=== cpu_queue_state ===
==> src/rtl/cpu_queue_state.sv <==
// cpu_queue_state: per-queue host ring-buffer state (kmem_addr/head/tail) for the
// FPGA->CPU DMA stage. The DMA stage looks up one active queue at a time. The CPU
// initialises queues and advances head through a small MMIO slave port.
module cpu_queue_state #(
    parameter int unsigned NB_QUEUES     = 16,
    parameter int unsigned APP_IDX_WIDTH = 4,
    parameter int unsigned RB_AWIDTH     = 10
) (
    input  logic                       clk,
    input  logic                       rst,
    input  logic                       dma_start,
    input  logic [APP_IDX_WIDTH-1:0]   dma_queue,
    input  logic                       dma_done,
    input  logic [RB_AWIDTH-1:0]       out_tail,
    output logic                       queue_ready,
    output logic [RB_AWIDTH-1:0]       head,
    output logic [RB_AWIDTH-1:0]       tail,
    output logic [63:0]                kmem_addr,
    input  logic                       cfg_write,
    input  logic                       cfg_read,
    input  logic [APP_IDX_WIDTH+1:0]   cfg_address,
    input  logic [31:0]                cfg_writedata,
    output logic [31:0]                cfg_readdata,
    output logic                       cfg_readvalid
);

    typedef enum logic [1:0] {IDLE, LOOKUP, READY} state_t;

    state_t                     state_q, state_d;
    logic [APP_IDX_WIDTH-1:0]   act_q_q, act_q_d;

    logic [63:0]                kmem_tbl_q [NB_QUEUES];
    logic [RB_AWIDTH-1:0]       head_tbl_q [NB_QUEUES];
    logic [RB_AWIDTH-1:0]       tail_tbl_q [NB_QUEUES];

    logic [63:0]                kmem_out_q;
    logic [RB_AWIDTH-1:0]       tail_out_q;

    logic [31:0]                rdata_q, rdata_d;
    logic                       rvalid_q;

    logic [APP_IDX_WIDTH-1:0]   cfg_q;
    logic [1:0]                 cfg_reg;
    logic                       wb_en;

    assign cfg_q   = cfg_address[APP_IDX_WIDTH+1:2];
    assign cfg_reg = cfg_address[1:0];
    assign wb_en   = (state_q == READY) && dma_done;

    // Next-state logic: accept a lookup only in IDLE, return to IDLE on dma_done
    always_comb begin
        state_d = state_q;
        act_q_d = act_q_q;
        unique case (state_q)
            IDLE: begin
                if (dma_start) begin
                    state_d = LOOKUP;
                    act_q_d = dma_queue;
                end
            end
            LOOKUP:  state_d = READY;
            READY:   if (dma_done) state_d = IDLE;
            default: state_d = IDLE;
        endcase
    end

    // FSM state and active-queue register
    always_ff @(posedge clk) begin
        if (rst) begin
            state_q <= IDLE;
            act_q_q <= '0;
        end else begin
            state_q <= state_d;
            act_q_q <= act_q_d;
        end
    end

    // State table: CPU writes first, DMA tail writeback last so it wins on a collision
    always_ff @(posedge clk) begin
        if (rst) begin
            for (int unsigned i = 0; i < NB_QUEUES; i++) begin
                kmem_tbl_q[i] <= '0;
                head_tbl_q[i] <= '0;
                tail_tbl_q[i] <= '0;
            end
        end else begin
            if (cfg_write) begin
                unique case (cfg_reg)
                    2'd0: kmem_tbl_q[cfg_q][31:0]  <= cfg_writedata;
                    2'd1: kmem_tbl_q[cfg_q][63:32] <= cfg_writedata;
                    2'd2: head_tbl_q[cfg_q]        <= cfg_writedata[RB_AWIDTH-1:0];
                    default: tail_tbl_q[cfg_q]     <= cfg_writedata[RB_AWIDTH-1:0];
                endcase
            end
            if (wb_en) begin
                tail_tbl_q[act_q_q] <= out_tail;
            end
        end
    end

    // Registered lookup of kmem_addr/tail; held from the end of LOOKUP until the next lookup
    always_ff @(posedge clk) begin
        if (rst) begin
            kmem_out_q <= '0;
            tail_out_q <= '0;
        end else if (state_q == LOOKUP) begin
            kmem_out_q <= kmem_tbl_q[act_q_q];
            tail_out_q <= tail_tbl_q[act_q_q];
        end
    end

    // MMIO read mux; a tail read colliding with writeback returns the written-back value
    always_comb begin
        rdata_d = '0;
        unique case (cfg_reg)
            2'd0: rdata_d = kmem_tbl_q[cfg_q][31:0];
            2'd1: rdata_d = kmem_tbl_q[cfg_q][63:32];
            2'd2: rdata_d = {{(32-RB_AWIDTH){1'b0}}, head_tbl_q[cfg_q]};
            default: begin
                if (wb_en && (cfg_q == act_q_q))
                    rdata_d = {{(32-RB_AWIDTH){1'b0}}, out_tail};
                else
                    rdata_d = {{(32-RB_AWIDTH){1'b0}}, tail_tbl_q[cfg_q]};
            end
        endcase
    end

    // MMIO read response register: valid pulses one cycle after cfg_read
    always_ff @(posedge clk) begin
        if (rst) begin
            rdata_q  <= '0;
            rvalid_q <= 1'b0;
        end else begin
            rvalid_q <= cfg_read;
            if (cfg_read) rdata_q <= rdata_d;
        end
    end

    assign queue_ready   = (state_q == READY);
    assign head          = head_tbl_q[act_q_q];
    assign tail          = tail_out_q;
    assign kmem_addr     = kmem_out_q;
    assign cfg_readdata  = rdata_q;
    assign cfg_readvalid = rvalid_q;

    a_start_in_idle: assert property (@(posedge clk) disable iff (rst)
        dma_start |-> (state_q == IDLE));
    a_done_in_ready: assert property (@(posedge clk) disable iff (rst)
        dma_done |-> (state_q == READY));

endmodule

==> config.mk <==
export PLATFORM = sky130hd
export DESIGN_NAME = cpu_queue_state
export DESIGN_NICKNAME = d
export VERILOG_FILES = /design/src/rtl/cpu_queue_state.sv
export SDC_FILE = /design/constraint.sdc
export NUM_CORES = 2
export LEC_CHECK = 0
export ABC_AREA = 1
export CORE_MARGIN = 5
export CORE_UTILIZATION = 35
export CTS_CLUSTER_DIAMETER = 150
export DETAILED_ROUTE_END_ITERATION = 16
export HOLD_SLACK_MARGIN = 0.06
export PLACE_DENSITY_LB_ADDON = 0.12
export SLEW_MARGIN = 20
export SYNTH_ARGS = -nofsm -noshare
export SYNTH_HDL_FRONTEND = slang
export SYNTH_SLANG_ARGS = --single-unit
==> constraint.sdc <==
create_clock -name clk -period 3.12 [get_ports clk]
set_input_delay 0.312 -clock clk [delete_from_list [all_inputs] [get_ports clk]]
set_output_delay 0.312 -clock clk [all_outputs]
set_load 0.05 [all_outputs]
==> flow_summary.toml <==
# yosys + openroad results
[run_status]
outcome = "finished clean"

[die]
die_area_mm2 = 0.219
tap_cells = 2805

[clocking]
cts.sinks = 1461

[global_routing]
first_global_vias = 62700

[routing]
firstDrtPassIters = 6

[final_layout]
nNonClkInverters = 122
signal_buffers = 580

[logic_synthesis]
synthArstFlopShare_pct = 0
yosys.area_share.aoi_pct = 12.7
syn_area_mm2 = 0.0734

[run]
warnings = 27

[final_timing]
final.min_clock_period_ns = 3.04
skew_ns = 0.0349
fin_crit_sh_pct = 97.4
layer usage:
layer / share of wire, % / vias to the layer above / GRT usage, %
li1: - / 28700 / -
met1: 40 / 32700 / 39.0
met2: 46 / 3582 / 46.8
met3: 9.0 / 646 / 5.15
met4: 5.1 / 4 / 13.1
met5: 0.0070 / - / 0
critical path: stages, from the launching register on:
cell and delay, ns:
dfxtp_4 0.42, inv_2 0.10, buf_6 0.37, o21ai_0 0.13, o221ai_1 0.32, nand3_1 0.11, nand2_1 0.16, buf_4 0.22
Figure 1. Layout detail (cpu_queue_state).
The bar under the picture is 5 um long. Region (224, 318) to (244, 338) um. Cells in grey, sequential cells in the stronger grey; small squares are vias.
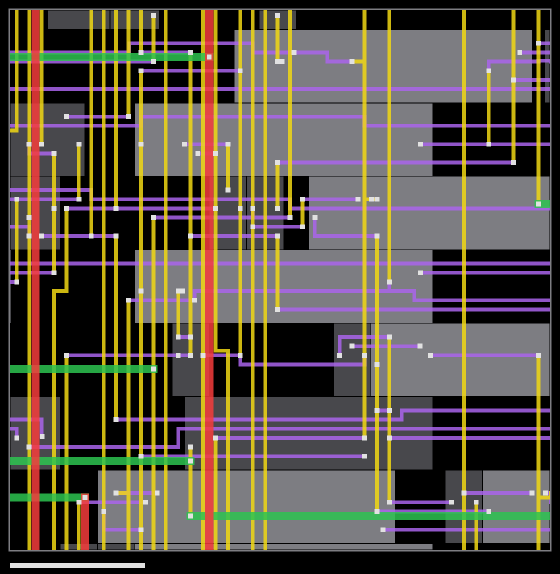
- M2: yellow
- M1: purple
- M3: green
- M4: red
- cells with their middle in the window: 15
- netlist names of flops here include: kmem_tbl_q (6)
- most frequent: edfxtp_1 (6), nor2_1 (5)
- sequential cells in the window: 6

Figure 2. Congestion heat map (cpu_queue_state).
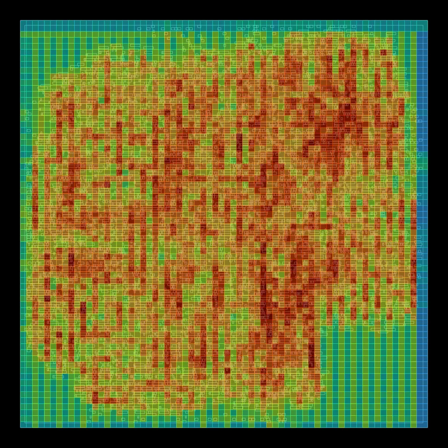
grt met1 use: 39.0%
WL per Instance: 29.2 um

Figure 3. Where the registers sit (cpu_queue_state).
The bar under the picture is 100 um long. Other sequential cells in the stronger grey, the rest of the logic in the fainter grey.
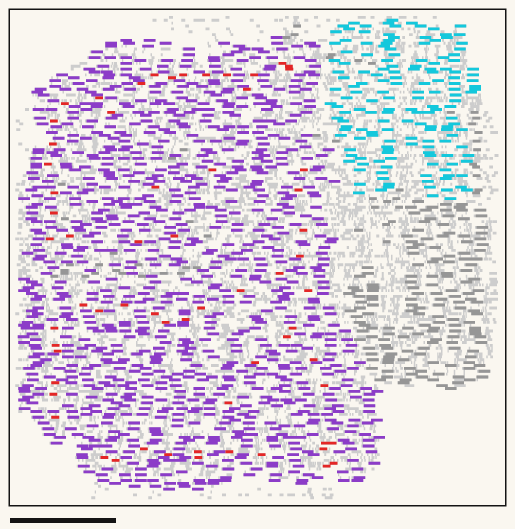
- tail_tbl_q: cyan (placed flops 160; where upper right)
- kmem_tbl_q: purple (placed flops 1024)
- kmem_addr: red (placed flops 64)
- not coloured: 213
Util after Layout: 41.2%
Flop area: 0.0427 mm2
fraction of area in registers: 49.5%
sequential cell power: 23.1 mW


=== shreg_serdes ===
Figure 4. Congestion heat map (shreg_serdes).
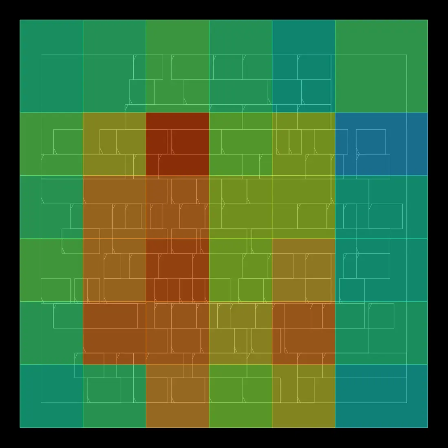
--- src/rtl/shreg_serdes.sv ---
// Universal WIDTH-bit shift register: parallel load/read, serial TX (MSB- or LSB-first,
// programmable fill) and serial RX, with a start/done handshake.
module shreg_serdes #(
    parameter int unsigned WIDTH     = 4,
    parameter bit          MSB_FIRST = 1'b1,
    parameter int unsigned FILL      = 0
) (
    input  logic                         clk,
    input  logic                         rst_n,
    input  logic                         clr,
    input  logic                         pl,
    input  logic [WIDTH-1:0]             par_in,
    input  logic                         so,
    input  logic                         sl,
    input  logic                         ser_in,
    output logic                         ser_out,
    output logic                         ser_out_valid,
    output logic [WIDTH-1:0]             par_out,
    output logic                         busy,
    output logic                         done,
    output logic [$clog2(WIDTH+1)-1:0]   cnt
);

    localparam int unsigned CW = $clog2(WIDTH + 1);

    if (WIDTH < 2 || FILL > 2) begin : g_param_check
        $error("shreg_serdes: WIDTH must be >= 2 and FILL must be 0, 1 or 2");
    end

    typedef enum logic [1:0] {StIdle, StTx, StRx} state_e;

    state_e           state_q, state_d;
    logic [WIDTH-1:0] reg_q, reg_d, shifted;
    logic [CW-1:0]    cnt_q, cnt_d;
    logic             done_q, done_d;
    logic             exit_bit, in_bit;

    assign exit_bit = MSB_FIRST ? reg_q[WIDTH-1] : reg_q[0];

    // RX always shifts ser_in; TX fill depends on FILL.
    always_comb begin
        in_bit = 1'b0;
        if (state_q == StRx || FILL == 2) begin
            in_bit = ser_in;
        end else if (FILL == 1) begin
            in_bit = exit_bit;
        end
    end

    assign shifted = MSB_FIRST ? {reg_q[WIDTH-2:0], in_bit} : {in_bit, reg_q[WIDTH-1:1]};

    always_comb begin
        state_d = state_q;
        reg_d   = reg_q;
        cnt_d   = cnt_q;
        done_d  = 1'b0;
        if (clr) begin
            reg_d   = '0;
            state_d = StIdle;
            cnt_d   = '0;
        end else begin
            unique case (state_q)
                StIdle: begin
                    if (pl) begin
                        reg_d = par_in;
                    end else if (so) begin
                        state_d = StTx;
                        cnt_d   = CW'(WIDTH);
                    end else if (sl) begin
                        state_d = StRx;
                        cnt_d   = CW'(WIDTH);
                    end
                end
                StTx, StRx: begin
                    reg_d = shifted;
                    cnt_d = cnt_q - CW'(1);
                    if (cnt_q == CW'(1)) begin
                        state_d = StIdle;
                        done_d  = 1'b1;
                    end
                end
                default: state_d = StIdle;
            endcase
        end
    end

    always_ff @(posedge clk or negedge rst_n) begin
        if (!rst_n) begin
            state_q <= StIdle;
            reg_q   <= '0;
            cnt_q   <= '0;
            done_q  <= 1'b0;
        end else begin
            state_q <= state_d;
            reg_q   <= reg_d;
            cnt_q   <= cnt_d;
            done_q  <= done_d;
        end
    end

    assign ser_out       = exit_bit;
    assign ser_out_valid = (state_q == StTx);
    assign busy          = (state_q != StIdle);
    assign done          = done_q;
    assign cnt           = cnt_q;
    assign par_out       = reg_q;

endmodule

--- config.mk ---
export PLATFORM = sky130hd
export DESIGN_NAME = shreg_serdes
export DESIGN_NICKNAME = d
export VERILOG_FILES = /design/src/rtl/shreg_serdes.sv
export SDC_FILE = /design/constraint.sdc
export NUM_CORES = 1
export LEC_CHECK = 0
export ABC_CLOCK_PERIOD_IN_PS = 1670
export CAP_MARGIN = 30
export CORE_MARGIN = 2
export CORE_UTILIZATION = 39
export CTS_CLUSTER_DIAMETER = 40
export DETAILED_ROUTE_END_ITERATION = 10
export PLACE_DENSITY = 0.73
export SETUP_SLACK_MARGIN = 0.15
export SLEW_MARGIN = 25
export SYNTH_ARGS = -nofsm -noshare
export SYNTH_HDL_FRONTEND = slang
export SYNTH_SLANG_ARGS = --single-unit
--- constraint.sdc ---
create_clock -name clk -period 1.67 [get_ports clk]
set_input_delay 0.334 -clock clk [delete_from_list [all_inputs] [get_ports clk]]
set_output_delay 0.334 -clock clk [all_outputs]
set_load 0.01 [all_outputs]
==> flow_summary.toml <==
# yosys + openroad results
[run_status]
outcome = "finished clean"

[critical_path]
path_buffers = 1
cp_slowest_cell = "dfrtp_1"
crit_start = "state_q[0]$_DFFE_PN0P_"
start_kind = "register"
cp-endpoint = "par_out[1]$_DFFE_PN0P_"
slowest_delay_ns = 0.41

[final_layout]
combGateArea_um2 = 400
clock_buffers = 4
lay_top_count = "buf_4"
n_antenna_cell = 0
nets = 121
stdcell_count = 120
largest_register_ffs = 4
nNonClkInverters = 9
design_area_mm2 = 0.00105
seq_share_pct = 23.7
signal_buffers = 36
largest_class = "multi-input combinational cells"

[final_timing]
setup_tns_ns = 0
setup_violations = 0
max_freq_ghz = 0.648

[placement]
gp_congestion = 0.847
dp_hpwl_mm = 1.09

[logic_synthesis]
ys_types = 25
simple_gate_area_share_pct = 16.0
ys.flops = 10
top_cell_area_share_pct = 38.9
syn_inst = 67
muxShareOfSynthArea_pct = 13.4
yosys_area_um2 = 643
top_area_cell = "dfrtp_1"

[routing]
wl_met1_um = 752
routed_wl_mm = 1.74
drtIter0Drc = 11
dr_wl_met3_um = 83
wl_met2_um = 870

[power_and_ir_drop]
vdd_ir_drop_max_v = 0.000551

[global_routing]
antenna_found_initial = 0
gr-max-usage-layer = "met2"
grt_first_pass_wirelength_mm = 2.43
grt_usage_pct = 17.7

[clocking]
postCtsSetupBuffers = 6
ctsResizeCount = 11

[run]
timing.max_cap.violations = 0
About Figure 4:
WL per Instance: 14.5 um
Util after Layout: 69.2%
grt met1 use: 23.7%

==> Yosys cell counts <==
master / n
or3_4: 1
ha_1: 5
a22o_1: 1
buf_2: 2
o21ai_0: 2
o32ai_1: 1
nand2_1: 4
dfrtp_1: 10
a211oi_1: 1
or2b_1: 1
nor2_1: 6
buf_4: 1
inv_2: 1
mux2i_1: 3
o21ai_2: 1
mux2_2: 5
nand3_1: 1
a21oi_1: 4
a21oi_2: 1
nor3b_1: 1
nand2b_2: 1
and2b_4: 1
nor3_1: 3
o41ai_1: 2
inv_1: 8

=== cpu_run_controller ===
$ cat config.mk
export PLATFORM = sky130hd
export DESIGN_NAME = cpu_run_controller
export DESIGN_NICKNAME = d
export VERILOG_FILES = /design/src/rtl/cpu_run_controller.sv
export SDC_FILE = /design/constraint.sdc
export NUM_CORES = 1
export LEC_CHECK = 0
export CAP_MARGIN = 40
export CORE_MARGIN = 5
export CORE_UTILIZATION = 56
export DETAILED_ROUTE_END_ITERATION = 10
export GPL_TIMING_DRIVEN = 0
export PLACE_DENSITY = 0.92
export SLEW_MARGIN = 20
export SYNTH_ARGS = -nofsm -noshare
export SYNTH_HDL_FRONTEND = slang
export SYNTH_SLANG_ARGS = --single-unit
$ cat constraint.sdc
create_clock -name Clock -period 8.65 [get_ports Clock]
set_clock_uncertainty 0.15 [all_clocks]
set_input_delay 0.865 -clock Clock [delete_from_list [all_inputs] [get_ports Clock]]
set_output_delay 0.865 -clock Clock [all_outputs]
set_load 0.03 [all_outputs]
$ cat src/rtl/cpu_run_controller.sv
// Bounded run/step controller: gates the CPU clock-enable for N cycles, a
// single step, or until halt, then parks in DONE with a cycle count and reason.
module cpu_run_controller #(
  parameter int CNT_W          = 16,
  parameter int DEFAULT_CYCLES = 4
) (
  input  logic             Clock,
  input  logic             Reset_n,
  input  logic             Start,
  input  logic             Step,
  input  logic [CNT_W-1:0] Cycles,
  input  logic             Abort,
  input  logic             Halt_in,
  output logic             CpuEn,
  output logic             Busy,
  output logic             Done,
  output logic [CNT_W-1:0] CycleCount,
  output logic [1:0]       StopReason
);

  typedef enum logic [1:0] {
    ST_IDLE = 2'd0,
    ST_RUN  = 2'd1,
    ST_STEP = 2'd2,
    ST_DONE = 2'd3
  } state_t;

  localparam logic [CNT_W-1:0] ZERO          = {CNT_W{1'b0}};
  localparam logic [CNT_W-1:0] ONE           = {{(CNT_W-1){1'b0}}, 1'b1};
  localparam logic [CNT_W-1:0] DEFAULT_LIMIT = CNT_W'(DEFAULT_CYCLES);

  localparam logic [1:0] REASON_LIMIT = 2'b00;
  localparam logic [1:0] REASON_HALT  = 2'b01;
  localparam logic [1:0] REASON_ABORT = 2'b10;
  localparam logic [1:0] REASON_STEP  = 2'b11;

  // Step accumulation must not wrap, so it sticks at all-ones.
  function automatic logic [CNT_W-1:0] sat_inc(input logic [CNT_W-1:0] value);
    if (value == {CNT_W{1'b1}}) begin
      sat_inc = value;
    end else begin
      sat_inc = value + ONE;
    end
  endfunction

  state_t           state_r;
  logic [CNT_W-1:0] limit_r;
  logic [CNT_W-1:0] count_r;
  logic [1:0]       reason_r;
  logic             cpu_en_r;
  logic             busy_r;
  logic             done_r;

  logic [CNT_W-1:0] count_inc_s;
  logic [CNT_W-1:0] limit_sel_s;

  // Next-count and start-time limit selection.
  always_comb begin
    count_inc_s = count_r + ONE;
    if (Cycles == ZERO) begin
      limit_sel_s = DEFAULT_LIMIT;
    end else begin
      limit_sel_s = Cycles;
    end
  end

  // State machine with registered Moore outputs.
  always_ff @(posedge Clock or negedge Reset_n) begin
    if (!Reset_n) begin
      state_r  <= ST_IDLE;
      limit_r  <= ZERO;
      count_r  <= ZERO;
      reason_r <= REASON_LIMIT;
      cpu_en_r <= 1'b0;
      busy_r   <= 1'b0;
      done_r   <= 1'b0;
    end else begin
      case (state_r)
        ST_IDLE, ST_DONE: begin
          if (Start) begin
            state_r  <= ST_RUN;
            count_r  <= ZERO;
            limit_r  <= limit_sel_s;
            cpu_en_r <= 1'b1;
            busy_r   <= 1'b1;
            done_r   <= 1'b0;
          end else if (Step) begin
            state_r  <= ST_STEP;
            cpu_en_r <= 1'b1;
            busy_r   <= 1'b1;
            done_r   <= 1'b0;
          end else begin
            cpu_en_r <= 1'b0;
            busy_r   <= 1'b0;
            done_r   <= (state_r == ST_DONE);
          end
        end
        ST_RUN: begin
          // The deciding cycle was enabled, so it is always counted.
          count_r <= count_inc_s;
          if (Abort || Halt_in || (count_inc_s == limit_r)) begin
            state_r  <= ST_DONE;
            cpu_en_r <= 1'b0;
            busy_r   <= 1'b0;
            done_r   <= 1'b1;
            if (Abort) begin
              reason_r <= REASON_ABORT;
            end else if (Halt_in) begin
              reason_r <= REASON_HALT;
            end else begin
              reason_r <= REASON_LIMIT;
            end
          end else begin
            cpu_en_r <= 1'b1;
            busy_r   <= 1'b1;
            done_r   <= 1'b0;
          end
        end
        ST_STEP: begin
          count_r  <= sat_inc(count_r);
          reason_r <= REASON_STEP;
          state_r  <= ST_DONE;
          cpu_en_r <= 1'b0;
          busy_r   <= 1'b0;
          done_r   <= 1'b1;
        end
        default: begin
          state_r  <= ST_IDLE;
          cpu_en_r <= 1'b0;
          busy_r   <= 1'b0;
          done_r   <= 1'b0;
        end
      endcase
    end
  end

  assign CpuEn      = cpu_en_r;
  assign Busy       = busy_r;
  assign Done       = done_r;
  assign CycleCount = count_r;
  assign StopReason = reason_r;

endmodule

Figure 5. Where the registers sit (cpu_run_controller).
The bar under the picture is 20 um long. Other sequential cells in the stronger grey, the rest of the logic in the fainter grey.
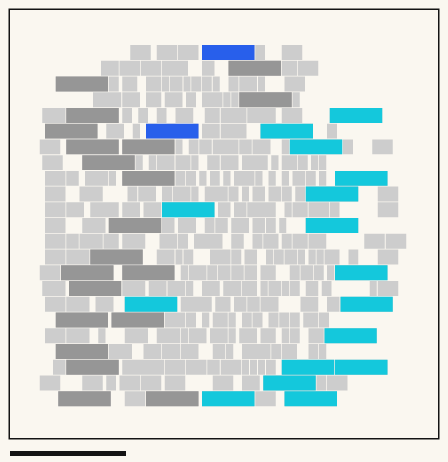
- CycleCount: cyan (placed flops 16)
- state_r: blue (placed flops 2)
- not coloured: 20
Util after Layout: 72.6%
sequential cell power: 0.287 mW
Flop area: 951 um2

==> flow_summary.toml <==
# yosys + openroad results
[critical_path]
crit_fanout = 8
r2r_end = "StopReason[0]$_DFFE_PN0P_"
worstSetupEndpointType = "register"
ff2ff_path_depth = 10

[clocking]
h-tree-depth = 2
clockBufferDepth = 2
cts_tree = "built"

[power_and_ir_drop]
p_per_area_mw_per_mm2 = 282
p_int_mw = 0.477
powerComb_mw = 0.400
pwr-share-comb_pct = 49.2

[final_timing]
final.min_clock_period_ns = 3.42
relSlewSlack_pct = 53.1

[logic_synthesis]
top_area_cell = "dfrtp_1"
ys_warn_count = 0

[routing]
top_layer = "met4"

[die]
num_io_pins = 43
tap_cells = 50
fp-utilization_pct = 57.7

[final_layout]
n_antenna_cell = 0

[global_routing]
grt_use_met2_pct = 37.4

[run_status]
outcome = "finished clean"
==> logic make-up (layout without fill, tap and decap cells) <==
logic type | after synthesis | in the layout | synth area share (%)
multiplexers | 15 | 15 | 7.37
buffers and inverters | 23 | 74 | 4.26
flip-flops | 38 | 38 | 41.5
XOR/XNOR | 20 | 20 | 7.64
adder cells (fa/ha/maj) | 4 | 4 | 2.18
AND-OR/OR-AND | 58 | 58 | 16.7
AND/OR/NAND/NOR | 85 | 85 | 20.4

=== twos_to_signmag_serial ===
Figure 6. Where the registers sit (twos_to_signmag_serial).
The bar under the picture is 10 um long. Other sequential cells in the stronger grey, the rest of the logic in the fainter grey.
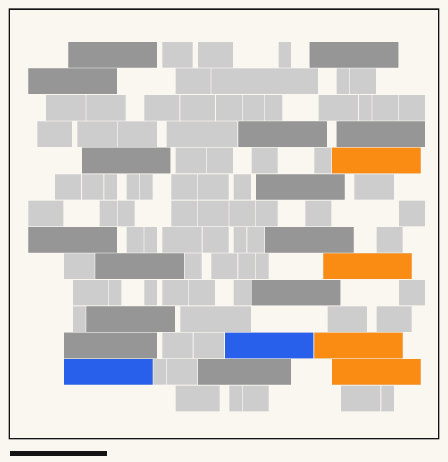
### src/rtl/twos_dec_pkg.sv
// twos_dec_pkg: state encoding and width helper shared by the two's complement
// to sign-magnitude serial decoder.
package twos_dec_pkg;
  localparam logic [1:0] ST_IDLE  = 2'd0;
  localparam logic [1:0] ST_SHIFT = 2'd1;
  localparam logic [1:0] ST_DONE  = 2'd2;
  typedef enum logic [1:0] {
    IDLE   = ST_IDLE,
    SHIFT  = ST_SHIFT,
    DONE_S = ST_DONE
  } state_t;
  function automatic int clog2(input int v);
    clog2 = 0;
    for (int i = v - 1; i > 0; i = i >> 1) clog2 = clog2 + 1;
  endfunction
endpackage

### src/rtl/twos_neg_bit.sv
// twos_neg_bit: one step of the serial negate rule (copy up to and including the
// first 1, invert every bit after it) applied only to negative operands.
module twos_neg_bit (
  input  logic b,
  input  logic sgn,
  input  logic seen_one,
  output logic r,
  output logic seen_one_nxt
);
  assign r            = (sgn & seen_one) ? ~b : b;
  assign seen_one_nxt = seen_one | b;
endmodule

### src/rtl/twos_to_signmag_serial.sv
// twos_to_signmag_serial: bit-serial two's complement to sign-magnitude decoder.
// Define TWOS_DEC_FAST_POS_EN to let non-negative operands bypass the serial walk.
module twos_to_signmag_serial
  import twos_dec_pkg::*;
#(
  parameter int WIDTH = 4
) (
  input  logic             clk,
  input  logic             rst_n,
  input  logic             start,
  input  logic [WIDTH-1:0] a,
  output logic             busy,
  output logic             done,
  output logic             sign,
  output logic [WIDTH-1:0] mag,
  output logic             ovf
);
  localparam int CW = clog2(WIDTH);
  localparam logic [CW-1:0] LAST = CW'(WIDTH - 1);
  localparam logic [WIDTH-1:0] MOST_NEG = {1'b1, {(WIDTH-1){1'b0}}};
  state_t state, state_nxt;
  logic [WIDTH-1:0] sh, a_cap;
  logic [CW-1:0] cnt;
  logic sgn, seen_one, r, seen_one_nxt, fast;
`ifdef TWOS_DEC_FAST_POS_EN
  assign fast = ~a[WIDTH-1];
`else
  assign fast = 1'b0;
`endif
  twos_neg_bit u_neg (
    .b            (sh[0]),
    .sgn          (sgn),
    .seen_one     (seen_one),
    .r            (r),
    .seen_one_nxt (seen_one_nxt)
  );
  always_ff @(posedge clk or negedge rst_n)
    if (!rst_n) state <= IDLE;
    else state <= state_nxt;
  always_comb begin
    state_nxt = state;
    case (state)
      IDLE:    state_nxt = start ? (fast ? DONE_S : SHIFT) : IDLE;
      SHIFT:   state_nxt = (cnt == LAST) ? DONE_S : SHIFT;
      default: state_nxt = IDLE;
    endcase
  end
  assign busy = (state != IDLE);
  // sh doubles as the accumulator: operand bits leave at the LSB while result bits
  // enter at the MSB, so after WIDTH shifts it holds the magnitude.
  always_ff @(posedge clk or negedge rst_n)
    if (!rst_n) begin
      sh       <= '0;
      a_cap    <= '0;
      cnt      <= '0;
      sgn      <= 1'b0;
      seen_one <= 1'b0;
      done     <= 1'b0;
      sign     <= 1'b0;
      mag      <= '0;
      ovf      <= 1'b0;
    end else begin
      done <= 1'b0;
      if (state == IDLE && start) begin
        sh       <= a;
        a_cap    <= a;
        sgn      <= a[WIDTH-1];
        cnt      <= '0;
        seen_one <= 1'b0;
        if (fast) begin
          mag  <= a;
          sign <= 1'b0;
          ovf  <= 1'b0;
          done <= 1'b1;
        end
      end else if (state == SHIFT) begin
        sh       <= {r, sh[WIDTH-1:1]};
        seen_one <= seen_one_nxt;
        if (cnt == LAST) begin
          mag  <= {r, sh[WIDTH-1:1]};
          sign <= sgn;
          ovf  <= sgn & (a_cap == MOST_NEG);
          done <= 1'b1;
        end else begin
          cnt <= cnt + 1'b1;
        end
      end
    end
endmodule

### config.mk
export PLATFORM = sky130hd
export DESIGN_NAME = twos_to_signmag_serial
export DESIGN_NICKNAME = d
export VERILOG_FILES = /design/src/rtl/twos_dec_pkg.sv /design/src/rtl/twos_neg_bit.sv /design/src/rtl/twos_to_signmag_serial.sv
export SDC_FILE = /design/constraint.sdc
export NUM_CORES = 1
export LEC_CHECK = 0
export CORE_UTILIZATION = 50
export CTS_CLUSTER_DIAMETER = 50
export DETAILED_ROUTE_END_ITERATION = 7
export HOLD_SLACK_MARGIN = 0.12
export PLACE_DENSITY = 0.76
export RECOVER_POWER = 25
export SETUP_SLACK_MARGIN = 0.1
export SLEW_MARGIN = 10
export SYNTH_ARGS = -nofsm -noshare
export SYNTH_HDL_FRONTEND = slang
export SYNTH_SLANG_ARGS = --single-unit
### constraint.sdc
create_clock -name clk -period 1.9 [get_ports clk]
set_clock_uncertainty 0.2 [all_clocks]
set_input_delay 0.38 -clock clk [delete_from_list [all_inputs] [get_ports clk]]
set_output_delay 0.38 -clock clk [all_outputs]
set_load 0.05 [all_outputs]
==> flow_summary.toml <==
# yosys + openroad results
[final_layout]
buf_share_pct = 16.1
largest_class = "flip-flops and latches"
comb_share_pct = 31.4
n_antenna_cell = 0
nets = 105

[routing]
top_layer = "met4"
dr_wl_met3_um = 44
vias = 609
wl_met1_um = 738

[logic_synthesis]
ys.flops = 20
synthArstFlopShare_pct = 100
syn_inst = 73

[critical_path]
start_kind = "register"
worstSetupEndpointType = "output port"
cp_slowest_cell = "dfrtp_2"
worstReg2RegStart = "state[1]$_DFF_PN0_"

[final_timing]
setup_slack_ns = 0.177
final-hold-violation-count = 0

[power_and_ir_drop]
p_per_area_mw_per_mm2 = 1910
clock_power_share_pct = 16.0
power_leakage_nw = 0.547
pwr-share-seq_pct = 35.7
p_sw_share_pct = 39.0

[die]
dieHeight_um = 44.1
rows = 14
num_io_pins = 15

[worst_hold_path]
worstHoldStart = "mag[2]$_DFFE_PN0P_"

[global_routing]
antenna_found_initial = 0

[clocking]
hold_buffers = 0

[placement]
dp_hpwl_mm = 1.17

[run_status]
outcome = "finished clean"
About Figure 6:
- cnt: blue (placed flops 2)
- mag: orange (placed flops 4)
- not coloured: 14
Util after Layout: 71.3%
sequential cell power: 0.768 mW
Flop area: 503 um2
fraction of area in registers: 44.7%

power by group through the flow:
stage,Sequential (mW),Combinational [mW],Clock [mW]
2_1_floorplan,0.957,0.523,0
3_3_place_gp,0.786,0.950,0
3_5_place_dp,0.799,0.982,0
4_1_cts,0.767,1.05,0.347
5_1_grt,0.789,1.12,0.371
6_report,0.768,1.04,0.345
metal layers:
layer | up-vias | GRT usage (%)
met1 | 297 | 24.8
met4 | 0 | 7.27
met2 | 9 | 33.2
met3 | 2 | 3.67
li1 | 301 | -
met5 | - | 0

=== piso_serializer ===
==> src/rtl/piso_serializer.sv <==
`default_nettype none
// ============================================================================
// Module      : piso_serializer
// Description : Parallel-in, serial-out transmitter. It accepts a word over a
//               valid/ready handshake and sends it one bit per clock, MSB- or
//               LSB-first. It supports hold (freeze) and abort (clear), and
//               marks each word with serial_valid/last for zero-gap streaming.
// Revision    : 1.0 - initial release
// ============================================================================
module piso_serializer #(
    parameter int WIDTH = 4
) (
    input  logic             clk,
    input  logic             reset,
    input  logic [WIDTH-1:0] inp,
    input  logic             in_valid,
    output logic             in_ready,
    input  logic             msb_first,
    input  logic             hold,
    input  logic             abort,
    output logic             serial_out,
    output logic             serial_valid,
    output logic             last,
    output logic             busy
);

    localparam int CNT_W = $clog2(WIDTH + 1);

    typedef enum logic [0:0] {
        S_IDLE  = 1'b0,
        S_SHIFT = 1'b1
    } state_t;

    state_t             state_q, state_d;
    logic [WIDTH-1:0]   shreg_q, shreg_d;
    logic               ord_q,   ord_d;
    logic [CNT_W-1:0]   cnt_q,   cnt_d;

    logic               w_load;

    // Output decode. hold/abort gate the handshake combinationally, so the
    // bit in flight is only consumed when neither is asserted.
    always_comb begin
        busy         = (state_q == S_SHIFT);
        serial_out   = ord_q ? shreg_q[WIDTH-1] : shreg_q[0];
        serial_valid = (state_q == S_SHIFT) && !hold && !abort;
        last         = serial_valid && (cnt_q == CNT_W'(1));
        in_ready     = !abort && ((state_q == S_IDLE) || last);
        w_load       = in_valid && in_ready;
    end

    // Next-state logic. Priority: abort, then load (which also covers the
    // back-to-back case on the last bit), then shift. Hold simply leaves all
    // registers at their current values.
    always_comb begin
        state_d = state_q;
        shreg_d = shreg_q;
        ord_d   = ord_q;
        cnt_d   = cnt_q;

        if (abort) begin
            state_d = S_IDLE;
            shreg_d = '0;
            cnt_d   = '0;
        end else if (w_load) begin
            state_d = S_SHIFT;
            shreg_d = inp;
            ord_d   = msb_first;
            cnt_d   = CNT_W'(WIDTH);
        end else if (serial_valid) begin
            // Vacated positions fill with zero so the register ends all-zero.
            if (ord_q) begin
                shreg_d = {shreg_q[WIDTH-2:0], 1'b0};
            end else begin
                shreg_d = {1'b0, shreg_q[WIDTH-1:1]};
            end
            if (last) begin
                state_d = S_IDLE;
                cnt_d   = '0;
            end else begin
                cnt_d   = cnt_q - CNT_W'(1);
            end
        end
    end

    // State registers with asynchronous clear.
    always_ff @(posedge clk or posedge reset) begin
        if (reset) begin
            state_q <= S_IDLE;
            shreg_q <= '0;
            ord_q   <= 1'b0;
            cnt_q   <= '0;
        end else begin
            state_q <= state_d;
            shreg_q <= shreg_d;
            ord_q   <= ord_d;
            cnt_q   <= cnt_d;
        end
    end

endmodule
`default_nettype wire

==> config.mk <==
export PLATFORM = sky130hd
export DESIGN_NAME = piso_serializer
export DESIGN_NICKNAME = d
export VERILOG_FILES = /design/src/rtl/piso_serializer.sv
export SDC_FILE = /design/constraint.sdc
export NUM_CORES = 1
export LEC_CHECK = 0
export CAP_MARGIN = 20
export CORE_UTILIZATION = 45
export CTS_BUF_LIST = sky130_fd_sc_hd__clkbuf_8
export DETAILED_ROUTE_END_ITERATION = 16
export PLACE_DENSITY = 0.76
export SYNTH_ARGS = -nofsm -noshare
export SYNTH_HDL_FRONTEND = slang
export SYNTH_SLANG_ARGS = --single-unit
==> constraint.sdc <==
create_clock -name clk -period 1.7 [get_ports clk]
set_clock_uncertainty 0.05 [all_clocks]
set_input_delay 0.51 -clock clk [delete_from_list [all_inputs] [get_ports clk]]
set_output_delay 0.51 -clock clk [all_outputs]
set_load 0.02 [all_outputs]
==> flow_summary.toml <==
# yosys + openroad results
[die]
die_area_mm2 = 0.00154
fp-utilization_pct = 48.0
die_width_um = 39.3

[power_and_ir_drop]
power_leakage_nw = 0.518
vdd_ir_drop_max_v = 0.000459

[logic_synthesis]
synthArstFlopShare_pct = 100
syn_nets = 76

[placement]
dp_slack_ns = -0.935
gp_congestion = 0.774

[routing]
wl_met1_um = 905
firstDrtPassIters = 4
route.detailed.drc = 0
dr_wl_met3_um = 144

[global_routing]
use_met1_pct = 33.6
grt_max_degree = 10
gr-max-usage-layer = "met2"
grt_first_pass_wirelength_mm = 3.20

[final_timing]
setup_violations = 7
relSlewSlack_pct = 76.0
final-hold-violation-count = 0
hold_ws_ns = 0.499
setup_slack_ns = -0.383

[final_layout]
design_area_mm2 = 0.00109
fillers = 73
nets = 121
nNonClkInverters = 6
layout_top_cells = "buf_4, dfrtp_1, clkdlybuf4s50_1, buf_6, inv_1"
seq_share_pct = 20.8
nMultiInputCombCells = 46
clock_buffers = 3

[critical_path]
crit_chain = "inv_2, ha_4, or3b_4, a21oi_2, buf_4"
critPathKind = "reg2out"
crit_start = "cnt_q[1]$_DFFE_PP0P_"
r2r_end = "shreg_q[2]$_DFFE_PP0P_"
ff2ff_path_depth = 9
worst-path-stages = 5

[clocking]
cts_root_buf = "clkbuf_8"
postCtsSetupBuffers = 5
ctsResizeCount = 39
cts.sinks = 9
h-tree-depth = 1

[run_status]
outcome = "complete, but fails checks"
violations = "setup timing"

[run]
timing.max_cap.violations = 0

[worst_hold_path]
hold_class = "in2async"
## worst reg2reg max path: cells and delay by family (launching register included)
family          cells  cell delay, ns
compound gates      2            0.51
fa+ha+maj           1            0.16
buf+inv             5            0.55
flops               1            0.37
simple gates        1            0.15
## power by group
group | internal, mW | leakage, nW | switching [mW] | total [mW]
logic | 0.131 | 0.374 | 0.112 | 0.243
registers | 0.235 | 0.117 | 0.0177 | 0.253
clock network | 0.157 | 0.0269 | 0.0866 | 0.244
## flip-flops by register name, summed over array words and instances, names as in the netlist
name and cells:
shreg_q 4, cnt_q 3, busy 1, ord_q 1
Figure 7. Layout detail (piso_serializer).
The bar under the picture is 5 um long. Region (10, 17) to (30, 37) um. Cells in grey, sequential cells in the stronger grey; small squares are vias.
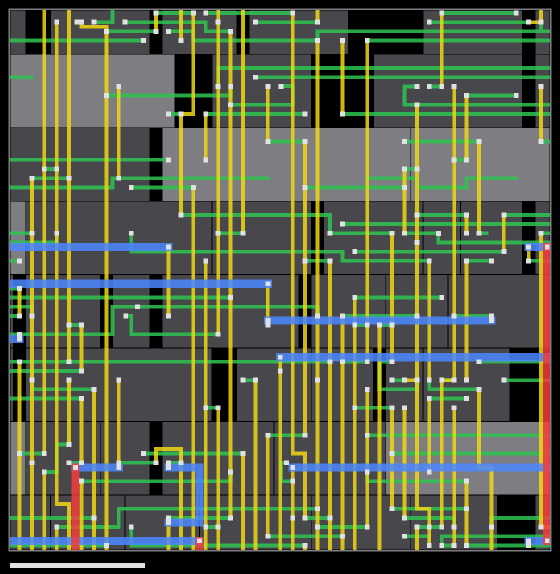
- M2: yellow
- M3: blue
- M4: red
- M1: green
- netlist names of flops here include: shreg_q (3), ord_q (1)
- cells with their middle in the window: 37
- most frequent: buf_4 (7), dfrtp_1 (4)
- sequential cells in the window: 4


=== lz77_decoder ===
Figure 8. Where the registers sit (lz77_decoder).
The bar under the picture is 20 um long. Other sequential cells in the stronger grey, the rest of the logic in the fainter grey.
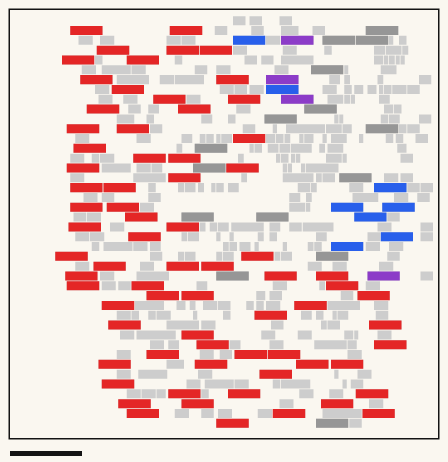
--- src/rtl/lz77_pkg.sv ---
// Shared LZ77 constants, token type and decoder state encoding,
// used by both the encoder and decoder stages.
package lz77_pkg;

    localparam int          SEARCH_DEPTH = 9;
    localparam int          OFS_W        = 4;
    localparam int          LEN_W        = 3;
    localparam logic [7:0]  END_CHAR     = 8'h24;
    localparam int          CNT_W        = $clog2(SEARCH_DEPTH + 1);

    typedef enum logic [1:0] {
        IDLE = 2'd0,
        COPY = 2'd1,
        LIT  = 2'd2,
        DONE = 2'd3
    } dec_state_e;

    typedef struct packed {
        logic [OFS_W-1:0] offset;
        logic [LEN_W-1:0] match_len;
        logic [7:0]       char_nxt;
    } lz77_token_t;

    // Out-of-range offsets read the oldest entry instead of wrapping.
    function automatic logic [OFS_W-1:0] clamp_ofs(input logic [OFS_W-1:0] ofs);
        return (ofs > OFS_W'(SEARCH_DEPTH - 1)) ? OFS_W'(SEARCH_DEPTH - 1) : ofs;
    endfunction

endpackage

--- src/rtl/lz77_hist_buf.sv ---
// History shift register of decoded characters: entry 0 is the most recent,
// with a combinational read port addressed by distance.
module lz77_hist_buf
    import lz77_pkg::*;
#(
    parameter int DEPTH = SEARCH_DEPTH,
    parameter int IDX_W = OFS_W
) (
    input  logic             clk,
    input  logic             rst,
    input  logic             shift_en_i,
    input  logic [7:0]       din_i,
    input  logic [IDX_W-1:0] rd_idx_i,
    output logic [7:0]       rd_data_o
);

    logic [7:0] hist_q [DEPTH];

    always_ff @(posedge clk or posedge rst) begin
        if (rst) begin
            for (int i = 0; i < DEPTH; i++) hist_q[i] <= 8'h00;
        end else if (shift_en_i) begin
            hist_q[0] <= din_i;
            for (int i = 1; i < DEPTH; i++) hist_q[i] <= hist_q[i-1];
        end
    end

    assign rd_data_o = hist_q[rd_idx_i];

endmodule

--- src/rtl/lz77_decoder.sv ---
// LZ77 token decoder: expands (offset, match_len, char_nxt) into one char/cycle.
// Define LZ77_DEC_CHECK_EN to add the sticky err output for bad back-references.
module lz77_decoder
    import lz77_pkg::*;
(
    input  logic             clk,
    input  logic             reset,
    input  logic             in_valid,
    output logic             in_ready,
    input  logic [OFS_W-1:0] offset,
    input  logic [LEN_W-1:0] match_len,
    input  logic [7:0]       char_nxt,
    output logic             out_valid,
    output logic [7:0]       out_char,
    output logic             finish
`ifdef LZ77_DEC_CHECK_EN
    ,output logic            err
`endif
);

    dec_state_e       state_q, state_d;
    logic [OFS_W-1:0] ofs_q, ofs_d;
    logic [7:0]       chr_q, chr_d;
    logic [LEN_W-1:0] rem_q, rem_d;
    logic             out_valid_q, out_valid_d;
    logic [7:0]       out_char_q, out_char_d;
    logic             finish_q, finish_d;

    lz77_token_t      tok_in;
    logic             accept;
    logic             shift_en;
    logic [7:0]       shift_din;
    logic [7:0]       hist_rd;

    assign tok_in   = '{offset: offset, match_len: match_len, char_nxt: char_nxt};
    assign in_ready = (state_q == IDLE) && !reset;
    assign accept   = in_valid && in_ready;

    lz77_hist_buf #(
        .DEPTH (SEARCH_DEPTH),
        .IDX_W (OFS_W)
    ) u_hist (
        .clk        (clk),
        .rst        (reset),
        .shift_en_i (shift_en),
        .din_i      (shift_din),
        .rd_idx_i   (clamp_ofs(ofs_q)),
        .rd_data_o  (hist_rd)
    );

    always_ff @(posedge clk or posedge reset) begin
        if (reset) begin
            state_q     <= IDLE;
            ofs_q       <= '0;
            chr_q       <= '0;
            rem_q       <= '0;
            out_valid_q <= 1'b0;
            out_char_q  <= '0;
            finish_q    <= 1'b0;
        end else begin
            state_q     <= state_d;
            ofs_q       <= ofs_d;
            chr_q       <= chr_d;
            rem_q       <= rem_d;
            out_valid_q <= out_valid_d;
            out_char_q  <= out_char_d;
            finish_q    <= finish_d;
        end
    end

    always_comb begin
        state_d = state_q;
        case (state_q)
            IDLE: if (accept) state_d = (tok_in.match_len != '0) ? COPY : LIT;
            COPY: if (rem_q == LEN_W'(1)) state_d = LIT;
            LIT:  state_d = (chr_q == END_CHAR) ? DONE : IDLE;
            DONE: state_d = DONE;
            default: state_d = IDLE;
        endcase
    end

    // Each copied char is shifted back in, so the same offset keeps pointing
    // at the next source char and overlapping matches decode naturally.
    always_comb begin
        ofs_d       = ofs_q;
        chr_d       = chr_q;
        rem_d       = rem_q;
        out_valid_d = 1'b0;
        out_char_d  = out_char_q;
        finish_d    = finish_q;
        shift_en    = 1'b0;
        shift_din   = hist_rd;
        case (state_q)
            IDLE: begin
                if (accept) begin
                    ofs_d = tok_in.offset;
                    chr_d = tok_in.char_nxt;
                    rem_d = tok_in.match_len;
                end
            end
            COPY: begin
                out_valid_d = 1'b1;
                out_char_d  = hist_rd;
                shift_en    = 1'b1;
                rem_d       = rem_q - LEN_W'(1);
            end
            LIT: begin
                if (chr_q != END_CHAR) begin
                    out_valid_d = 1'b1;
                    out_char_d  = chr_q;
                    shift_en    = 1'b1;
                    shift_din   = chr_q;
                end else begin
                    finish_d = 1'b1;
                end
            end
            default: ;
        endcase
    end

    assign out_valid = out_valid_q;
    assign out_char  = out_char_q;
    assign finish    = finish_q;

`ifdef LZ77_DEC_CHECK_EN
    logic [CNT_W-1:0] cnt_q;
    logic             err_q;

    always_ff @(posedge clk or posedge reset) begin
        if (reset) begin
            cnt_q <= '0;
            err_q <= 1'b0;
        end else begin
            if (shift_en && (int'(cnt_q) < SEARCH_DEPTH)) cnt_q <= cnt_q + CNT_W'(1);
            if (accept && ((int'(tok_in.offset) > SEARCH_DEPTH - 1) ||
                           ((tok_in.match_len != '0) && (int'(tok_in.offset) >= int'(cnt_q)))))
                err_q <= 1'b1;
        end
    end

    assign err = err_q;
`endif

endmodule

--- config.mk ---
export PLATFORM = sky130hd
export DESIGN_NAME = lz77_decoder
export DESIGN_NICKNAME = d
export VERILOG_FILES = /design/src/rtl/lz77_pkg.sv /design/src/rtl/lz77_hist_buf.sv /design/src/rtl/lz77_decoder.sv
export SDC_FILE = /design/constraint.sdc
export NUM_CORES = 1
export LEC_CHECK = 0
export CAP_MARGIN = 5
export CORE_UTILIZATION = 35
export CTS_CLUSTER_SIZE = 12
export DETAILED_ROUTE_END_ITERATION = 10
export PLACE_DENSITY_LB_ADDON = 0.12
export SYNTH_ARGS = -nofsm -noshare
export SYNTH_HDL_FRONTEND = slang
export SYNTH_SLANG_ARGS = --single-unit
--- constraint.sdc ---
create_clock -name clk -period 3.4 [get_ports clk]
set_input_delay 0.68 -clock clk [delete_from_list [all_inputs] [get_ports clk]]
set_output_delay 0.68 -clock clk [all_outputs]
set_load 0.02 [all_outputs]
==> flow_summary.toml <==
# yosys + openroad results
[placement]
dp_slack_ns = 0.770
gp_congestion = 0.753

[run_status]
outcome = "finished clean"

[final_timing]
final_max_slew_viol_count = 0
worstMarginPinSlew_ns = 0.899
skew_ns = 0.00597
final-hold-violation-count = 0

[die]
num_io_pins = 29
die_width_um = 119

[routing]
routedWlPerCell_um = 18.3
dr_wl_met3_um = 347
top_layer = "met4"
routed_wl_mm = 10.4
avgViaCountPerCell = 5.39
route.detailed.drc = 0
firstDrtPassIters = 4

[clocking]
cts_buffers = 9
hold_buffers = 0

[worst_hold_path]
worstHoldStart = "finish$_DFFE_PP0P_"

[power_and_ir_drop]
pg_clk_mw = 1.21
pwr-share-comb_pct = 41.4

[critical_path]
r2r_end = "u_hist.hist_q[31]$_DFFE_PP0P_"
slowest_delay_ns = 0.62

[global_routing]
overflow = 0

[logic_synthesis]
postSynthSeqShare_pct = 52.1

[final_layout]
combGateArea_mm2 = 0.00213
stdcell_count = 569
Notes on Figure 8 above:
- u_hist.hist_q: red (placed flops 72)
- chr_q: blue (placed flops 8; where middle right)
- ofs_q: purple (placed flops 4)
- not coloured: 15
Util after Layout: 42.1%
sequential cell power: 2.23 mW
fraction of area in registers: 44.4%
Flop area: 0.00248 mm2

layout make-up:
cell class	count	share of cell area, %
repair buffers	35	6.19
well taps	176	3.95
multi-input cells	234	38.3
inverters	9	0.651
flip-flops and latches	99	44.4
clock buffers	12	4.78
clock inverters	4	1.71
placed cells by master, fill, tap and decap left out, types with 9 or more instances in the layout:
cell type        synthesis  final
dfrtp_1                 99     99
mux2_2                  50     50
clkdlybuf4s50_1          0     28
mux2_1                  27     27
mux2i_1                 15     15
nand2_1                 14     14
nor2_1                  11     11
o21ai_0                 10     10
nand3_1                  9      9
clkbuf_16                0      9

=== multi_timer ===
Figure 9. Where the registers sit (multi_timer).
The bar under the picture is 50 um long. Other sequential cells in the stronger grey, the rest of the logic in the fainter grey.
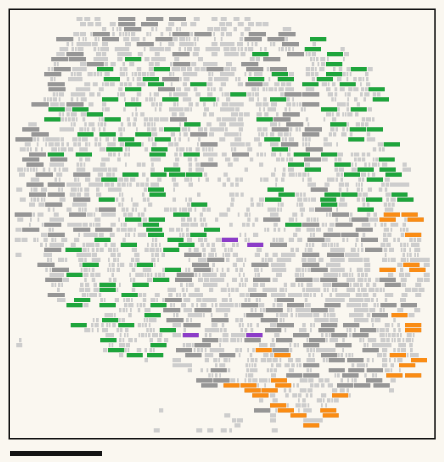
Figure 10. Selected gate families (multi_timer).
The bar under the picture is 50 um long.
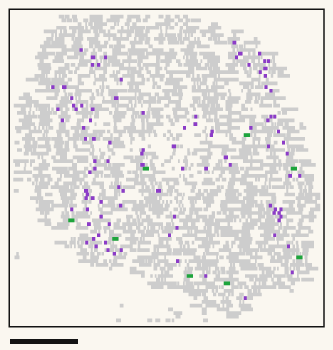
Figure 11. Congestion heat map (multi_timer).
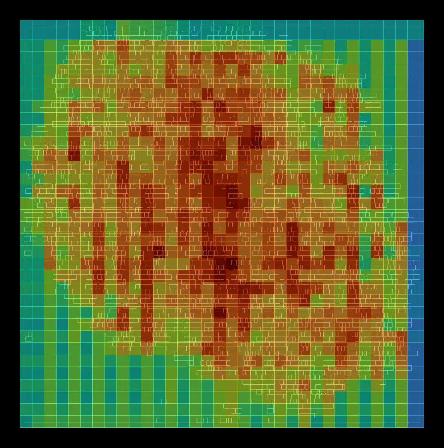
<file path="src/rtl/multi_timer.sv">
// multi_timer: NUM_CH independent prescaled compare timers
// with a word-addressed register file and a shared level irq.
module multi_timer #(
  parameter int NUM_CH     = 4,
  parameter int WIDTH      = 32,
  parameter int PRESCALE_W = 8
) (
  input  logic                      input_clk,
  input  logic                      reset,
  input  logic                      sel,
  input  logic [$clog2(NUM_CH)+1:0] addr,
  input  logic [3:0]                we,
  input  logic [31:0]               wdata,
  output logic [31:0]               rdata,
  output logic                      irq
);

  localparam int AW = $clog2(NUM_CH) + 2;
  localparam int CW = (NUM_CH > 1) ? $clog2(NUM_CH) : 1;

  logic [WIDTH-1:0]      compare_q [NUM_CH];
  logic [WIDTH-1:0]      count_q   [NUM_CH];
  logic [PRESCALE_W-1:0] pre_cnt_q [NUM_CH];
  logic [PRESCALE_W-1:0] pre_q     [NUM_CH];
  logic [NUM_CH-1:0]     en_q;
  logic [NUM_CH-1:0]     auto_q;
  logic [NUM_CH-1:0]     ie_q;
  logic [NUM_CH-1:0]     pending_q;

  logic [CW-1:0]     ch;
  logic              wr;
  logic [NUM_CH-1:0] hit_cmp;
  logic [NUM_CH-1:0] hit_cnt;
  logic [NUM_CH-1:0] hit_ctl;
  logic [NUM_CH-1:0] hit_clr;
  logic [NUM_CH-1:0] tick;
  logic [NUM_CH-1:0] match;
  logic [WIDTH-1:0]  cmp_wr;
  logic [31:0]       ctl_wr;

  generate
    if (NUM_CH > 1) begin : g_ch
      assign ch = addr[AW-1:2];
    end else begin : g_ch1
      assign ch = 1'b0;
    end
  endgenerate

  function automatic logic [31:0] merge(
    input logic [31:0] old,
    input logic [31:0] d,
    input logic [3:0]  m
  );
    logic [31:0] r;
    for (int b = 0; b < 4; b++)
      r[8*b +: 8] = m[b] ? d[8*b +: 8] : old[8*b +: 8];
    return r;
  endfunction

  function automatic logic [31:0] ctrl_word(
    input logic                  e,
    input logic                  a,
    input logic                  i,
    input logic [PRESCALE_W-1:0] p
  );
    logic [31:0] v;
    v = '0;
    v[8 +: PRESCALE_W] = p;
    v[2:0] = {i, a, e};
    return v;
  endfunction

  // decode the single write target and per-channel tick/match
  always_comb begin
    wr = sel && (we != 4'd0);
    cmp_wr = WIDTH'(merge(32'(compare_q[ch]), wdata, we));
    ctl_wr = merge(ctrl_word(en_q[ch], auto_q[ch],
                             ie_q[ch], pre_q[ch]), wdata, we);
    for (int i = 0; i < NUM_CH; i++) begin
      hit_cmp[i] = wr && (ch == CW'(i)) && (addr[1:0] == 2'd0);
      hit_cnt[i] = wr && (ch == CW'(i)) && (addr[1:0] == 2'd1);
      hit_ctl[i] = wr && (ch == CW'(i)) && (addr[1:0] == 2'd2);
      hit_clr[i] = wr && (ch == CW'(i)) && (addr[1:0] == 2'd3)
                   && we[0] && wdata[0];
      tick[i]  = en_q[i] && (pre_cnt_q[i] == pre_q[i])
                 && !hit_cnt[i];
      match[i] = tick[i] && (count_q[i] == compare_q[i]);
    end
  end

  // channel state; later assignments give writes their priority
  always_ff @(posedge input_clk or posedge reset) begin
    if (reset) begin
      for (int i = 0; i < NUM_CH; i++) begin
        compare_q[i] <= '1;
        count_q[i]   <= '0;
        pre_cnt_q[i] <= '0;
        pre_q[i]     <= '0;
      end
      en_q      <= '0;
      auto_q    <= '0;
      ie_q      <= '0;
      pending_q <= '0;
    end else begin
      for (int i = 0; i < NUM_CH; i++) begin
        if (en_q[i])
          pre_cnt_q[i] <= (pre_cnt_q[i] == pre_q[i]) ? '0
                          : pre_cnt_q[i] + PRESCALE_W'(1);
        if (hit_clr[i])
          pending_q[i] <= 1'b0;
        if (tick[i]) begin
          if (match[i]) begin
            pending_q[i] <= 1'b1;
            if (auto_q[i]) count_q[i] <= '0;
            else           en_q[i]    <= 1'b0;
          end else begin
            count_q[i] <= count_q[i] + WIDTH'(1);
          end
        end
        if (hit_cnt[i]) begin
          count_q[i]   <= '0;
          pre_cnt_q[i] <= '0;
        end
        if (hit_cmp[i])
          compare_q[i] <= cmp_wr;
        if (hit_ctl[i]) begin
          en_q[i]   <= ctl_wr[0];
          auto_q[i] <= ctl_wr[1];
          ie_q[i]   <= ctl_wr[2];
          pre_q[i]  <= ctl_wr[8 +: PRESCALE_W];
        end
      end
    end
  end

  // registered interrupt request
  always_ff @(posedge input_clk or posedge reset) begin
    if (reset) irq <= 1'b0;
    else       irq <= |(pending_q & ie_q);
  end

  // zero-latency register read mux
  always_comb begin
    rdata = '0;
    if (sel) begin
      case (addr[1:0])
        2'd0: rdata = 32'(compare_q[ch]);
        2'd1: rdata = 32'(count_q[ch]);
        2'd2: rdata = ctrl_word(en_q[ch], auto_q[ch],
                                ie_q[ch], pre_q[ch]);
        default: begin
          rdata[0] = pending_q[ch];
          rdata[16 +: NUM_CH] = pending_q;
        end
      endcase
    end
  end

endmodule
</file>
<file path="config.mk">
export PLATFORM = sky130hd
export DESIGN_NAME = multi_timer
export DESIGN_NICKNAME = d
export VERILOG_FILES = /design/src/rtl/multi_timer.sv
export SDC_FILE = /design/constraint.sdc
export NUM_CORES = 1
export LEC_CHECK = 0
export CAP_MARGIN = 10
export CORE_AREA = 2 2 228 230
export CTS_BUF_LIST = sky130_fd_sc_hd__clkbuf_4 sky130_fd_sc_hd__clkbuf_8
export CTS_CLUSTER_SIZE = 20
export DETAILED_ROUTE_END_ITERATION = 7
export DIE_AREA = 0 0 230 232
export PLACE_DENSITY = 0.6
export RECOVER_POWER = 100
export SLEW_MARGIN = 15
export SYNTH_ARGS = -nofsm -noshare
export SYNTH_HDL_FRONTEND = slang
export SYNTH_SLANG_ARGS = --single-unit
</file>
<file path="constraint.sdc">
create_clock -name input_clk -period 13.85 [get_ports input_clk]
set_clock_uncertainty 0.15 [all_clocks]
set_input_delay 4.155 -clock input_clk [delete_from_list [all_inputs] [get_ports input_clk]]
set_output_delay 4.155 -clock input_clk [all_outputs]
set_load 0.05 [all_outputs]
</file>
==> flow_summary.toml <==
# yosys + openroad results
[global_routing]
antenna_found_initial = 5
grt_max_degree = 165

[routing]
ant_nets = 0
wl_met1_mm = 31.0
vias = 17600

[die]
fp-utilization_pct = 39.7
dieHeight_um = 232
num_io_pins = 76

[final_layout]
reg_top3 = "compare_q: 128 flops, count_q: 128 flops"
drive_gt1_share_pct = 16.5
design_area_mm2 = 0.0228
nets = 2161

[power_and_ir_drop]
finalPower_mw = 3.43
vdd_ir_drop_max_v = 0.0000744
power_leader = "sequential cells"
power_leakage_nw = 9.14
p_switching_mw = 1.18

[critical_path]
cp.required_ns = 9.55
r2r_end = "count_q[79]$_DFFE_PP0P_"
ff2ff_path_depth = 9
rrSetupSlack_ns = 8.52
crit_start = "addr[2]"
start_kind = "input port"

[final_timing]
final_max_slew_viol_count = 703
final.min_clock_period_ns = 12.21
fin_crit_sh_pct = 88.1

[logic_synthesis]
adder_share_pct = 0.495
simple_gate_area_share_pct = 18.4
ys_types = 72
topCellsByArea = "dfrtp_1, dfstp_2, mux4_2"
ys_warn_count = 0

[worst_hold_path]
holdPathStages = 2

[placement]
place_inst = 2728
dp_slack_ns = 2.11

[clocking]
clock.latency.late_pin_ns = 0.71
postCtsSetupBuffers = 0
cts_tree = "built"

[run_status]
violations = "capacitance limit, slew limit"
outcome = "complete, but fails checks"

[run]
timing.max_cap.violations = 13
## Picture notes: Figure 9
- count_q: green (placed flops 128)
- pending_q: purple (placed flops 4)
- pre_cnt_q: orange (placed flops 32; where lower right)
Util after Layout: 44.7%
Flop area: 0.00859 mm2
fraction of area in registers: 37.8%
sequential cell power: 1.52 mW

## Picture notes: Figure 10
- and/or cells: purple (cells 99; most used and3_1)
- fa/ha/maj cells: green (cells 8; most used ha_1)
most numerous logic cell after layout: nor2_1
logic share of the area: 47.7%
fin cells: 2843

## Picture notes: Figure 11
WL per Instance: 25.9 um
GRT busiest layer: met2
Total GRT Usage: 27.6%

[worst max-delay path, cell delays in order]
cell and delay, ns:
clkbuf_2 1.09, buf_4 0.64, mux4_2 0.56, mux2_2 0.27
a22oi_1 0.26, nor2b_1 0.09, dlygate4sd3_1 0.77
[layout make-up]
type	instances	area, um2
fill	4933	28100
multi-input combinational	1573	10800
sequential	337	8590
clock buffer	97	1170
timing repair buffer	104	893
tap	680	851
clock inverter	17	273
inverter	34	129
antenna	1	2.50
[metal layers]
layer  GRT usage [%]  vias up
li1                -     7619
met1            38.9     8781
met2            41.5      982
met3            5.49      177
met4            11.1        0
met5               0        -

=== clk_key_ctrl ===
Figure 12. Where the registers sit (clk_key_ctrl).
The bar under the picture is 20 um long. Other sequential cells in the stronger grey, the rest of the logic in the fainter grey.
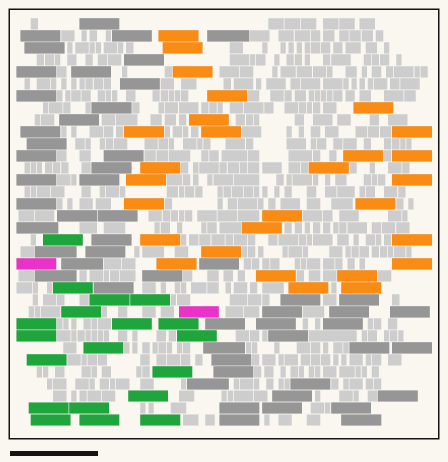
Figure 13. Layout detail (clk_key_ctrl).
The bar under the picture is 5 um long. Region (38, 58) to (58, 78) um. Cells in grey, sequential cells in the stronger grey; small squares are vias.
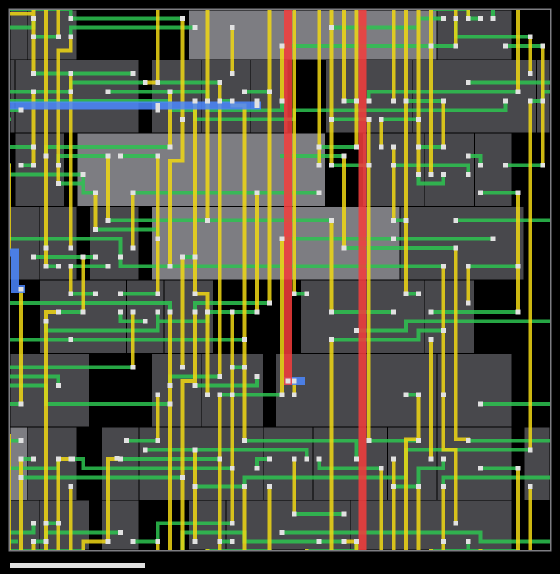
Figure 14. Metal layers overlaid (clk_key_ctrl).
The bar under the picture is 20 um long.
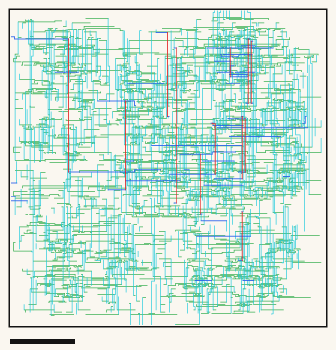
### config.mk
export PLATFORM = sky130hd
export DESIGN_NAME = clk_key_ctrl
export DESIGN_NICKNAME = d
export VERILOG_FILES = /design/src/rtl/clk_ctrl_pkg.sv /design/src/rtl/clk_key_ctrl_debounce.sv /design/src/rtl/clk_key_ctrl.sv
export SDC_FILE = /design/constraint.sdc
export NUM_CORES = 1
export LEC_CHECK = 0
export CAP_MARGIN = 20
export CORE_MARGIN = 1
export CORE_UTILIZATION = 64
export CTS_BUF_LIST = sky130_fd_sc_hd__clkbuf_8
export CTS_CLUSTER_SIZE = 28
export DETAILED_ROUTE_END_ITERATION = 8
export HOLD_SLACK_MARGIN = 0.06
export PLACE_DENSITY = 0.8
export SLEW_MARGIN = 15
export SYNTH_ARGS = -nofsm -noshare
export SYNTH_HDL_FRONTEND = slang
export SYNTH_SLANG_ARGS = --single-unit
### constraint.sdc
create_clock -name CLOCK_50 -period 5 [get_ports CLOCK_50]
set_clock_uncertainty 0.1 [all_clocks]
set_input_delay 0.75 -clock CLOCK_50 [delete_from_list [all_inputs] [get_ports CLOCK_50]]
set_output_delay 0.75 -clock CLOCK_50 [all_outputs]
set_load 0.01 [all_outputs]
### src/rtl/clk_ctrl_pkg.sv
// Shared types and constants for the board clock/key control stage.
// Optional feature macro used by clk_key_ctrl: CLK_STEP_COUNT_EN.
package clk_ctrl_pkg;

  typedef enum logic {
    MODE_AUTO,
    MODE_MANUAL
  } mode_e;

  localparam int SEL_W  = 2;
  localparam int FDIV_W = 8;

  localparam logic             RST_FAST = 1'b1;
  localparam mode_e            RST_MODE = MODE_AUTO;
  localparam logic [SEL_W-1:0] RST_SEL  = '0;

  // A division factor of zero behaves as one.
  function automatic logic [FDIV_W-1:0] fdiv_clamp(input logic [FDIV_W-1:0] f);
    return (f == '0) ? FDIV_W'(1) : f;
  endfunction

endpackage

### src/rtl/clk_key_ctrl_debounce.sv
// Push-button conditioner: 2-FF synchronizer, stability counter and a
// one-cycle press pulse on the released->pressed debounced transition.
module key_debounce #(
  parameter int unsigned DEBOUNCE_CYCLES = 500000
) (
  input  logic clk_i,
  input  logic rst_i,
  input  logic key_ni,
  output logic pressed_o,
  output logic press_o
);

  localparam int unsigned CNT_W = (DEBOUNCE_CYCLES < 2) ? 1 : $clog2(DEBOUNCE_CYCLES);
  localparam logic [CNT_W-1:0] CNT_LAST = CNT_W'(DEBOUNCE_CYCLES - 1);

  logic             meta_q;
  logic             sync_q;
  logic             db_q;
  logic             armed_q;
  logic             press_q;
  logic [CNT_W-1:0] cnt_q;

  // Synchronizer resets to "pressed" and the pulse stays disarmed until a
  // real released level is seen, so a key held through reset cannot pulse.
  always_ff @(posedge clk_i or posedge rst_i) begin
    if (rst_i) begin
      meta_q  <= 1'b1;
      sync_q  <= 1'b1;
      db_q    <= 1'b0;
      armed_q <= 1'b0;
      press_q <= 1'b0;
      cnt_q   <= '0;
    end else begin
      meta_q  <= ~key_ni;
      sync_q  <= meta_q;
      press_q <= 1'b0;
      if (!sync_q) armed_q <= 1'b1;
      if (sync_q != db_q) begin
        if (cnt_q == CNT_LAST) begin
          db_q    <= sync_q;
          cnt_q   <= '0;
          press_q <= sync_q & armed_q;
        end else begin
          cnt_q <= cnt_q + CNT_W'(1);
        end
      end else begin
        cnt_q <= '0;
      end
    end
  end

  assign pressed_o = db_q;
  assign press_o   = press_q;

endmodule

### src/rtl/clk_key_ctrl.sv
// CPU clock generator (fast/slow divider or manual KEY3) with key-driven mode
// and display-window select. CLK_STEP_COUNT_EN adds the manual step counter.
module clk_key_ctrl
  import clk_ctrl_pkg::*;
#(
  parameter int unsigned DEBOUNCE_CYCLES = 500000,
  parameter int unsigned SLOW_SHIFT      = 20
) (
  input  logic              CLOCK_50,
  input  logic              iRST,
  input  logic [2:0]        iKEY,
  input  logic [FDIV_W-1:0] iFdiv,
  output logic              oCLK,
  output logic              oCLKSelectFast,
  output logic              oCLKSelectAuto,
  output logic [SEL_W-1:0]  oSelect
`ifdef CLK_STEP_COUNT_EN
  ,
  output logic [15:0]       oStepCount
`endif
);

  localparam int unsigned CNT_W = FDIV_W + SLOW_SHIFT;

  logic p1, p2, k3_level;
  logic unused_lvl1, unused_lvl2, unused_p3;

  key_debounce #(.DEBOUNCE_CYCLES(DEBOUNCE_CYCLES)) u_key1 (
    .clk_i(CLOCK_50), .rst_i(iRST), .key_ni(iKEY[0]),
    .pressed_o(unused_lvl1), .press_o(p1)
  );
  key_debounce #(.DEBOUNCE_CYCLES(DEBOUNCE_CYCLES)) u_key2 (
    .clk_i(CLOCK_50), .rst_i(iRST), .key_ni(iKEY[1]),
    .pressed_o(unused_lvl2), .press_o(p2)
  );
  key_debounce #(.DEBOUNCE_CYCLES(DEBOUNCE_CYCLES)) u_key3 (
    .clk_i(CLOCK_50), .rst_i(iRST), .key_ni(iKEY[2]),
    .pressed_o(k3_level), .press_o(unused_p3)
  );

  mode_e            mode_q;
  logic             fast_q;
  logic             clk_q;
  logic [SEL_W-1:0] sel_q;
  logic [CNT_W-1:0] div_q;
  logic [CNT_W-1:0] div_last_d;
  logic             div_hit_d;
`ifdef CLK_STEP_COUNT_EN
  logic [15:0]      step_q;
`endif

  // >= rather than == so a shrinking limit mid-count toggles next cycle.
  always_comb begin
    div_last_d = CNT_W'(fdiv_clamp(iFdiv));
    if (!fast_q) div_last_d = div_last_d << SLOW_SHIFT;
    div_last_d = div_last_d - CNT_W'(1);
    div_hit_d  = (div_q >= div_last_d);
  end

  always_ff @(posedge CLOCK_50 or posedge iRST) begin
    if (iRST) begin
      mode_q <= RST_MODE;
      fast_q <= RST_FAST;
      sel_q  <= RST_SEL;
      clk_q  <= 1'b0;
      div_q  <= '0;
`ifdef CLK_STEP_COUNT_EN
      step_q <= '0;
`endif
    end else begin
      case (mode_q)
        MODE_AUTO: begin
          if (p1) fast_q <= ~fast_q;
          if (p2) begin
            mode_q <= MODE_MANUAL;
            div_q  <= '0;
`ifdef CLK_STEP_COUNT_EN
            step_q <= '0;
`endif
          end else if (div_hit_d) begin
            clk_q <= ~clk_q;
            div_q <= '0;
          end else begin
            div_q <= div_q + CNT_W'(1);
          end
        end
        MODE_MANUAL: begin
          if (p1 && p2) begin
            mode_q <= MODE_AUTO;
            div_q  <= '0;
          end else begin
            if (p1) sel_q[0] <= ~sel_q[0];
            if (p2) sel_q[1] <= ~sel_q[1];
            clk_q <= k3_level;
`ifdef CLK_STEP_COUNT_EN
            if (!clk_q && k3_level) step_q <= step_q + 16'd1;
`endif
          end
        end
        default: mode_q <= RST_MODE;
      endcase
    end
  end

  assign oCLK           = clk_q;
  assign oCLKSelectFast = fast_q;
  assign oCLKSelectAuto = (mode_q == MODE_AUTO);
  assign oSelect        = sel_q;
`ifdef CLK_STEP_COUNT_EN
  assign oStepCount     = step_q;
`endif

endmodule

==> flow_summary.toml <==
# yosys + openroad results
[final_layout]
largest-register = "div_q"
drive_gt1_share_pct = 7.53
n_antenna_cell = 0

[clocking]
cts_root_buf = "clkbuf_8"
cts_buffers = 9
clock.latency.late_pin_ns = 0.37
clkTransAtPathRegs_ns = 0.11

[power_and_ir_drop]
vdd_ir_drop_max_v = 0.000203
pwr-share-seq_pct = 54.4
pg_clk_mw = 0.556
p_switching_mw = 0.540
p_sw_share_pct = 30.1

[logic_synthesis]
ys.flops = 103
syn_nets = 685
logic_family = "simple AND/OR/NAND/NOR gates"
postSynthSeqShare_pct = 44.8
syn_avg_cell_area_um2 = 9.05
top_cell_area_share_pct = 41.6

[critical_path]
critPathKind = "in2reg"
path_buffers = 2

[placement]
dp_hpwl_mm = 8.38
place_inst = 756

[run]
timing.max_cap.violations = 0

[routing]
avgViaCountPerCell = 5.97
route.detailed.drc = 0

[global_routing]
first_global_vias = 4613
overflow = 0

[final_timing]
fin_crit_sh_pct = 94.6

[run_status]
outcome = "finished clean"
## Picture notes: Figure 12
- u_key1.cnt_q: green (placed flops 19; where lower left)
- div_q: orange (placed flops 28)
- oSelect: magenta (placed flops 2)
- not coloured: 54
fraction of area in registers: 40.9%
sequential cell power: 0.977 mW
Flop area: 0.00259 mm2
Util after Layout: 72.5%

## Picture notes: Figure 13
- M1: green
- M4: red
- M3: blue
- M2: yellow
- netlist names of flops here include: div_q (3)
- cells with their middle in the window: 40
- sequential cells in the window: 3
- most frequent: ha_1 (6), nand2_1 (5)

## Picture notes: Figure 14
- M2: cyan (wire length 5690 um)
- M1: green (wire length 5250 um)
- M4: red (wire length 274 um)
- M3: blue (wire length 380 um)
final wirelength: 11.6 mm
Vias: 4607
Total GRT Usage: 26.1%
WL per Instance: 15.0 um

-- area by class of cell --
cell class	instances	area share (%)
Tap cell	108	2.14
Clock inverter	7	1.42
Timing Repair Buffer	30	4.23
Clock buffer	9	1.96
Multi-Input combinational cell	493	48.0
Sequential cell	103	40.9
Inverter	22	1.35
-- layer usage --
layer  up-vias  part of all wire, %  GRT usage [%]
li1       2284                    -              -
met1      2215                   45           33.8
met2        83                   49           44.1
met3        25                  3.3           4.55
met4         0                  2.4           9.18
met5         -                    0              0

=== div_seq_ctrl ===
Figure 15. Layout detail (div_seq_ctrl).
The bar under the picture is 5 um long. Region (79, 114) to (99, 134) um. Cells in grey, sequential cells in the stronger grey; small squares are vias.
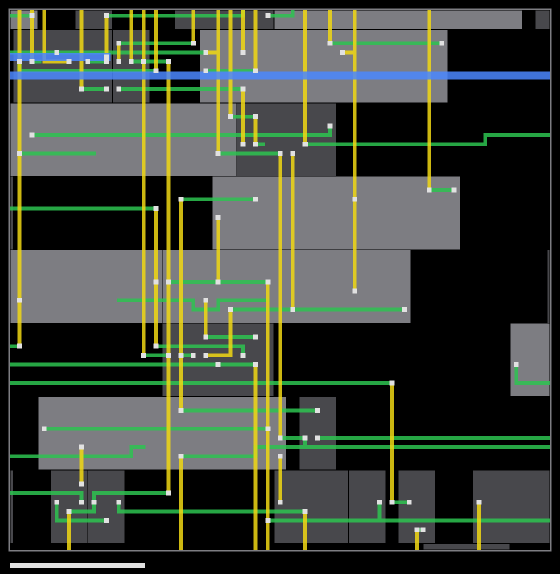
Figure 16. Nets reached from selected ports (div_seq_ctrl).
The bar under the picture is 50 um long.
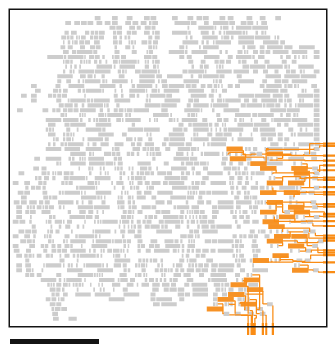
Figure 17. Metal layers overlaid (div_seq_ctrl).
The bar under the picture is 50 um long.
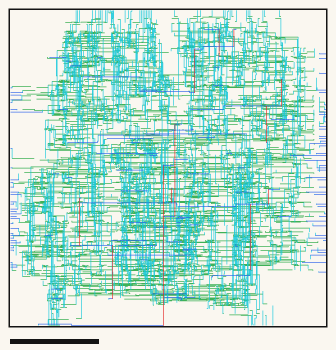
## src/rtl/div_pkg.sv

```systemverilog
// Shared types and constants for the sequential signed divider.
// Holds the FSM state encoding, the default operand width and the fill bit
// used to build the all-ones divide-by-zero result at any width.
package div_pkg;

  localparam int DIV_WIDTH_DEFAULT = 32;

  // Divide-by-zero result is this bit replicated across the result width.
  localparam logic DIV_ZERO_FILL = 1'b1;

  typedef enum logic [1:0] {
    IDLE = 2'd0,
    ITER = 2'd1,
    FIX  = 2'd2
  } div_state_e;

endpackage

```

## src/rtl/div_step.sv

```systemverilog
// One restoring-division step on unsigned magnitudes.
// Latency: purely combinational, no state.
// Backpressure: none; the caller decides when the result is consumed.
//
// Ports:
//   rem_in  - partial remainder before this step (always < divisor)
//   dvd_bit - next dividend bit, MSB first
//   divisor - divisor magnitude |b|
//   rem_out - partial remainder after this step
//   q_bit   - quotient bit produced by this step
module div_step
  import div_pkg::*;
#(
  parameter int WIDTH = DIV_WIDTH_DEFAULT
) (
  input  logic [WIDTH-1:0] rem_in,
  input  logic             dvd_bit,
  input  logic [WIDTH-1:0] divisor,
  output logic [WIDTH-1:0] rem_out,
  output logic             q_bit
);

  logic [WIDTH:0] shifted;

  // The compare is one bit wider so the shifted-out remainder MSB is never
  // dropped. The subtraction can stay at WIDTH bits: rem_in < divisor, so the
  // true difference always fits.
  always_comb begin
    shifted = {rem_in, dvd_bit};
    q_bit   = (shifted >= {1'b0, divisor});
    rem_out = q_bit ? (shifted[WIDTH-1:0] - divisor) : shifted[WIDTH-1:0];
  end

endmodule

```

## src/rtl/div_seq_ctrl.sv

```systemverilog
// Sequential signed divider: quotient truncated toward zero, remainder takes the dividend's sign.
// Latency: done pulses WIDTH+1 clocks after the accepting edge; divide-by-zero answers on that edge.
// Backpressure: start is only sampled in IDLE (busy=0); requests while busy are dropped.
//
// Ports:
//   clock    - single rising-edge clock
//   clear_n  - asynchronous active-low reset; aborts any division in flight
//   start    - begin a division using a/b (accepted only when idle, incl. the done cycle)
//   a, b     - signed dividend / divisor, captured on the accepted start
//   busy     - high while iterating or fixing up signs
//   done     - one-cycle pulse, q/r valid and held until the next done
//   q, r     - signed quotient / remainder
//   div_zero - (only with DIV_ZERO_FLAG_EN defined) pulses with done when b was zero
module div_seq_ctrl
  import div_pkg::*;
#(
  parameter int WIDTH = DIV_WIDTH_DEFAULT
) (
  input  logic             clock,
  input  logic             clear_n,
  input  logic             start,
  input  logic [WIDTH-1:0] a,
  input  logic [WIDTH-1:0] b,
  output logic             busy,
  output logic             done,
  output logic [WIDTH-1:0] q,
  output logic [WIDTH-1:0] r
`ifdef DIV_ZERO_FLAG_EN
  ,
  output logic             div_zero
`endif
);

  localparam int               CNT_W    = (WIDTH > 1) ? $clog2(WIDTH) : 1;
  localparam logic [CNT_W-1:0] CNT_LAST = CNT_W'(WIDTH - 1);
  localparam logic [CNT_W-1:0] CNT_ONE  = CNT_W'(1);

  div_state_e       state, state_nxt;
  logic [WIDTH-1:0] dvd, dvd_nxt;   // |a|, shifted left one bit per step
  logic [WIDTH-1:0] dvs, dvs_nxt;   // |b|
  logic [WIDTH-1:0] rem, rem_nxt;   // partial remainder
  logic [WIDTH-1:0] quo, quo_nxt;   // quotient magnitude, built LSB-in
  logic             sign_a, sign_a_nxt;
  logic             sign_b, sign_b_nxt;
  logic [CNT_W-1:0] cnt, cnt_nxt;
  logic             busy_nxt, done_nxt;
  logic [WIDTH-1:0] q_nxt, r_nxt;
  logic [WIDTH-1:0] step_rem;
  logic             step_qbit;
  logic [WIDTH-1:0] zero_res;
`ifdef DIV_ZERO_FLAG_EN
  logic             div_zero_nxt;
`endif

  assign zero_res = {WIDTH{DIV_ZERO_FILL}};

  div_step #(
    .WIDTH (WIDTH)
  ) u_step (
    .rem_in  (rem),
    .dvd_bit (dvd[WIDTH-1]),
    .divisor (dvs),
    .rem_out (step_rem),
    .q_bit   (step_qbit)
  );

  always_comb begin
    state_nxt  = state;
    dvd_nxt    = dvd;
    dvs_nxt    = dvs;
    rem_nxt    = rem;
    quo_nxt    = quo;
    sign_a_nxt = sign_a;
    sign_b_nxt = sign_b;
    cnt_nxt    = cnt;
    q_nxt      = q;
    r_nxt      = r;
    done_nxt   = 1'b0;
`ifdef DIV_ZERO_FLAG_EN
    div_zero_nxt = 1'b0;
`endif

    unique case (state)
      IDLE: begin
        if (start) begin
          if (b == '0) begin
            // Answered immediately; the FSM never leaves IDLE.
            q_nxt    = zero_res;
            r_nxt    = zero_res;
            done_nxt = 1'b1;
`ifdef DIV_ZERO_FLAG_EN
            div_zero_nxt = 1'b1;
`endif
          end else begin
            // Negating the most-negative value wraps to itself, which is the
            // correct unsigned magnitude 2^(WIDTH-1).
            sign_a_nxt = a[WIDTH-1];
            sign_b_nxt = b[WIDTH-1];
            dvd_nxt    = a[WIDTH-1] ? (-a) : a;
            dvs_nxt    = b[WIDTH-1] ? (-b) : b;
            rem_nxt    = '0;
            quo_nxt    = '0;
            cnt_nxt    = CNT_LAST;
            state_nxt  = ITER;
          end
        end
      end

      ITER: begin
        rem_nxt = step_rem;
        quo_nxt = {quo[WIDTH-2:0], step_qbit};
        dvd_nxt = {dvd[WIDTH-2:0], 1'b0};
        if (cnt == '0) begin
          state_nxt = FIX;
        end else begin
          cnt_nxt = cnt - CNT_ONE;
        end
      end

      FIX: begin
        q_nxt     = (sign_a ^ sign_b) ? (-quo) : quo;
        r_nxt     = sign_a ? (-rem) : rem;
        done_nxt  = 1'b1;
        state_nxt = IDLE;
      end

      default: begin
        state_nxt = IDLE;
      end
    endcase

    busy_nxt = (state_nxt == ITER) || (state_nxt == FIX);
  end

  always_ff @(posedge clock or negedge clear_n) begin
    if (!clear_n) begin
      state  <= IDLE;
      dvd    <= '0;
      dvs    <= '0;
      rem    <= '0;
      quo    <= '0;
      sign_a <= 1'b0;
      sign_b <= 1'b0;
      cnt    <= '0;
      q      <= '0;
      r      <= '0;
      busy   <= 1'b0;
      done   <= 1'b0;
`ifdef DIV_ZERO_FLAG_EN
      div_zero <= 1'b0;
`endif
    end else begin
      state  <= state_nxt;
      dvd    <= dvd_nxt;
      dvs    <= dvs_nxt;
      rem    <= rem_nxt;
      quo    <= quo_nxt;
      sign_a <= sign_a_nxt;
      sign_b <= sign_b_nxt;
      cnt    <= cnt_nxt;
      q      <= q_nxt;
      r      <= r_nxt;
      busy   <= busy_nxt;
      done   <= done_nxt;
`ifdef DIV_ZERO_FLAG_EN
      div_zero <= div_zero_nxt;
`endif
    end
  end

endmodule

```

## config.mk

```make
export PLATFORM = sky130hd
export DESIGN_NAME = div_seq_ctrl
export DESIGN_NICKNAME = d
export VERILOG_FILES = /design/src/rtl/div_pkg.sv /design/src/rtl/div_step.sv /design/src/rtl/div_seq_ctrl.sv
export SDC_FILE = /design/constraint.sdc
export NUM_CORES = 1
export LEC_CHECK = 0
export CAP_MARGIN = 15
export CORE_MARGIN = 1
export CORE_UTILIZATION = 41
export DETAILED_ROUTE_END_ITERATION = 6
export GPL_TIMING_DRIVEN = 1
export PLACE_DENSITY = 0.62
export SETUP_SLACK_MARGIN = 0.5
export SLEW_MARGIN = 10
export SYNTH_ARGS = -nofsm -noshare
export SYNTH_HDL_FRONTEND = slang
export SYNTH_HIERARCHICAL = 1
export SYNTH_SLANG_ARGS = --single-unit
```

## constraint.sdc

```tcl
create_clock -name clock -period 7.49 [get_ports clock]
set_input_delay 1.498 -clock clock [delete_from_list [all_inputs] [get_ports clock]]
set_output_delay 1.498 -clock clock [all_outputs]
set_load 0.01 [all_outputs]
```

==> flow_summary.toml <==
# yosys + openroad results
[critical_path]
slowest_delay_ns = 0.99
cp.arrival_ns = 4.92
worstReg2RegStart = "rem[9]$_DFFE_PN0P_"
worst-path-stages = 7
crit_start = "b[31]"
cp_top_family = "simple AND/OR/NAND/NOR gates"

[routing]
ant_nets = 0
vias = 10400
wl_met1_mm = 16.1
top_layer = "met4"

[logic_synthesis]
synth_top_cell_by_count = "dfrtp_1"
syn_avg_cell_area_um2 = 9.15
syn_inst = 1377
flop_cell = "dfrtp_1"
ys_types = 72
ys_sh_xor_pct = 10.1
ys_top_cells_by_count = "dfrtp_1, nand2_1, nor2_1"
synthArstFlopShare_pct = 100
muxShareOfSynthArea_pct = 3.73

[final_layout]
syn_to_final_growth_pct = 18.7
stdcell_count = 1876
layout_top_cells = "dfrtp_1, nand2_1, clkdlybuf4s50_1"

[final_timing]
worstMarginPinSlew_ns = 1.09
relSlewSlack_pct = 27.4
setup_violations = 0
fin_crit_sh_pct = 60.2
hold_ws_ns = 0.471

[power_and_ir_drop]
p_int_mw = 4.10
vdd_ir_drop_max_v = 0.000226
pwr-share-seq_pct = 27.5
power_leakage_nw = 6.19
p_per_area_mw_per_mm2 = 474
clock_power_share_pct = 15.7

[worst_hold_path]
worstHoldStart = "dvs[5]$_DFFE_PN0P_"
hold_class = "reg2reg"
hold_path_end = "dvs[5]$_DFFE_PN0P_"
holdPathStages = 2

[global_routing]
gr-max-usage-layer = "met2"
met3_usage_pct = 2.34

[clocking]
clkTransAtPathRegs_ns = 0.06
ctsResizeCount = 0

[run_status]
outcome = "finished clean"

[placement]
place_area_mm2 = 0.0142

[die]
die_width_um = 177
About Figure 15:
- M2: yellow
- M3: blue
- M1: green
- cells with their middle in the window: 16
- netlist names of flops here include: dvd (4)
- sequential cells in the window: 6
- most frequent: dfrtp_1 (6), a221o_1 (2), nand2_1 (2)

About Figure 16:
- r: orange (bits 32; direction output; end cells 32; buffers 32; wire 834 um)
I/O Buffers: 132
I/O pin total: 133

About Figure 17:
- M2: cyan (wire length 14400 um)
- M4: red (wire length 335 um)
- M3: blue (wire length 1280 um)
- M1: green (wire length 16100 um)
final wirelength: 32.0 mm
Total GRT Usage: 20.5%
WL per Instance: 17.1 um

area by class of cell:
type                    instances  area [um2]  area share [%]
clock buffers                  36         714            4.78
clock inverters                 6        45.0           0.301
inverters                      62         233            1.56
repair buffers                144        1420            9.47
well taps                     390         488            3.26
flip-flops and latches        203        5080            34.0
diodes                          1        2.50          0.0167
multi-input cells            1034        6970            46.6
flip-flops by register name (all words and copies together), names as in the netlist:
| name | count |
|---|---|
| state | 2 |
| sign_b | 1 |
| q | 32 |
| dvd | 32 |
| dvs | 32 |
| done | 1 |
| rem | 32 |
| sign_a | 1 |
| r | 32 |
| quo | 32 |
| busy | 1 |
| cnt | 5 |

=== conv_8_32 ===
Figure 18. Congestion heat map (conv_8_32).
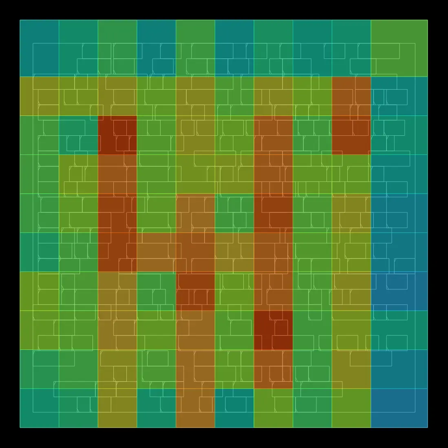
==> src/rtl/conv_pkg.sv <==
// Shared width defaults, FSM state encoding and reset values for the 8<->32 link converters.
package conv_pkg;

    localparam int WORD_W_DEF = 32;
    localparam int BYTE_W_DEF = 8;

    typedef enum logic {
        ST_IDLE = 1'b0,
        ST_FILL = 1'b1
    } state_e;

    localparam logic [WORD_W_DEF-1:0] DATA_OUT_RST = '0;

endpackage

==> src/rtl/conv_8_32.sv <==
// Byte-to-word assembler: collects NBYTES consecutive valid bytes MSB-first into one word.
// Optional abort reporting (abort_err pulse, saturating abort_cnt) under CONV_8_32_ABORT_ERR_EN.
module conv_8_32
    import conv_pkg::*;
#(
    parameter int WORD_W = WORD_W_DEF,
    parameter int BYTE_W = BYTE_W_DEF
) (
    input  logic              clk_4f,
    input  logic              reset,
    input  logic [BYTE_W-1:0] data_in,
    input  logic              valid_in,
    output logic [WORD_W-1:0] data_out,
    output logic              valid_out,
    output logic              busy
`ifdef CONV_8_32_ABORT_ERR_EN
    ,
    output logic              abort_err,
    output logic [7:0]        abort_cnt
`endif
);

    localparam int NBYTES = WORD_W / BYTE_W;
    localparam int SHW    = WORD_W - BYTE_W;
    localparam int CW     = (NBYTES > 1) ? $clog2(NBYTES) : 1;

    state_e              state_q, state_d;
    logic [CW-1:0]       cnt_q, cnt_d;
    logic [SHW-1:0]      sh_q, sh_d;
    logic [WORD_W-1:0]   data_q, data_d;
    logic                vld_q, vld_d;
    logic                busy_q, busy_d;
    logic                abort;

    always_comb begin
        state_d = state_q;
        cnt_d   = cnt_q;
        sh_d    = sh_q;
        data_d  = data_q;
        vld_d   = 1'b0;
        abort   = 1'b0;
        case (state_q)
            ST_IDLE: begin
                if (valid_in) begin
                    sh_d    = SHW'(data_in);
                    cnt_d   = CW'(1);
                    state_d = ST_FILL;
                end
            end
            ST_FILL: begin
                if (!valid_in) begin
                    // Gap inside a word: drop the fragment, output word untouched.
                    abort   = 1'b1;
                    sh_d    = '0;
                    cnt_d   = '0;
                    state_d = ST_IDLE;
                end else if (cnt_q == CW'(NBYTES - 1)) begin
                    data_d  = {sh_q, data_in};
                    vld_d   = 1'b1;
                    sh_d    = '0;
                    cnt_d   = '0;
                    state_d = ST_IDLE;
                end else begin
                    sh_d  = SHW'({sh_q, data_in});
                    cnt_d = cnt_q + CW'(1);
                end
            end
            default: begin
                cnt_d   = '0;
                state_d = ST_IDLE;
            end
        endcase
        busy_d = (cnt_d != '0);
    end

    always_ff @(posedge clk_4f) begin
        if (reset) begin
            state_q <= ST_IDLE;
            cnt_q   <= '0;
            sh_q    <= '0;
            data_q  <= WORD_W'(DATA_OUT_RST);
            vld_q   <= 1'b0;
            busy_q  <= 1'b0;
        end else begin
            state_q <= state_d;
            cnt_q   <= cnt_d;
            sh_q    <= sh_d;
            data_q  <= data_d;
            vld_q   <= vld_d;
            busy_q  <= busy_d;
        end
    end

    assign data_out  = data_q;
    assign valid_out = vld_q;
    assign busy      = busy_q;

`ifdef CONV_8_32_ABORT_ERR_EN
    logic       abort_err_q;
    logic [7:0] abort_cnt_q;

    always_ff @(posedge clk_4f) begin
        if (reset) begin
            abort_err_q <= 1'b0;
            abort_cnt_q <= 8'h00;
        end else begin
            abort_err_q <= abort;
            if (abort && abort_cnt_q != 8'hFF)
                abort_cnt_q <= abort_cnt_q + 8'h01;
        end
    end

    assign abort_err = abort_err_q;
    assign abort_cnt = abort_cnt_q;
`else
    logic unused_abort;
    assign unused_abort = abort;
`endif

endmodule

==> config.mk <==
export PLATFORM = sky130hd
export DESIGN_NAME = conv_8_32
export DESIGN_NICKNAME = d
export VERILOG_FILES = /design/src/rtl/conv_pkg.sv /design/src/rtl/conv_8_32.sv
export SDC_FILE = /design/constraint.sdc
export NUM_CORES = 1
export LEC_CHECK = 0
export CAP_MARGIN = 15
export CORE_MARGIN = 2
export CORE_UTILIZATION = 50
export CTS_CLUSTER_SIZE = 12
export DETAILED_ROUTE_END_ITERATION = 7
export PLACE_DENSITY_LB_ADDON = 0.12
export SETUP_SLACK_MARGIN = 0.4
export SLEW_MARGIN = 20
export SYNTH_ARGS = -nofsm -noshare
export SYNTH_HDL_FRONTEND = slang
export SYNTH_SLANG_ARGS = --single-unit
==> constraint.sdc <==
create_clock -name clk_4f -period 2.6 [get_ports clk_4f]
set_input_delay 0.52 -clock clk_4f [delete_from_list [all_inputs] [get_ports clk_4f]]
set_output_delay 0.52 -clock clk_4f [all_outputs]
set_load 0.01 [all_outputs]
==> flow_summary.toml <==
# yosys + openroad results
[run]
timing.max_cap.violations = 0
warnings = 26

[global_routing]
antenna_found_initial = 0

[clocking]
clock.latency.late_pin_ns = 0.33
cts.sinks = 61
cts_root_buf = "clkbuf_8"

[critical_path]
worstReg2RegStart = "cnt_q[0]$_SDFF_PP0_"
cp.required_ns = 2.08
crit_chain = "clkdlybuf4s50_1"
critPathKind = "reg2out"
cp.arrival_ns = 1.21

[logic_synthesis]
yosys_area_mm2 = 0.00232
ys_top_cells_by_count = "nand2b_1, dfxtp_1, mux2i_1"
top_area_cell = "dfxtp_1"
edf_count = 0
ys_types = 23

[run_status]
outcome = "finished clean"

[final_layout]
largest_class = "flip-flops and latches"
seq_share_pct = 41.5
layout_top_cells = "nand2b_1, dfxtp_1, clkdlybuf4s50_1"
clock_buffers = 16
buf_share_pct = 16.2

[die]
die_width_um = 72.1

[final_timing]
setup_violations = 0
worstMarginPinSlew_ns = 0.516
final_max_slew_viol_count = 0

[placement]
place_inst = 297
Notes on Figure 18 above:
M2 GR Usage: 26.3%
grt met1 use: 22.4%
Util after Layout: 66.6%
GRT busiest layer: met2

## per-layer routing
layer | vias up | part of all wire [%] | GRT usage, %
li1 | 826 | - | -
met1 | 716 | 49 | 22.4
met2 | 36 | 45 | 26.3
met3 | 9 | 4.3 | 4.31
met4 | 0 | 2.1 | 11.3
met5 | - | 0 | 0
## cells by family (layout without fill, tap and decap cells)
group                    count (synthesis)  count (layout)  synth area share, %
AND-OR/OR-AND                           29              29                 8.14
adder cells (fa/ha/maj)                  1               1                0.539
buffers and inverters                   19              64                 5.01
flip-flops                              61              61                 52.6
multiplexers                            32              32                 13.8
AND/OR/NAND/NOR                         74              74                 19.9

=== clkdiv_prog_multi ===
Figure 19. Metal layers overlaid (clkdiv_prog_multi).
The bar under the picture is 20 um long.
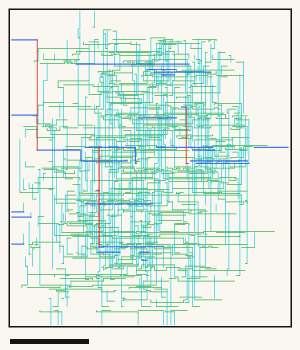
Figure 20. Where the registers sit (clkdiv_prog_multi).
The bar under the picture is 20 um long. Other sequential cells in the stronger grey, the rest of the logic in the fainter grey.
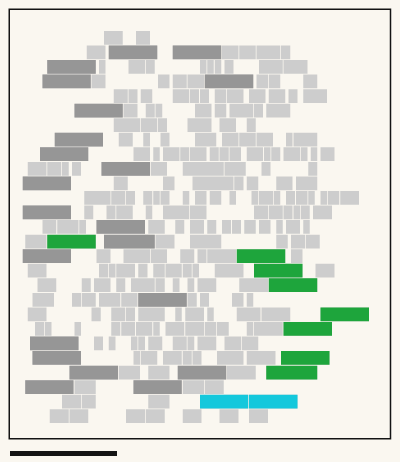
File: src/rtl/clkdiv_prog_multi.sv
// Programmable clock divider: off, fixed 2^STAGES, or runtime integer divide.
// Divisor changes are deferred to a period boundary and acknowledged with load_ack.
module clkdiv_prog_multi #(
  parameter int unsigned DIV_W  = 8,
  parameter int unsigned STAGES = 4
) (
  input  logic             clk,
  input  logic             arst_n,
  input  logic             en,
  input  logic [1:0]       mode,
  input  logic [DIV_W-1:0] div_val,
  input  logic             div_load,
  output logic             load_ack,
  output logic             clk_out,
  output logic             tick
);

  localparam logic [1:0]       ModePow2 = 2'b01;
  localparam logic [1:0]       ModeProg = 2'b10;
  localparam logic [DIV_W-1:0] One      = DIV_W'(1);
  localparam logic [DIV_W-1:0] Two      = DIV_W'(2);

  // Period length for a given mode and divisor; off/reserved modes use the prog rule.
  function automatic logic [DIV_W-1:0] period_of(input logic [1:0] m, input logic [DIV_W-1:0] a);
    if (m == ModePow2) begin
      return One << STAGES;
    end else if (a < Two) begin
      return Two;
    end else begin
      return a;
    end
  endfunction

  logic [DIV_W-1:0] a_q, a_d;
  logic [DIV_W-1:0] pend_val_q, pend_val_d;
  logic             pending_q, pending_d;
  logic [DIV_W-1:0] cnt_q, cnt_d;
  logic [1:0]       mode_q, mode_d;
  logic             clk_out_q, clk_out_d;
  logic             tick_q, tick_d;
  logic             ack_q, ack_d;
  // Set when a mode change consumed a pending load; the ack waits for the first tick.
  logic             arm_q, arm_d;

  logic [DIV_W-1:0] n_cur;
  logic [DIV_W-1:0] a_next;
  logic [DIV_W-1:0] cnt_inc;
  logic             active;

  always_comb begin
    a_d        = a_q;
    pend_val_d = pend_val_q;
    pending_d  = pending_q;
    cnt_d      = cnt_q;
    mode_d     = mode_q;
    clk_out_d  = clk_out_q;
    tick_d     = 1'b0;
    ack_d      = 1'b0;
    arm_d      = arm_q;
    a_next     = a_q;

    n_cur   = period_of(mode_q, a_q);
    cnt_inc = cnt_q + One;
    active  = (mode_q == ModePow2) || (mode_q == ModeProg);

    if (mode != mode_q) begin
      mode_d = mode;
      if (pending_q) begin
        a_next    = pend_val_q;
        pending_d = 1'b0;
        arm_d     = 1'b1;
      end
      a_d       = a_next;
      cnt_d     = period_of(mode, a_next) - One;
      clk_out_d = 1'b0;
    end else if (!active) begin
      cnt_d     = n_cur - One;
      clk_out_d = 1'b0;
    end else if (en) begin
      if (cnt_q == n_cur - One) begin
        // Period start: N >= 2, so clk_out is always high at cnt==0.
        cnt_d     = '0;
        tick_d    = 1'b1;
        clk_out_d = 1'b1;
        if (pending_q) begin
          a_d       = pend_val_q;
          pending_d = 1'b0;
          ack_d     = 1'b1;
        end
        if (arm_q) begin
          ack_d = 1'b1;
          arm_d = 1'b0;
        end
      end else begin
        cnt_d     = cnt_inc;
        clk_out_d = cnt_inc < (n_cur >> 1);
      end
    end

    // Captured after any application so a load on a wrap stays pending for the next one.
    if (div_load) begin
      pend_val_d = div_val;
      pending_d  = 1'b1;
    end
  end

  always_ff @(posedge clk or negedge arst_n) begin
    if (!arst_n) begin
      a_q        <= Two;
      pend_val_q <= '0;
      pending_q  <= 1'b0;
      cnt_q      <= One;
      mode_q     <= 2'b00;
      clk_out_q  <= 1'b0;
      tick_q     <= 1'b0;
      ack_q      <= 1'b0;
      arm_q      <= 1'b0;
    end else begin
      a_q        <= a_d;
      pend_val_q <= pend_val_d;
      pending_q  <= pending_d;
      cnt_q      <= cnt_d;
      mode_q     <= mode_d;
      clk_out_q  <= clk_out_d;
      tick_q     <= tick_d;
      ack_q      <= ack_d;
      arm_q      <= arm_d;
    end
  end

  assign clk_out  = clk_out_q;
  assign tick     = tick_q;
  assign load_ack = ack_q;

endmodule

File: config.mk
export PLATFORM = sky130hd
export DESIGN_NAME = clkdiv_prog_multi
export DESIGN_NICKNAME = d
export VERILOG_FILES = /design/src/rtl/clkdiv_prog_multi.sv
export SDC_FILE = /design/constraint.sdc
export NUM_CORES = 1
export LEC_CHECK = 0
export CAP_MARGIN = 20
export CORE_AREA = 2 2 69 78
export CTS_BUF_LIST = sky130_fd_sc_hd__clkbuf_2 sky130_fd_sc_hd__clkbuf_4 sky130_fd_sc_hd__clkbuf_8
export DETAILED_ROUTE_END_ITERATION = 16
export DIE_AREA = 0 0 71 80
export GPL_ROUTABILITY_DRIVEN = 0
export PLACE_DENSITY = 0.68
export SYNTH_ARGS = -nofsm -noshare
export SYNTH_HDL_FRONTEND = slang
export SYNTH_SLANG_ARGS = --single-unit
File: constraint.sdc
create_clock -name clk -period 6.6 [get_ports clk]
set_clock_uncertainty 0.05 [all_clocks]
set_input_delay 1.65 -clock clk [delete_from_list [all_inputs] [get_ports clk]]
set_output_delay 1.65 -clock clk [all_outputs]
set_load 0.05 [all_outputs]
==> flow_summary.toml <==
# yosys + openroad results
[run_status]
outcome = "finished clean"

[final_timing]
final_max_slew_viol_count = 0
rsz0062_at_grt = "false"
worstMarginPinSlew_ns = 0.904

[global_routing]
gr-max-usage-layer = "met2"

[critical_path]
rrSetupSlack_ns = 2.34
ff2ff_path_depth = 11
cp.arrival_ns = 4.38

[clocking]
cts.sinks = 31

[logic_synthesis]
ys_types = 59
ys_cells = 255
simple_gate_area_share_pct = 17.9
ys_sh_xor_pct = 6.30
ys.flops = 31

[power_and_ir_drop]
pwr-share-seq_pct = 37.9
finalPower_mw = 0.799
pwr-share-comb_pct = 42.3

[die]
rows = 27

[final_layout]
largest_class = "multi-input combinational cells"
syn_to_final_growth_pct = 11.2
comb_share_pct = 56.3
combGateArea_mm2 = 0.00148
drive_gt1_share_pct = 14.0

[routing]
wl_met2_mm = 2.61

[worst_hold_path]
worstHoldStart = "arm_q$_DFFE_PN0P_"
About Figure 19:
- M3: blue (wire length 229 um)
- M2: cyan (wire length 2610 um)
- M1: green (wire length 2630 um)
- M4: red (wire length 67.3 um)
final wirelength: 5.54 mm
WL per Instance: 17.2 um
Total GRT Usage: 21.4%

About Figure 20:
- a_q: green (placed flops 8)
- mode_q: cyan (placed flops 2)
fraction of area in registers: 29.6%
Util after Layout: 53.6%
Flop area: 778 um2
sequential cell power: 0.303 mW

-- worst max path at each step --
stage                         end  cells past startpoint  slack [ns]
5_1_grt        a_q[7]$_DFFE_PN0P_                     11        2.16
3_5_place_dp   a_q[4]$_DFFE_PN0P_                     11        2.38
3_3_place_gp   a_q[0]$_DFFE_PN0P_                     11        2.40
6_report       a_q[4]$_DFFE_PN0P_                     11        2.34
4_1_cts        a_q[4]$_DFFE_PN0P_                     11        2.36
2_1_floorplan  a_q[0]$_DFFE_PN0P_                     12        2.63

=== mp3_key_ctrl ===
### src/rtl/mp3_pkg.sv
`default_nettype none
// +------------------------------------------------------------------+
// | mp3_pkg                                                          |
// | Shared constants and types for the MP3 front-panel key control.  |
// | Contents: volume level limits/width, volume FSM state encoding.  |
// | Revision: 1.0 - initial release                                  |
// +------------------------------------------------------------------+
package mp3_pkg;

  localparam int VOL_W = 4;
  localparam logic [VOL_W-1:0] VOL_MIN = 4'd0;  // loudest
  localparam logic [VOL_W-1:0] VOL_MAX = 4'd8;  // mute

  typedef enum logic [1:0] {
    VOL_IDLE        = 2'd0,
    VOL_WAIT_REPEAT = 2'd1,
    VOL_REPEATING   = 2'd2
  } vol_state_e;

endpackage
`default_nettype wire

### src/rtl/key_debounce.sv
`default_nettype none
// +------------------------------------------------------------------+
// | key_debounce                                                     |
// | 2-FF synchroniser, debounce counter, debounced level and a       |
// | one-cycle rise strobe for one raw push-button.                   |
// | Ports: clk, rst (async, active-high), key_i (raw key),           |
// |        level_o (debounced level), rise_o (press strobe).         |
// | Revision: 1.0 - initial release                                  |
// +------------------------------------------------------------------+
module key_debounce #(
  parameter int DB_CYCLES = 1_000_000
) (
  input  logic clk,
  input  logic rst,
  input  logic key_i,
  output logic level_o,
  output logic rise_o
);

  localparam int CNT_W = (DB_CYCLES > 1) ? $clog2(DB_CYCLES) : 1;
  localparam logic [CNT_W-1:0] CNT_LAST = CNT_W'(DB_CYCLES - 1);

  logic [1:0]       sync_q;
  logic [CNT_W-1:0] cnt_q;
  logic             level_q;
  logic             level_dly_q;
  logic             rise_q;

  always_ff @(posedge clk or posedge rst) begin
    if (rst) begin
      sync_q      <= 2'b00;
      cnt_q       <= '0;
      level_q     <= 1'b0;
      level_dly_q <= 1'b0;
      rise_q      <= 1'b0;
    end else begin
      sync_q      <= {sync_q[0], key_i};
      level_dly_q <= level_q;
      // Rise is taken from the registered level so the strobe lands one
      // cycle after the flip; this fixes the DB_CYCLES+3 press latency.
      rise_q      <= level_q & ~level_dly_q;
      if (sync_q[1] == level_q) begin
        cnt_q <= '0;
      end else if (cnt_q == CNT_LAST) begin
        level_q <= sync_q[1];
        cnt_q   <= '0;
      end else begin
        cnt_q <= cnt_q + 1'b1;
      end
    end
  end

  assign level_o = level_q;
  assign rise_o  = rise_q;

endmodule
`default_nettype wire

### src/rtl/mp3_key_ctrl.sv
`default_nettype none
// +------------------------------------------------------------------+
// | mp3_key_ctrl                                                     |
// | Front-panel key controller: debounced track strobes, saturating  |
// | 0..8 volume attenuation with auto-repeat, display highlights.    |
// | Inputs : clk, rst (async, active-high), i_btn_next, i_btn_pre,   |
// |          i_btn_up, i_btn_down (raw keys).                        |
// | Outputs: o_next, o_pre (track strobes), o_vol_plus, o_vol_dec    |
// |          (highlight flags), o_vol_level, o_vol_update (strobe).  |
// | Revision: 1.0 - initial release                                  |
// +------------------------------------------------------------------+
module mp3_key_ctrl
  import mp3_pkg::*;
#(
  parameter int DB_CYCLES     = 1_000_000,
  parameter int HOLD_CYCLES   = 50_000_000,
  parameter int REPEAT_DELAY  = 50_000_000,
  parameter int REPEAT_PERIOD = 20_000_000,
  parameter int VOL_INIT      = 4
) (
  input  logic             clk,
  input  logic             rst,
  input  logic             i_btn_next,
  input  logic             i_btn_pre,
  input  logic             i_btn_up,
  input  logic             i_btn_down,
  output logic             o_next,
  output logic             o_pre,
  output logic             o_vol_plus,
  output logic             o_vol_dec,
  output logic [VOL_W-1:0] o_vol_level,
  output logic             o_vol_update
);

  localparam int RPT_MAX = (REPEAT_DELAY > REPEAT_PERIOD) ? REPEAT_DELAY : REPEAT_PERIOD;
  localparam int RPT_W   = $clog2(RPT_MAX + 1);
  localparam int HOLD_W  = $clog2(HOLD_CYCLES + 1);
  localparam logic [RPT_W-1:0] DELAY_LAST  = RPT_W'(REPEAT_DELAY - 1);
  localparam logic [RPT_W-1:0] PERIOD_LAST = RPT_W'(REPEAT_PERIOD - 1);

  // Key index: 0 next, 1 pre, 2 up, 3 down.
  logic [3:0] raw_w;
  logic [3:0] level_w;
  logic [3:0] rise_w;
  logic [1:0] step_w;          // 0 up step, 1 down step
  logic       unused_level_w;  // track keys only need their press strobe

  assign raw_w          = {i_btn_down, i_btn_up, i_btn_pre, i_btn_next};
  assign unused_level_w = ^level_w[1:0];

  genvar gi;
  generate
    for (gi = 0; gi < 4; gi++) begin : g_key
      key_debounce #(
        .DB_CYCLES(DB_CYCLES)
      ) u_db (
        .clk    (clk),
        .rst    (rst),
        .key_i  (raw_w[gi]),
        .level_o(level_w[gi]),
        .rise_o (rise_w[gi])
      );
    end

    // One repeat FSM per volume key; held is the debounced level.
    for (gi = 0; gi < 2; gi++) begin : g_vol_fsm
      vol_state_e       state_q;
      logic [RPT_W-1:0] cnt_q;
      logic             held_w;
      logic             press_w;

      assign held_w  = level_w[gi + 2];
      assign press_w = rise_w[gi + 2];
      assign step_w[gi] = ((state_q == VOL_IDLE)        && press_w) ||
                          ((state_q == VOL_WAIT_REPEAT) && held_w && (cnt_q == DELAY_LAST)) ||
                          ((state_q == VOL_REPEATING)   && held_w && (cnt_q == PERIOD_LAST));

      always_ff @(posedge clk or posedge rst) begin
        if (rst) begin
          state_q <= VOL_IDLE;
          cnt_q   <= '0;
        end else begin
          case (state_q)
            VOL_IDLE: begin
              cnt_q <= '0;
              if (press_w) state_q <= VOL_WAIT_REPEAT;
            end
            VOL_WAIT_REPEAT: begin
              if (!held_w) begin
                state_q <= VOL_IDLE;
                cnt_q   <= '0;
              end else if (cnt_q == DELAY_LAST) begin
                state_q <= VOL_REPEATING;
                cnt_q   <= '0;
              end else begin
                cnt_q <= cnt_q + 1'b1;
              end
            end
            VOL_REPEATING: begin
              if (!held_w) begin
                state_q <= VOL_IDLE;
                cnt_q   <= '0;
              end else if (cnt_q == PERIOD_LAST) begin
                cnt_q <= '0;
              end else begin
                cnt_q <= cnt_q + 1'b1;
              end
            end
            default: begin
              state_q <= VOL_IDLE;
              cnt_q   <= '0;
            end
          endcase
        end
      end
    end
  endgenerate

  logic [VOL_W-1:0]  level_q, level_d;
  logic              vol_update_q, vol_update_d;
  logic              vol_plus_q, vol_dec_q;
  logic [HOLD_W-1:0] hold_q;
  logic              next_q, pre_q;

  // Up wins over down; a step at a limit leaves the level and strobe alone.
  always_comb begin
    level_d      = level_q;
    vol_update_d = 1'b0;
    if (step_w[0]) begin
      if (level_q != VOL_MIN) begin
        level_d      = level_q - VOL_W'(1);
        vol_update_d = 1'b1;
      end
    end else if (step_w[1]) begin
      if (level_q != VOL_MAX) begin
        level_d      = level_q + VOL_W'(1);
        vol_update_d = 1'b1;
      end
    end
  end

  always_ff @(posedge clk or posedge rst) begin
    if (rst) begin
      level_q      <= VOL_W'(VOL_INIT);
      vol_update_q <= 1'b0;
      vol_plus_q   <= 1'b0;
      vol_dec_q    <= 1'b0;
      hold_q       <= '0;
      next_q       <= 1'b0;
      pre_q        <= 1'b0;
    end else begin
      next_q       <= rise_w[0];
      pre_q        <= rise_w[1] & ~rise_w[0];
      level_q      <= level_d;
      vol_update_q <= vol_update_d;
      // Any step, saturated or not, re-arms the highlight.
      if (step_w[0]) begin
        vol_plus_q <= 1'b1;
        vol_dec_q  <= 1'b0;
        hold_q     <= HOLD_W'(HOLD_CYCLES);
      end else if (step_w[1]) begin
        vol_plus_q <= 1'b0;
        vol_dec_q  <= 1'b1;
        hold_q     <= HOLD_W'(HOLD_CYCLES);
      end else if (hold_q != '0) begin
        hold_q <= hold_q - 1'b1;
        if (hold_q == HOLD_W'(1)) begin
          vol_plus_q <= 1'b0;
          vol_dec_q  <= 1'b0;
        end
      end
    end
  end

  assign o_next       = next_q;
  assign o_pre        = pre_q;
  assign o_vol_plus   = vol_plus_q;
  assign o_vol_dec    = vol_dec_q;
  assign o_vol_level  = level_q;
  assign o_vol_update = vol_update_q;

endmodule
`default_nettype wire
### config.mk
export PLATFORM = sky130hd
export DESIGN_NAME = mp3_key_ctrl
export DESIGN_NICKNAME = d
export VERILOG_FILES = /design/src/rtl/mp3_pkg.sv /design/src/rtl/key_debounce.sv /design/src/rtl/mp3_key_ctrl.sv
export SDC_FILE = /design/constraint.sdc
export NUM_CORES = 1
export LEC_CHECK = 0
export CAP_MARGIN = 20
export CORE_ASPECT_RATIO = 0.75
export CORE_MARGIN = 1
export CORE_UTILIZATION = 45
export CTS_CLUSTER_DIAMETER = 80
export DETAILED_ROUTE_END_ITERATION = 8
export MAX_ROUTING_LAYER = met4
export SLEW_MARGIN = 20
export SYNTH_ARGS = -nofsm -noshare
export SYNTH_HDL_FRONTEND = slang
export SYNTH_SLANG_ARGS = --single-unit
### constraint.sdc
create_clock -name clk -period 12.3 [get_ports clk]
set_input_delay 3.69 -clock clk [delete_from_list [all_inputs] [get_ports clk]]
set_output_delay 3.69 -clock clk [all_outputs]
set_load 0.02 [all_outputs]
Figure 21. Selected gate families (mp3_key_ctrl).
The bar under the picture is 50 um long.
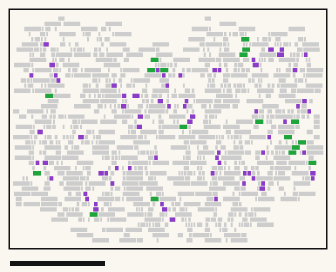
- and/or cells: purple (cells 69)
- fa/ha/maj cells: green (cells 18; most used ha_1)
fin cells: 1203
most numerous logic cell after layout: dfrtp_1
logic share of the area: 41.4%

==> flow_summary.toml <==
# yosys + openroad results
[logic_synthesis]
topCellsByArea = "dfrtp_1, xor2_1, nor2_1"
top_area_cell = "dfrtp_1"
adder_share_pct = 2.46
syn_area_mm2 = 0.00917
syn_inst = 921
synth_top_cell_by_count = "dfrtp_1"
synthArstFlopShare_pct = 100
flop_cell = "dfrtp_1"
ys_cells = 921
yosys_area_mm2 = 0.00917

[routing]
vias = 6291
firstDrtPassIters = 5

[run]
warnings = 35

[placement]
dp_hpwl_mm = 10.8
place_area_mm2 = 0.00956

[global_routing]
met3_usage_pct = 3.58
antenna_found_initial = 0
grt_usage_pct = 17.6
use_met1_pct = 25.8
overflow = 0

[die]
num_io_pins = 15
tap_cells = 253

[power_and_ir_drop]
vdd_ir_drop_max_v = 0.0000694

[critical_path]
ff2ff_path_depth = 9
critPathKind = "reg2out"
cp-endpoint = "o_vol_level[1]"

[final_layout]
syn_to_final_growth_pct = 11.2
finish.utilization_pct = 51.9
drive_gt1_share_pct = 6.00
combGateArea_mm2 = 0.00422
n_antenna_cell = 0

[final_timing]
final_max_slew_viol_count = 0
setup_tns_ns = 0
setup_violations = 0
setup_slack_ns = 6.94
max_freq_ghz = 0.187

[run_status]
outcome = "finished clean"

[clocking]
clkTransAtPathRegs_ns = 0.07
clockBufferDepth = 2
cts_root_buf = "clkbuf_16"
ctsResizeCount = 0

[worst_hold_path]
hold_class = "reg2reg"
hold_path_end = "g_key[1].u_db.sync_q[1]$_DFF_PP0_"
-- sequential cells by signal (all words and copies together), names as in the netlist --
signal                  cells
o_vol_level                 4
hold_q                     26
g_key.u_db.level_dly_q      4
g_key.u_db.cnt_q           80
o_pre                       1
g_key.u_db.rise_o           4
g_key.u_db.level_o          4
g_key.u_db.sync_q           8
o_vol_dec                   1
g_vol_fsm.cnt_q            52
o_next                      1
o_vol_plus                  1
g_vol_fsm.state_q           4
o_vol_update                1
-- power by group --
part	switching, mW	leakage [nW]	internal, mW
combinational	0.0193	1.54	0.00659
sequential	0.00361	2.64	0.632
clock	0.266	0.294	0.291
total	0.289	4.47	0.930

=== seg_scan_driver_flat ===
Figure 22. Where the registers sit (seg_scan_driver_flat).
The bar under the picture is 20 um long. Other sequential cells in the stronger grey, the rest of the logic in the fainter grey.
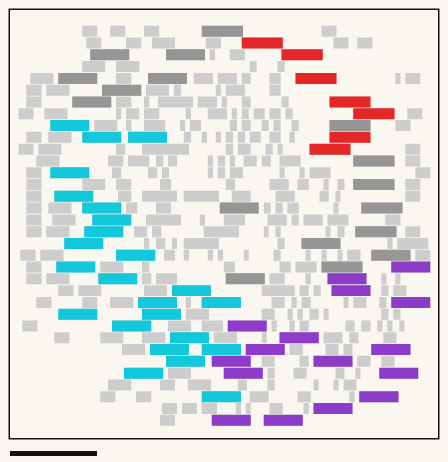
$ cat src/rtl/seg_scan_driver_if.sv
// Digit-input / display-output bundle for seg_scan_driver.
// blink_mask exists only when SEG_SCAN_BLINK_EN is defined.
interface seg_scan_driver_if #(
   parameter int NUM_DIGITS = 6
);
   logic [4*NUM_DIGITS-1:0] digits_in;
   logic [NUM_DIGITS-1:0]   dp_in;
   logic                    blank_lz;
`ifdef SEG_SCAN_BLINK_EN
   logic [NUM_DIGITS-1:0]   blink_mask;
`endif
   logic [6:0]              seg_out;
   logic                    dp_out;
   logic [NUM_DIGITS-1:0]   dig_sel;
   logic                    frame_start;

`ifdef SEG_SCAN_BLINK_EN
   modport master (output digits_in, dp_in, blank_lz, blink_mask,
                   input  seg_out, dp_out, dig_sel, frame_start);
   modport slave  (input  digits_in, dp_in, blank_lz, blink_mask,
                   output seg_out, dp_out, dig_sel, frame_start);
`else
   modport master (output digits_in, dp_in, blank_lz,
                   input  seg_out, dp_out, dig_sel, frame_start);
   modport slave  (input  digits_in, dp_in, blank_lz,
                   output seg_out, dp_out, dig_sel, frame_start);
`endif
endinterface

$ cat src/rtl/seg_scan_driver.sv
// Multiplexed seven-segment scanner with per-frame input snapshot and leading-zero blanking.
// Define SEG_SCAN_BLINK_EN to add per-digit blinking (blink_mask, BLINK_FRAMES).
module seg_scan_driver #(
   parameter int NUM_DIGITS     = 6,
   parameter int SCAN_DIV       = 50000,
   parameter int GUARD          = 2,
   parameter bit SEG_ACTIVE_LOW = 1'b1,
   parameter bit DIG_ACTIVE_LOW = 1'b1
`ifdef SEG_SCAN_BLINK_EN
   , parameter int BLINK_FRAMES = 32
`endif
) (
   input logic              clk,
   input logic              rst,
   seg_scan_driver_if.slave bus
);
   localparam int PW = (SCAN_DIV > 1) ? $clog2(SCAN_DIV) : 1;
   localparam int IW = (NUM_DIGITS > 1) ? $clog2(NUM_DIGITS) : 1;
   localparam logic [6:0]            SEG_OFF = SEG_ACTIVE_LOW ? 7'h7F : 7'h00;
   localparam logic                  DP_OFF  = SEG_ACTIVE_LOW;
   localparam logic [NUM_DIGITS-1:0] DIG_OFF = DIG_ACTIVE_LOW ? {NUM_DIGITS{1'b1}} : {NUM_DIGITS{1'b0}};

   logic [PW-1:0]              presc_q, presc_d;
   logic [IW-1:0]              idx_q, idx_d;
   logic [NUM_DIGITS-1:0][3:0] digits_q, digits_d;
   logic [NUM_DIGITS-1:0]      dp_q, dp_d;
   logic [6:0]                 seg_q, seg_d;
   logic                       dpo_q, dpo_d;
   logic [NUM_DIGITS-1:0]      dig_q, dig_d;
   logic                       fs_q, fs_d;

   logic                  tick, wrap, in_guard, blink_off, blank, upper_zero;
   logic [NUM_DIGITS-1:0] lz_blank;
   logic [3:0]            cur;
   logic [6:0]            seg_on;

   function automatic logic [6:0] decode(input logic [3:0] v);
      case (v)
         4'd0:    decode = 7'h3F;
         4'd1:    decode = 7'h06;
         4'd2:    decode = 7'h5B;
         4'd3:    decode = 7'h4F;
         4'd4:    decode = 7'h66;
         4'd5:    decode = 7'h6D;
         4'd6:    decode = 7'h7D;
         4'd7:    decode = 7'h07;
         4'd8:    decode = 7'h7F;
         4'd9:    decode = 7'h6F;
         default: decode = 7'h00;
      endcase
   endfunction

   assign tick = (presc_q == PW'(SCAN_DIV - 1));
   assign wrap = tick && (idx_q == IW'(NUM_DIGITS - 1));

   generate
      if (GUARD == 0) begin : g_noguard
         assign in_guard = 1'b0;
      end else begin : g_guard
         assign in_guard = (presc_q < PW'(GUARD));
      end
   endgenerate

`ifdef SEG_SCAN_BLINK_EN
   localparam int BW = (BLINK_FRAMES > 1) ? $clog2(BLINK_FRAMES) : 1;
   logic [BW-1:0]         bcnt_q, bcnt_d;
   logic                  phase_q, phase_d;   // 1 = blinking digits dark
   logic [NUM_DIGITS-1:0] mask_q, mask_d;

   always_comb begin
      bcnt_d  = bcnt_q;
      phase_d = phase_q;
      mask_d  = mask_q;
      if (wrap) begin
         mask_d = bus.blink_mask;
         if (bcnt_q == BW'(BLINK_FRAMES - 1)) begin
            bcnt_d  = '0;
            phase_d = ~phase_q;
         end else begin
            bcnt_d = bcnt_q + BW'(1);
         end
      end
   end

   always_ff @(posedge clk or posedge rst) begin
      if (rst) begin
         bcnt_q  <= '0;
         phase_q <= 1'b0;
         mask_q  <= '0;
      end else begin
         bcnt_q  <= bcnt_d;
         phase_q <= phase_d;
         mask_q  <= mask_d;
      end
   end

   assign blink_off = phase_q & mask_q[idx_q];
`else
   assign blink_off = 1'b0;
`endif

   // Scan counters and the frame snapshot, which only moves on the wrap tick.
   always_comb begin
      presc_d  = tick ? '0 : presc_q + PW'(1);
      idx_d    = idx_q;
      if (tick) idx_d = wrap ? '0 : idx_q + IW'(1);
      digits_d = digits_q;
      dp_d     = dp_q;
      if (wrap) begin
         digits_d = bus.digits_in;
         dp_d     = bus.dp_in;
      end
      fs_d = wrap;
   end

   // A digit is a leading zero when it and every more significant digit are zero.
   always_comb begin
      upper_zero = 1'b1;
      lz_blank   = '0;
      for (int i = NUM_DIGITS - 1; i > 0; i--) begin
         upper_zero  = upper_zero & (digits_q[i] == 4'h0);
         lz_blank[i] = upper_zero;
      end
   end

   always_comb begin
      cur    = digits_q[idx_q];
      blank  = (bus.blank_lz & lz_blank[idx_q]) | blink_off;
      seg_on = blank ? 7'h00 : decode(cur);
      seg_d  = SEG_OFF;
      dpo_d  = DP_OFF;
      dig_d  = DIG_OFF;
      if (!in_guard) begin
         seg_d = SEG_ACTIVE_LOW ? ~seg_on : seg_on;
         dpo_d = (dp_q[idx_q] & ~blank) ^ SEG_ACTIVE_LOW;
         dig_d = (NUM_DIGITS'(1) << idx_q) ^ DIG_OFF;
      end
   end

   always_ff @(posedge clk or posedge rst) begin
      if (rst) begin
         presc_q  <= '0;
         idx_q    <= '0;
         digits_q <= '0;
         dp_q     <= '0;
         seg_q    <= SEG_OFF;
         dpo_q    <= DP_OFF;
         dig_q    <= DIG_OFF;
         fs_q     <= 1'b0;
      end else begin
         presc_q  <= presc_d;
         idx_q    <= idx_d;
         digits_q <= digits_d;
         dp_q     <= dp_d;
         seg_q    <= seg_d;
         dpo_q    <= dpo_d;
         dig_q    <= dig_d;
         fs_q     <= fs_d;
      end
   end

   assign bus.seg_out     = seg_q;
   assign bus.dp_out      = dpo_q;
   assign bus.dig_sel     = dig_q;
   assign bus.frame_start = fs_q;
endmodule
$ cat src/flat_wrapper.sv
// flat-port wrapper written by rule: the top's interface ports become plain ports
module seg_scan_driver_flat 
#(
   parameter int NUM_DIGITS     = 6,
   parameter int SCAN_DIV       = 50000,
   parameter int GUARD          = 2,
   parameter bit SEG_ACTIVE_LOW = 1'b1,
   parameter bit DIG_ACTIVE_LOW = 1'b1

)
  (clk, rst, bus_digits_in, bus_dp_in, bus_blank_lz, bus_seg_out, bus_dp_out, bus_dig_sel, bus_frame_start);
  seg_scan_driver_if #(.NUM_DIGITS(NUM_DIGITS)) bus_i ();
  input logic clk;
  input logic rst;
  input wire logic [$bits(bus_i.digits_in)-1:0] bus_digits_in;
  input wire logic [$bits(bus_i.dp_in)-1:0] bus_dp_in;
  input wire logic [$bits(bus_i.blank_lz)-1:0] bus_blank_lz;
  output wire logic [$bits(bus_i.seg_out)-1:0] bus_seg_out;
  output wire logic [$bits(bus_i.dp_out)-1:0] bus_dp_out;
  output wire logic [$bits(bus_i.dig_sel)-1:0] bus_dig_sel;
  output wire logic [$bits(bus_i.frame_start)-1:0] bus_frame_start;
  assign bus_i.digits_in = bus_digits_in;
  assign bus_i.dp_in = bus_dp_in;
  assign bus_i.blank_lz = bus_blank_lz;
  assign bus_seg_out = bus_i.seg_out;
  assign bus_dp_out = bus_i.dp_out;
  assign bus_dig_sel = bus_i.dig_sel;
  assign bus_frame_start = bus_i.frame_start;
  seg_scan_driver #(.NUM_DIGITS(NUM_DIGITS), .SCAN_DIV(SCAN_DIV), .GUARD(GUARD), .SEG_ACTIVE_LOW(SEG_ACTIVE_LOW), .DIG_ACTIVE_LOW(DIG_ACTIVE_LOW)) u_core (.clk(clk), .rst(rst), .bus(bus_i));
endmodule
$ cat config.mk
export PLATFORM = sky130hd
export DESIGN_NAME = seg_scan_driver_flat
export DESIGN_NICKNAME = d
export VERILOG_FILES = /design/src/rtl/seg_scan_driver_if.sv /design/src/rtl/seg_scan_driver.sv /design/src/flat_wrapper.sv
export SDC_FILE = /design/constraint.sdc
export NUM_CORES = 1
export LEC_CHECK = 0
export CAP_MARGIN = 20
export CELL_PAD_IN_SITES_DETAIL_PLACEMENT = 1
export CELL_PAD_IN_SITES_GLOBAL_PLACEMENT = 2
export CORE_MARGIN = 1
export CORE_UTILIZATION = 35
export CTS_CLUSTER_DIAMETER = 80
export CTS_CLUSTER_SIZE = 12
export DETAILED_ROUTE_END_ITERATION = 8
export HOLD_SLACK_MARGIN = 0.05
export PLACE_DENSITY_LB_ADDON = 0.3
export SLEW_MARGIN = 30
export SYNTH_ARGS = -nofsm -noshare
export SYNTH_HDL_FRONTEND = slang
export SYNTH_SLANG_ARGS = --single-unit
$ cat constraint.sdc
create_clock -name clk -period 2.8 [get_ports clk]
set_clock_uncertainty 0.15 [all_clocks]
set_input_delay 0.28 -clock clk [delete_from_list [all_inputs] [get_ports clk]]
set_output_delay 0.28 -clock clk [all_outputs]
set_load 0.05 [all_outputs]
==> flow_summary.toml <==
# yosys + openroad results
[run_status]
outcome = "finished clean"

[critical_path]
cp_slowest_cell = "mux4_2"
cp_top_family = "AND-OR/OR-AND gates"
slowest_delay_ns = 0.57
worstReg2RegStart = "u_core.idx_q[0]$_DFFE_PP0N_"
cp.arrival_ns = 2.55
r2r_end = "u_core.bus.seg_out[3]$_DFF_PP1_"
path_buffers = 1

[logic_synthesis]
syn_nets = 314
syn_area_mm2 = 0.00328
ys_sh_xor_pct = 4.28
edf_count = 0
top_area_cell = "dfrtp_1"
syn_avg_cell_area_um2 = 12.1
syn_inst = 270

[routing]
routedWlPerCell_um = 16.4
firstDrtPassIters = 4

[placement]
place_inst = 421
dp_slack_ns = 0.338

[power_and_ir_drop]
p_switching_mw = 0.470
powerComb_mw = 0.204

[clocking]
hold_buffers = 0
cts_tree = "built"
clockBufferDepth = 2
clkTransAtPathRegs_ns = 0.07
clock.latency.late_pin_ns = 0.34

[worst_hold_path]
hold_class = "in2async"

[final_timing]
setup_slack_ns = 0.346
max_freq_ghz = 0.408
final.min_clock_period_ns = 2.45
worstMarginPinSlew_ns = 0.593

[final_layout]
syn_to_final_growth_pct = 23.7
fillers = 964
seq_cells = 64
clock_area_share_pct = 4.48
lay_top_count = "dfrtp_1"

[die]
die_width_um = 98.7
fp-utilization_pct = 36.8
coreArea_mm2 = 0.00889
dieHeight_um = 98.7

[run]
warnings = 33
## Picture notes: Figure 22
- u_core.presc_q: purple (placed flops 16)
- u_core.digits_q: cyan (placed flops 24)
- u_core.bus.seg_out: red (placed flops 7; where upper right)
- not coloured: 17
sequential cell power: 0.989 mW
Util after Layout: 45.6%
fraction of area in registers: 40.0%
Flop area: 0.00162 mm2

[worst max path at each step]
| stage | end | slack (ns) |
|---|---|---|
| floorplan | u_core.bus.seg_out[0]$_DFF_PP1_ | 0.46 |
| global placement | u_core.bus.seg_out[0]$_DFF_PP1_ | 0.44 |
| detailed placement | u_core.bus.seg_out[3]$_DFF_PP1_ | 0.34 |
| CTS | u_core.bus.seg_out[3]$_DFF_PP1_ | 0.32 |
| global route | u_core.bus.seg_out[0]$_DFF_PP1_ | 0.09 |
| finish | u_core.bus.seg_out[3]$_DFF_PP1_ | 0.35 |

=== seg7_scan_ctrl_flat ===
Figure 23. Metal layers overlaid (seg7_scan_ctrl_flat).
The bar under the picture is 20 um long.
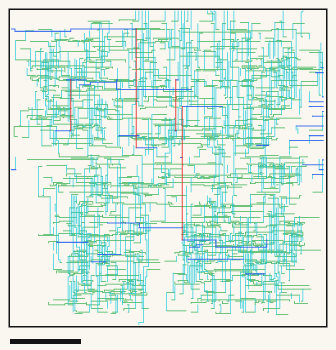
`src/rtl/seg7_scan_ctrl_if.sv`:
```
// rtl/seg7_scan_ctrl_if.sv - display word, button and 7-segment signal bundle
interface seg7_scan_ctrl_if;
    logic [15:0] disp;
    logic        btn_next;
    logic        btn_prev;
    logic        hold;
    logic [3:0]  show;
    logic [3:0]  an;
    logic [6:0]  seg;
    logic        dp;

    modport master (
        output disp, btn_next, btn_prev, hold,
        input  show, an, seg, dp
    );

    modport slave (
        input  disp, btn_next, btn_prev, hold,
        output show, an, seg, dp
    );
endinterface

```
`src/rtl/seg7_scan_ctrl.sv`:
```
// rtl/seg7_scan_ctrl.sv - 4-digit 7-segment scanner with debounced register-select buttons
module seg7_scan_ctrl #(
    parameter int unsigned REFRESH_DIV  = 100000,
    parameter int unsigned DEBOUNCE_CYC = 1000000
) (
    input  logic            clk,
    input  logic            rst,
    seg7_scan_ctrl_if.slave bus
);
    localparam int RW = $clog2(REFRESH_DIV);
    localparam int DW = $clog2(DEBOUNCE_CYC);

    // index 0 = next button, index 1 = prev button
    logic [1:0]         sync1_q, sync2_q, stable_q, armed_q;
    logic [1:0]         stable_d, armed_d, rise;
    logic [1:0]         fill_q, fill_d;
    logic [1:0][DW-1:0] dbc_q, dbc_d;

    logic [3:0]    show_q, show_d;
    logic [15:0]   snap_q, snap_d;
    logic [RW-1:0] rcnt_q, rcnt_d;
    logic [1:0]    idx_q, idx_d;
    logic [3:0]    an_q, an_d;
    logic [6:0]    seg_q, seg_d;
    logic          dp_q, dp_d;
    logic [3:0]    nib;

    function automatic logic [6:0] hexdec(input logic [3:0] v);
        logic [6:0] s;
        case (v)
            4'h0: s = 7'b1000000;
            4'h1: s = 7'b1111001;
            4'h2: s = 7'b0100100;
            4'h3: s = 7'b0110000;
            4'h4: s = 7'b0011001;
            4'h5: s = 7'b0010010;
            4'h6: s = 7'b0000010;
            4'h7: s = 7'b1111000;
            4'h8: s = 7'b0000000;
            4'h9: s = 7'b0010000;
            4'hA: s = 7'b0001000;
            4'hB: s = 7'b0000011;
            4'hC: s = 7'b1000110;
            4'hD: s = 7'b0100001;
            4'hE: s = 7'b0000110;
            default: s = 7'b0001110;
        endcase
        return s;
    endfunction

    // A button only produces a press pulse once it has been seen released after
    // reset; fill_q marks when the synchronisers hold real post-reset samples.
    always_comb begin
        stable_d = stable_q;
        armed_d  = armed_q | ({2{fill_q[1]}} & ~sync2_q);
        rise     = 2'b00;
        dbc_d    = '0;
        fill_d   = {fill_q[0], 1'b1};
        for (int i = 0; i < 2; i++) begin
            if (sync2_q[i] != stable_q[i]) begin
                if (dbc_q[i] == DW'(DEBOUNCE_CYC - 1)) begin
                    stable_d[i] = sync2_q[i];
                    rise[i]     = sync2_q[i] & armed_q[i];
                end else begin
                    dbc_d[i] = dbc_q[i] + DW'(1);
                end
            end
        end
    end

    always_comb begin
        show_d = show_q;
        case (rise)
            2'b01:   show_d = show_q + 4'd1;
            2'b10:   show_d = show_q - 4'd1;
            default: show_d = show_q;
        endcase

        snap_d = bus.hold ? snap_q : bus.disp;

        rcnt_d = rcnt_q + RW'(1);
        idx_d  = idx_q;
        if (rcnt_q == RW'(REFRESH_DIV - 1)) begin
            rcnt_d = '0;
            idx_d  = idx_q + 2'd1;
        end

        nib   = snap_q[{idx_q, 2'b00} +: 4];
        an_d  = ~(4'b0001 << idx_q);
        seg_d = hexdec(nib);
        dp_d  = ~((idx_q == 2'd3) & bus.hold);
    end

    always_ff @(posedge clk) begin
        if (!rst) begin
            sync1_q  <= '0;
            sync2_q  <= '0;
            stable_q <= '0;
            armed_q  <= '0;
            fill_q   <= '0;
            dbc_q    <= '0;
            show_q   <= '0;
            snap_q   <= '0;
            rcnt_q   <= '0;
            idx_q    <= '0;
            an_q     <= 4'hF;
            seg_q    <= 7'h7F;
            dp_q     <= 1'b1;
        end else begin
            sync1_q  <= {bus.btn_prev, bus.btn_next};
            sync2_q  <= sync1_q;
            stable_q <= stable_d;
            armed_q  <= armed_d;
            fill_q   <= fill_d;
            dbc_q    <= dbc_d;
            show_q   <= show_d;
            snap_q   <= snap_d;
            rcnt_q   <= rcnt_d;
            idx_q    <= idx_d;
            an_q     <= an_d;
            seg_q    <= seg_d;
            dp_q     <= dp_d;
        end
    end

    assign bus.show = show_q;
    assign bus.an   = an_q;
    assign bus.seg  = seg_q;
    assign bus.dp   = dp_q;
endmodule

```
`src/flat_wrapper.sv`:
```
// flat-port wrapper written by rule: the top's interface ports become plain ports
module seg7_scan_ctrl_flat 
#(
    parameter int unsigned REFRESH_DIV  = 100000,
    parameter int unsigned DEBOUNCE_CYC = 1000000
)
  (clk, rst, bus_disp, bus_btn_next, bus_btn_prev, bus_hold, bus_show, bus_an, bus_seg, bus_dp);
  seg7_scan_ctrl_if bus_i ();
  input  logic clk;
  input  logic rst;
  input wire logic [$bits(bus_i.disp)-1:0] bus_disp;
  input wire logic [$bits(bus_i.btn_next)-1:0] bus_btn_next;
  input wire logic [$bits(bus_i.btn_prev)-1:0] bus_btn_prev;
  input wire logic [$bits(bus_i.hold)-1:0] bus_hold;
  output wire logic [$bits(bus_i.show)-1:0] bus_show;
  output wire logic [$bits(bus_i.an)-1:0] bus_an;
  output wire logic [$bits(bus_i.seg)-1:0] bus_seg;
  output wire logic [$bits(bus_i.dp)-1:0] bus_dp;
  assign bus_i.disp = bus_disp;
  assign bus_i.btn_next = bus_btn_next;
  assign bus_i.btn_prev = bus_btn_prev;
  assign bus_i.hold = bus_hold;
  assign bus_show = bus_i.show;
  assign bus_an = bus_i.an;
  assign bus_seg = bus_i.seg;
  assign bus_dp = bus_i.dp;
  seg7_scan_ctrl #(.REFRESH_DIV(REFRESH_DIV), .DEBOUNCE_CYC(DEBOUNCE_CYC)) u_core (.clk(clk), .rst(rst), .bus(bus_i));
endmodule
```
`config.mk`:
```
export PLATFORM = sky130hd
export DESIGN_NAME = seg7_scan_ctrl_flat
export DESIGN_NICKNAME = d
export VERILOG_FILES = /design/src/rtl/seg7_scan_ctrl_if.sv /design/src/rtl/seg7_scan_ctrl.sv /design/src/flat_wrapper.sv
export SDC_FILE = /design/constraint.sdc
export NUM_CORES = 1
export LEC_CHECK = 0
export ABC_CLOCK_PERIOD_IN_PS = 5620
export CORE_UTILIZATION = 60
export DETAILED_ROUTE_END_ITERATION = 6
export PLACE_DENSITY = 0.82
export RECOVER_POWER = 50
export SYNTH_ARGS = -nofsm -noshare
export SYNTH_HDL_FRONTEND = slang
export SYNTH_SLANG_ARGS = --single-unit
```
`constraint.sdc`:
```
create_clock -name clk -period 5.62 [get_ports clk]
set_input_delay 1.124 -clock clk [delete_from_list [all_inputs] [get_ports clk]]
set_output_delay 1.124 -clock clk [all_outputs]
set_load 0.01 [all_outputs]
```
==> flow_summary.toml <==
# yosys + openroad results
[run_status]
outcome = "complete, but fails checks"
violations = "capacitance limit, slew limit"

[logic_synthesis]
ys_cells = 489
ys_sh_xor_pct = 7.78
yosys.area_share.aoi_pct = 8.00
logic_family = "simple AND/OR/NAND/NOR gates"
top_cell_area_share_pct = 44.9
ys_types = 51

[routing]
drtIter0Drc = 103
wl_met1_mm = 3.73

[clocking]
cts_tree = "built"
hold_buffers = 0

[final_timing]
final-hold-violation-count = 0
relSlewSlack_pct = -5.84
worstMarginPinSlew_ns = 1.57
fin_crit_sh_pct = 55.0
final_max_slew_viol_count = 16

[final_layout]
finish.utilization_pct = 70.3
nMultiInputCombCells = 351
seqCellArea_mm2 = 0.00202
layout_top_cells = "dfxtp_1, nor2_1, nand2_1"
drive_gt1_share_pct = 7.02
fillers = 567
nNonClkInverters = 22
seq_cells = 101
comb_share_pct = 45.5

[critical_path]
cp.required_ns = 5.90
worstSetupEndpointType = "register"
worstReg2RegStart = "u_core.rcnt_q[0]$_SDFF_PP0_"

[global_routing]
grt_use_met2_pct = 38.3
overflow = 0
antenna_found_initial = 0

[power_and_ir_drop]
pg_clk_mw = 0.436
p_per_area_mw_per_mm2 = 245
seq-power_mw = 0.741
vdd_ir_drop_max_v = 0.000118
finalPower_mw = 1.25
pwr-share-comb_pct = 5.9

[die]
fp-utilization_pct = 62.1
tap_cells = 99

[placement]
place_area_mm2 = 0.00492
place_inst = 610

[run]
timing.max_cap.violations = 1
About Figure 23:
- M3: blue (wire length 249 um)
- M1: green (wire length 3730 um)
- M4: red (wire length 99.3 um)
- M2: cyan (wire length 3960 um)
final wirelength: 8.04 mm
Vias: 3479
Total GRT Usage: 22.2%
WL per Instance: 12.8 um

## state kept, by name, summed over array words and instances (netlist names)
register and cells:
u_core.bus.dp 1, u_core.bus.an 4, u_core.stable_q 2, u_core.rcnt_q 17, u_core.bus.seg 7, u_core.snap_q 16, u_core.sync2_q 2, u_core.idx_q 2
u_core.dbc_q 40, u_core.bus.show 4, u_core.fill_q 2, u_core.sync1_q 2, u_core.armed_q 2
## worst max-delay path, cell delays in order
cell and delay [ns]:
dlygate4sd3_1 1.05, clkinv_1 0.86, a21oi_1 0.33

=== cbx_param_cfg ===
Figure 24. Metal layers overlaid (cbx_param_cfg).
The bar under the picture is 50 um long.
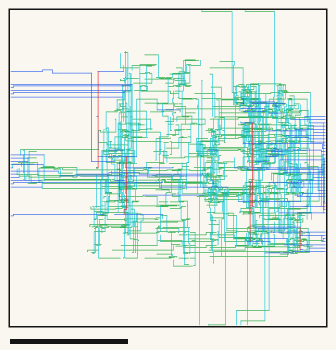
`config.mk`:
```
export PLATFORM = sky130hd
export DESIGN_NAME = cbx_param_cfg
export DESIGN_NICKNAME = d
export VERILOG_FILES = /design/src/rtl/cbx_param_cfg.sv
export SDC_FILE = /design/constraint.sdc
export NUM_CORES = 1
export LEC_CHECK = 0
export CORE_MARGIN = 2
export CORE_UTILIZATION = 25
export DETAILED_ROUTE_END_ITERATION = 8
export DONT_BUFFER_PORTS = 1
export SYNTH_ARGS = -nofsm -noshare
export SYNTH_HDL_FRONTEND = slang
export SYNTH_SLANG_ARGS = --single-unit
export TNS_END_PERCENT = 10
```
`constraint.sdc`:
```
create_clock -name prog_clk -period 4.5 [get_ports prog_clk]
set_clock_uncertainty 0.1 [all_clocks]
set_input_delay 0.9 -clock prog_clk [delete_from_list [all_inputs] [get_ports prog_clk]]
set_output_delay 0.9 -clock prog_clk [all_outputs]
set_load 0.02 [all_outputs]
```
`src/rtl/cbx_param_cfg.sv`:
```
// cbx_param_cfg: parametrised X-direction connection block.
// W horizontal tracks pass straight through in both directions. Each of the
// N_IPIN grid input pins is a full crossbar mux over all 2*W tracks. The mux
// selects sit in a double-buffered store: shadow words are written through
// the programming port, copied to the active set atomically on commit, and
// the active words can be read back.
// Select code s < 2*W picks left track s/2 (s even) or right track s/2
// (s odd). Any larger code, including the all-ones reset value, leaves the
// pin disconnected and driving 0.
module cbx_param_cfg #(
  parameter int W       = 9,
  parameter int N_IPIN  = 6,
  parameter int SEL_W   = $clog2(2*W+1),
  parameter int ADDR_W  = $clog2(N_IPIN),
  parameter int OUT_REG = 0
) (
  input  logic              prog_clk,
  input  logic              pReset_n,
  input  logic [W-1:0]      chanx_left_in,
  input  logic [W-1:0]      chanx_right_in,
  output logic [W-1:0]      chanx_left_out,
  output logic [W-1:0]      chanx_right_out,
  input  logic              enable,
  input  logic [ADDR_W-1:0] address,
  input  logic [SEL_W-1:0]  data_in,
  input  logic              commit,
  input  logic              rd_en,
  output logic [SEL_W-1:0]  data_out,
  output logic              data_out_valid,
  output logic [N_IPIN-1:0] ipin_out,
  output logic              cfg_err
);

  // One extra bit so that N_IPIN itself is representable when it is a power of two.
  localparam logic [ADDR_W:0]  N_IPIN_C = (ADDR_W+1)'(N_IPIN);
  localparam logic [SEL_W-1:0] SEL_OFF  = {SEL_W{1'b1}};

  logic [SEL_W-1:0]  shadow_r [N_IPIN];
  logic [SEL_W-1:0]  active_r [N_IPIN];
  logic [SEL_W-1:0]  rd_word_s;
  logic [SEL_W-1:0]  data_out_r;
  logic              data_out_valid_r;
  logic              cfg_err_r;
  logic              addr_ok_s;
  logic [N_IPIN-1:0] ipin_dec_s;

  // Crossbar for one pin. Unmatched codes fall through to 0 (disconnected).
  function automatic logic mux_pick(input logic [SEL_W-1:0] sel,
                                    input logic [W-1:0]     left_trk,
                                    input logic [W-1:0]     right_trk);
    logic res;
    res = 1'b0;
    for (int t = 0; t < W; t++) begin
      if (sel == SEL_W'(2*t)) begin
        res = left_trk[t];
      end else if (sel == SEL_W'(2*t+1)) begin
        res = right_trk[t];
      end else begin
        res = res;
      end
    end
    return res;
  endfunction

  assign chanx_right_out = chanx_left_in;
  assign chanx_left_out  = chanx_right_in;
  assign addr_ok_s       = ({1'b0, address} < N_IPIN_C);
  assign data_out        = data_out_r;
  assign data_out_valid  = data_out_valid_r;
  assign cfg_err         = cfg_err_r;

  // Decode every pin from the active selects and the current track values.
  always_comb begin
    ipin_dec_s = {N_IPIN{1'b0}};
    for (int k = 0; k < N_IPIN; k++) begin
      ipin_dec_s[k] = mux_pick(active_r[k], chanx_left_in, chanx_right_in);
    end
  end

  // Readback word selection. An out-of-range address matches no entry and reads 0.
  always_comb begin
    rd_word_s = {SEL_W{1'b0}};
    for (int k = 0; k < N_IPIN; k++) begin
      if (address == ADDR_W'(k)) begin
        rd_word_s = active_r[k];
      end else begin
        rd_word_s = rd_word_s;
      end
    end
  end

  // Shadow writes and atomic commit. Commit copies the pre-edge shadow, so a
  // write in the same cycle reaches the active set only on a later commit.
  always_ff @(posedge prog_clk) begin
    if (!pReset_n) begin
      for (int k = 0; k < N_IPIN; k++) begin
        shadow_r[k] <= SEL_OFF;
        active_r[k] <= SEL_OFF;
      end
    end else begin
      for (int k = 0; k < N_IPIN; k++) begin
        if (commit) begin
          active_r[k] <= shadow_r[k];
        end
        if (enable && addr_ok_s && (address == ADDR_W'(k))) begin
          shadow_r[k] <= data_in;
        end
      end
    end
  end

  // Readback port with one cycle of latency, plus the sticky bad-address flag.
  always_ff @(posedge prog_clk) begin
    if (!pReset_n) begin
      data_out_r       <= {SEL_W{1'b0}};
      data_out_valid_r <= 1'b0;
      cfg_err_r        <= 1'b0;
    end else begin
      if (rd_en) begin
        data_out_r       <= rd_word_s;
        data_out_valid_r <= 1'b1;
      end else begin
        data_out_valid_r <= 1'b0;
      end
      if ((enable || rd_en) && !addr_ok_s) begin
        cfg_err_r <= 1'b1;
      end
    end
  end

  generate
    if (OUT_REG != 0) begin : g_out_reg
      logic [N_IPIN-1:0] ipin_r;
      // Registered pin outputs: one prog_clk of latency after the decode.
      always_ff @(posedge prog_clk) begin
        if (!pReset_n) begin
          ipin_r <= {N_IPIN{1'b0}};
        end else begin
          ipin_r <= ipin_dec_s;
        end
      end
      assign ipin_out = ipin_r;
    end else begin : g_out_comb
      assign ipin_out = ipin_dec_s;
    end
  endgenerate

endmodule

```
==> flow_summary.toml <==
# yosys + openroad results
[run_status]
outcome = "finished clean"

[power_and_ir_drop]
pwr-share-comb_pct = 8.5
power_leader = "sequential cells"
p_int_mw = 1.16
p_sw_share_pct = 24.3
seq-power_mw = 0.767

[logic_synthesis]
synthArstFlopShare_pct = 0
ys.flops = 67
ys_warn_count = 0
syn_area_mm2 = 0.00421
top_area_cell = "edfxtp_1"
postSynthSeqShare_pct = 46.1
syn_nets = 412
syn_avg_cell_area_um2 = 11.1

[routing]
top_layer = "met4"
wl_met1_mm = 4.37
wl_met2_mm = 4.58
ant_nets = 0

[final_layout]
seqCellArea_mm2 = 0.00194
lay_top_count = "edfxtp_1"
combGateArea_mm2 = 0.00193
drive_gt1_share_pct = 21.6
syn_to_final_growth_pct = 6.12
nMultiInputCombCells = 259
design_area_mm2 = 0.00447

[placement]
place_area_mm2 = 0.00419
gp_congestion = 0.826

[critical_path]
cp-endpoint = "ipin_out[5]"
crit_start = "active_r[5][1]$_SDFFCE_PN1P_"
crit_fanout = 8

[die]
tap_cells = 220

[final_timing]
hold_ws_ns = 0.401
rsz0062_at_grt = "false"
final.min_clock_period_ns = 3.43

[run]
warnings = 26

[global_routing]
met3_usage_pct = 5.10
grt_first_pass_wirelength_mm = 16.2
first_global_vias = 2918

[clocking]
clockBufferDepth = 2
cts_root_buf = "clkbuf_16"
postCtsSetupBuffers = 0
## Picture notes: Figure 24
- M2: cyan (wire length 4580 um)
- M3: blue (wire length 1430 um)
- M4: red (wire length 210 um)
- M1: green (wire length 4370 um)
Vias: 2914
final wirelength: 10.6 mm

-- worst max-delay path: stages (launching register included) --
cell and delay (ns):
edfxtp_1 0.53, mux4_1 0.39, nand2b_1 0.06, a2111oi_1 0.42, a211oi_1 0.09, a211oi_1 0.61
-- state kept, by name (all words and copies together) (netlist names) --
| register | flops |
|---|---|
| data_out | 5 |
| active_r | 30 |
| shadow_r | 30 |
| data_out_valid | 1 |
| cfg_err | 1 |
-- cells by family after synthesis --
logic type | count (synthesis) | share of synthesized area (%)
mux | 38 | 12.8
compound gates | 84 | 13.5
simple gates | 137 | 19.6
flops | 67 | 46.1
buf+inv | 55 | 8.02

=== avg_pool_ctrl ===
Figure 25. Layout detail (avg_pool_ctrl).
The bar under the picture is 5 um long. Region (31, 48) to (51, 68) um. Cells in grey, sequential cells in the stronger grey; small squares are vias.
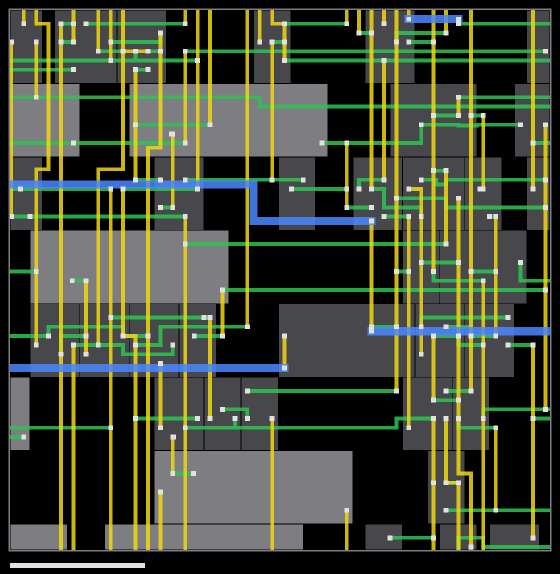
Figure 26. Selected gate families (avg_pool_ctrl).
The bar under the picture is 20 um long.
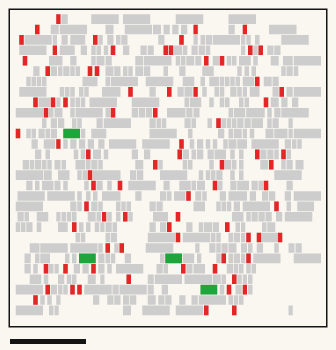
$ cat src/rtl/avg_pool_ctrl_pkg.sv
// rtl/avg_pool_ctrl_pkg.sv - state encoding and parameter defaults for the avg_pool sequencer
package avg_pool_ctrl_pkg;

  localparam int WIN_W_DEF   = 8;
  localparam int CNT_W_DEF   = 16;
  localparam int TIMEOUT_DEF = 1024;

  typedef enum logic [2:0] {
    IDLE = 3'd0,
    INIT = 3'd1,
    FEED = 3'd2,
    WAIT = 3'd3,
    FIN  = 3'd4
  } state_t;

endpackage

$ cat src/rtl/avg_pool_ctrl_wdog.sv
// rtl/avg_pool_ctrl_wdog.sv - cycle counter that flags a pool result overdue in WAIT
module avg_pool_ctrl_wdog
  import avg_pool_ctrl_pkg::*;
#(
  parameter int TIMEOUT = TIMEOUT_DEF
) (
  input  logic clk,
  input  logic rst,
  input  logic en,
  output logic expired
);

  localparam int CW = $clog2(TIMEOUT) + 1;

  logic [CW-1:0] cnt;

  // Count consecutive WAIT cycles; leaving WAIT restarts the count from zero
  always_ff @(posedge clk) begin
    if (rst || !en) begin
      cnt <= '0;
    end else if (!expired) begin
      cnt <= cnt + 1'b1;
    end
  end

  // Fires during the TIMEOUT-th consecutive WAIT cycle
  assign expired = en && (cnt == CW'(TIMEOUT - 1));

endmodule

$ cat src/rtl/avg_pool_ctrl.sv
// rtl/avg_pool_ctrl.sv - avg_pool job sequencer; AVG_POOL_CTRL_TIMEOUT_EN enables the WAIT watchdog
module avg_pool_ctrl
  import avg_pool_ctrl_pkg::*;
#(
  parameter int WIN_W   = WIN_W_DEF,
  parameter int CNT_W   = CNT_W_DEF,
  parameter int TIMEOUT = TIMEOUT_DEF
) (
  input  logic             clk,
  input  logic             rst,
  input  logic             cfg_start,
  input  logic [WIN_W-1:0] cfg_win_len,
  input  logic [CNT_W-1:0] cfg_num_win,
  output logic             busy,
  output logic             done,
  output logic             err,
  input  logic             s_valid,
  output logic             s_ready,
  output logic             pool_init,
  output logic             pool_enable,
  output logic             pool_in_valid,
  input  logic             pool_out_valid,
  output logic             res_load,
  output logic             m_valid,
  input  logic             m_ready
);

  state_t           state;
  logic [WIN_W-1:0] win_len_q;
  logic [WIN_W-1:0] beat_cnt;
  logic [CNT_W-1:0] num_win_q;
  logic [CNT_W-1:0] win_cnt;
  logic             err_q;
  logic             timeout;
  logic             last_beat;
  logic             last_win;

  assign last_beat = (beat_cnt == win_len_q - 1'b1);
  assign last_win  = (win_cnt == num_win_q - 1'b1);

  // Withhold the final beat of a window while the slot is full, so a result never meets a full slot
  assign s_ready       = (state == FEED) && !(last_beat && m_valid);
  assign pool_in_valid = s_valid && s_ready;
  assign res_load      = (state == WAIT) && pool_out_valid;
  assign err           = err_q;

`ifdef AVG_POOL_CTRL_TIMEOUT_EN
  avg_pool_ctrl_wdog #(
    .TIMEOUT (TIMEOUT)
  ) u_wdog (
    .clk     (clk),
    .rst     (rst),
    .en      (state == WAIT),
    .expired (timeout)
  );
`else
  // Without the watchdog WAIT never gives up; TIMEOUT has no effect
  assign timeout = 1'b0 & (TIMEOUT != 0);
`endif

  // Job sequencer: state, latched config, counters and registered control strobes
  always_ff @(posedge clk) begin
    if (rst) begin
      state       <= IDLE;
      busy        <= 1'b0;
      done        <= 1'b0;
      pool_init   <= 1'b0;
      pool_enable <= 1'b0;
      err_q       <= 1'b0;
      win_len_q   <= '0;
      num_win_q   <= '0;
      beat_cnt    <= '0;
      win_cnt     <= '0;
    end else begin
      done      <= 1'b0;
      pool_init <= 1'b0;
      case (state)
        IDLE: begin
          if (cfg_start) begin
            win_len_q <= (cfg_win_len == '0) ? WIN_W'(1) : cfg_win_len;
            num_win_q <= cfg_num_win;
            beat_cnt  <= '0;
            win_cnt   <= '0;
            err_q     <= 1'b0;
            busy      <= 1'b1;
            if (cfg_num_win == '0) begin
              state <= FIN;
              done  <= 1'b1;
            end else begin
              state       <= INIT;
              pool_init   <= 1'b1;
              pool_enable <= 1'b1;
            end
          end
        end
        INIT: begin
          beat_cnt <= '0;
          state    <= FEED;
        end
        FEED: begin
          if (pool_in_valid) begin
            beat_cnt <= beat_cnt + 1'b1;
            if (last_beat) begin
              state <= WAIT;
            end
          end
        end
        WAIT: begin
          if (res_load) begin
            win_cnt <= win_cnt + 1'b1;
            if (last_win) begin
              state       <= FIN;
              done        <= 1'b1;
              pool_enable <= 1'b0;
            end else begin
              state     <= INIT;
              pool_init <= 1'b1;
            end
          end else if (timeout) begin
            state       <= FIN;
            done        <= 1'b1;
            pool_enable <= 1'b0;
            err_q       <= 1'b1;
          end
        end
        FIN: begin
          busy  <= 1'b0;
          state <= IDLE;
        end
        default: begin
          state <= IDLE;
        end
      endcase
    end
  end

  // One-entry result slot; a load in the same cycle as a drain keeps it full
  always_ff @(posedge clk) begin
    if (rst) begin
      m_valid <= 1'b0;
    end else if (res_load) begin
      m_valid <= 1'b1;
    end else if (m_ready) begin
      m_valid <= 1'b0;
    end
  end

endmodule

$ cat config.mk
export PLATFORM = sky130hd
export DESIGN_NAME = avg_pool_ctrl
export DESIGN_NICKNAME = d
export VERILOG_FILES = /design/src/rtl/avg_pool_ctrl_pkg.sv /design/src/rtl/avg_pool_ctrl_wdog.sv /design/src/rtl/avg_pool_ctrl.sv
export SDC_FILE = /design/constraint.sdc
export NUM_CORES = 1
export LEC_CHECK = 0
export ABC_AREA = 1
export ABC_CLOCK_PERIOD_IN_PS = 5500
export CAP_MARGIN = 20
export CORE_UTILIZATION = 55
export DETAILED_ROUTE_END_ITERATION = 16
export DONT_BUFFER_PORTS = 1
export HOLD_SLACK_MARGIN = 0.05
export PLACE_DENSITY = 0.7
export SLEW_MARGIN = 10
export SYNTH_ARGS = -nofsm -noshare
export SYNTH_HDL_FRONTEND = slang
export SYNTH_HIERARCHICAL = 1
export SYNTH_SLANG_ARGS = --single-unit
$ cat constraint.sdc
create_clock -name clk -period 5.5 [get_ports clk]
set_clock_uncertainty 0.1 [all_clocks]
set_input_delay 1.1 -clock clk [delete_from_list [all_inputs] [get_ports clk]]
set_output_delay 1.1 -clock clk [all_outputs]
set_load 0.05 [all_outputs]
==> flow_summary.toml <==
# yosys + openroad results
[die]
coreArea_mm2 = 0.00631
die_area_mm2 = 0.00683
die_width_um = 82.6
dieHeight_um = 82.6

[run_status]
outcome = "finished clean"

[critical_path]
crit_start = "win_len_q[0]$_SDFFE_PP0P_"
path_buffers = 1
cp_top_family = "simple AND/OR/NAND/NOR gates"
crit_fanout = 6
ff2ff_path_depth = 12
cp.arrival_ns = 2.25
worstReg2RegStart = "state[0]$_SDFFE_PP0P_"

[logic_synthesis]
topCellsByArea = "dfxtp_1, nand2_1, inv_1"
top_cell_area_share_pct = 31.4
adder_share_pct = 1.40
synth_top_cell_by_count = "nand2_1"
yosys_area_mm2 = 0.00357
ys_types = 33
ys_warn_count = 6

[placement]
place_area_mm2 = 0.00363

[clocking]
clock.latency.late_pin_ns = 0.32
h-tree-depth = 2

[run]
timing.max_cap.violations = 0

[global_routing]
overflow = 0

[final_layout]
layout_top_cells = "nand2_1, inv_1, nor2_1"
nets = 610
finish.utilization_pct = 58.9
combGateArea_mm2 = 0.00211
reg_top3 = "num_win_q: 16 flops, win_cnt: 16 flops"
seqCellArea_mm2 = 0.00112

[power_and_ir_drop]
pg_clk_mw = 0.236
p_switching_mw = 0.765
p_sw_share_pct = 48.9

[routing]
route.detailed.drc = 0
vias = 3521

[final_timing]
max_freq_ghz = 0.290
hold_ws_ns = 0.382
final-hold-violation-count = 0
About Figure 25:
- M3: blue
- M1: green
- M2: yellow
- netlist names of flops here include: num_win_q (3)
- sequential cells in the window: 3
- cells with their middle in the window: 32
- most frequent: nand2_1 (5)

About Figure 26:
- fa/ha/maj cells: green (cells 4; most used ha_1)
- inv cells: red (cells 79; most used inv_1; where widely spread)
most numerous logic cell after layout: nand2_1
fin cells: 654

layer usage:
metal	vias to the layer above	track usage [%]	wire length (um)
met1	1582	32.6	3880
met5	-	0	0
met4	0	7.24	122
met3	12	4.73	353
met2	72	50.0	4380
li1	1855	-	-
final cells by class:
type / count / area share [%]
Clock inverter: 2 / 0.438
Clock buffer: 6 / 1.95
Inverter: 79 / 7.98
Sequential cell: 56 / 30.2
Tap cell: 77 / 2.59
Multi-Input combinational cell: 434 / 56.9

=== layer_out_serializer ===
===== src/rtl/layer_out_serializer_pkg.sv =====
// Shared types for the layer output serializer: FSM encodings and the default activation width.
`ifndef ROM_bitwidth
`define ROM_bitwidth 16
`endif

package layer_out_serializer_pkg;
    localparam logic [1:0] COLLECT_ENC = 2'd0;
    localparam logic [1:0] STREAM_ENC  = 2'd1;
    localparam logic [1:0] DONE_ENC    = 2'd2;

    typedef enum logic [1:0] {
        COLLECT = COLLECT_ENC,
        STREAM  = STREAM_ENC,
        DONE    = DONE_ENC
    } state_t;
endpackage


===== src/rtl/layer_out_serializer_argmax.sv =====
// Running argmax over a streamed frame; element 0 always loads, later ones replace only if strictly greater.
module argmax_tracker #(
    parameter int outWidth  = 16,
    parameter int idxWidth  = 5,
    parameter int signedCmp = 0
) (
    input  logic                clk,
    input  logic                rst,
    input  logic                hs,
    input  logic                first,
    input  logic [outWidth-1:0] val,
    input  logic [idxWidth-1:0] idx,
    output logic [outWidth-1:0] next_val,
    output logic [idxWidth-1:0] next_idx
);
    logic [outWidth-1:0] best_val;
    logic [idxWidth-1:0] best_idx;
    logic                greater;

    always_comb begin
        greater = (signedCmp != 0) ? ($signed(val) > $signed(best_val)) : (val > best_val);
        if (first || greater) begin
            next_val = val;
            next_idx = idx;
        end else begin
            next_val = best_val;
            next_idx = best_idx;
        end
    end

    always_ff @(posedge clk) begin
        if (rst) begin
            best_val <= '0;
            best_idx <= '0;
        end else if (hs) begin
            best_val <= next_val;
            best_idx <= next_idx;
        end
    end
endmodule


===== src/rtl/layer_out_serializer.sv =====
// Captures one layer's neuron activations, streams them one per handshake, and reports the frame argmax.
module layer_out_serializer
    import layer_out_serializer_pkg::*;
#(
    parameter int numNeurons = 32,
    parameter int outWidth   = `ROM_bitwidth,
    parameter int signedCmp  = 0
) (
    input  logic                             clk,
    input  logic                             rst,
    input  logic [numNeurons*outWidth-1:0]   in_data,
    input  logic [numNeurons-1:0]            in_valid,
    input  logic                             out_ready,
    output logic [outWidth-1:0]              out_data,
    output logic                             out_valid,
    output logic                             out_last,
    output logic [$clog2(numNeurons)-1:0]    max_idx,
    output logic [outWidth-1:0]              max_val,
    output logic                             done,
    output logic                             overrun
);
    localparam int idxWidth = $clog2(numNeurons);
    localparam logic [idxWidth-1:0] LAST = idxWidth'(numNeurons - 1);

    state_t                 state;
    logic [outWidth-1:0]    vals [numNeurons];
    logic [numNeurons-1:0]  cap, take, cap_next;
    logic [idxWidth-1:0]    idx, idx_inc;
    logic [outWidth-1:0]    first_val, best_val;
    logic [idxWidth-1:0]    best_idx;
    logic                   hs;

    // Neurons already captured ignore further pulses; cap stays all-ones through STREAM and DONE.
    assign take     = in_valid & ~cap;
    assign cap_next = cap | take;
    assign hs       = out_valid & out_ready;
    assign idx_inc  = idx + 1'b1;
    // Element 0 may be captured on the same cycle the frame completes.
    assign first_val = take[0] ? in_data[0 +: outWidth] : vals[0];

    always_ff @(posedge clk) begin
        for (int k = 0; k < numNeurons; k++)
            if (take[k]) vals[k] <= in_data[k*outWidth +: outWidth];
    end

    argmax_tracker #(
        .outWidth (outWidth),
        .idxWidth (idxWidth),
        .signedCmp(signedCmp)
    ) u_argmax (
        .clk     (clk),
        .rst     (rst),
        .hs      (hs),
        .first   (idx == '0),
        .val     (out_data),
        .idx     (idx),
        .next_val(best_val),
        .next_idx(best_idx)
    );

    always_ff @(posedge clk) begin
        if (rst) begin
            state     <= COLLECT;
            cap       <= '0;
            idx       <= '0;
            out_data  <= '0;
            out_valid <= 1'b0;
            out_last  <= 1'b0;
            max_idx   <= '0;
            max_val   <= '0;
            done      <= 1'b0;
            overrun   <= 1'b0;
        end else begin
            done <= 1'b0;
            if (|(in_valid & cap)) overrun <= 1'b1;
            case (state)
                COLLECT: begin
                    cap <= cap_next;
                    if (&cap_next) begin
                        state     <= STREAM;
                        idx       <= '0;
                        out_valid <= 1'b1;
                        out_data  <= first_val;
                        out_last  <= 1'b0;
                    end
                end
                STREAM: begin
                    if (hs) begin
                        if (idx == LAST) begin
                            state     <= DONE;
                            out_valid <= 1'b0;
                            out_last  <= 1'b0;
                            done      <= 1'b1;
                            max_idx   <= best_idx;
                            max_val   <= best_val;
                        end else begin
                            idx      <= idx_inc;
                            out_data <= vals[idx_inc];
                            out_last <= (idx_inc == LAST);
                        end
                    end
                end
                DONE: begin
                    cap   <= '0;
                    state <= COLLECT;
                end
                default: state <= COLLECT;
            endcase
        end
    end
endmodule


===== config.mk =====
export PLATFORM = sky130hd
export DESIGN_NAME = layer_out_serializer
export DESIGN_NICKNAME = d
export VERILOG_FILES = /design/src/rtl/layer_out_serializer_pkg.sv /design/src/rtl/layer_out_serializer_argmax.sv /design/src/rtl/layer_out_serializer.sv
export SDC_FILE = /design/constraint.sdc
export NUM_CORES = 1
export LEC_CHECK = 0
export ABC_AREA = 1
export CAP_MARGIN = 30
export CELL_PAD_IN_SITES_DETAIL_PLACEMENT = 2
export CELL_PAD_IN_SITES_GLOBAL_PLACEMENT = 2
export CORE_UTILIZATION = 33
export CTS_BUF_LIST = sky130_fd_sc_hd__clkbuf_8
export DETAILED_ROUTE_END_ITERATION = 16
export GPL_ROUTABILITY_DRIVEN = 1
export PLACE_DENSITY_LB_ADDON = 0.08
export RECOVER_POWER = 100
export SYNTH_ARGS = -nofsm -noshare
export SYNTH_HDL_FRONTEND = slang
export SYNTH_SLANG_ARGS = --single-unit

===== constraint.sdc =====
create_clock -name clk -period 2.89 [get_ports clk]
set_input_delay 0.7225 -clock clk [delete_from_list [all_inputs] [get_ports clk]]
set_output_delay 0.7225 -clock clk [all_outputs]
set_load 0.05 [all_outputs]

Figure 27. Where the registers sit (layer_out_serializer).
The bar under the picture is 100 um long. Other sequential cells in the stronger grey, the rest of the logic in the fainter grey.
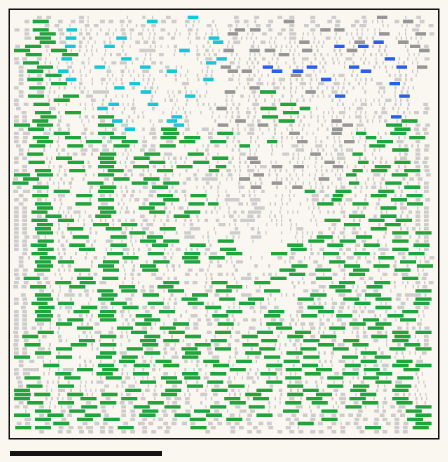
- vals: green (placed flops 512; where widely spread)
- cap: cyan (placed flops 32)
- u_argmax.best_val: blue (placed flops 16; where upper right)
- not coloured: 53
sequential cell power: 10.3 mW
Util after Layout: 46.0%

==> flow_summary.toml <==
# yosys + openroad results
[run_status]
outcome = "complete, but fails checks"
violations = "capacitance limit, slew limit"

[global_routing]
first_global_vias = 23800

[critical_path]
rrSetupSlack_ns = 0.17
start_kind = "register"

[clocking]
h-tree-depth = 3
hold_buffers = 0
clockBufferDepth = 3
ctsResizeCount = 4

[final_layout]
reg_top3 = "vals: 512 flops, cap: 32 flops"
layout_top_cells = "dlygate4sd3_1, nor2_1, edfxtp_1"
fillers = 7948
lay_top_count = "dlygate4sd3_1"
largest_register_ffs = 512
seqCellArea_mm2 = 0.0172

[power_and_ir_drop]
pwr-share-comb_pct = 7.4
p_switching_mw = 4.93
vdd_ir_drop_max_v = 0.000481
p_per_area_mw_per_mm2 = 567
pwr-share-seq_pct = 51.5
p_sw_share_pct = 24.8

[final_timing]
hold_ws_ns = 0.489
max_freq_ghz = 0.352
setup_violations = 0
final_max_slew_viol_count = 84

[routing]
drtIter0Drc = 1378
vias = 21800
route.detailed.drc = 0

[run]
timing.max_cap.violations = 4

[placement]
dp_slack_ns = -0.0433

[die]
rows = 101
dieHeight_um = 281
coreArea_mm2 = 0.0765

[logic_synthesis]
logic_family = "simple AND/OR/NAND/NOR gates"
postSynthSeqShare_pct = 67.1
Figure 28. Layout detail (layer_out_serializer).
The bar under the picture is 5 um long. Region (130, 187) to (150, 207) um. Cells in grey, sequential cells in the stronger grey; small squares are vias.
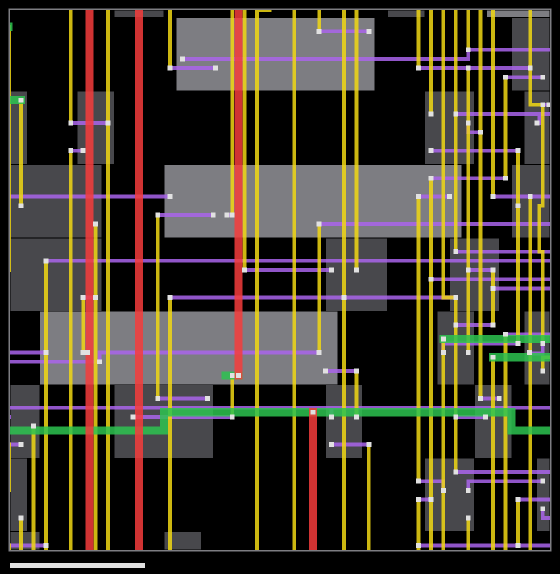
- M3: green
- M1: purple
- M4: red
- M2: yellow
- cells with their middle in the window: 18
- netlist names of flops here include: vals (2), state (1)
- most frequent: dlygate4sd3_1 (3)
- sequential cells in the window: 3

-- layer usage --
layer,track usage [%],wire [um],part of all wire (%),up-vias
li1,-,-,-,9832
met1,34.4,44700,38,10900
met2,52.8,60200,52,761
met3,5.50,7210,6.2,270
met4,10.6,4360,3.7,26
met5,0,168,0.14,-
-- final cells by class --
cell class | instances | area share [%]
inverters | 157 | 1.70
well taps | 1030 | 3.66
multi-input cells | 1520 | 20.4
clock buffers | 118 | 4.62
clock inverters | 85 | 1.50
flip-flops and latches | 613 | 49.0
repair buffers | 684 | 18.7
diodes | 60 | 0.427

=== ram_arb2 ===
File: config.mk
export PLATFORM = sky130hd
export DESIGN_NAME = ram_arb2
export DESIGN_NICKNAME = d
export VERILOG_FILES = /design/src/rtl/ram_arb2.sv
export SDC_FILE = /design/constraint.sdc
export NUM_CORES = 1
export LEC_CHECK = 0
export CAP_MARGIN = 15
export CORE_ASPECT_RATIO = 1.1
export CORE_MARGIN = 1.5
export CORE_UTILIZATION = 35
export DETAILED_ROUTE_END_ITERATION = 7
export GPL_TIMING_DRIVEN = 0
export PLACE_DENSITY = 0.74
export SYNTH_ARGS = -nofsm -noshare
export SYNTH_HDL_FRONTEND = slang
export SYNTH_SLANG_ARGS = --single-unit
File: constraint.sdc
create_clock -name clk -period 1.28 [get_ports clk]
set_clock_uncertainty 0.05 [all_clocks]
set_input_delay 0.128 -clock clk [delete_from_list [all_inputs] [get_ports clk]]
set_output_delay 0.128 -clock clk [all_outputs]
set_load 0.1 [all_outputs]
File: src/rtl/ram_arb2.sv
// ram_arb2: two-master round-robin arbiter sequencing read/write accesses onto a single-port RAM
module ram_arb2 #(
  parameter int DW = 8,
  parameter int AW = 5
) (
  input  logic          clk,
  input  logic          rst,
  input  logic          req0,
  input  logic          req1,
  input  logic          wr0,
  input  logic          wr1,
  input  logic [AW-1:0] addr0,
  input  logic [AW-1:0] addr1,
  input  logic [DW-1:0] wdata0,
  input  logic [DW-1:0] wdata1,
  output logic          gnt0,
  output logic          gnt1,
  output logic          rvalid0,
  output logic          rvalid1,
  output logic [DW-1:0] rdata0,
  output logic [DW-1:0] rdata1,
  output logic          busy,
  output logic          ram_wr_re,
  output logic [AW-1:0] ram_addr,
  output logic [DW-1:0] ram_datain,
  input  logic [DW-1:0] ram_dataout
);
  typedef enum logic [1:0] {IDLE, ISSUE, CAPT} state_t;
  state_t state, state_nx;
  logic last, owner, win, take;
  assign take = state == IDLE && (req0 || req1);
  assign win = (req0 && req1) ? ~last : req1;
  assign busy = state != IDLE;
  // next state: a write finishes after ISSUE, a read needs the CAPT cycle for the registered RAM output
  always_comb begin
    state_nx = state;
    state_nx = state == IDLE ? (take ? ISSUE : IDLE) :
               state == ISSUE ? (ram_wr_re ? IDLE : CAPT) : IDLE;
  end
  // state register
  always_ff @(posedge clk or negedge rst) begin
    if (!rst) state <= IDLE;
    else state <= state_nx;
  end
  // grant, RAM port and read return registers; strobes default low so they pulse for one cycle
  always_ff @(posedge clk or negedge rst) begin
    if (!rst) begin
      last <= 1'b1;
      owner <= 1'b0;
      gnt0 <= 1'b0;
      gnt1 <= 1'b0;
      rvalid0 <= 1'b0;
      rvalid1 <= 1'b0;
      rdata0 <= '0;
      rdata1 <= '0;
      ram_wr_re <= 1'b0;
      ram_addr <= '0;
      ram_datain <= '0;
    end else begin
      gnt0 <= 1'b0;
      gnt1 <= 1'b0;
      rvalid0 <= 1'b0;
      rvalid1 <= 1'b0;
      ram_wr_re <= 1'b0;
      if (take) begin
        last <= win;
        owner <= win;
        gnt0 <= ~win;
        gnt1 <= win;
        ram_wr_re <= win ? wr1 : wr0;
        ram_addr <= win ? addr1 : addr0;
        ram_datain <= win ? wdata1 : wdata0;
      end
      if (state == CAPT && owner) begin
        rdata1 <= ram_dataout;
        rvalid1 <= 1'b1;
      end
      if (state == CAPT && !owner) begin
        rdata0 <= ram_dataout;
        rvalid0 <= 1'b1;
      end
    end
  end
endmodule

Figure 29. Selected gate families (ram_arb2).
The bar under the picture is 20 um long.
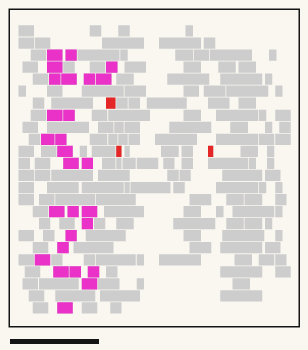
- inv cells: red (cells 3)
- non-inverting ao/oa cells: magenta (cells 27)
fin cells: 245
most numerous logic cell after layout: clkdlybuf4s50_1

Figure 30. Where the registers sit (ram_arb2).
The bar under the picture is 20 um long. Other sequential cells in the stronger grey, the rest of the logic in the fainter grey.
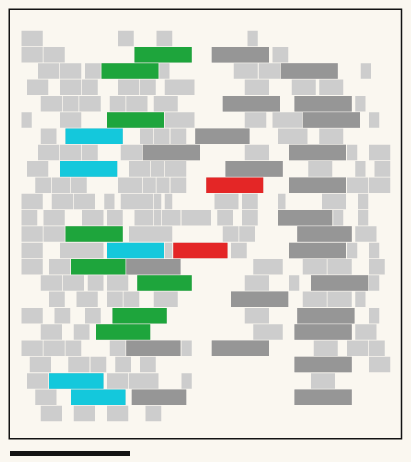
- state: red (placed flops 2)
- ram_addr: cyan (placed flops 5)
- ram_datain: green (placed flops 8)
- not coloured: 23
Util after Layout: 60.4%
fraction of area in registers: 40.4%

==> flow_summary.toml <==
# yosys + openroad results
[run_status]
violations = "setup timing"
outcome = "complete, but fails checks"

[logic_synthesis]
muxShareOfSynthArea_pct = 12.1
postSynthSeqShare_pct = 64.0
flop_cell = "dfrtp_1"

[routing]
route.detailed.drc = 0
firstDrtPassIters = 4
top_layer = "met4"

[final_timing]
rsz0062_at_grt = "true"
setup_violations = 25
setup_slack_ns = -0.122
final-hold-violation-count = 0
relSlewSlack_pct = 66.2

[critical_path]
worstReg2RegStart = "state[1]$_DFF_PN0_"
start_kind = "register"

[worst_hold_path]
hold_class = "in2async"

[global_routing]
antenna_found_initial = 0

[die]
die_area_mm2 = 0.00465

[final_layout]
layout_top_cells = "clkdlybuf4s50_1, dfrtp_2, buf_2"

[placement]
place_inst = 230
Figure 31. Metal layers overlaid (ram_arb2).
The bar under the picture is 20 um long.
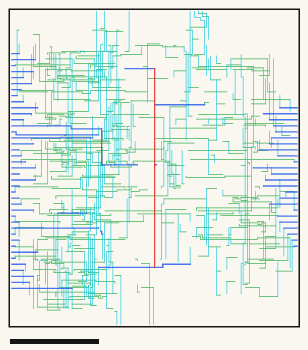
- M4: red (wire length 53.0 um)
- M1: green (wire length 1520 um)
- M3: blue (wire length 358 um)
- M2: cyan (wire length 1620 um)
Total GRT Usage: 16.2%
final wirelength: 3.56 mm

-- flip-flops by register name, indices dropped and copies added, names as in the netlist --
name and cells:
rdata1 8, last 1, rvalid0 1, ram_datain 8, rdata0 8, ram_wr_re 1, gnt1 1, ram_addr 5
owner 1, rvalid1 1, state 2, gnt0 1
-- through the flow --
stage               TNS (ns)  util [%]  hold slack [ns]
floorplan             -0.742         -           -0.218
global placement      -51.85      58.2            0.371
detailed placement    -21.00      58.1            0.223
CTS                    -2.19      58.3            0.392
global route           -3.28      60.4            0.380
finish                 -1.93      60.4            0.328

=== pipelined_carry_adder ===
Figure 32. Metal layers overlaid (pipelined_carry_adder).
The bar under the picture is 20 um long.
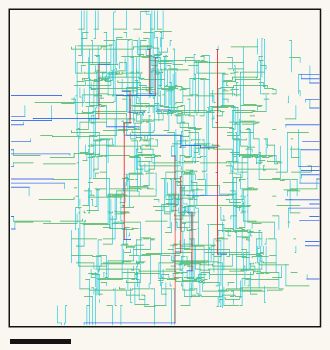
Figure 33. Layout detail (pipelined_carry_adder).
The bar under the picture is 5 um long. Region (40, 62) to (60, 82) um. Cells in grey, sequential cells in the stronger grey; small squares are vias.
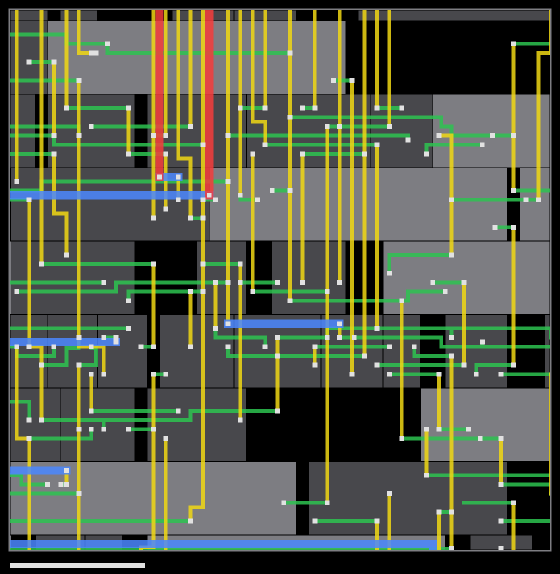
[config.mk]
export PLATFORM = sky130hd
export DESIGN_NAME = pipelined_carry_adder
export DESIGN_NICKNAME = d
export VERILOG_FILES = /design/src/rtl/pipelined_carry_adder.sv
export SDC_FILE = /design/constraint.sdc
export NUM_CORES = 1
export LEC_CHECK = 0
export CAP_MARGIN = 20
export CORE_AREA = 3 3 98 100
export CTS_CLUSTER_SIZE = 40
export DETAILED_ROUTE_END_ITERATION = 12
export DIE_AREA = 0 0 101 103
export HOLD_SLACK_MARGIN = 0.06
export PLACE_DENSITY = 0.79
export SLEW_MARGIN = 30
export SYNTH_ARGS = -nofsm -noshare
export SYNTH_HDL_FRONTEND = slang
export SYNTH_SLANG_ARGS = --single-unit
[constraint.sdc]
create_clock -name clk -period 4.1 [get_ports clk]
set_input_delay 1.025 -clock clk [delete_from_list [all_inputs] [get_ports clk]]
set_output_delay 1.025 -clock clk [all_outputs]
set_load 0.005 [all_outputs]
[src/rtl/pipelined_carry_adder.sv]
// -----------------------------------------------------------------------------
// pipelined_carry_adder
//
// Streaming pipelined ripple-carry adder/subtractor. The operand width is cut
// into SLICE-bit slices. Each slice is resolved in its own register stage, and
// each stage hands its carry to the next one. Operands that are not yet
// consumed travel down the pipe next to the partial sum, so that every stage
// sees the operands of its own beat. Latency is STAGES = WIDTH/SLICE cycles
// and throughput is one beat per cycle. A single global stall freezes every
// stage while the output is held and not taken.
//
// Optional feature macro: OVERFLOW_FLAGS_EN
//   defined   -> out_ovf (signed overflow) and out_zero (sum == 0) are
//                registered with the result.
//   undefined -> out_ovf and out_zero are tied to 0 and no flag logic exists.
//
// Parameters
//   WIDTH  operand/sum width; must be a multiple of SLICE
//   SLICE  bits resolved per pipeline stage
//
// Ports
//   clk        rising-edge clock
//   rst        synchronous active-high reset
//   in_valid   operand beat valid
//   in_ready   beat accepted this cycle when in_valid is also high
//   in_a/in_b  operands
//   in_cin     carry-in; used in add mode only
//   in_sub     1: A - B, 0: A + B + cin
//   out_valid  result valid
//   out_ready  downstream takes the result
//   out_sum    result, modulo 2^WIDTH
//   out_cout   carry out of the MSB; in subtract mode 1 means no borrow
//   out_ovf    signed overflow (flags build only, else 0)
//   out_zero   out_sum == 0 (flags build only, else 0)
// -----------------------------------------------------------------------------
`timescale 1ns/1ps

module pipelined_carry_adder #(
  parameter int WIDTH = 16,
  parameter int SLICE = 4
) (
  input  logic             clk,
  input  logic             rst,
  input  logic             in_valid,
  output logic             in_ready,
  input  logic [WIDTH-1:0] in_a,
  input  logic [WIDTH-1:0] in_b,
  input  logic             in_cin,
  input  logic             in_sub,
  output logic             out_valid,
  input  logic             out_ready,
  output logic [WIDTH-1:0] out_sum,
  output logic             out_cout,
  output logic             out_ovf,
  output logic             out_zero
);

  localparam int STAGES = WIDTH / SLICE;
  localparam int LAST   = STAGES - 1;

  if (WIDTH % SLICE != 0) begin : g_width_check
    $error("pipelined_carry_adder: WIDTH (%0d) must be a multiple of SLICE (%0d)",
           WIDTH, SLICE);
  end

  // Per-stage registers. Stage k holds the sum bits resolved so far, the
  // carry out of slice k, and the operands its successors still need.
  logic             valid_q [STAGES];
  logic             carry_q [STAGES];
  logic [WIDTH-1:0] a_q     [STAGES];
  logic [WIDTH-1:0] b_q     [STAGES];
  logic [WIDTH-1:0] sum_q   [STAGES];

  // What each stage sees at its input this cycle.
  logic             v_in      [STAGES];
  logic             c_in      [STAGES];
  logic [WIDTH-1:0] a_in      [STAGES];
  logic [WIDTH-1:0] b_in      [STAGES];
  logic [WIDTH-1:0] s_in      [STAGES];
  logic [SLICE:0]   slice_sum [STAGES];
  logic [WIDTH-1:0] s_next    [STAGES];

  // Global stall: the whole pipe moves only when the output slot is free or
  // is being emptied this cycle.
  logic advance;
  assign advance  = !valid_q[LAST] || out_ready;
  assign in_ready = advance;

  for (genvar k = 0; k < STAGES; k++) begin : g_stage
    if (k == 0) begin : g_first
      // Subtraction is A + ~B + 1. The forced carry-in is the +1, so in_cin
      // plays no part in subtract mode.
      assign v_in[k] = in_valid;
      assign a_in[k] = in_a;
      assign b_in[k] = in_sub ? ~in_b : in_b;
      assign c_in[k] = in_sub ? 1'b1 : in_cin;
      assign s_in[k] = '0;
    end else begin : g_next
      assign v_in[k] = valid_q[k-1];
      assign a_in[k] = a_q[k-1];
      assign b_in[k] = b_q[k-1];
      assign c_in[k] = carry_q[k-1];
      assign s_in[k] = sum_q[k-1];
    end

    assign slice_sum[k] = {1'b0, a_in[k][k*SLICE +: SLICE]}
                        + {1'b0, b_in[k][k*SLICE +: SLICE]}
                        + {{SLICE{1'b0}}, c_in[k]};
  end

  // Merge the newly resolved slice into the sum forwarded from upstream.
  always_comb begin
    for (int k = 0; k < STAGES; k++) begin
      // NOTE: the whole word is assigned before the slice overwrite, so every
      // bit has a value on every pass and no latch can be inferred.
      s_next[k]                    = s_in[k];
      s_next[k][k*SLICE +: SLICE]  = slice_sum[k][SLICE-1:0];
    end
  end

  always_ff @(posedge clk) begin
    if (rst) begin
      // NOTE: the datapath registers are reset together with the valid bits
      // because out_sum/out_cout must read 0 out of reset, and clearing the
      // rest costs nothing in correctness.
      for (int k = 0; k < STAGES; k++) begin
        valid_q[k] <= 1'b0;
        carry_q[k] <= 1'b0;
        a_q[k]     <= '0;
        b_q[k]     <= '0;
        sum_q[k]   <= '0;
      end
    end else if (advance) begin
      // NOTE: non-blocking assignments let every stage take its
      // predecessor's old value on the same edge, which gives a true shift.
      for (int k = 0; k < STAGES; k++) begin
        valid_q[k] <= v_in[k];
        carry_q[k] <= slice_sum[k][SLICE];
        a_q[k]     <= a_in[k];
        b_q[k]     <= b_in[k];
        sum_q[k]   <= s_next[k];
      end
    end
  end

  assign out_valid = valid_q[LAST];
  assign out_sum   = sum_q[LAST];
  assign out_cout  = carry_q[LAST];

`ifdef OVERFLOW_FLAGS_EN
  // The carry into the MSB is recovered from the MSB's own sum bit:
  // sum = a ^ b ^ cin, so cin = a ^ b ^ sum. Signed overflow is that carry
  // XOR the carry out of the MSB.
  logic msb_carry_in;
  logic ovf_q;
  logic zero_q;

  assign msb_carry_in = a_in[LAST][WIDTH-1] ^ b_in[LAST][WIDTH-1] ^ s_next[LAST][WIDTH-1];

  always_ff @(posedge clk) begin
    if (rst) begin
      ovf_q  <= 1'b0;
      zero_q <= 1'b0;
    end else if (advance) begin
      ovf_q  <= msb_carry_in ^ slice_sum[LAST][SLICE];
      zero_q <= (s_next[LAST] == '0);
    end
  end

  assign out_ovf  = ovf_q;
  assign out_zero = zero_q;
`else
  assign out_ovf  = 1'b0;
  assign out_zero = 1'b0;
`endif

endmodule

==> flow_summary.toml <==
# yosys + openroad results
[final_layout]
fillers = 702
comb_share_pct = 24.5
finish.utilization_pct = 58.2
clock_area_share_pct = 3.66

[clocking]
cts.sinks = 96
ctsResizeCount = 0

[run_status]
outcome = "finished clean"

[critical_path]
ff2ff_path_depth = 4
crit_chain = "clkdlybuf4s50_1, nand2b_4, clkdlybuf4s50_1"

[die]
dieHeight_um = 103

[global_routing]
grt_max_degree = 82

[worst_hold_path]
hold_class = "reg2reg"

[routing]
drtIter0Drc = 143
avgViaCountPerCell = 5.22

[final_timing]
fin_crit_sh_pct = 76.0
Notes on Figure 32 above:
- M1: green (wire length 2800 um)
- M2: cyan (wire length 3300 um)
- M3: blue (wire length 371 um)
- M4: red (wire length 259 um)
Total GRT Usage: 13.6%
final wirelength: 6.73 mm

Notes on Figure 33 above:
- M4: red
- M2: yellow
- M3: blue
- M1: green
- sequential cells in the window: 4
- netlist names of flops here include: sum_q (3), a_q (1)
- cells with their middle in the window: 22
- most frequent: edfxtp_1 (4), and3_1 (3)

registers in the layout, summed over array words and instances (netlist names):
signal	count
carry_q	4
b_q	24
sum_q	40
valid_q	4
a_q	24
logic make-up (layout without fill, tap and decap cells):
| family | Yosys count | after routing | share of synthesized area (%) |
|---|---|---|---|
| fa+ha+maj | 20 | 20 | 7.21 |
| compound gates | 16 | 16 | 2.27 |
| simple gates | 105 | 105 | 14.4 |
| flops | 96 | 96 | 67.0 |
| buf+inv | 28 | 82 | 4.22 |
| other cells | 1 | 2 | 0.0872 |
| mux | 4 | 4 | 0.931 |
| xor+xnor | 19 | 19 | 3.87 |

=== seq_multiplier ===
===== config.mk =====
export PLATFORM = sky130hd
export DESIGN_NAME = seq_multiplier
export DESIGN_NICKNAME = d
export VERILOG_FILES = /design/src/rtl/seq_multiplier.sv
export SDC_FILE = /design/constraint.sdc
export NUM_CORES = 1
export LEC_CHECK = 0
export ABC_CLOCK_PERIOD_IN_PS = 3200
export CAP_MARGIN = 20
export CORE_ASPECT_RATIO = 0.6
export CORE_UTILIZATION = 30
export DETAILED_ROUTE_END_ITERATION = 16
export PLACE_DENSITY_LB_ADDON = 0.3
export SETUP_SLACK_MARGIN = 0.02
export SYNTH_ARGS = -nofsm -noshare
export SYNTH_HDL_FRONTEND = slang
export SYNTH_SLANG_ARGS = --single-unit

===== constraint.sdc =====
create_clock -name clk -period 3.2 [get_ports clk]
set_input_delay 0.32 -clock clk [delete_from_list [all_inputs] [get_ports clk]]
set_output_delay 0.32 -clock clk [all_outputs]
set_load 0.02 [all_outputs]

===== src/rtl/seq_multiplier.sv =====
// seq_multiplier: sequential shift-add multiplier, one multiplier bit retired
// every two clocks (EVAL then SHIFT), with a one-cycle done pulse.
// Optional feature macro: SEQ_MULT_SIGNED_EN selects two's-complement operands
// and product; when undefined the unit is purely unsigned.
module seq_multiplier #(
  parameter int nBit = 16
) (
  input  logic              clk,
  input  logic              reset,
  input  logic              start,
  input  logic [nBit-1:0]   a,
  input  logic [nBit-1:0]   b,
  output logic              busy,
  output logic              done,
  output logic [2*nBit-1:0] product
);

  localparam int CW = (nBit > 1) ? $clog2(nBit) : 1;
  localparam logic [CW-1:0] LAST = CW'(nBit - 1);

  typedef enum logic [1:0] {
    IDLE   = 2'd0,
    EVAL   = 2'd1,
    SHIFT  = 2'd2,
    DONE_S = 2'd3
  } state_t;

  state_t          state;
  logic [nBit-1:0] m;
  logic [nBit-1:0] q;
  logic [nBit-1:0] p;
  logic            c;
  logic [CW-1:0]   cnt;
`ifdef SEQ_MULT_SIGNED_EN
  logic            sgn;
`endif

  // (nBit+1)-bit partial-product accumulation; the top bit becomes the carry.
  function automatic logic [nBit:0] add_step(input logic [nBit-1:0] acc,
                                             input logic [nBit-1:0] mcand);
    return {1'b0, acc} + {1'b0, mcand};
  endfunction

  // Operand as loaded into the datapath: magnitude in signed mode, as-is otherwise.
  // The most negative value wraps to 2^(nBit-1), which is exact as unsigned.
  function automatic logic [nBit-1:0] operand_mag(input logic [nBit-1:0] v);
`ifdef SEQ_MULT_SIGNED_EN
    return v[nBit-1] ? (~v + 1'b1) : v;
`else
    return v;
`endif
  endfunction

`ifdef SEQ_MULT_SIGNED_EN
  // Reapply the result sign to the unsigned magnitude product.
  function automatic logic [2*nBit-1:0] apply_sign(input logic [2*nBit-1:0] mag,
                                                   input logic            neg);
    return neg ? (~mag + 1'b1) : mag;
  endfunction
`endif

  // Controller and datapath: state, iteration registers and registered Moore outputs.
  always_ff @(posedge clk or posedge reset) begin
    if (reset) begin
      state   <= IDLE;
      busy    <= 1'b0;
      done    <= 1'b0;
      product <= '0;
      m       <= '0;
      q       <= '0;
      p       <= '0;
      c       <= 1'b0;
      cnt     <= '0;
`ifdef SEQ_MULT_SIGNED_EN
      sgn     <= 1'b0;
`endif
    end else begin
      case (state)
        IDLE: begin
          done <= 1'b0;
          if (start) begin
            m     <= operand_mag(a);
            q     <= operand_mag(b);
            p     <= '0;
            c     <= 1'b0;
            cnt   <= '0;
`ifdef SEQ_MULT_SIGNED_EN
            sgn   <= a[nBit-1] ^ b[nBit-1];
`endif
            busy  <= 1'b1;
            state <= EVAL;
          end
        end

        EVAL: begin
          if (q[0]) begin
            {c, p} <= add_step(p, m);
          end
          state <= SHIFT;
        end

        SHIFT: begin
          // Logical right shift of the (2*nBit+1)-bit {C,P,Q} chain.
          c <= 1'b0;
          p <= {c, p[nBit-1:1]};
          q <= {p[0], q[nBit-1:1]};
          if (cnt == LAST) begin
            // Product is captured from the post-shift value on the edge entering DONE.
`ifdef SEQ_MULT_SIGNED_EN
            product <= apply_sign({c, p, q[nBit-1:1]}, sgn);
`else
            product <= {c, p, q[nBit-1:1]};
`endif
            busy  <= 1'b0;
            done  <= 1'b1;
            state <= DONE_S;
          end else begin
            cnt   <= cnt + 1'b1;
            state <= EVAL;
          end
        end

        DONE_S: begin
          // Start here is ignored; the next accept can only come from IDLE.
          done  <= 1'b0;
          state <= IDLE;
        end

        default: begin
          busy  <= 1'b0;
          done  <= 1'b0;
          state <= IDLE;
        end
      endcase
    end
  end

endmodule

Figure 34. Congestion heat map (seq_multiplier).
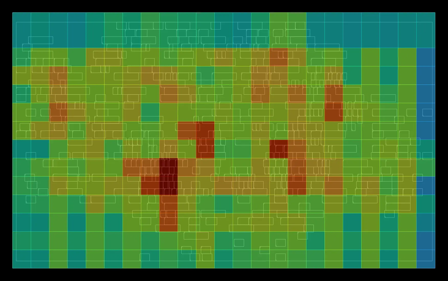
met3 GRT Util: 4.48%
WL per Instance: 15.6 um
M2 GR Usage: 19.4%

Figure 35. Metal layers overlaid (seq_multiplier).
The bar under the picture is 50 um long.
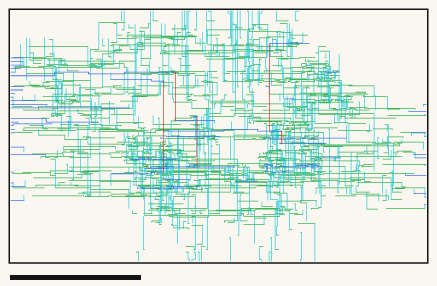
- M4: red (wire length 110 um)
- M1: green (wire length 5370 um)
- M3: blue (wire length 643 um)
- M2: cyan (wire length 4000 um)
Total GRT Usage: 14.1%
final wirelength: 10.1 mm

==> flow_summary.toml <==
# yosys + openroad results
[die]
dieHeight_um = 96.1
fp-utilization_pct = 31.5
coreArea_mm2 = 0.0140

[clocking]
cts_buffers = 9

[logic_synthesis]
syn_avg_cell_area_um2 = 11.4
postSynthSeqShare_pct = 50.3
flop_cell = "dfrtp_1"
syn_inst = 387

[final_layout]
combGateArea_mm2 = 0.00209
largest_class = "flip-flops and latches"
nMultiInputCombCells = 277

[power_and_ir_drop]
pg_clk_mw = 1.08
p_per_area_mw_per_mm2 = 793
pwr-share-seq_pct = 37.2
pwr-share-comb_pct = 38.5

[worst_hold_path]
hold_class = "in2async"

[final_timing]
worstMarginPinSlew_ns = 0.831
setup_slack_ns = 0.934
relSlewSlack_pct = 44.6

[routing]
drtIter0Drc = 177
dr_wl_met3_um = 643

[critical_path]
critPathKind = "reg2reg"
worstSetupEndpointType = "register"
crit_top_cell = "o21ai_1"

[global_routing]
use_met1_pct = 20.8

[run_status]
outcome = "finished clean"

[placement]
dp_hpwl_mm = 7.14
Figure 36. Selected gate families (seq_multiplier).
The bar under the picture is 50 um long.
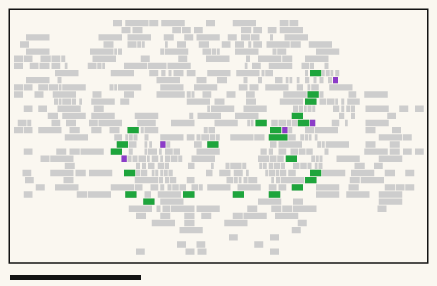
- fa/ha/maj cells: green (cells 22; most used ha_1)
- and/or cells: purple (cells 5; most used and3_1)
logic share of the area: 37.3%
most numerous logic cell after layout: dfrtp_1
fin cells: 650

==> registers in the layout, indices dropped and copies added, names as in the netlist <==
register  cells
product      32
m            16
cnt           4
c             1
p            16
done          1
state         2
q            16
busy          1
==> cell families (layout without fill, tap and decap cells) <==
family | count (synthesis) | after routing | share of synthesized area [%]
AND-OR/OR-AND | 105 | 105 | 15.2
multiplexers | 65 | 65 | 16.1
AND/OR/NAND/NOR | 74 | 74 | 7.38
buffers and inverters | 21 | 92 | 2.52
flip-flops | 89 | 89 | 50.3
XOR/XNOR | 11 | 11 | 2.18
adder cells (fa/ha/maj) | 22 | 22 | 6.39

=== n64_poll_engine ===
Figure 37. Congestion heat map (n64_poll_engine).
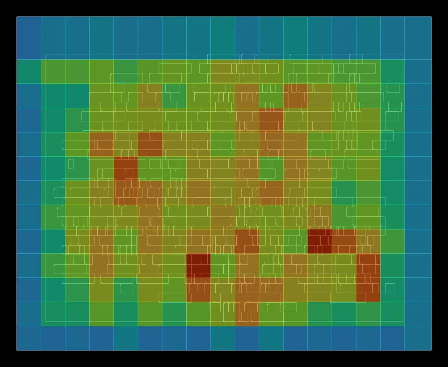
Figure 38. Selected gate families (n64_poll_engine).
The bar under the picture is 20 um long.
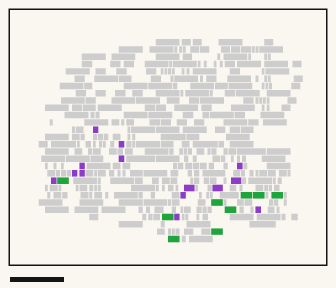
**src/rtl/n64_pkg.sv**
```systemverilog
// Shared types and constants for the N64 controller poll engine.
// Response bit k is the k-th bit received from the controller.
package n64_pkg;

  typedef enum logic [2:0] {
    ST_IDLE,
    ST_TX_BIT,
    ST_TX_STOP,
    ST_RX_WAIT_FALL,
    ST_RX_SAMPLE,
    ST_RX_WAIT_RISE,
    ST_DONE,
    ST_ABORT
  } n64_state_t;

  localparam logic [7:0] POLL_CMD  = 8'h01;
  localparam int         RESP_BITS = 32;

  localparam int BTN_A     = 11;
  localparam int BTN_B     = 10;
  localparam int BTN_Z     = 9;
  localparam int BTN_START = 8;
  localparam int BTN_DU    = 7;
  localparam int BTN_DD    = 6;
  localparam int BTN_DL    = 5;
  localparam int BTN_DR    = 4;
  localparam int BTN_L     = 3;
  localparam int BTN_R     = 2;
  localparam int BTN_CU    = 1;
  localparam int BTN_CD    = 0;

  localparam int RSP_A     = 0;
  localparam int RSP_B     = 1;
  localparam int RSP_Z     = 2;
  localparam int RSP_START = 3;
  localparam int RSP_DU    = 4;
  localparam int RSP_DD    = 5;
  localparam int RSP_DL    = 6;
  localparam int RSP_DR    = 7;
  localparam int RSP_L     = 10;
  localparam int RSP_R     = 11;
  localparam int RSP_CU    = 12;
  localparam int RSP_CD    = 13;

  function automatic logic [11:0] map_buttons(input logic [RESP_BITS-1:0] rsp);
    logic [11:0] b;
    b            = '0;
    b[BTN_A]     = rsp[RSP_A];
    b[BTN_B]     = rsp[RSP_B];
    b[BTN_Z]     = rsp[RSP_Z];
    b[BTN_START] = rsp[RSP_START];
    b[BTN_DU]    = rsp[RSP_DU];
    b[BTN_DD]    = rsp[RSP_DD];
    b[BTN_DL]    = rsp[RSP_DL];
    b[BTN_DR]    = rsp[RSP_DR];
    b[BTN_L]     = rsp[RSP_L];
    b[BTN_R]     = rsp[RSP_R];
    b[BTN_CU]    = rsp[RSP_CU];
    b[BTN_CD]    = rsp[RSP_CD];
    return b;
  endfunction

endpackage

```
**src/rtl/n64_sync.sv**
```systemverilog
// Two-flop synchronizer for the pad level, plus a delayed copy for edge pulses.
// Resets to the idle-high line level so no spurious edge follows reset.
module n64_sync (
  input  logic clk_i,
  input  logic rst_ni,
  input  logic d,
  output logic lvl,
  output logic fall,
  output logic rise
);

  logic [2:0] q;

  always_ff @(posedge clk_i or negedge rst_ni) begin
    if (!rst_ni) q <= 3'b111;
    else         q <= {q[1:0], d};
  end

  assign lvl  = q[1];
  assign fall = q[2] & ~q[1];
  assign rise = ~q[2] & q[1];

endmodule

```
**src/rtl/n64_poll_engine.sv**
```systemverilog
// N64 controller poll engine: sends 0x01, decodes the 32-bit reply by pulse width,
// and publishes 12 button bits.
//
// state           | meaning
// IDLE            | poll period timer running, line released
// TX_BIT          | sending command cell bit_q (MSB first)
// TX_STOP         | 1 us low stop bit
// RX_WAIT_FALL    | waiting for start of a response cell
// RX_SAMPLE       | 2 us after the falling edge, then sample level
// RX_WAIT_RISE    | waiting for the line to return high
// DONE            | publish buttons once the line is high
// ABORT           | one-cycle timeout pulse
module n64_poll_engine
  import n64_pkg::*;
#(
  parameter int CLK_PER_US     = 14,
  parameter int POLL_PERIOD_US = 16000,
  parameter int RX_TIMEOUT_US  = 8
) (
  input  logic        clk_i,
  input  logic        rst_ni,
  input  logic        n64_i,
  output logic        n64_oe_o,
  output logic [11:0] buttons_o,
  output logic        valid_o,
  output logic        timeout_o,
  output logic        busy_o
);

  localparam int CELL_CYC = 4 * CLK_PER_US;
  localparam int TO_CYC   = RX_TIMEOUT_US * CLK_PER_US;
  localparam int POLL_CYC = POLL_PERIOD_US * CLK_PER_US;
  localparam int CNT_MAX  = (CELL_CYC > TO_CYC) ? CELL_CYC : TO_CYC;
  localparam int CNT_W    = $clog2(CNT_MAX);
  localparam int POLL_W   = $clog2(POLL_CYC);

  localparam logic [CNT_W-1:0]  CELL_END = CNT_W'(CELL_CYC - 1);
  localparam logic [CNT_W-1:0]  US_END   = CNT_W'(CLK_PER_US - 1);
  localparam logic [CNT_W-1:0]  SMP_END  = CNT_W'(2 * CLK_PER_US - 1);
  localparam logic [CNT_W-1:0]  TO_END   = CNT_W'(TO_CYC - 1);
  localparam logic [CNT_W-1:0]  CNT_SAT  = CNT_W'(CNT_MAX - 1);
  localparam logic [CNT_W-1:0]  LOW_1    = CNT_W'(CLK_PER_US);
  localparam logic [CNT_W-1:0]  LOW_0    = CNT_W'(3 * CLK_PER_US);
  localparam logic [POLL_W-1:0] POLL_END = POLL_W'(POLL_CYC - 1);
  localparam logic [5:0]        BITS_ALL = 6'(RESP_BITS);

  n64_state_t           state_q, state_d;
  logic [CNT_W-1:0]     cnt_q;
  logic [POLL_W-1:0]    poll_q;
  logic [5:0]           bit_q;
  logic [RESP_BITS-1:0] rsp_q;
  logic [11:0]          btn_q;
  logic [7:0]           cmd;
  logic                 rx_lvl, rx_fall, rx_rise, rx_high;
  logic                 cell_end, smp_end, tx_bit;

  n64_sync u_sync (
    .clk_i  (clk_i),
    .rst_ni (rst_ni),
    .d      (n64_i),
    .lvl    (rx_lvl),
    .fall   (rx_fall),
    .rise   (rx_rise)
  );

  assign cmd      = POLL_CMD;
  assign rx_high  = rx_lvl | rx_rise;
  assign cell_end = (state_q == ST_TX_BIT) && (cnt_q == CELL_END);
  assign smp_end  = (state_q == ST_RX_SAMPLE) && (cnt_q == SMP_END);
  assign tx_bit   = cmd[~bit_q[2:0]];

  always_ff @(posedge clk_i or negedge rst_ni) begin
    if (!rst_ni) state_q <= ST_IDLE;
    else         state_q <= state_d;
  end

  always_comb begin
    state_d = state_q;
    case (state_q)
      ST_IDLE:         if (poll_q == POLL_END) state_d = ST_TX_BIT;
      ST_TX_BIT:       if (cell_end && bit_q == 6'd7) state_d = ST_TX_STOP;
      ST_TX_STOP:      if (cnt_q == US_END) state_d = ST_RX_WAIT_FALL;
      ST_RX_WAIT_FALL: begin
        if (rx_fall)              state_d = ST_RX_SAMPLE;
        else if (cnt_q == TO_END) state_d = ST_ABORT;
      end
      ST_RX_SAMPLE:    if (smp_end) state_d = ST_RX_WAIT_RISE;
      ST_RX_WAIT_RISE: begin
        if (rx_high)              state_d = (bit_q == BITS_ALL) ? ST_DONE : ST_RX_WAIT_FALL;
        else if (cnt_q == TO_END) state_d = ST_ABORT;
      end
      ST_DONE: begin
        if (rx_high)              state_d = ST_IDLE;
        else if (cnt_q == TO_END) state_d = ST_ABORT;
      end
      ST_ABORT:        state_d = ST_IDLE;
      default:         state_d = ST_IDLE;
    endcase
  end

  // Phase counter restarts on every state change and at each command cell boundary.
  always_ff @(posedge clk_i or negedge rst_ni) begin
    if (!rst_ni) begin
      cnt_q  <= '0;
      poll_q <= '0;
      bit_q  <= '0;
      rsp_q  <= '0;
      btn_q  <= '0;
    end else begin
      if (state_d != state_q || cell_end) cnt_q <= '0;
      else if (cnt_q != CNT_SAT)          cnt_q <= cnt_q + 1'b1;

      if (state_q != ST_IDLE || state_d != ST_IDLE) poll_q <= '0;
      else if (poll_q != POLL_END)                  poll_q <= poll_q + 1'b1;

      if (state_q == ST_IDLE || state_q == ST_TX_STOP) bit_q <= '0;
      else if (cell_end || smp_end)                    bit_q <= bit_q + 1'b1;

      if (smp_end) rsp_q <= {rx_lvl, rsp_q[RESP_BITS-1:1]};

      if (state_q == ST_DONE && rx_high) btn_q <= map_buttons(rsp_q);
    end
  end

  always_comb begin
    n64_oe_o  = 1'b0;
    valid_o   = 1'b0;
    timeout_o = 1'b0;
    busy_o    = (state_q != ST_IDLE);
    case (state_q)
      ST_TX_BIT:  n64_oe_o  = (cnt_q < (tx_bit ? LOW_1 : LOW_0));
      ST_TX_STOP: n64_oe_o  = 1'b1;
      ST_DONE:    valid_o   = rx_high;
      ST_ABORT:   timeout_o = 1'b1;
      default:    n64_oe_o  = 1'b0;
    endcase
  end

  assign buttons_o = btn_q;

endmodule

```
**config.mk**
```make
export PLATFORM = sky130hd
export DESIGN_NAME = n64_poll_engine
export DESIGN_NICKNAME = d
export VERILOG_FILES = /design/src/rtl/n64_pkg.sv /design/src/rtl/n64_sync.sv /design/src/rtl/n64_poll_engine.sv
export SDC_FILE = /design/constraint.sdc
export NUM_CORES = 1
export LEC_CHECK = 0
export ABC_CLOCK_PERIOD_IN_PS = 4200
export CAP_MARGIN = 40
export CORE_AREA = 8 8 110 87
export DETAILED_ROUTE_END_ITERATION = 12
export DIE_AREA = 0 0 118 95
export GPL_ROUTABILITY_DRIVEN = 1
export PLACE_DENSITY = 0.72
export SYNTH_ARGS = -nofsm -noshare
export SYNTH_HDL_FRONTEND = slang
export SYNTH_SLANG_ARGS = --single-unit
```
**constraint.sdc**
```tcl
create_clock -name clk_i -period 4.2 [get_ports clk_i]
set_clock_uncertainty 0.05 [all_clocks]
set_input_delay 1.05 -clock clk_i [delete_from_list [all_inputs] [get_ports clk_i]]
set_output_delay 1.05 -clock clk_i [all_outputs]
set_load 0.005 [all_outputs]
```
==> flow_summary.toml <==
# yosys + openroad results
[final_timing]
setup_tns_ns = 0
final.min_clock_period_ns = 3.61

[global_routing]
antenna_found_initial = 0
grt_max_degree = 63

[logic_synthesis]
synth_top_cell_by_count = "dfrtp_1"
ys_top_cells_by_count = "dfrtp_1, nand2_1, nor2_1"
flop_cell = "dfrtp_1"
ys_cells = 354
ys_sh_xor_pct = 4.17
logic_family = "simple AND/OR/NAND/NOR gates"

[clocking]
cts_tree = "built"

[worst_hold_path]
holdPathStages = 0
hold_class = "reg2reg"
hold_path_end = "u_sync.q[1]$_DFF_PN1_"

[power_and_ir_drop]
clock_power_share_pct = 43.9
p_sw_share_pct = 21.3

[critical_path]
worst-path-stages = 10
worstReg2RegStart = "cnt_q[0]$_DFFE_PN0P_"
r2r_end = "cnt_q[6]$_DFFE_PN0P_"
crit_fanout = 3

[routing]
wl_met2_mm = 3.07

[final_layout]
design_area_mm2 = 0.00430

[placement]
place_inst = 465

[run_status]
outcome = "finished clean"
Notes on Figure 37 above:
Util after Layout: 55.5%
GRT busiest layer: met2
grt met1 use: 16.2%
WL per Instance: 13.8 um

Notes on Figure 38 above:
- fa/ha/maj cells: green (cells 9; most used ha_1)
- and/or cells: purple (cells 14; most used and3_1)
logic share of the area: 38.6%
fin cells: 481
most numerous logic cell after layout: dfrtp_1

state kept, by name (all words and copies together), names as in the netlist:
register   flops
state_q        3
bit_q          6
u_sync.q       3
poll_q        18
cnt_q          7
rsp_q         32
buttons_o     12
layout make-up:
| type | count | area [um2] |
|---|---|---|
| clock buffer | 9 | 124 |
| clock inverter | 7 | 103 |
| fill | 697 | 3450 |
| inverter | 8 | 30.0 |
| multi-input combinational | 250 | 1660 |
| sequential | 81 | 2030 |
| tap | 105 | 131 |
| timing repair buffer | 21 | 220 |

=== pc_sequencer ===
[src/rtl/pc_sequencer_pkg.sv]
// Shared ISA definitions: sequencer state encoding, halt opcode and default widths.
// Imported by the sequencer and by the control decoder so both agree on encodings.
package pc_sequencer_pkg;

  localparam int               INST_W          = 9;
  localparam int               PC_W_DEF        = 10;
  localparam int               RETIRED_W       = 16;
  localparam int               MEM_TIMEOUT_DEF = 15;
  localparam logic [INST_W-1:0] HALT_INST_DEF  = 9'h1FF;

  typedef enum logic [2:0] {
    S_IDLE,
    S_FETCH,
    S_EXEC,
    S_MEMWAIT,
    S_DONE,
    S_FAULT
  } seq_state_t;

endpackage

[src/rtl/pc_sequencer_sat_counter.sv]
// Saturating up-counter with synchronous clear; clear wins over increment.
// Single-cycle update, never wraps, sticks at all-ones.
module sat_counter #(
  parameter int W = 16
) (
  input  logic         clk,
  input  logic         reset_n,
  input  logic         clr,
  input  logic         inc,
  output logic [W-1:0] count
);

  always_ff @(posedge clk or negedge reset_n) begin
    if (!reset_n) begin
      count <= '0;
    end else if (clr) begin
      count <= '0;
    end else if (inc && (count != '1)) begin
      count <= count + 1'b1;
    end
  end

endmodule

[src/rtl/pc_sequencer.sv]
// Program-counter sequencer: FETCH/EXEC loop with memory-wait stall, timeout fault and halt.
// Outputs registered (commit lands with the new pc one cycle after the decision); mem_ready gates MEMWAIT.
module pc_sequencer
  import pc_sequencer_pkg::*;
#(
  parameter int                PC_W        = PC_W_DEF,
  parameter logic [INST_W-1:0] HALT_INST   = HALT_INST_DEF,
  parameter int                MEM_TIMEOUT = MEM_TIMEOUT_DEF
) (
  input  logic                 clk,
  input  logic                 reset_n,
  input  logic                 start,
  input  logic [INST_W-1:0]    inst,
  input  logic                 branch_en,
  input  logic [PC_W-1:0]      branch_target,
  input  logic                 mem_access,
  input  logic                 mem_ready,
  output logic [PC_W-1:0]      pc,
  output logic                 commit,
  output logic                 stall,
  output logic                 done,
  output logic                 fault,
  output logic [RETIRED_W-1:0] retired
);

  localparam int WAIT_W = $clog2(MEM_TIMEOUT + 1);

  seq_state_t        state;
  logic [WAIT_W-1:0] wait_cnt;
  logic              br_en_q;
  logic [PC_W-1:0]   br_tgt_q;

  logic              exec_halt;
  logic              exec_wait;
  logic              take_commit;
  logic              start_run;
  logic              use_br;
  logic [PC_W-1:0]   tgt;
  logic [PC_W-1:0]   next_pc;

  always_comb begin
    exec_halt   = (state == S_EXEC) && (inst == HALT_INST);
    exec_wait   = (state == S_EXEC) && !exec_halt && mem_access && !mem_ready;
    take_commit = ((state == S_EXEC) && !exec_halt && !exec_wait) ||
                  ((state == S_MEMWAIT) && mem_ready);
    start_run   = (state == S_IDLE) && start;
    // A stalled instruction retires with the branch decode captured on entry to MEMWAIT.
    use_br      = (state == S_MEMWAIT) ? br_en_q  : branch_en;
    tgt         = (state == S_MEMWAIT) ? br_tgt_q : branch_target;
    next_pc     = use_br ? tgt : pc + 1'b1;
  end

  always_ff @(posedge clk or negedge reset_n) begin
    if (!reset_n) begin
      state    <= S_IDLE;
      pc       <= '0;
      commit   <= 1'b0;
      stall    <= 1'b0;
      done     <= 1'b0;
      fault    <= 1'b0;
      wait_cnt <= '0;
      br_en_q  <= 1'b0;
      br_tgt_q <= '0;
    end else begin
      commit <= take_commit;
      stall  <= 1'b0;
      done   <= 1'b0;
      fault  <= 1'b0;
      case (state)
        S_IDLE: begin
          if (start) state <= S_FETCH;
        end
        S_FETCH: begin
          state <= S_EXEC;
        end
        S_EXEC: begin
          if (exec_halt) begin
            state <= S_DONE;
            done  <= 1'b1;
          end else if (exec_wait) begin
            state    <= S_MEMWAIT;
            stall    <= 1'b1;
            wait_cnt <= WAIT_W'(1);
            br_en_q  <= branch_en;
            br_tgt_q <= branch_target;
          end else begin
            state <= S_FETCH;
            pc    <= next_pc;
          end
        end
        S_MEMWAIT: begin
          if (mem_ready) begin
            state    <= S_FETCH;
            pc       <= next_pc;
            wait_cnt <= '0;
          end else if (wait_cnt == WAIT_W'(MEM_TIMEOUT)) begin
            state    <= S_FAULT;
            fault    <= 1'b1;
            wait_cnt <= '0;
          end else begin
            stall    <= 1'b1;
            wait_cnt <= wait_cnt + 1'b1;
          end
        end
        S_DONE: begin
          if (!start) begin
            state <= S_IDLE;
            pc    <= '0;
          end else begin
            done <= 1'b1;
          end
        end
        S_FAULT: begin
          if (!start) begin
            state <= S_IDLE;
            pc    <= '0;
          end else begin
            fault <= 1'b1;
          end
        end
        default: begin
          state <= S_IDLE;
          pc    <= '0;
        end
      endcase
    end
  end

  sat_counter #(
    .W(RETIRED_W)
  ) u_retired (
    .clk     (clk),
    .reset_n (reset_n),
    .clr     (start_run),
    .inc     (take_commit),
    .count   (retired)
  );

endmodule

[config.mk]
export PLATFORM = sky130hd
export DESIGN_NAME = pc_sequencer
export DESIGN_NICKNAME = d
export VERILOG_FILES = /design/src/rtl/pc_sequencer_pkg.sv /design/src/rtl/pc_sequencer_sat_counter.sv /design/src/rtl/pc_sequencer.sv
export SDC_FILE = /design/constraint.sdc
export NUM_CORES = 1
export LEC_CHECK = 0
export CAP_MARGIN = 20
export CORE_MARGIN = 5
export CORE_UTILIZATION = 50
export DETAILED_ROUTE_END_ITERATION = 10
export PLACE_DENSITY = 0.8
export SLEW_MARGIN = 20
export SYNTH_ARGS = -nofsm -noshare
export SYNTH_HDL_FRONTEND = slang
export SYNTH_HIERARCHICAL = 1
export SYNTH_SLANG_ARGS = --single-unit
[constraint.sdc]
create_clock -name clk -period 2.9 [get_ports clk]
set_input_delay 0.435 -clock clk [delete_from_list [all_inputs] [get_ports clk]]
set_output_delay 0.435 -clock clk [all_outputs]
set_load 0.02 [all_outputs]
==> flow_summary.toml <==
# yosys + openroad results
[routing]
wl_met2_mm = 3.14
dr_wl_met3_um = 350

[logic_synthesis]
synth_top_cell_by_count = "dfrtp_1"
syn_area_mm2 = 0.00267
ys_top_cells_by_count = "dfrtp_1, a21oi_1, nand2_1"
topCellsByArea = "dfrtp_1, mux2_2, a21oi_1"
top_area_cell = "dfrtp_1"
muxShareOfSynthArea_pct = 9.15

[critical_path]
path_buffers = 4
rrSetupSlack_ns = 0.46
ff2ff_path_depth = 8
r2r_end = "u_retired/count[3]$_DFFE_PN0P_"

[final_layout]
clock_area_share_pct = 3.15
fillers = 428
combGateArea_mm2 = 0.00137
nMultiInputCombCells = 199
n_antenna_cell = 0
largest_class = "multi-input combinational cells"
buf_share_pct = 17.9
nNonClkInverters = 11

[run_status]
outcome = "finished clean"

[global_routing]
antenna_found_initial = 0
grt_first_pass_wirelength_mm = 11.1

[power_and_ir_drop]
power_leader = "combinational logic"
powerComb_mw = 1.24
pg_clk_mw = 0.481

[final_timing]
fin_crit_sh_pct = 84.2
final-hold-violation-count = 0
rsz0062_at_grt = "false"
setup_slack_ns = 0.457
final.min_clock_period_ns = 2.44
final_max_slew_viol_count = 0
relSlewSlack_pct = 52.4

[placement]
dp_hpwl_mm = 4.64

[clocking]
cts.sinks = 48
clockBufferDepth = 2
hold_buffers = 0
cts_tree = "built"
==> metrics by stage <==
stage	hold WS [ns]	util, %	power (mW)	std cells	area (um2)
2_1_floorplan	0.139	-	1.82	271	2670
3_3_place_gp	0.487	64.3	2.26	392	3310
3_5_place_dp	0.492	64.3	2.30	392	3310
4_1_cts	0.350	66.4	2.79	400	3410
5_1_grt	0.156	66.5	2.97	400	3420
6_report	0.126	66.5	2.78	400	3420
==> flip-flops by register name, indices dropped and copies added, names as in the netlist <==
register         flops
u_retired/count     16
br_tgt_q            10
pc                  10
wait_cnt             4
state                3
br_en_q              1
commit               1
done                 1
fault                1
stall                1
Figure 39. Metal layers overlaid (pc_sequencer).
The bar under the picture is 20 um long.
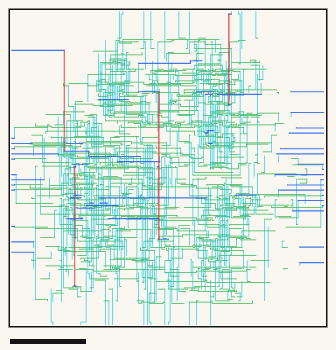
- M4: red (wire length 120 um)
- M2: cyan (wire length 3140 um)
- M1: green (wire length 2920 um)
- M3: blue (wire length 351 um)
Vias: 2388
final wirelength: 6.54 mm
Total GRT Usage: 19.2%
WL per Instance: 16.3 um

Figure 40. Where the registers sit (pc_sequencer).
The bar under the picture is 20 um long. Other sequential cells in the stronger grey, the rest of the logic in the fainter grey.
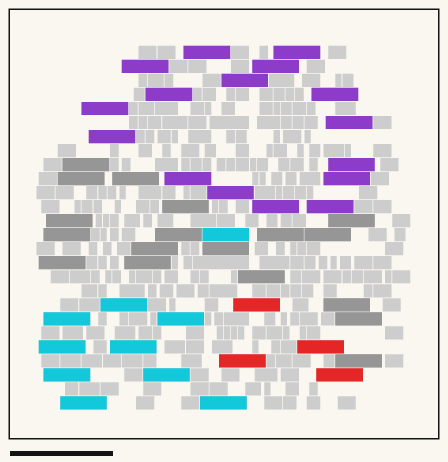
- br_tgt_q: cyan (placed flops 10)
- wait_cnt: red (placed flops 4)
- u_retired/count: purple (placed flops 16)
sequential cell power: 1.06 mW
fraction of area in registers: 35.2%
Flop area: 0.00120 mm2
Util after Layout: 66.5%

Figure 41. Selected gate families (pc_sequencer).
The bar under the picture is 20 um long.
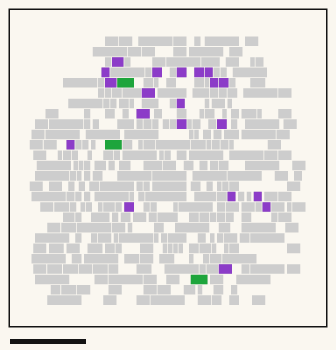
- fa/ha/maj cells: green (cells 3; most used ha_1)
- and/or cells: purple (cells 20; most used or4_1)
most numerous logic cell after layout: clkdlybuf4s50_1
logic share of the area: 40.0%


=== card_dealer ===
Figure 42. Selected gate families (card_dealer).
The bar under the picture is 20 um long.
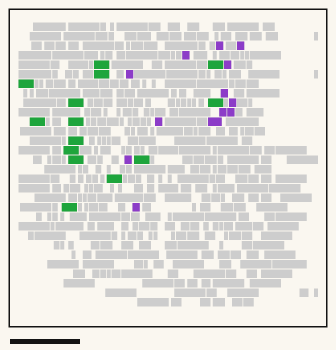
[src/rtl/card_dealer.sv]
// card_dealer: draws one card without replacement from a single 52-card deck
// and delivers its blackjack point value (ace = 1, 2..9, ten/J/Q/K = 10).
// A free-running 8-bit LFSR picks the starting deck index for each deal. From
// there the scan walks forward, wrapping 51 -> 0, until it finds an undealt card.
//
// Parameters
//   SEED           LFSR reset value (must be nonzero)
// Ports
//   clk            system clock, rising edge
//   rst            asynchronous active-low reset
//   deal_req       request one card (sampled only while idle)
//   deal_to_dealer destination tag captured with deal_req (1 = dealer)
//   shuffle        return all 52 cards to the deck (any state)
//   card_value     point value of the last delivered card, 1..10, held
//   card_to_dealer captured destination tag of the last delivered card
//   card_valid     one-cycle pulse when card_value/card_to_dealer are new
//   busy           high while a deal is in flight
//   cards_left     undealt cards, 0..52
//   deck_empty     cards_left == 0
module card_dealer #(
  parameter logic [7:0] SEED = 8'h5A
) (
  input  logic       clk,
  input  logic       rst,
  input  logic       deal_req,
  input  logic       deal_to_dealer,
  input  logic       shuffle,
  output logic [7:0] card_value,
  output logic       card_to_dealer,
  output logic       card_valid,
  output logic       busy,
  output logic [5:0] cards_left,
  output logic       deck_empty
);

  typedef enum logic [1:0] {
    StIdle,
    StScan,
    StDeliver
  } state_e;

  state_e      state_q;
  logic [51:0] used_q;
  logic [5:0]  idx_q;
  logic [7:0]  lfsr_q;
  logic        tag_q;
  logic [5:0]  start_idx;

  // Point value of deck index i: rank = (i mod 13) + 1, faces count as 10.
  function automatic logic [3:0] card_val(input logic [5:0] i);
    logic [5:0] r;
    if (i >= 6'd39) begin
      r = i - 6'd39;
    end else if (i >= 6'd26) begin
      r = i - 6'd26;
    end else if (i >= 6'd13) begin
      r = i - 6'd13;
    end else begin
      r = i;
    end
    // r is rank - 1 here, so r >= 10 means J/Q/K
    card_val = (r >= 6'd10) ? 4'd10 : (r[3:0] + 4'd1);
  endfunction

  // Fold the 6 low LFSR bits into 0..51.
  always_comb begin
    start_idx = lfsr_q[5:0];
    if (lfsr_q[5:0] >= 6'd52) begin
      start_idx = lfsr_q[5:0] - 6'd52;
    end
  end

  assign busy       = (state_q != StIdle);
  assign deck_empty = (cards_left == 6'd0);

  // Free-running: advances every cycle regardless of state.
  always_ff @(posedge clk or negedge rst) begin
    if (!rst) begin
      lfsr_q <= SEED;
    end else begin
      lfsr_q <= {lfsr_q[6:0], lfsr_q[7] ^ lfsr_q[5] ^ lfsr_q[4] ^ lfsr_q[3]};
    end
  end

  always_ff @(posedge clk or negedge rst) begin
    if (!rst) begin
      state_q        <= StIdle;
      used_q         <= '0;
      cards_left     <= 6'd52;
      idx_q          <= '0;
      tag_q          <= 1'b0;
      card_value     <= '0;
      card_to_dealer <= 1'b0;
      card_valid     <= 1'b0;
    end else begin
      card_valid <= 1'b0;
      unique case (state_q)
        StIdle: begin
          if (shuffle) begin
            used_q     <= '0;
            cards_left <= 6'd52;
          end else if (deal_req && !deck_empty) begin
            tag_q   <= deal_to_dealer;
            idx_q   <= start_idx;
            state_q <= StScan;
          end
        end
        StScan: begin
          if (shuffle) begin
            // In-flight deal is abandoned; no pulse follows.
            used_q     <= '0;
            cards_left <= 6'd52;
            state_q    <= StIdle;
          end else if (!used_q[idx_q]) begin
            used_q[idx_q]  <= 1'b1;
            card_value     <= {4'b0000, card_val(idx_q)};
            card_to_dealer <= tag_q;
            cards_left     <= cards_left - 6'd1;
            // Registered pulse is high for exactly the deliver cycle.
            card_valid     <= 1'b1;
            state_q        <= StDeliver;
          end else begin
            idx_q <= (idx_q == 6'd51) ? 6'd0 : (idx_q + 6'd1);
          end
        end
        StDeliver: begin
          state_q <= StIdle;
          // The pulse is already out; the delivered card goes back too.
          if (shuffle) begin
            used_q     <= '0;
            cards_left <= 6'd52;
          end
        end
        default: begin
          state_q <= StIdle;
        end
      endcase
    end
  end

endmodule

[config.mk]
export PLATFORM = sky130hd
export DESIGN_NAME = card_dealer
export DESIGN_NICKNAME = d
export VERILOG_FILES = /design/src/rtl/card_dealer.sv
export SDC_FILE = /design/constraint.sdc
export NUM_CORES = 1
export LEC_CHECK = 0
export CAP_MARGIN = 20
export CORE_MARGIN = 2
export CORE_UTILIZATION = 60
export CTS_CLUSTER_DIAMETER = 120
export DETAILED_ROUTE_END_ITERATION = 16
export PLACE_DENSITY = 0.9
export SETUP_SLACK_MARGIN = 0.15
export SYNTH_ARGS = -nofsm -noshare
export SYNTH_HDL_FRONTEND = slang
export SYNTH_SLANG_ARGS = --single-unit
[constraint.sdc]
create_clock -name clk -period 3.8 [get_ports clk]
set_input_delay 0.57 -clock clk [delete_from_list [all_inputs] [get_ports clk]]
set_output_delay 0.57 -clock clk [all_outputs]
set_load 0.05 [all_outputs]
==> flow_summary.toml <==
# yosys + openroad results
[final_timing]
relSlewSlack_pct = 46.2
setup_violations = 0
skew_ns = 0.00784
rsz0062_at_grt = "false"

[logic_synthesis]
syn_inst = 429
topCellsByArea = "dfrtp_1, a22o_1, mux2i_1"
syn_avg_cell_area_um2 = 10.5
yosys_area_mm2 = 0.00449
top_cell_area_share_pct = 41.3
flop_cell = "dfrtp_1"
ys_cells = 429
yosys.area_share.aoi_pct = 21.0

[clocking]
ctsResizeCount = 0
hold_buffers = 0
clock.latency.late_pin_ns = 0.35

[run_status]
outcome = "finished clean"

[final_layout]
nNonClkInverters = 14
design_area_mm2 = 0.00491

[routing]
dr_wl_met3_um = 768
drtIter0Drc = 388
top_layer = "met4"
routedWlPerCell_um = 19.8

[die]
coreArea_mm2 = 0.00725
die_area_mm2 = 0.00819

[global_routing]
met3_usage_pct = 5.43

[critical_path]
path_buffers = 2
crit_top_cell = "buf_4"
rrSetupSlack_ns = 0.61
start_kind = "register"

[power_and_ir_drop]
power_leader = "combinational logic"
pg_clk_mw = 0.593

[run]
timing.max_cap.violations = 0
About Figure 42:
- fa/ha/maj cells: green (cells 14; most used ha_1)
- and/or cells: purple (cells 13; most used and3_1)
most numerous logic cell after layout: dfrtp_1
logic share of the area: 45.5%
fin cells: 544

-- flip-flops by register name (all words and copies together), names as in the netlist --
register and flops:
idx_q 6, tag_q 1, state_q 2, used_q 52, card_to_dealer 1, card_value 4, lfsr_q 8, card_valid 1
cards_left 6
-- through the flow --
stage	hold slack [ns]	setup slack [ns]	power, mW
finish	0.138	0.612	3.14
global route	0.171	0.329	3.33
CTS	0.397	0.696	3.12
detailed placement	0.383	0.693	2.52
global placement	0.381	0.867	2.46
floorplan	0.274	0.618	2.18

=== pulse_rate_meter ===
File: config.mk
export PLATFORM = sky130hd
export DESIGN_NAME = pulse_rate_meter
export DESIGN_NICKNAME = d
export VERILOG_FILES = /design/src/rtl/pulse_meter_pkg.sv /design/src/rtl/pulse_sync_edge.sv /design/src/rtl/pulse_rate_meter.sv
export SDC_FILE = /design/constraint.sdc
export NUM_CORES = 1
export LEC_CHECK = 0
export CAP_MARGIN = 20
export CORE_ASPECT_RATIO = 0.7
export CORE_MARGIN = 2
export CORE_UTILIZATION = 58
export CTS_BUF_LIST = sky130_fd_sc_hd__clkbuf_4 sky130_fd_sc_hd__clkbuf_8
export DETAILED_ROUTE_END_ITERATION = 8
export PLACE_DENSITY = 0.89
export RECOVER_POWER = 25
export SYNTH_ARGS = -nofsm -noshare
export SYNTH_HDL_FRONTEND = slang
export SYNTH_SLANG_ARGS = --single-unit
File: constraint.sdc
create_clock -name clk -period 2.8 [get_ports clk]
set_input_delay 0.42 -clock clk [delete_from_list [all_inputs] [get_ports clk]]
set_output_delay 0.42 -clock clk [all_outputs]
set_load 0.02 [all_outputs]
File: src/rtl/pulse_meter_pkg.sv
// Shared types and widths for the pulse rate meter slice.
package pulse_meter_pkg;

    typedef enum logic {
        IDLE = 1'b0,
        RUN  = 1'b1
    } state_t;

    localparam int STEP_W          = 14;
    localparam int RATE_W          = 8;
    localparam int CNT_MAX_DEFAULT = 9999;

endpackage

File: src/rtl/pulse_sync_edge.sv
// Two-flop synchronizer for an asynchronous pulse, followed by a registered rising-edge detector.
module pulse_sync_edge (
    input  logic clk,
    input  logic rst,
    input  logic async_in,
    output logic rise_edge
);

    logic sync_a;
    logic sync_b;
    logic prev;

    always_ff @(posedge clk) begin
        if (rst) begin
            sync_a <= 1'b0;
            sync_b <= 1'b0;
            prev   <= 1'b0;
        end else begin
            sync_a <= async_in;
            sync_b <= sync_a;
            prev   <= sync_b;
        end
    end

    assign rise_edge = sync_b & ~prev;

endmodule

File: src/rtl/pulse_rate_meter.sv
// Step counter and per-window rate meter for an asynchronous pulse train.
// Define PULSE_RATE_METER_HIGH_ACT_EN to build the high-activity seconds counter.
module pulse_rate_meter
    import pulse_meter_pkg::*;
#(
    parameter int CLK_HZ       = 100_000_000,
    parameter int CNT_MAX      = CNT_MAX_DEFAULT,
    parameter int HIGH_RATE    = 32,
    parameter int IDLE_WINDOWS = 4
) (
    input  logic              clk,
    input  logic              rst,
    input  logic              pulse_in,
    input  logic              clear,
    output logic [STEP_W-1:0] step_count,
    output logic              step_sat,
    output logic [RATE_W-1:0] rate,
    output logic              rate_valid,
    output logic [RATE_W-1:0] high_act_secs,
    output logic              active
);

    localparam int WIN_W   = (CLK_HZ > 1) ? $clog2(CLK_HZ) : 1;
    localparam int EMPTY_W = $clog2(IDLE_WINDOWS + 1);

    localparam logic [WIN_W-1:0]   WIN_LAST   = WIN_W'(CLK_HZ - 1);
    localparam logic [STEP_W-1:0]  STEP_MAX   = STEP_W'(CNT_MAX);
    localparam logic [EMPTY_W-1:0] EMPTY_LAST = EMPTY_W'(IDLE_WINDOWS - 1);

    if (CLK_HZ < 2 || IDLE_WINDOWS < 1 || CNT_MAX < 1 || CNT_MAX >= (2 ** STEP_W) ||
        HIGH_RATE < 0 || HIGH_RATE > 255) begin : g_bad_params
        $error("pulse_rate_meter: unsupported parameter set");
    end

    state_t             state, state_next;
    logic               step_edge;
    logic [WIN_W-1:0]   win_cnt, win_cnt_next;
    logic [RATE_W-1:0]  win_steps, win_steps_next;
    logic [EMPTY_W-1:0] empty_cnt, empty_cnt_next;
    logic [RATE_W-1:0]  rate_next;
    logic               rate_valid_next;
    logic [STEP_W-1:0]  step_count_next;

    pulse_sync_edge u_sync (
        .clk       (clk),
        .rst       (rst),
        .async_in  (pulse_in),
        .rise_edge (step_edge)
    );

    // An edge coincident with the terminal count opens the next window, so it
    // restarts the run even when the closing window would otherwise go idle.
    always_comb begin
        state_next      = state;
        win_cnt_next    = win_cnt;
        win_steps_next  = win_steps;
        empty_cnt_next  = empty_cnt;
        rate_next       = rate;
        rate_valid_next = 1'b0;
        case (state)
            IDLE: begin
                win_cnt_next   = '0;
                win_steps_next = '0;
                empty_cnt_next = '0;
                rate_next      = '0;
                if (step_edge) begin
                    state_next     = RUN;
                    win_steps_next = RATE_W'(1);
                end
            end
            RUN: begin
                if (win_cnt == WIN_LAST) begin
                    rate_valid_next = 1'b1;
                    rate_next       = win_steps;
                    win_cnt_next    = '0;
                    win_steps_next  = step_edge ? RATE_W'(1) : '0;
                    if (win_steps != '0) begin
                        empty_cnt_next = '0;
                    end else if (empty_cnt != EMPTY_LAST) begin
                        empty_cnt_next = empty_cnt + 1'b1;
                    end else begin
                        empty_cnt_next = '0;
                        if (!step_edge) state_next = IDLE;
                    end
                end else begin
                    win_cnt_next = win_cnt + 1'b1;
                    if (step_edge && win_steps != '1) win_steps_next = win_steps + 1'b1;
                end
            end
            default: state_next = IDLE;
        endcase
    end

    always_comb begin
        step_count_next = step_count;
        if (step_edge && step_count != STEP_MAX) step_count_next = step_count + 1'b1;
    end

    always_ff @(posedge clk) begin
        if (rst || clear) begin
            state      <= IDLE;
            win_cnt    <= '0;
            win_steps  <= '0;
            empty_cnt  <= '0;
            rate       <= '0;
            rate_valid <= 1'b0;
            step_count <= '0;
            step_sat   <= 1'b0;
        end else begin
            state      <= state_next;
            win_cnt    <= win_cnt_next;
            win_steps  <= win_steps_next;
            empty_cnt  <= empty_cnt_next;
            rate       <= rate_next;
            rate_valid <= rate_valid_next;
            step_count <= step_count_next;
            if (step_count_next == STEP_MAX) step_sat <= 1'b1;
        end
    end

    assign active = (state == RUN);

`ifdef PULSE_RATE_METER_HIGH_ACT_EN
    localparam int HI_W = RATE_W + 1;
    localparam logic [HI_W-1:0] HIGH_TH = HI_W'(HIGH_RATE);

    always_ff @(posedge clk) begin
        if (rst || clear) begin
            high_act_secs <= '0;
        end else if (rate_valid_next && ({1'b0, win_steps} >= HIGH_TH) &&
                     (high_act_secs != '1)) begin
            high_act_secs <= high_act_secs + 1'b1;
        end
    end
`else
    assign high_act_secs = '0;
`endif

endmodule

Figure 43. Congestion heat map (pulse_rate_meter).
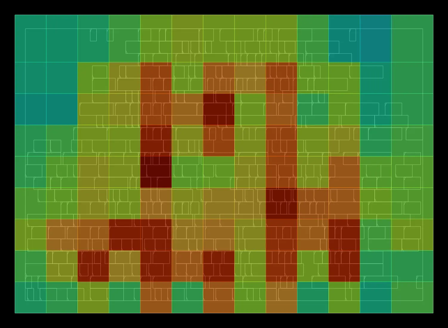
Total GRT Usage: 24.5%
M2 GR Usage: 36.6%

Figure 44. Metal layers overlaid (pulse_rate_meter).
The bar under the picture is 20 um long.
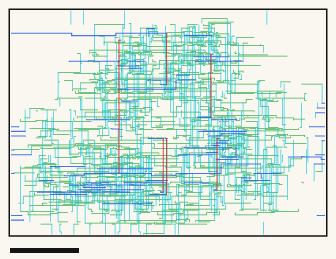
- M4: red (wire length 119 um)
- M3: blue (wire length 562 um)
- M2: cyan (wire length 2950 um)
- M1: green (wire length 3140 um)
WL per Instance: 14.9 um
Vias: 2635
final wirelength: 6.77 mm

==> flow_summary.toml <==
# yosys + openroad results
[logic_synthesis]
yosys_area_mm2 = 0.00314
top_area_cell = "dfxtp_1"
ys_sh_xor_pct = 10.6
syn_inst = 352
ys_top_cells_by_count = "dfxtp_1, nor2_1, xnor2_1"
muxShareOfSynthArea_pct = 1.67
synth_top_cell_by_count = "dfxtp_1"
simple_gate_area_share_pct = 27.8
syn_area_mm2 = 0.00314
logic_family = "simple AND/OR/NAND/NOR gates"

[power_and_ir_drop]
pwr-share-seq_pct = 49.7
powerComb_mw = 0.0353
p_switching_mw = 0.406
power_leader = "sequential cells"
pg_clk_mw = 0.920

[run_status]
outcome = "finished clean"

[final_layout]
design_area_mm2 = 0.00364
n_antenna_cell = 0
stdcell_count = 454

[final_timing]
skew_ns = 0.0109

[critical_path]
worstSetupEndpointType = "register"
r2r_end = "win_steps[5]$_SDFFE_PP0P_"
rrSetupSlack_ns = 0.54
crit_start = "win_cnt[0]$_SDFF_PP0_"

[clocking]
clock.latency.late_pin_ns = 0.36
cts_tree = "built"
hold_buffers = 0
postCtsSetupBuffers = 0
cts.sinks = 66

[global_routing]
grt_first_pass_wirelength_mm = 11.5

[routing]
ant_nets = 0
route.detailed.drc = 0
wl_met1_mm = 3.14

[die]
die_area_mm2 = 0.00604
fp-utilization_pct = 60.1

[run]
timing.max_cap.violations = 0
warnings = 27

[placement]
port_buffers = 28
critical path: stages (launching register included):
cell	delay [ns]
dfxtp_1	0.41
ha_1	0.33
nand3_4	0.18
or4_4	0.70
nand2_1	0.11
buf_4	0.30
a211oi_1	0.10
layout make-up:
cell class | instances | area (um2)
timing repair buffer | 30 | 295
tap | 72 | 90.1
clock inverter | 5 | 85.1
multi-input combinational | 258 | 1660
sequential | 66 | 1320
fill | 390 | 1590
clock buffer | 11 | 145
inverter | 12 | 45.0

=== stripe_flow_ctrl_flat ===
[src/rtl/stripe_flow_ctrl_pkg.sv]
// Shared types and default constants for the stripe flow controller.
// Latency: n/a (declarations only).
// Backpressure: n/a.
package stripe_flow_ctrl_pkg;

    // Layer sequencing states.
    typedef enum logic [1:0] {
        ST_IDLE  = 2'd0,
        ST_RUN   = 2'd1,
        ST_DRAIN = 2'd2
    } state_t;

    localparam int DEF_WT_SLOTS   = 2;
    localparam int DEF_CREDIT_NUM = 4;
    localparam int DEF_CRED_INC_W = 2;

endpackage

[src/rtl/stripe_flow_ctrl_if.sv]
// Control bundle between the layer sequencer and the stripe flow controller.
// Latency: n/a (wiring only).
// Backpressure: go outputs tell the feature/weight channels when they may proceed.
interface stripe_flow_ctrl_if
    import stripe_flow_ctrl_pkg::*;
#(
    parameter int WT_SLOTS   = DEF_WT_SLOTS,
    parameter int CREDIT_NUM = DEF_CREDIT_NUM,
    parameter int CRED_INC_W = DEF_CRED_INC_W
);
    localparam int OCC_W  = $clog2(WT_SLOTS + 1);
    localparam int CRED_W = $clog2(CREDIT_NUM + 1);

    logic                  start;
    logic                  flush;
    logic                  feature_data_vld;
    logic                  feature_data_rdy;
    logic                  stripe_last;
    logic                  layer_last;
    logic                  credit_vld;
    logic [CRED_INC_W-1:0] credit_inc;
    logic                  wt_last;
    logic                  wout_loop_end;
    logic                  dat_ch_go;
    logic                  wt_ch_go;
    logic                  busy;
    logic                  done;
    logic [OCC_W-1:0]      wt_occ;
    logic [CRED_W-1:0]     credit_cnt;
    logic                  err_credit_ovf;
    logic                  err_credit_udf;
    logic                  err_wt_ovf;
    logic                  err_wt_udf;

    // Sequencer side: drives events, observes status.
    modport master (
        output start, flush, feature_data_vld, feature_data_rdy, stripe_last,
               layer_last, credit_vld, credit_inc, wt_last, wout_loop_end,
        input  dat_ch_go, wt_ch_go, busy, done, wt_occ, credit_cnt,
               err_credit_ovf, err_credit_udf, err_wt_ovf, err_wt_udf
    );

    // Controller side.
    modport slave (
        input  start, flush, feature_data_vld, feature_data_rdy, stripe_last,
               layer_last, credit_vld, credit_inc, wt_last, wout_loop_end,
        output dat_ch_go, wt_ch_go, busy, done, wt_occ, credit_cnt,
               err_credit_ovf, err_credit_udf, err_wt_ovf, err_wt_udf
    );

endinterface

[src/rtl/stripe_flow_ctrl_sat_updown_cnt.sv]
// Saturating up/down counter: adds inc and subtracts dec in one step, clamps to [0, MAX].
// Latency: 1 cycle from inc/dec/clr to cnt; ovf/udf flag the clamped update in the same cycle.
// Backpressure: none; every request is accepted, out-of-range ones are clamped and flagged.
module sat_updown_cnt #(
    parameter int MAX     = 4,
    parameter int INC_W   = 1,
    parameter int CLR_VAL = 0
) (
    input  logic                       clk,
    input  logic                       rst_n,
    input  logic                       clr,
    input  logic [INC_W-1:0]           inc,
    input  logic                       dec,
    output logic [$clog2(MAX+1)-1:0]   cnt,
    output logic                       ovf,
    output logic                       udf
);
    localparam int W  = $clog2(MAX + 1);
    // One spare bit above the wider operand so inc never wraps before the compare.
    localparam int EW = ((W > INC_W) ? W : INC_W) + 1;

    localparam logic [W-1:0]  CLR_V = CLR_VAL[W-1:0];
    localparam logic [W-1:0]  MAX_V = MAX[W-1:0];
    localparam logic [EW-1:0] MAX_E = EW'(MAX);

    logic [EW-1:0] sum_up;
    logic [EW-1:0] diff;
    logic [W-1:0]  nxt;

    // Net the increment and decrement together, then clamp; clear overrides everything.
    always_comb begin
        sum_up = EW'(cnt) + EW'(inc);
        diff   = sum_up - EW'(dec);
        nxt    = cnt;
        ovf    = 1'b0;
        udf    = 1'b0;
        if (clr) begin
            nxt = CLR_V;
        end else if (dec && (sum_up == '0)) begin
            udf = 1'b1;
        end else if (diff > MAX_E) begin
            nxt = MAX_V;
            ovf = 1'b1;
        end else begin
            nxt = diff[W-1:0];
        end
    end

    // Counter register; reset value equals the clear value.
    always_ff @(posedge clk or negedge rst_n) begin
        if (!rst_n) begin
            cnt <= CLR_V;
        end else begin
            cnt <= nxt;
        end
    end

endmodule

[src/rtl/stripe_flow_ctrl.sv]
// Gates feature/weight channels on weight-slot occupancy and downstream stripe credits per layer.
// Latency: go/status outputs are decoded from registers; an input event shows one cycle later.
// Backpressure: dat_ch_go/wt_ch_go drop when credits run out or slots are empty/full.
module stripe_flow_ctrl
    import stripe_flow_ctrl_pkg::*;
#(
    parameter int WT_SLOTS   = DEF_WT_SLOTS,
    parameter int CREDIT_NUM = DEF_CREDIT_NUM,
    parameter int CRED_INC_W = DEF_CRED_INC_W
) (
    input  logic                 clk,
    input  logic                 rst_n,
    stripe_flow_ctrl_if.slave    bus
);
    localparam int OCC_W  = $clog2(WT_SLOTS + 1);
    localparam int CRED_W = $clog2(CREDIT_NUM + 1);

    localparam logic [OCC_W-1:0]  OCC_FULL  = WT_SLOTS[OCC_W-1:0];
    localparam logic [CRED_W-1:0] CRED_FULL = CREDIT_NUM[CRED_W-1:0];

    state_t              state;
    state_t              state_nxt;
    logic                done_q;
    logic                done_nxt;

    logic [OCC_W-1:0]    wt_occ;
    logic [CRED_W-1:0]   credit_cnt;
    logic [CRED_INC_W-1:0] credit_add;
    logic                stripe_hs;
    logic                layer_end;
    logic                cred_ovf;
    logic                cred_udf;
    logic                occ_ovf;
    logic                occ_udf;

    logic                err_cred_ovf_q;
    logic                err_cred_udf_q;
    logic                err_wt_ovf_q;
    logic                err_wt_udf_q;

    assign stripe_hs  = bus.feature_data_vld & bus.feature_data_rdy & bus.stripe_last;
    assign layer_end  = stripe_hs & bus.layer_last;
    assign credit_add = bus.credit_vld ? bus.credit_inc : '0;

    // Downstream credits: one consumed per completed stripe, returned in batches.
    sat_updown_cnt #(
        .MAX     (CREDIT_NUM),
        .INC_W   (CRED_INC_W),
        .CLR_VAL (CREDIT_NUM)
    ) u_credit_cnt (
        .clk   (clk),
        .rst_n (rst_n),
        .clr   (bus.flush),
        .inc   (credit_add),
        .dec   (stripe_hs),
        .cnt   (credit_cnt),
        .ovf   (cred_ovf),
        .udf   (cred_udf)
    );

    // Weight-slot occupancy: a simultaneous load and free cancel out.
    sat_updown_cnt #(
        .MAX     (WT_SLOTS),
        .INC_W   (1),
        .CLR_VAL (0)
    ) u_wt_occ_cnt (
        .clk   (clk),
        .rst_n (rst_n),
        .clr   (bus.flush),
        .inc   (bus.wt_last),
        .dec   (bus.wout_loop_end),
        .cnt   (wt_occ),
        .ovf   (occ_ovf),
        .udf   (occ_udf)
    );

    // Layer sequencing; flush aborts from any state and suppresses done.
    always_comb begin
        state_nxt = state;
        done_nxt  = 1'b0;
        if (bus.flush) begin
            state_nxt = ST_IDLE;
        end else begin
            unique case (state)
                ST_IDLE: begin
                    if (bus.start) state_nxt = ST_RUN;
                end
                ST_RUN: begin
                    if (layer_end) state_nxt = ST_DRAIN;
                end
                ST_DRAIN: begin
                    if ((credit_cnt == CRED_FULL) && (wt_occ == '0)) begin
                        state_nxt = ST_IDLE;
                        done_nxt  = 1'b1;
                    end
                end
                default: state_nxt = ST_IDLE;
            endcase
        end
    end

    // State and registered done pulse.
    always_ff @(posedge clk or negedge rst_n) begin
        if (!rst_n) begin
            state  <= ST_IDLE;
            done_q <= 1'b0;
        end else begin
            state  <= state_nxt;
            done_q <= done_nxt;
        end
    end

    // Sticky error flags, cleared only by reset.
    always_ff @(posedge clk or negedge rst_n) begin
        if (!rst_n) begin
            err_cred_ovf_q <= 1'b0;
            err_cred_udf_q <= 1'b0;
            err_wt_ovf_q   <= 1'b0;
            err_wt_udf_q   <= 1'b0;
        end else begin
            err_cred_ovf_q <= err_cred_ovf_q | cred_ovf;
            err_cred_udf_q <= err_cred_udf_q | cred_udf;
            err_wt_ovf_q   <= err_wt_ovf_q   | occ_ovf;
            err_wt_udf_q   <= err_wt_udf_q   | occ_udf;
        end
    end

    // Go decode uses only registered state and counters.
    assign bus.dat_ch_go = (state == ST_RUN) & (wt_occ != '0) & (credit_cnt != '0);
    assign bus.wt_ch_go  = (state == ST_RUN) & (wt_occ < OCC_FULL) & (credit_cnt != '0);
    assign bus.busy      = (state != ST_IDLE);
    assign bus.done      = done_q;
    assign bus.wt_occ    = wt_occ;
    assign bus.credit_cnt     = credit_cnt;
    assign bus.err_credit_ovf = err_cred_ovf_q;
    assign bus.err_credit_udf = err_cred_udf_q;
    assign bus.err_wt_ovf     = err_wt_ovf_q;
    assign bus.err_wt_udf     = err_wt_udf_q;

endmodule

[src/flat_wrapper.sv]
// flat-port wrapper written by rule: the top's interface ports become plain ports
module stripe_flow_ctrl_flat import stripe_flow_ctrl_pkg::*;
#(
    parameter int WT_SLOTS   = DEF_WT_SLOTS,
    parameter int CREDIT_NUM = DEF_CREDIT_NUM,
    parameter int CRED_INC_W = DEF_CRED_INC_W
)
  (clk, rst_n, bus_start, bus_flush, bus_feature_data_vld, bus_feature_data_rdy, bus_stripe_last, bus_layer_last, bus_credit_vld, bus_credit_inc, bus_wt_last, bus_wout_loop_end, bus_dat_ch_go, bus_wt_ch_go, bus_busy, bus_done, bus_wt_occ, bus_credit_cnt, bus_err_credit_ovf, bus_err_credit_udf, bus_err_wt_ovf, bus_err_wt_udf);
  stripe_flow_ctrl_if #(.WT_SLOTS(WT_SLOTS), .CREDIT_NUM(CREDIT_NUM), .CRED_INC_W(CRED_INC_W)) bus_i ();
  input  logic clk;
  input  logic rst_n;
  input wire logic [$bits(bus_i.start)-1:0] bus_start;
  input wire logic [$bits(bus_i.flush)-1:0] bus_flush;
  input wire logic [$bits(bus_i.feature_data_vld)-1:0] bus_feature_data_vld;
  input wire logic [$bits(bus_i.feature_data_rdy)-1:0] bus_feature_data_rdy;
  input wire logic [$bits(bus_i.stripe_last)-1:0] bus_stripe_last;
  input wire logic [$bits(bus_i.layer_last)-1:0] bus_layer_last;
  input wire logic [$bits(bus_i.credit_vld)-1:0] bus_credit_vld;
  input wire logic [$bits(bus_i.credit_inc)-1:0] bus_credit_inc;
  input wire logic [$bits(bus_i.wt_last)-1:0] bus_wt_last;
  input wire logic [$bits(bus_i.wout_loop_end)-1:0] bus_wout_loop_end;
  output wire logic [$bits(bus_i.dat_ch_go)-1:0] bus_dat_ch_go;
  output wire logic [$bits(bus_i.wt_ch_go)-1:0] bus_wt_ch_go;
  output wire logic [$bits(bus_i.busy)-1:0] bus_busy;
  output wire logic [$bits(bus_i.done)-1:0] bus_done;
  output wire logic [$bits(bus_i.wt_occ)-1:0] bus_wt_occ;
  output wire logic [$bits(bus_i.credit_cnt)-1:0] bus_credit_cnt;
  output wire logic [$bits(bus_i.err_credit_ovf)-1:0] bus_err_credit_ovf;
  output wire logic [$bits(bus_i.err_credit_udf)-1:0] bus_err_credit_udf;
  output wire logic [$bits(bus_i.err_wt_ovf)-1:0] bus_err_wt_ovf;
  output wire logic [$bits(bus_i.err_wt_udf)-1:0] bus_err_wt_udf;
  assign bus_i.start = bus_start;
  assign bus_i.flush = bus_flush;
  assign bus_i.feature_data_vld = bus_feature_data_vld;
  assign bus_i.feature_data_rdy = bus_feature_data_rdy;
  assign bus_i.stripe_last = bus_stripe_last;
  assign bus_i.layer_last = bus_layer_last;
  assign bus_i.credit_vld = bus_credit_vld;
  assign bus_i.credit_inc = bus_credit_inc;
  assign bus_i.wt_last = bus_wt_last;
  assign bus_i.wout_loop_end = bus_wout_loop_end;
  assign bus_dat_ch_go = bus_i.dat_ch_go;
  assign bus_wt_ch_go = bus_i.wt_ch_go;
  assign bus_busy = bus_i.busy;
  assign bus_done = bus_i.done;
  assign bus_wt_occ = bus_i.wt_occ;
  assign bus_credit_cnt = bus_i.credit_cnt;
  assign bus_err_credit_ovf = bus_i.err_credit_ovf;
  assign bus_err_credit_udf = bus_i.err_credit_udf;
  assign bus_err_wt_ovf = bus_i.err_wt_ovf;
  assign bus_err_wt_udf = bus_i.err_wt_udf;
  stripe_flow_ctrl #(.WT_SLOTS(WT_SLOTS), .CREDIT_NUM(CREDIT_NUM), .CRED_INC_W(CRED_INC_W)) u_core (.clk(clk), .rst_n(rst_n), .bus(bus_i));
endmodule
[config.mk]
export PLATFORM = sky130hd
export DESIGN_NAME = stripe_flow_ctrl_flat
export DESIGN_NICKNAME = d
export VERILOG_FILES = /design/src/rtl/stripe_flow_ctrl_pkg.sv /design/src/rtl/stripe_flow_ctrl_if.sv /design/src/rtl/stripe_flow_ctrl_sat_updown_cnt.sv /design/src/rtl/stripe_flow_ctrl.sv /design/src/flat_wrapper.sv
export SDC_FILE = /design/constraint.sdc
export NUM_CORES = 1
export LEC_CHECK = 0
export CORE_MARGIN = 1
export CORE_UTILIZATION = 50
export CTS_BUF_LIST = sky130_fd_sc_hd__clkbuf_8 sky130_fd_sc_hd__clkbuf_16
export CTS_CLUSTER_DIAMETER = 60
export CTS_CLUSTER_SIZE = 10
export DETAILED_ROUTE_END_ITERATION = 12
export PLACE_DENSITY = 0.81
export SLEW_MARGIN = 10
export SYNTH_ARGS = -nofsm -noshare
export SYNTH_HDL_FRONTEND = slang
export SYNTH_SLANG_ARGS = --single-unit
[constraint.sdc]
create_clock -name clk -period 4.4 [get_ports clk]
set_input_delay 1.32 -clock clk [delete_from_list [all_inputs] [get_ports clk]]
set_output_delay 1.32 -clock clk [all_outputs]
set_load 0.01 [all_outputs]
Figure 45. Congestion heat map (stripe_flow_ctrl_flat).
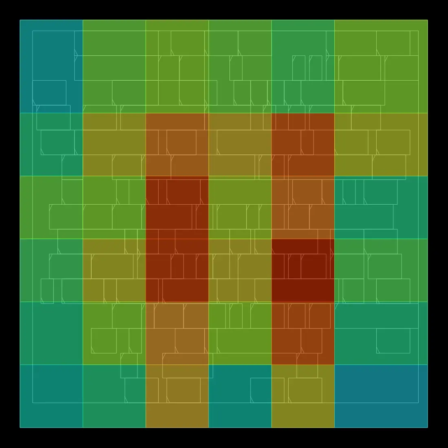
grt met1 use: 27.4%
WL per Instance: 12.8 um
M2 GR Usage: 35.9%
Total GRT Usage: 22.2%
GRT busiest layer: met2

Figure 46. Where the registers sit (stripe_flow_ctrl_flat).
The bar under the picture is 10 um long. Other sequential cells in the stronger grey, the rest of the logic in the fainter grey.
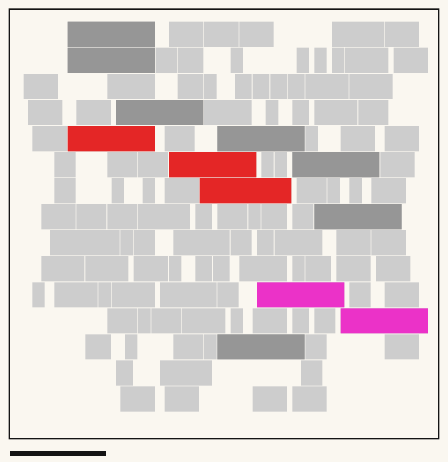
- u_core.state: magenta (placed flops 2)
- u_core.u_credit_cnt.cnt: red (placed flops 3)
fraction of area in registers: 24.9%
Flop area: 302 um2
Util after Layout: 70.2%
sequential cell power: 0.144 mW

Figure 47. Layout detail (stripe_flow_ctrl_flat).
The bar under the picture is 5 um long. Region (12, 21) to (32, 41) um. Cells in grey, sequential cells in the stronger grey; small squares are vias.
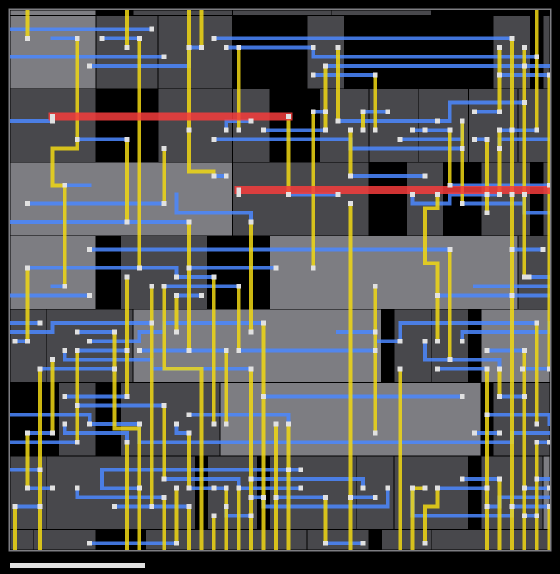
- M2: yellow
- M1: blue
- M3: red
- most frequent: nor2_1 (7), a21oi_1 (3), dfrtp_1 (3)
- netlist names of flops here include: u_core.u_credit_cnt.cnt (2)
- cells with their middle in the window: 32
- sequential cells in the window: 4

[routing by layer]
metal  track usage (%)  up-vias  share of wire, %
li1                  -      389                 -
met5                 0        -                 0
met3              6.80        0               4.8
met2              35.9       21                49
met1              27.4      380                46
met4              9.70        0                 0
[critical path, stage by stage]
cell and delay [ns]:
clkdlybuf4s50_1 0.40, and2_1 0.16, ha_1 0.21, fa_1 0.54
inv_1 0.09, ha_1 0.25, xnor2_2 0.23, xnor2_1 0.11
a221oi_2 0.29, a22oi_2 0.08
==> flow_summary.toml <==
# yosys + openroad results
[run_status]
outcome = "finished clean"

[final_layout]
largest_class = "multi-input combinational cells"
buf_share_pct = 20.6
stdcell_count = 144

[clocking]
clkTransAtPathRegs_ns = 0.05
cts_root_buf = "clkbuf_8"
clockBufferDepth = 2

[routing]
firstDrtPassIters = 4
avgViaCountPerCell = 5.49

[die]
rows = 15

[final_timing]
final-hold-violation-count = 0
final.min_clock_period_ns = 3.57

[logic_synthesis]
flop_cell = "dfrtp_1"
syn_inst = 93
topCellsByArea = "dfrtp_1, ha_1, nor2_1"
synthArstFlopShare_pct = 100
top_cell_area_share_pct = 30.2
syn_area_um2 = 912
yosys_area_um2 = 912
ys_cells = 93

[power_and_ir_drop]
pwr-share-comb_pct = 40.1
powerComb_mw = 0.175

[run]
timing.max_cap.violations = 0

=== mul_div_unit_flat ===
Figure 48. Congestion heat map (mul_div_unit_flat).
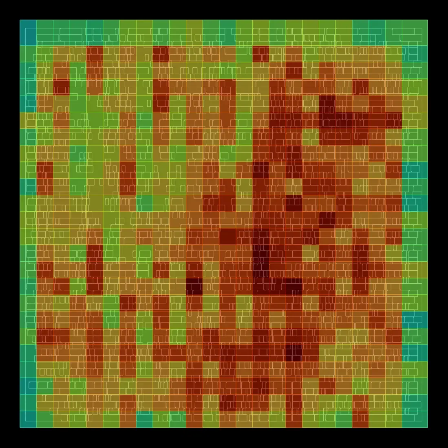
Figure 49. Selected gate families (mul_div_unit_flat).
The bar under the picture is 50 um long.
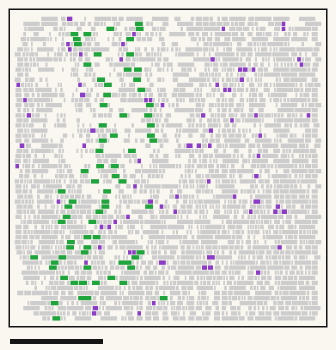
### src/rtl/mul_div_unit_pkg.sv
// mul_div_unit_pkg: shared op/state encodings and op decode helpers
package mul_div_unit_pkg;
    typedef enum logic [1:0] {
        OP_MULT  = 2'b00,
        OP_MULTU = 2'b01,
        OP_DIV   = 2'b10,
        OP_DIVU  = 2'b11
    } op_e;

    typedef enum logic [1:0] {S_IDLE, S_CALC, S_FIX} state_e;

    function automatic logic is_div(op_e op);
        return op[1];
    endfunction

    function automatic logic is_signed(op_e op);
        return ~op[0];
    endfunction
endpackage

### src/rtl/mul_div_unit_if.sv
// mul_div_unit_if: command, operand and HI/LO bus of the multiply/divide unit
interface mul_div_unit_if #(parameter int WIDTH = 32);
    import mul_div_unit_pkg::*;
    logic             i_start;
    op_e              i_op;
    logic [WIDTH-1:0] i_src_a;
    logic [WIDTH-1:0] i_src_b;
    logic             i_hi_we;
    logic             i_lo_we;
    logic [WIDTH-1:0] i_hi_wdata;
    logic [WIDTH-1:0] i_lo_wdata;
    logic             o_busy;
    logic             o_done;
    logic             o_div_by_zero;
    logic [WIDTH-1:0] o_hi;
    logic [WIDTH-1:0] o_lo;

    modport master (
        output i_start, i_op, i_src_a, i_src_b, i_hi_we, i_lo_we, i_hi_wdata, i_lo_wdata,
        input  o_busy, o_done, o_div_by_zero, o_hi, o_lo
    );

    modport slave (
        input  i_start, i_op, i_src_a, i_src_b, i_hi_we, i_lo_we, i_hi_wdata, i_lo_wdata,
        output o_busy, o_done, o_div_by_zero, o_hi, o_lo
    );
endinterface

### src/rtl/mul_div_unit_datapath.sv
// md_datapath: shared accumulator for shift-add multiply and restoring divide on magnitudes
module md_datapath #(
    parameter int WIDTH = 32
) (
    input  logic               i_clock,
    input  logic               i_reset,
    input  logic               i_load,
    input  logic               i_step,
    input  logic               i_div,
    input  logic [WIDTH-1:0]   i_a,
    input  logic [WIDTH-1:0]   i_b,
    output logic [2*WIDTH-1:0] o_prod,
    output logic [WIDTH-1:0]   o_rem,
    output logic [WIDTH-1:0]   o_quo
);
    // r_acc = {partial remainder / product high, quotient / multiplier bits}
    logic [2*WIDTH:0] r_acc;
    logic [WIDTH-1:0] r_d;
    logic [2*WIDTH:0] w_mul, w_dvs;
    logic [WIDTH:0]   w_sum, w_shift;
    logic [WIDTH+1:0] w_diff;

    // One radix-2 step: conditional add-then-shift, or shift-then-trial-subtract
    always_comb begin
        w_sum   = r_acc[2*WIDTH:WIDTH] + (r_acc[0] ? {1'b0, r_d} : '0);
        w_mul   = {1'b0, w_sum, r_acc[WIDTH-1:1]};
        w_shift = {r_acc[2*WIDTH-1:WIDTH], r_acc[WIDTH-1]};
        w_diff  = {1'b0, w_shift} - {2'b0, r_d};
        w_dvs   = w_diff[WIDTH+1] ? {w_shift, r_acc[WIDTH-2:0], 1'b0}
                                  : {w_diff[WIDTH:0], r_acc[WIDTH-2:0], 1'b1};
    end

    // Load operands at start, then advance one step per CALC cycle
    always_ff @(posedge i_clock or posedge i_reset) begin
        if (i_reset) begin
            r_acc <= '0;
            r_d   <= '0;
        end else if (i_load) begin
            r_acc <= {{(WIDTH+1){1'b0}}, i_a};
            r_d   <= i_b;
        end else if (i_step) begin
            r_acc <= i_div ? w_dvs : w_mul;
        end
    end

    assign o_prod = r_acc[2*WIDTH-1:0];
    assign o_rem  = r_acc[2*WIDTH-1:WIDTH];
    assign o_quo  = r_acc[WIDTH-1:0];
endmodule

### src/rtl/mul_div_unit.sv
// mul_div_unit: iterative MULT/MULTU/DIV/DIVU unit holding the HI/LO registers
module mul_div_unit import mul_div_unit_pkg::*; #(
    parameter int WIDTH = 32,
    parameter int CNT_W = $clog2(WIDTH) + 1
) (
    input logic          i_clock,
    input logic          i_reset,
    mul_div_unit_if.slave bus
);
    state_e             r_state, w_next;
    op_e                r_op;
    logic [CNT_W-1:0]   r_cnt;
    logic               r_neg_q, r_neg_r, r_b_zero, r_done, r_dbz;
    logic [WIDTH-1:0]   r_a_orig, r_hi, r_lo;
    logic               w_idle, w_load, w_sa, w_sb;
    logic [WIDTH-1:0]   w_mag_a, w_mag_b, w_quo, w_rem, w_quo_s, w_rem_s;
    logic [2*WIDTH-1:0] w_prod, w_prod_s;

    assign w_idle  = r_state == S_IDLE;
    assign w_load  = w_idle & bus.i_start;
    assign w_sa    = is_signed(bus.i_op) & bus.i_src_a[WIDTH-1];
    assign w_sb    = is_signed(bus.i_op) & bus.i_src_b[WIDTH-1];
    assign w_mag_a = w_sa ? -bus.i_src_a : bus.i_src_a;
    assign w_mag_b = w_sb ? -bus.i_src_b : bus.i_src_b;

    md_datapath #(.WIDTH(WIDTH)) u_dp (
        .i_clock (i_clock),
        .i_reset (i_reset),
        .i_load  (w_load),
        .i_step  (r_state == S_CALC),
        .i_div   (is_div(r_op)),
        .i_a     (w_mag_a),
        .i_b     (w_mag_b),
        .o_prod  (w_prod),
        .o_rem   (w_rem),
        .o_quo   (w_quo)
    );

    // Next state: fixed-length CALC phase followed by a single FIX cycle
    always_comb begin
        w_next = r_state;
        if (w_load)
            w_next = S_CALC;
        else if (r_state == S_CALC && r_cnt == CNT_W'(1))
            w_next = S_FIX;
        else if (r_state == S_FIX)
            w_next = S_IDLE;
    end

    // State register
    always_ff @(posedge i_clock or posedge i_reset) begin
        if (i_reset) r_state <= S_IDLE;
        else         r_state <= w_next;
    end

    // Capture operation context at start and count down the iterations
    always_ff @(posedge i_clock or posedge i_reset) begin
        if (i_reset) begin
            r_cnt    <= '0;
            r_op     <= OP_MULT;
            r_neg_q  <= 1'b0;
            r_neg_r  <= 1'b0;
            r_b_zero <= 1'b0;
            r_a_orig <= '0;
        end else if (w_load) begin
            r_cnt    <= CNT_W'(WIDTH);
            r_op     <= bus.i_op;
            r_neg_q  <= w_sa ^ w_sb;
            r_neg_r  <= w_sa;
            r_b_zero <= bus.i_src_b == '0;
            r_a_orig <= bus.i_src_a;
        end else if (r_state == S_CALC) begin
            r_cnt    <= r_cnt - CNT_W'(1);
        end
    end

    // Remainder follows the dividend's sign; product and quotient follow the sign XOR
    assign w_prod_s = r_neg_q ? -w_prod : w_prod;
    assign w_quo_s  = r_neg_q ? -w_quo : w_quo;
    assign w_rem_s  = r_neg_r ? -w_rem : w_rem;

    // Commit results at FIX; MTHI/MTLO only in IDLE and only when not starting
    always_ff @(posedge i_clock or posedge i_reset) begin
        if (i_reset) begin
            r_hi   <= '0;
            r_lo   <= '0;
            r_done <= 1'b0;
            r_dbz  <= 1'b0;
        end else begin
            r_done <= r_state == S_FIX;
            r_dbz  <= r_state == S_FIX && is_div(r_op) && r_b_zero;
            if (r_state == S_FIX) begin
                {r_hi, r_lo} <= !is_div(r_op) ? w_prod_s
                              : r_b_zero      ? {r_a_orig, {WIDTH{1'b1}}}
                              :                 {w_rem_s, w_quo_s};
            end else if (w_idle && !bus.i_start) begin
                if (bus.i_hi_we) r_hi <= bus.i_hi_wdata;
                if (bus.i_lo_we) r_lo <= bus.i_lo_wdata;
            end
        end
    end

    assign bus.o_busy        = !w_idle;
    assign bus.o_done        = r_done;
    assign bus.o_div_by_zero = r_dbz;
    assign bus.o_hi          = r_hi;
    assign bus.o_lo          = r_lo;
endmodule

### src/flat_wrapper.sv
// flat-port wrapper written by rule: the top's interface ports become plain ports
module mul_div_unit_flat import mul_div_unit_pkg::*;
#(
    parameter int WIDTH = 32,
    parameter int CNT_W = $clog2(WIDTH) + 1
)
  (i_clock, i_reset, bus_i_start, bus_i_op, bus_i_src_a, bus_i_src_b, bus_i_hi_we, bus_i_lo_we, bus_i_hi_wdata, bus_i_lo_wdata, bus_o_busy, bus_o_done, bus_o_div_by_zero, bus_o_hi, bus_o_lo);
  mul_div_unit_if #(.WIDTH(WIDTH)) bus_i ();
  input logic i_clock;
  input logic i_reset;
  input wire logic [$bits(bus_i.i_start)-1:0] bus_i_start;
  input wire logic [$bits(bus_i.i_op)-1:0] bus_i_op;
  input wire logic [$bits(bus_i.i_src_a)-1:0] bus_i_src_a;
  input wire logic [$bits(bus_i.i_src_b)-1:0] bus_i_src_b;
  input wire logic [$bits(bus_i.i_hi_we)-1:0] bus_i_hi_we;
  input wire logic [$bits(bus_i.i_lo_we)-1:0] bus_i_lo_we;
  input wire logic [$bits(bus_i.i_hi_wdata)-1:0] bus_i_hi_wdata;
  input wire logic [$bits(bus_i.i_lo_wdata)-1:0] bus_i_lo_wdata;
  output wire logic [$bits(bus_i.o_busy)-1:0] bus_o_busy;
  output wire logic [$bits(bus_i.o_done)-1:0] bus_o_done;
  output wire logic [$bits(bus_i.o_div_by_zero)-1:0] bus_o_div_by_zero;
  output wire logic [$bits(bus_i.o_hi)-1:0] bus_o_hi;
  output wire logic [$bits(bus_i.o_lo)-1:0] bus_o_lo;
  assign bus_i.i_start = bus_i_start;
  assign bus_i.i_op = bus_i_op;
  assign bus_i.i_src_a = bus_i_src_a;
  assign bus_i.i_src_b = bus_i_src_b;
  assign bus_i.i_hi_we = bus_i_hi_we;
  assign bus_i.i_lo_we = bus_i_lo_we;
  assign bus_i.i_hi_wdata = bus_i_hi_wdata;
  assign bus_i.i_lo_wdata = bus_i_lo_wdata;
  assign bus_o_busy = bus_i.o_busy;
  assign bus_o_done = bus_i.o_done;
  assign bus_o_div_by_zero = bus_i.o_div_by_zero;
  assign bus_o_hi = bus_i.o_hi;
  assign bus_o_lo = bus_i.o_lo;
  mul_div_unit #(.WIDTH(WIDTH), .CNT_W(CNT_W)) u_core (.i_clock(i_clock), .i_reset(i_reset), .bus(bus_i));
endmodule
### config.mk
export PLATFORM = sky130hd
export DESIGN_NAME = mul_div_unit_flat
export DESIGN_NICKNAME = d
export VERILOG_FILES = /design/src/rtl/mul_div_unit_pkg.sv /design/src/rtl/mul_div_unit_if.sv /design/src/rtl/mul_div_unit_datapath.sv /design/src/rtl/mul_div_unit.sv /design/src/flat_wrapper.sv
export SDC_FILE = /design/constraint.sdc
export NUM_CORES = 1
export LEC_CHECK = 0
export ABC_AREA = 0
export CORE_MARGIN = 2
export CORE_UTILIZATION = 62
export CTS_CLUSTER_DIAMETER = 80
export DETAILED_ROUTE_END_ITERATION = 8
export PLACE_DENSITY = 0.87
export SLEW_MARGIN = 5
export SYNTH_ARGS = -nofsm -noshare
export SYNTH_HDL_FRONTEND = slang
export SYNTH_SLANG_ARGS = --single-unit
### constraint.sdc
create_clock -name i_clock -period 21.2 [get_ports i_clock]
set_clock_uncertainty 0.15 [all_clocks]
set_input_delay 4.24 -clock i_clock [delete_from_list [all_inputs] [get_ports i_clock]]
set_output_delay 4.24 -clock i_clock [all_outputs]
set_load 0.05 [all_outputs]
==> flow_summary.toml <==
# yosys + openroad results
[run_status]
outcome = "finished clean"

[critical_path]
ff2ff_path_depth = 13
crit_fanout = 4
start_kind = "input port"
cp.arrival_ns = 7.40

[power_and_ir_drop]
finalPower_mw = 3.73
power_leakage_nw = 8.36
p_switching_mw = 1.92
vdd_ir_drop_max_v = 0.000103

[placement]
port_buffers = 201

[routing]
ant_nets = 0
wl_met2_mm = 24.7

[final_timing]
worstMarginPinSlew_ns = 1.24
final.min_clock_period_ns = 7.18
hold_ws_ns = 0.325

[final_layout]
signal_buffers = 216
syn_to_final_growth_pct = 15.5
design_area_mm2 = 0.0196

[die]
die_area_mm2 = 0.0287
fp-utilization_pct = 63.0

[logic_synthesis]
top_cell_area_share_pct = 30.6
synthArstFlopShare_pct = 100

[clocking]
h-tree-depth = 1
## Picture notes: Figure 48
M2 GR Usage: 59.7%
grt met1 use: 49.3%

## Picture notes: Figure 49
- and/or cells: purple (cells 75; most used or3_1; where widely spread)
- fa/ha/maj cells: green (cells 72; most used ha_1)
logic share of the area: 54.7%
fin cells: 2593
most numerous logic cell after layout: nand2_1

## registers in the layout, summed over array words and instances, names as in the netlist
signal / cells
u_core.u_dp.r_acc: 65
u_core.bus.o_hi: 32
u_core.bus.o_lo: 32
u_core.r_a_orig: 32
u_core.u_dp.r_d: 32
u_core.r_cnt: 6
u_core.r_state: 2
u_core.bus.o_div_by_zero: 1
u_core.bus.o_done: 1
u_core.r_b_zero: 1
u_core.r_neg_q: 1
u_core.r_neg_r: 1
u_core.r_op: 1


==> notes/layouts.md <==
Pictures saved along the way, in no particular order.

Selected gate families.
shot_01.png
The bar under the picture is 20 um long.
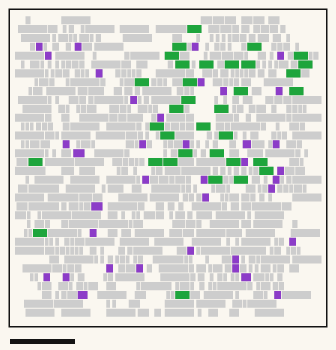
shot_02.png
The bar under the picture is 20 um long.
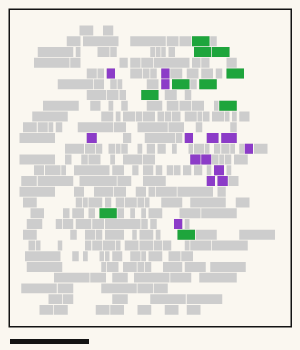
shot_03.png
The bar under the picture is 20 um long.
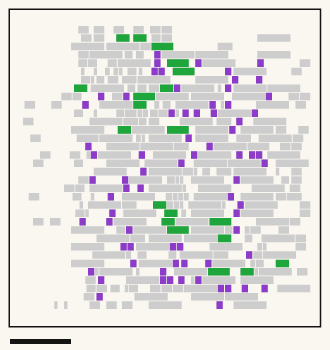
shot_04.png
The bar under the picture is 10 um long.
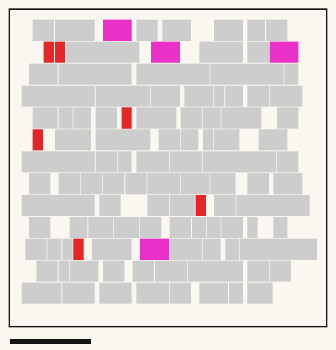
shot_05.png
The bar under the picture is 20 um long.
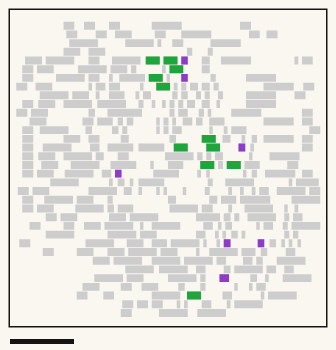
shot_06.png
The bar under the picture is 20 um long.
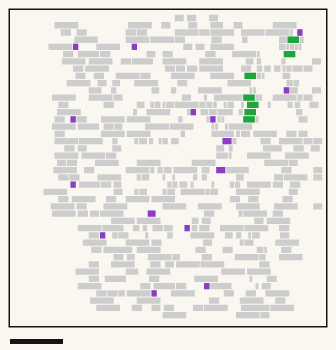
clkdiv_prog_multi is shot_02.png.
piso_serializer is shot_04.png.
pipelined_carry_adder is shot_03.png.
lz77_decoder is shot_06.png.
seg_scan_driver_flat is shot_05.png.
clk_key_ctrl is shot_01.png.
The one with the most cells is shot_01.png.
The one with the smallest die is shot_04.png.

Key to shot_03.png:
- and/or cells: purple (cells 72; most used and3_1)
- fa/ha/maj cells: green (cells 20; most used ha_1)


## Gallery

Metal layers overlaid.
(a)
The bar under the picture is 50 um long.
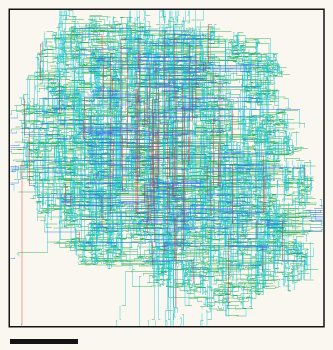
(b)
The bar under the picture is 50 um long.
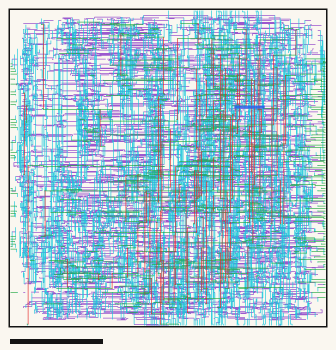
(c)
The bar under the picture is 100 um long.
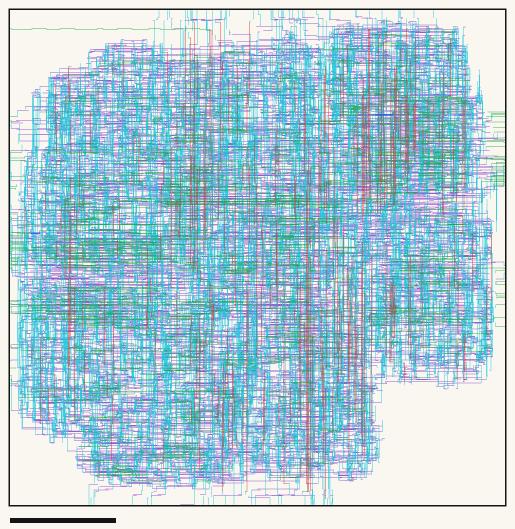
(d)
The bar under the picture is 50 um long.
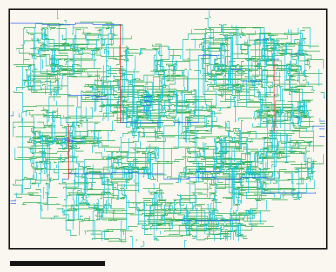
(e)
The bar under the picture is 10 um long.
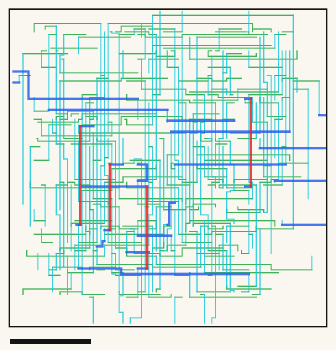
(f)
The bar under the picture is 10 um long.
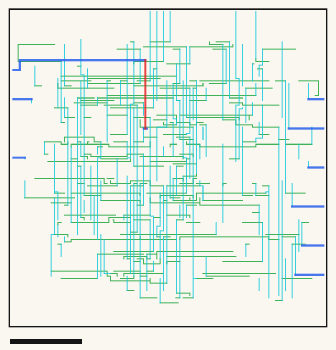
(e) -> piso_serializer
(c) -> cpu_queue_state
(a) -> multi_timer
(f) -> twos_to_signmag_serial
(b) -> mul_div_unit_flat
(d) -> mp3_key_ctrl
- largest die: (c)
- least wire: (f)

Power figures rest on the tool's default switching activity, not on a simulated workload.
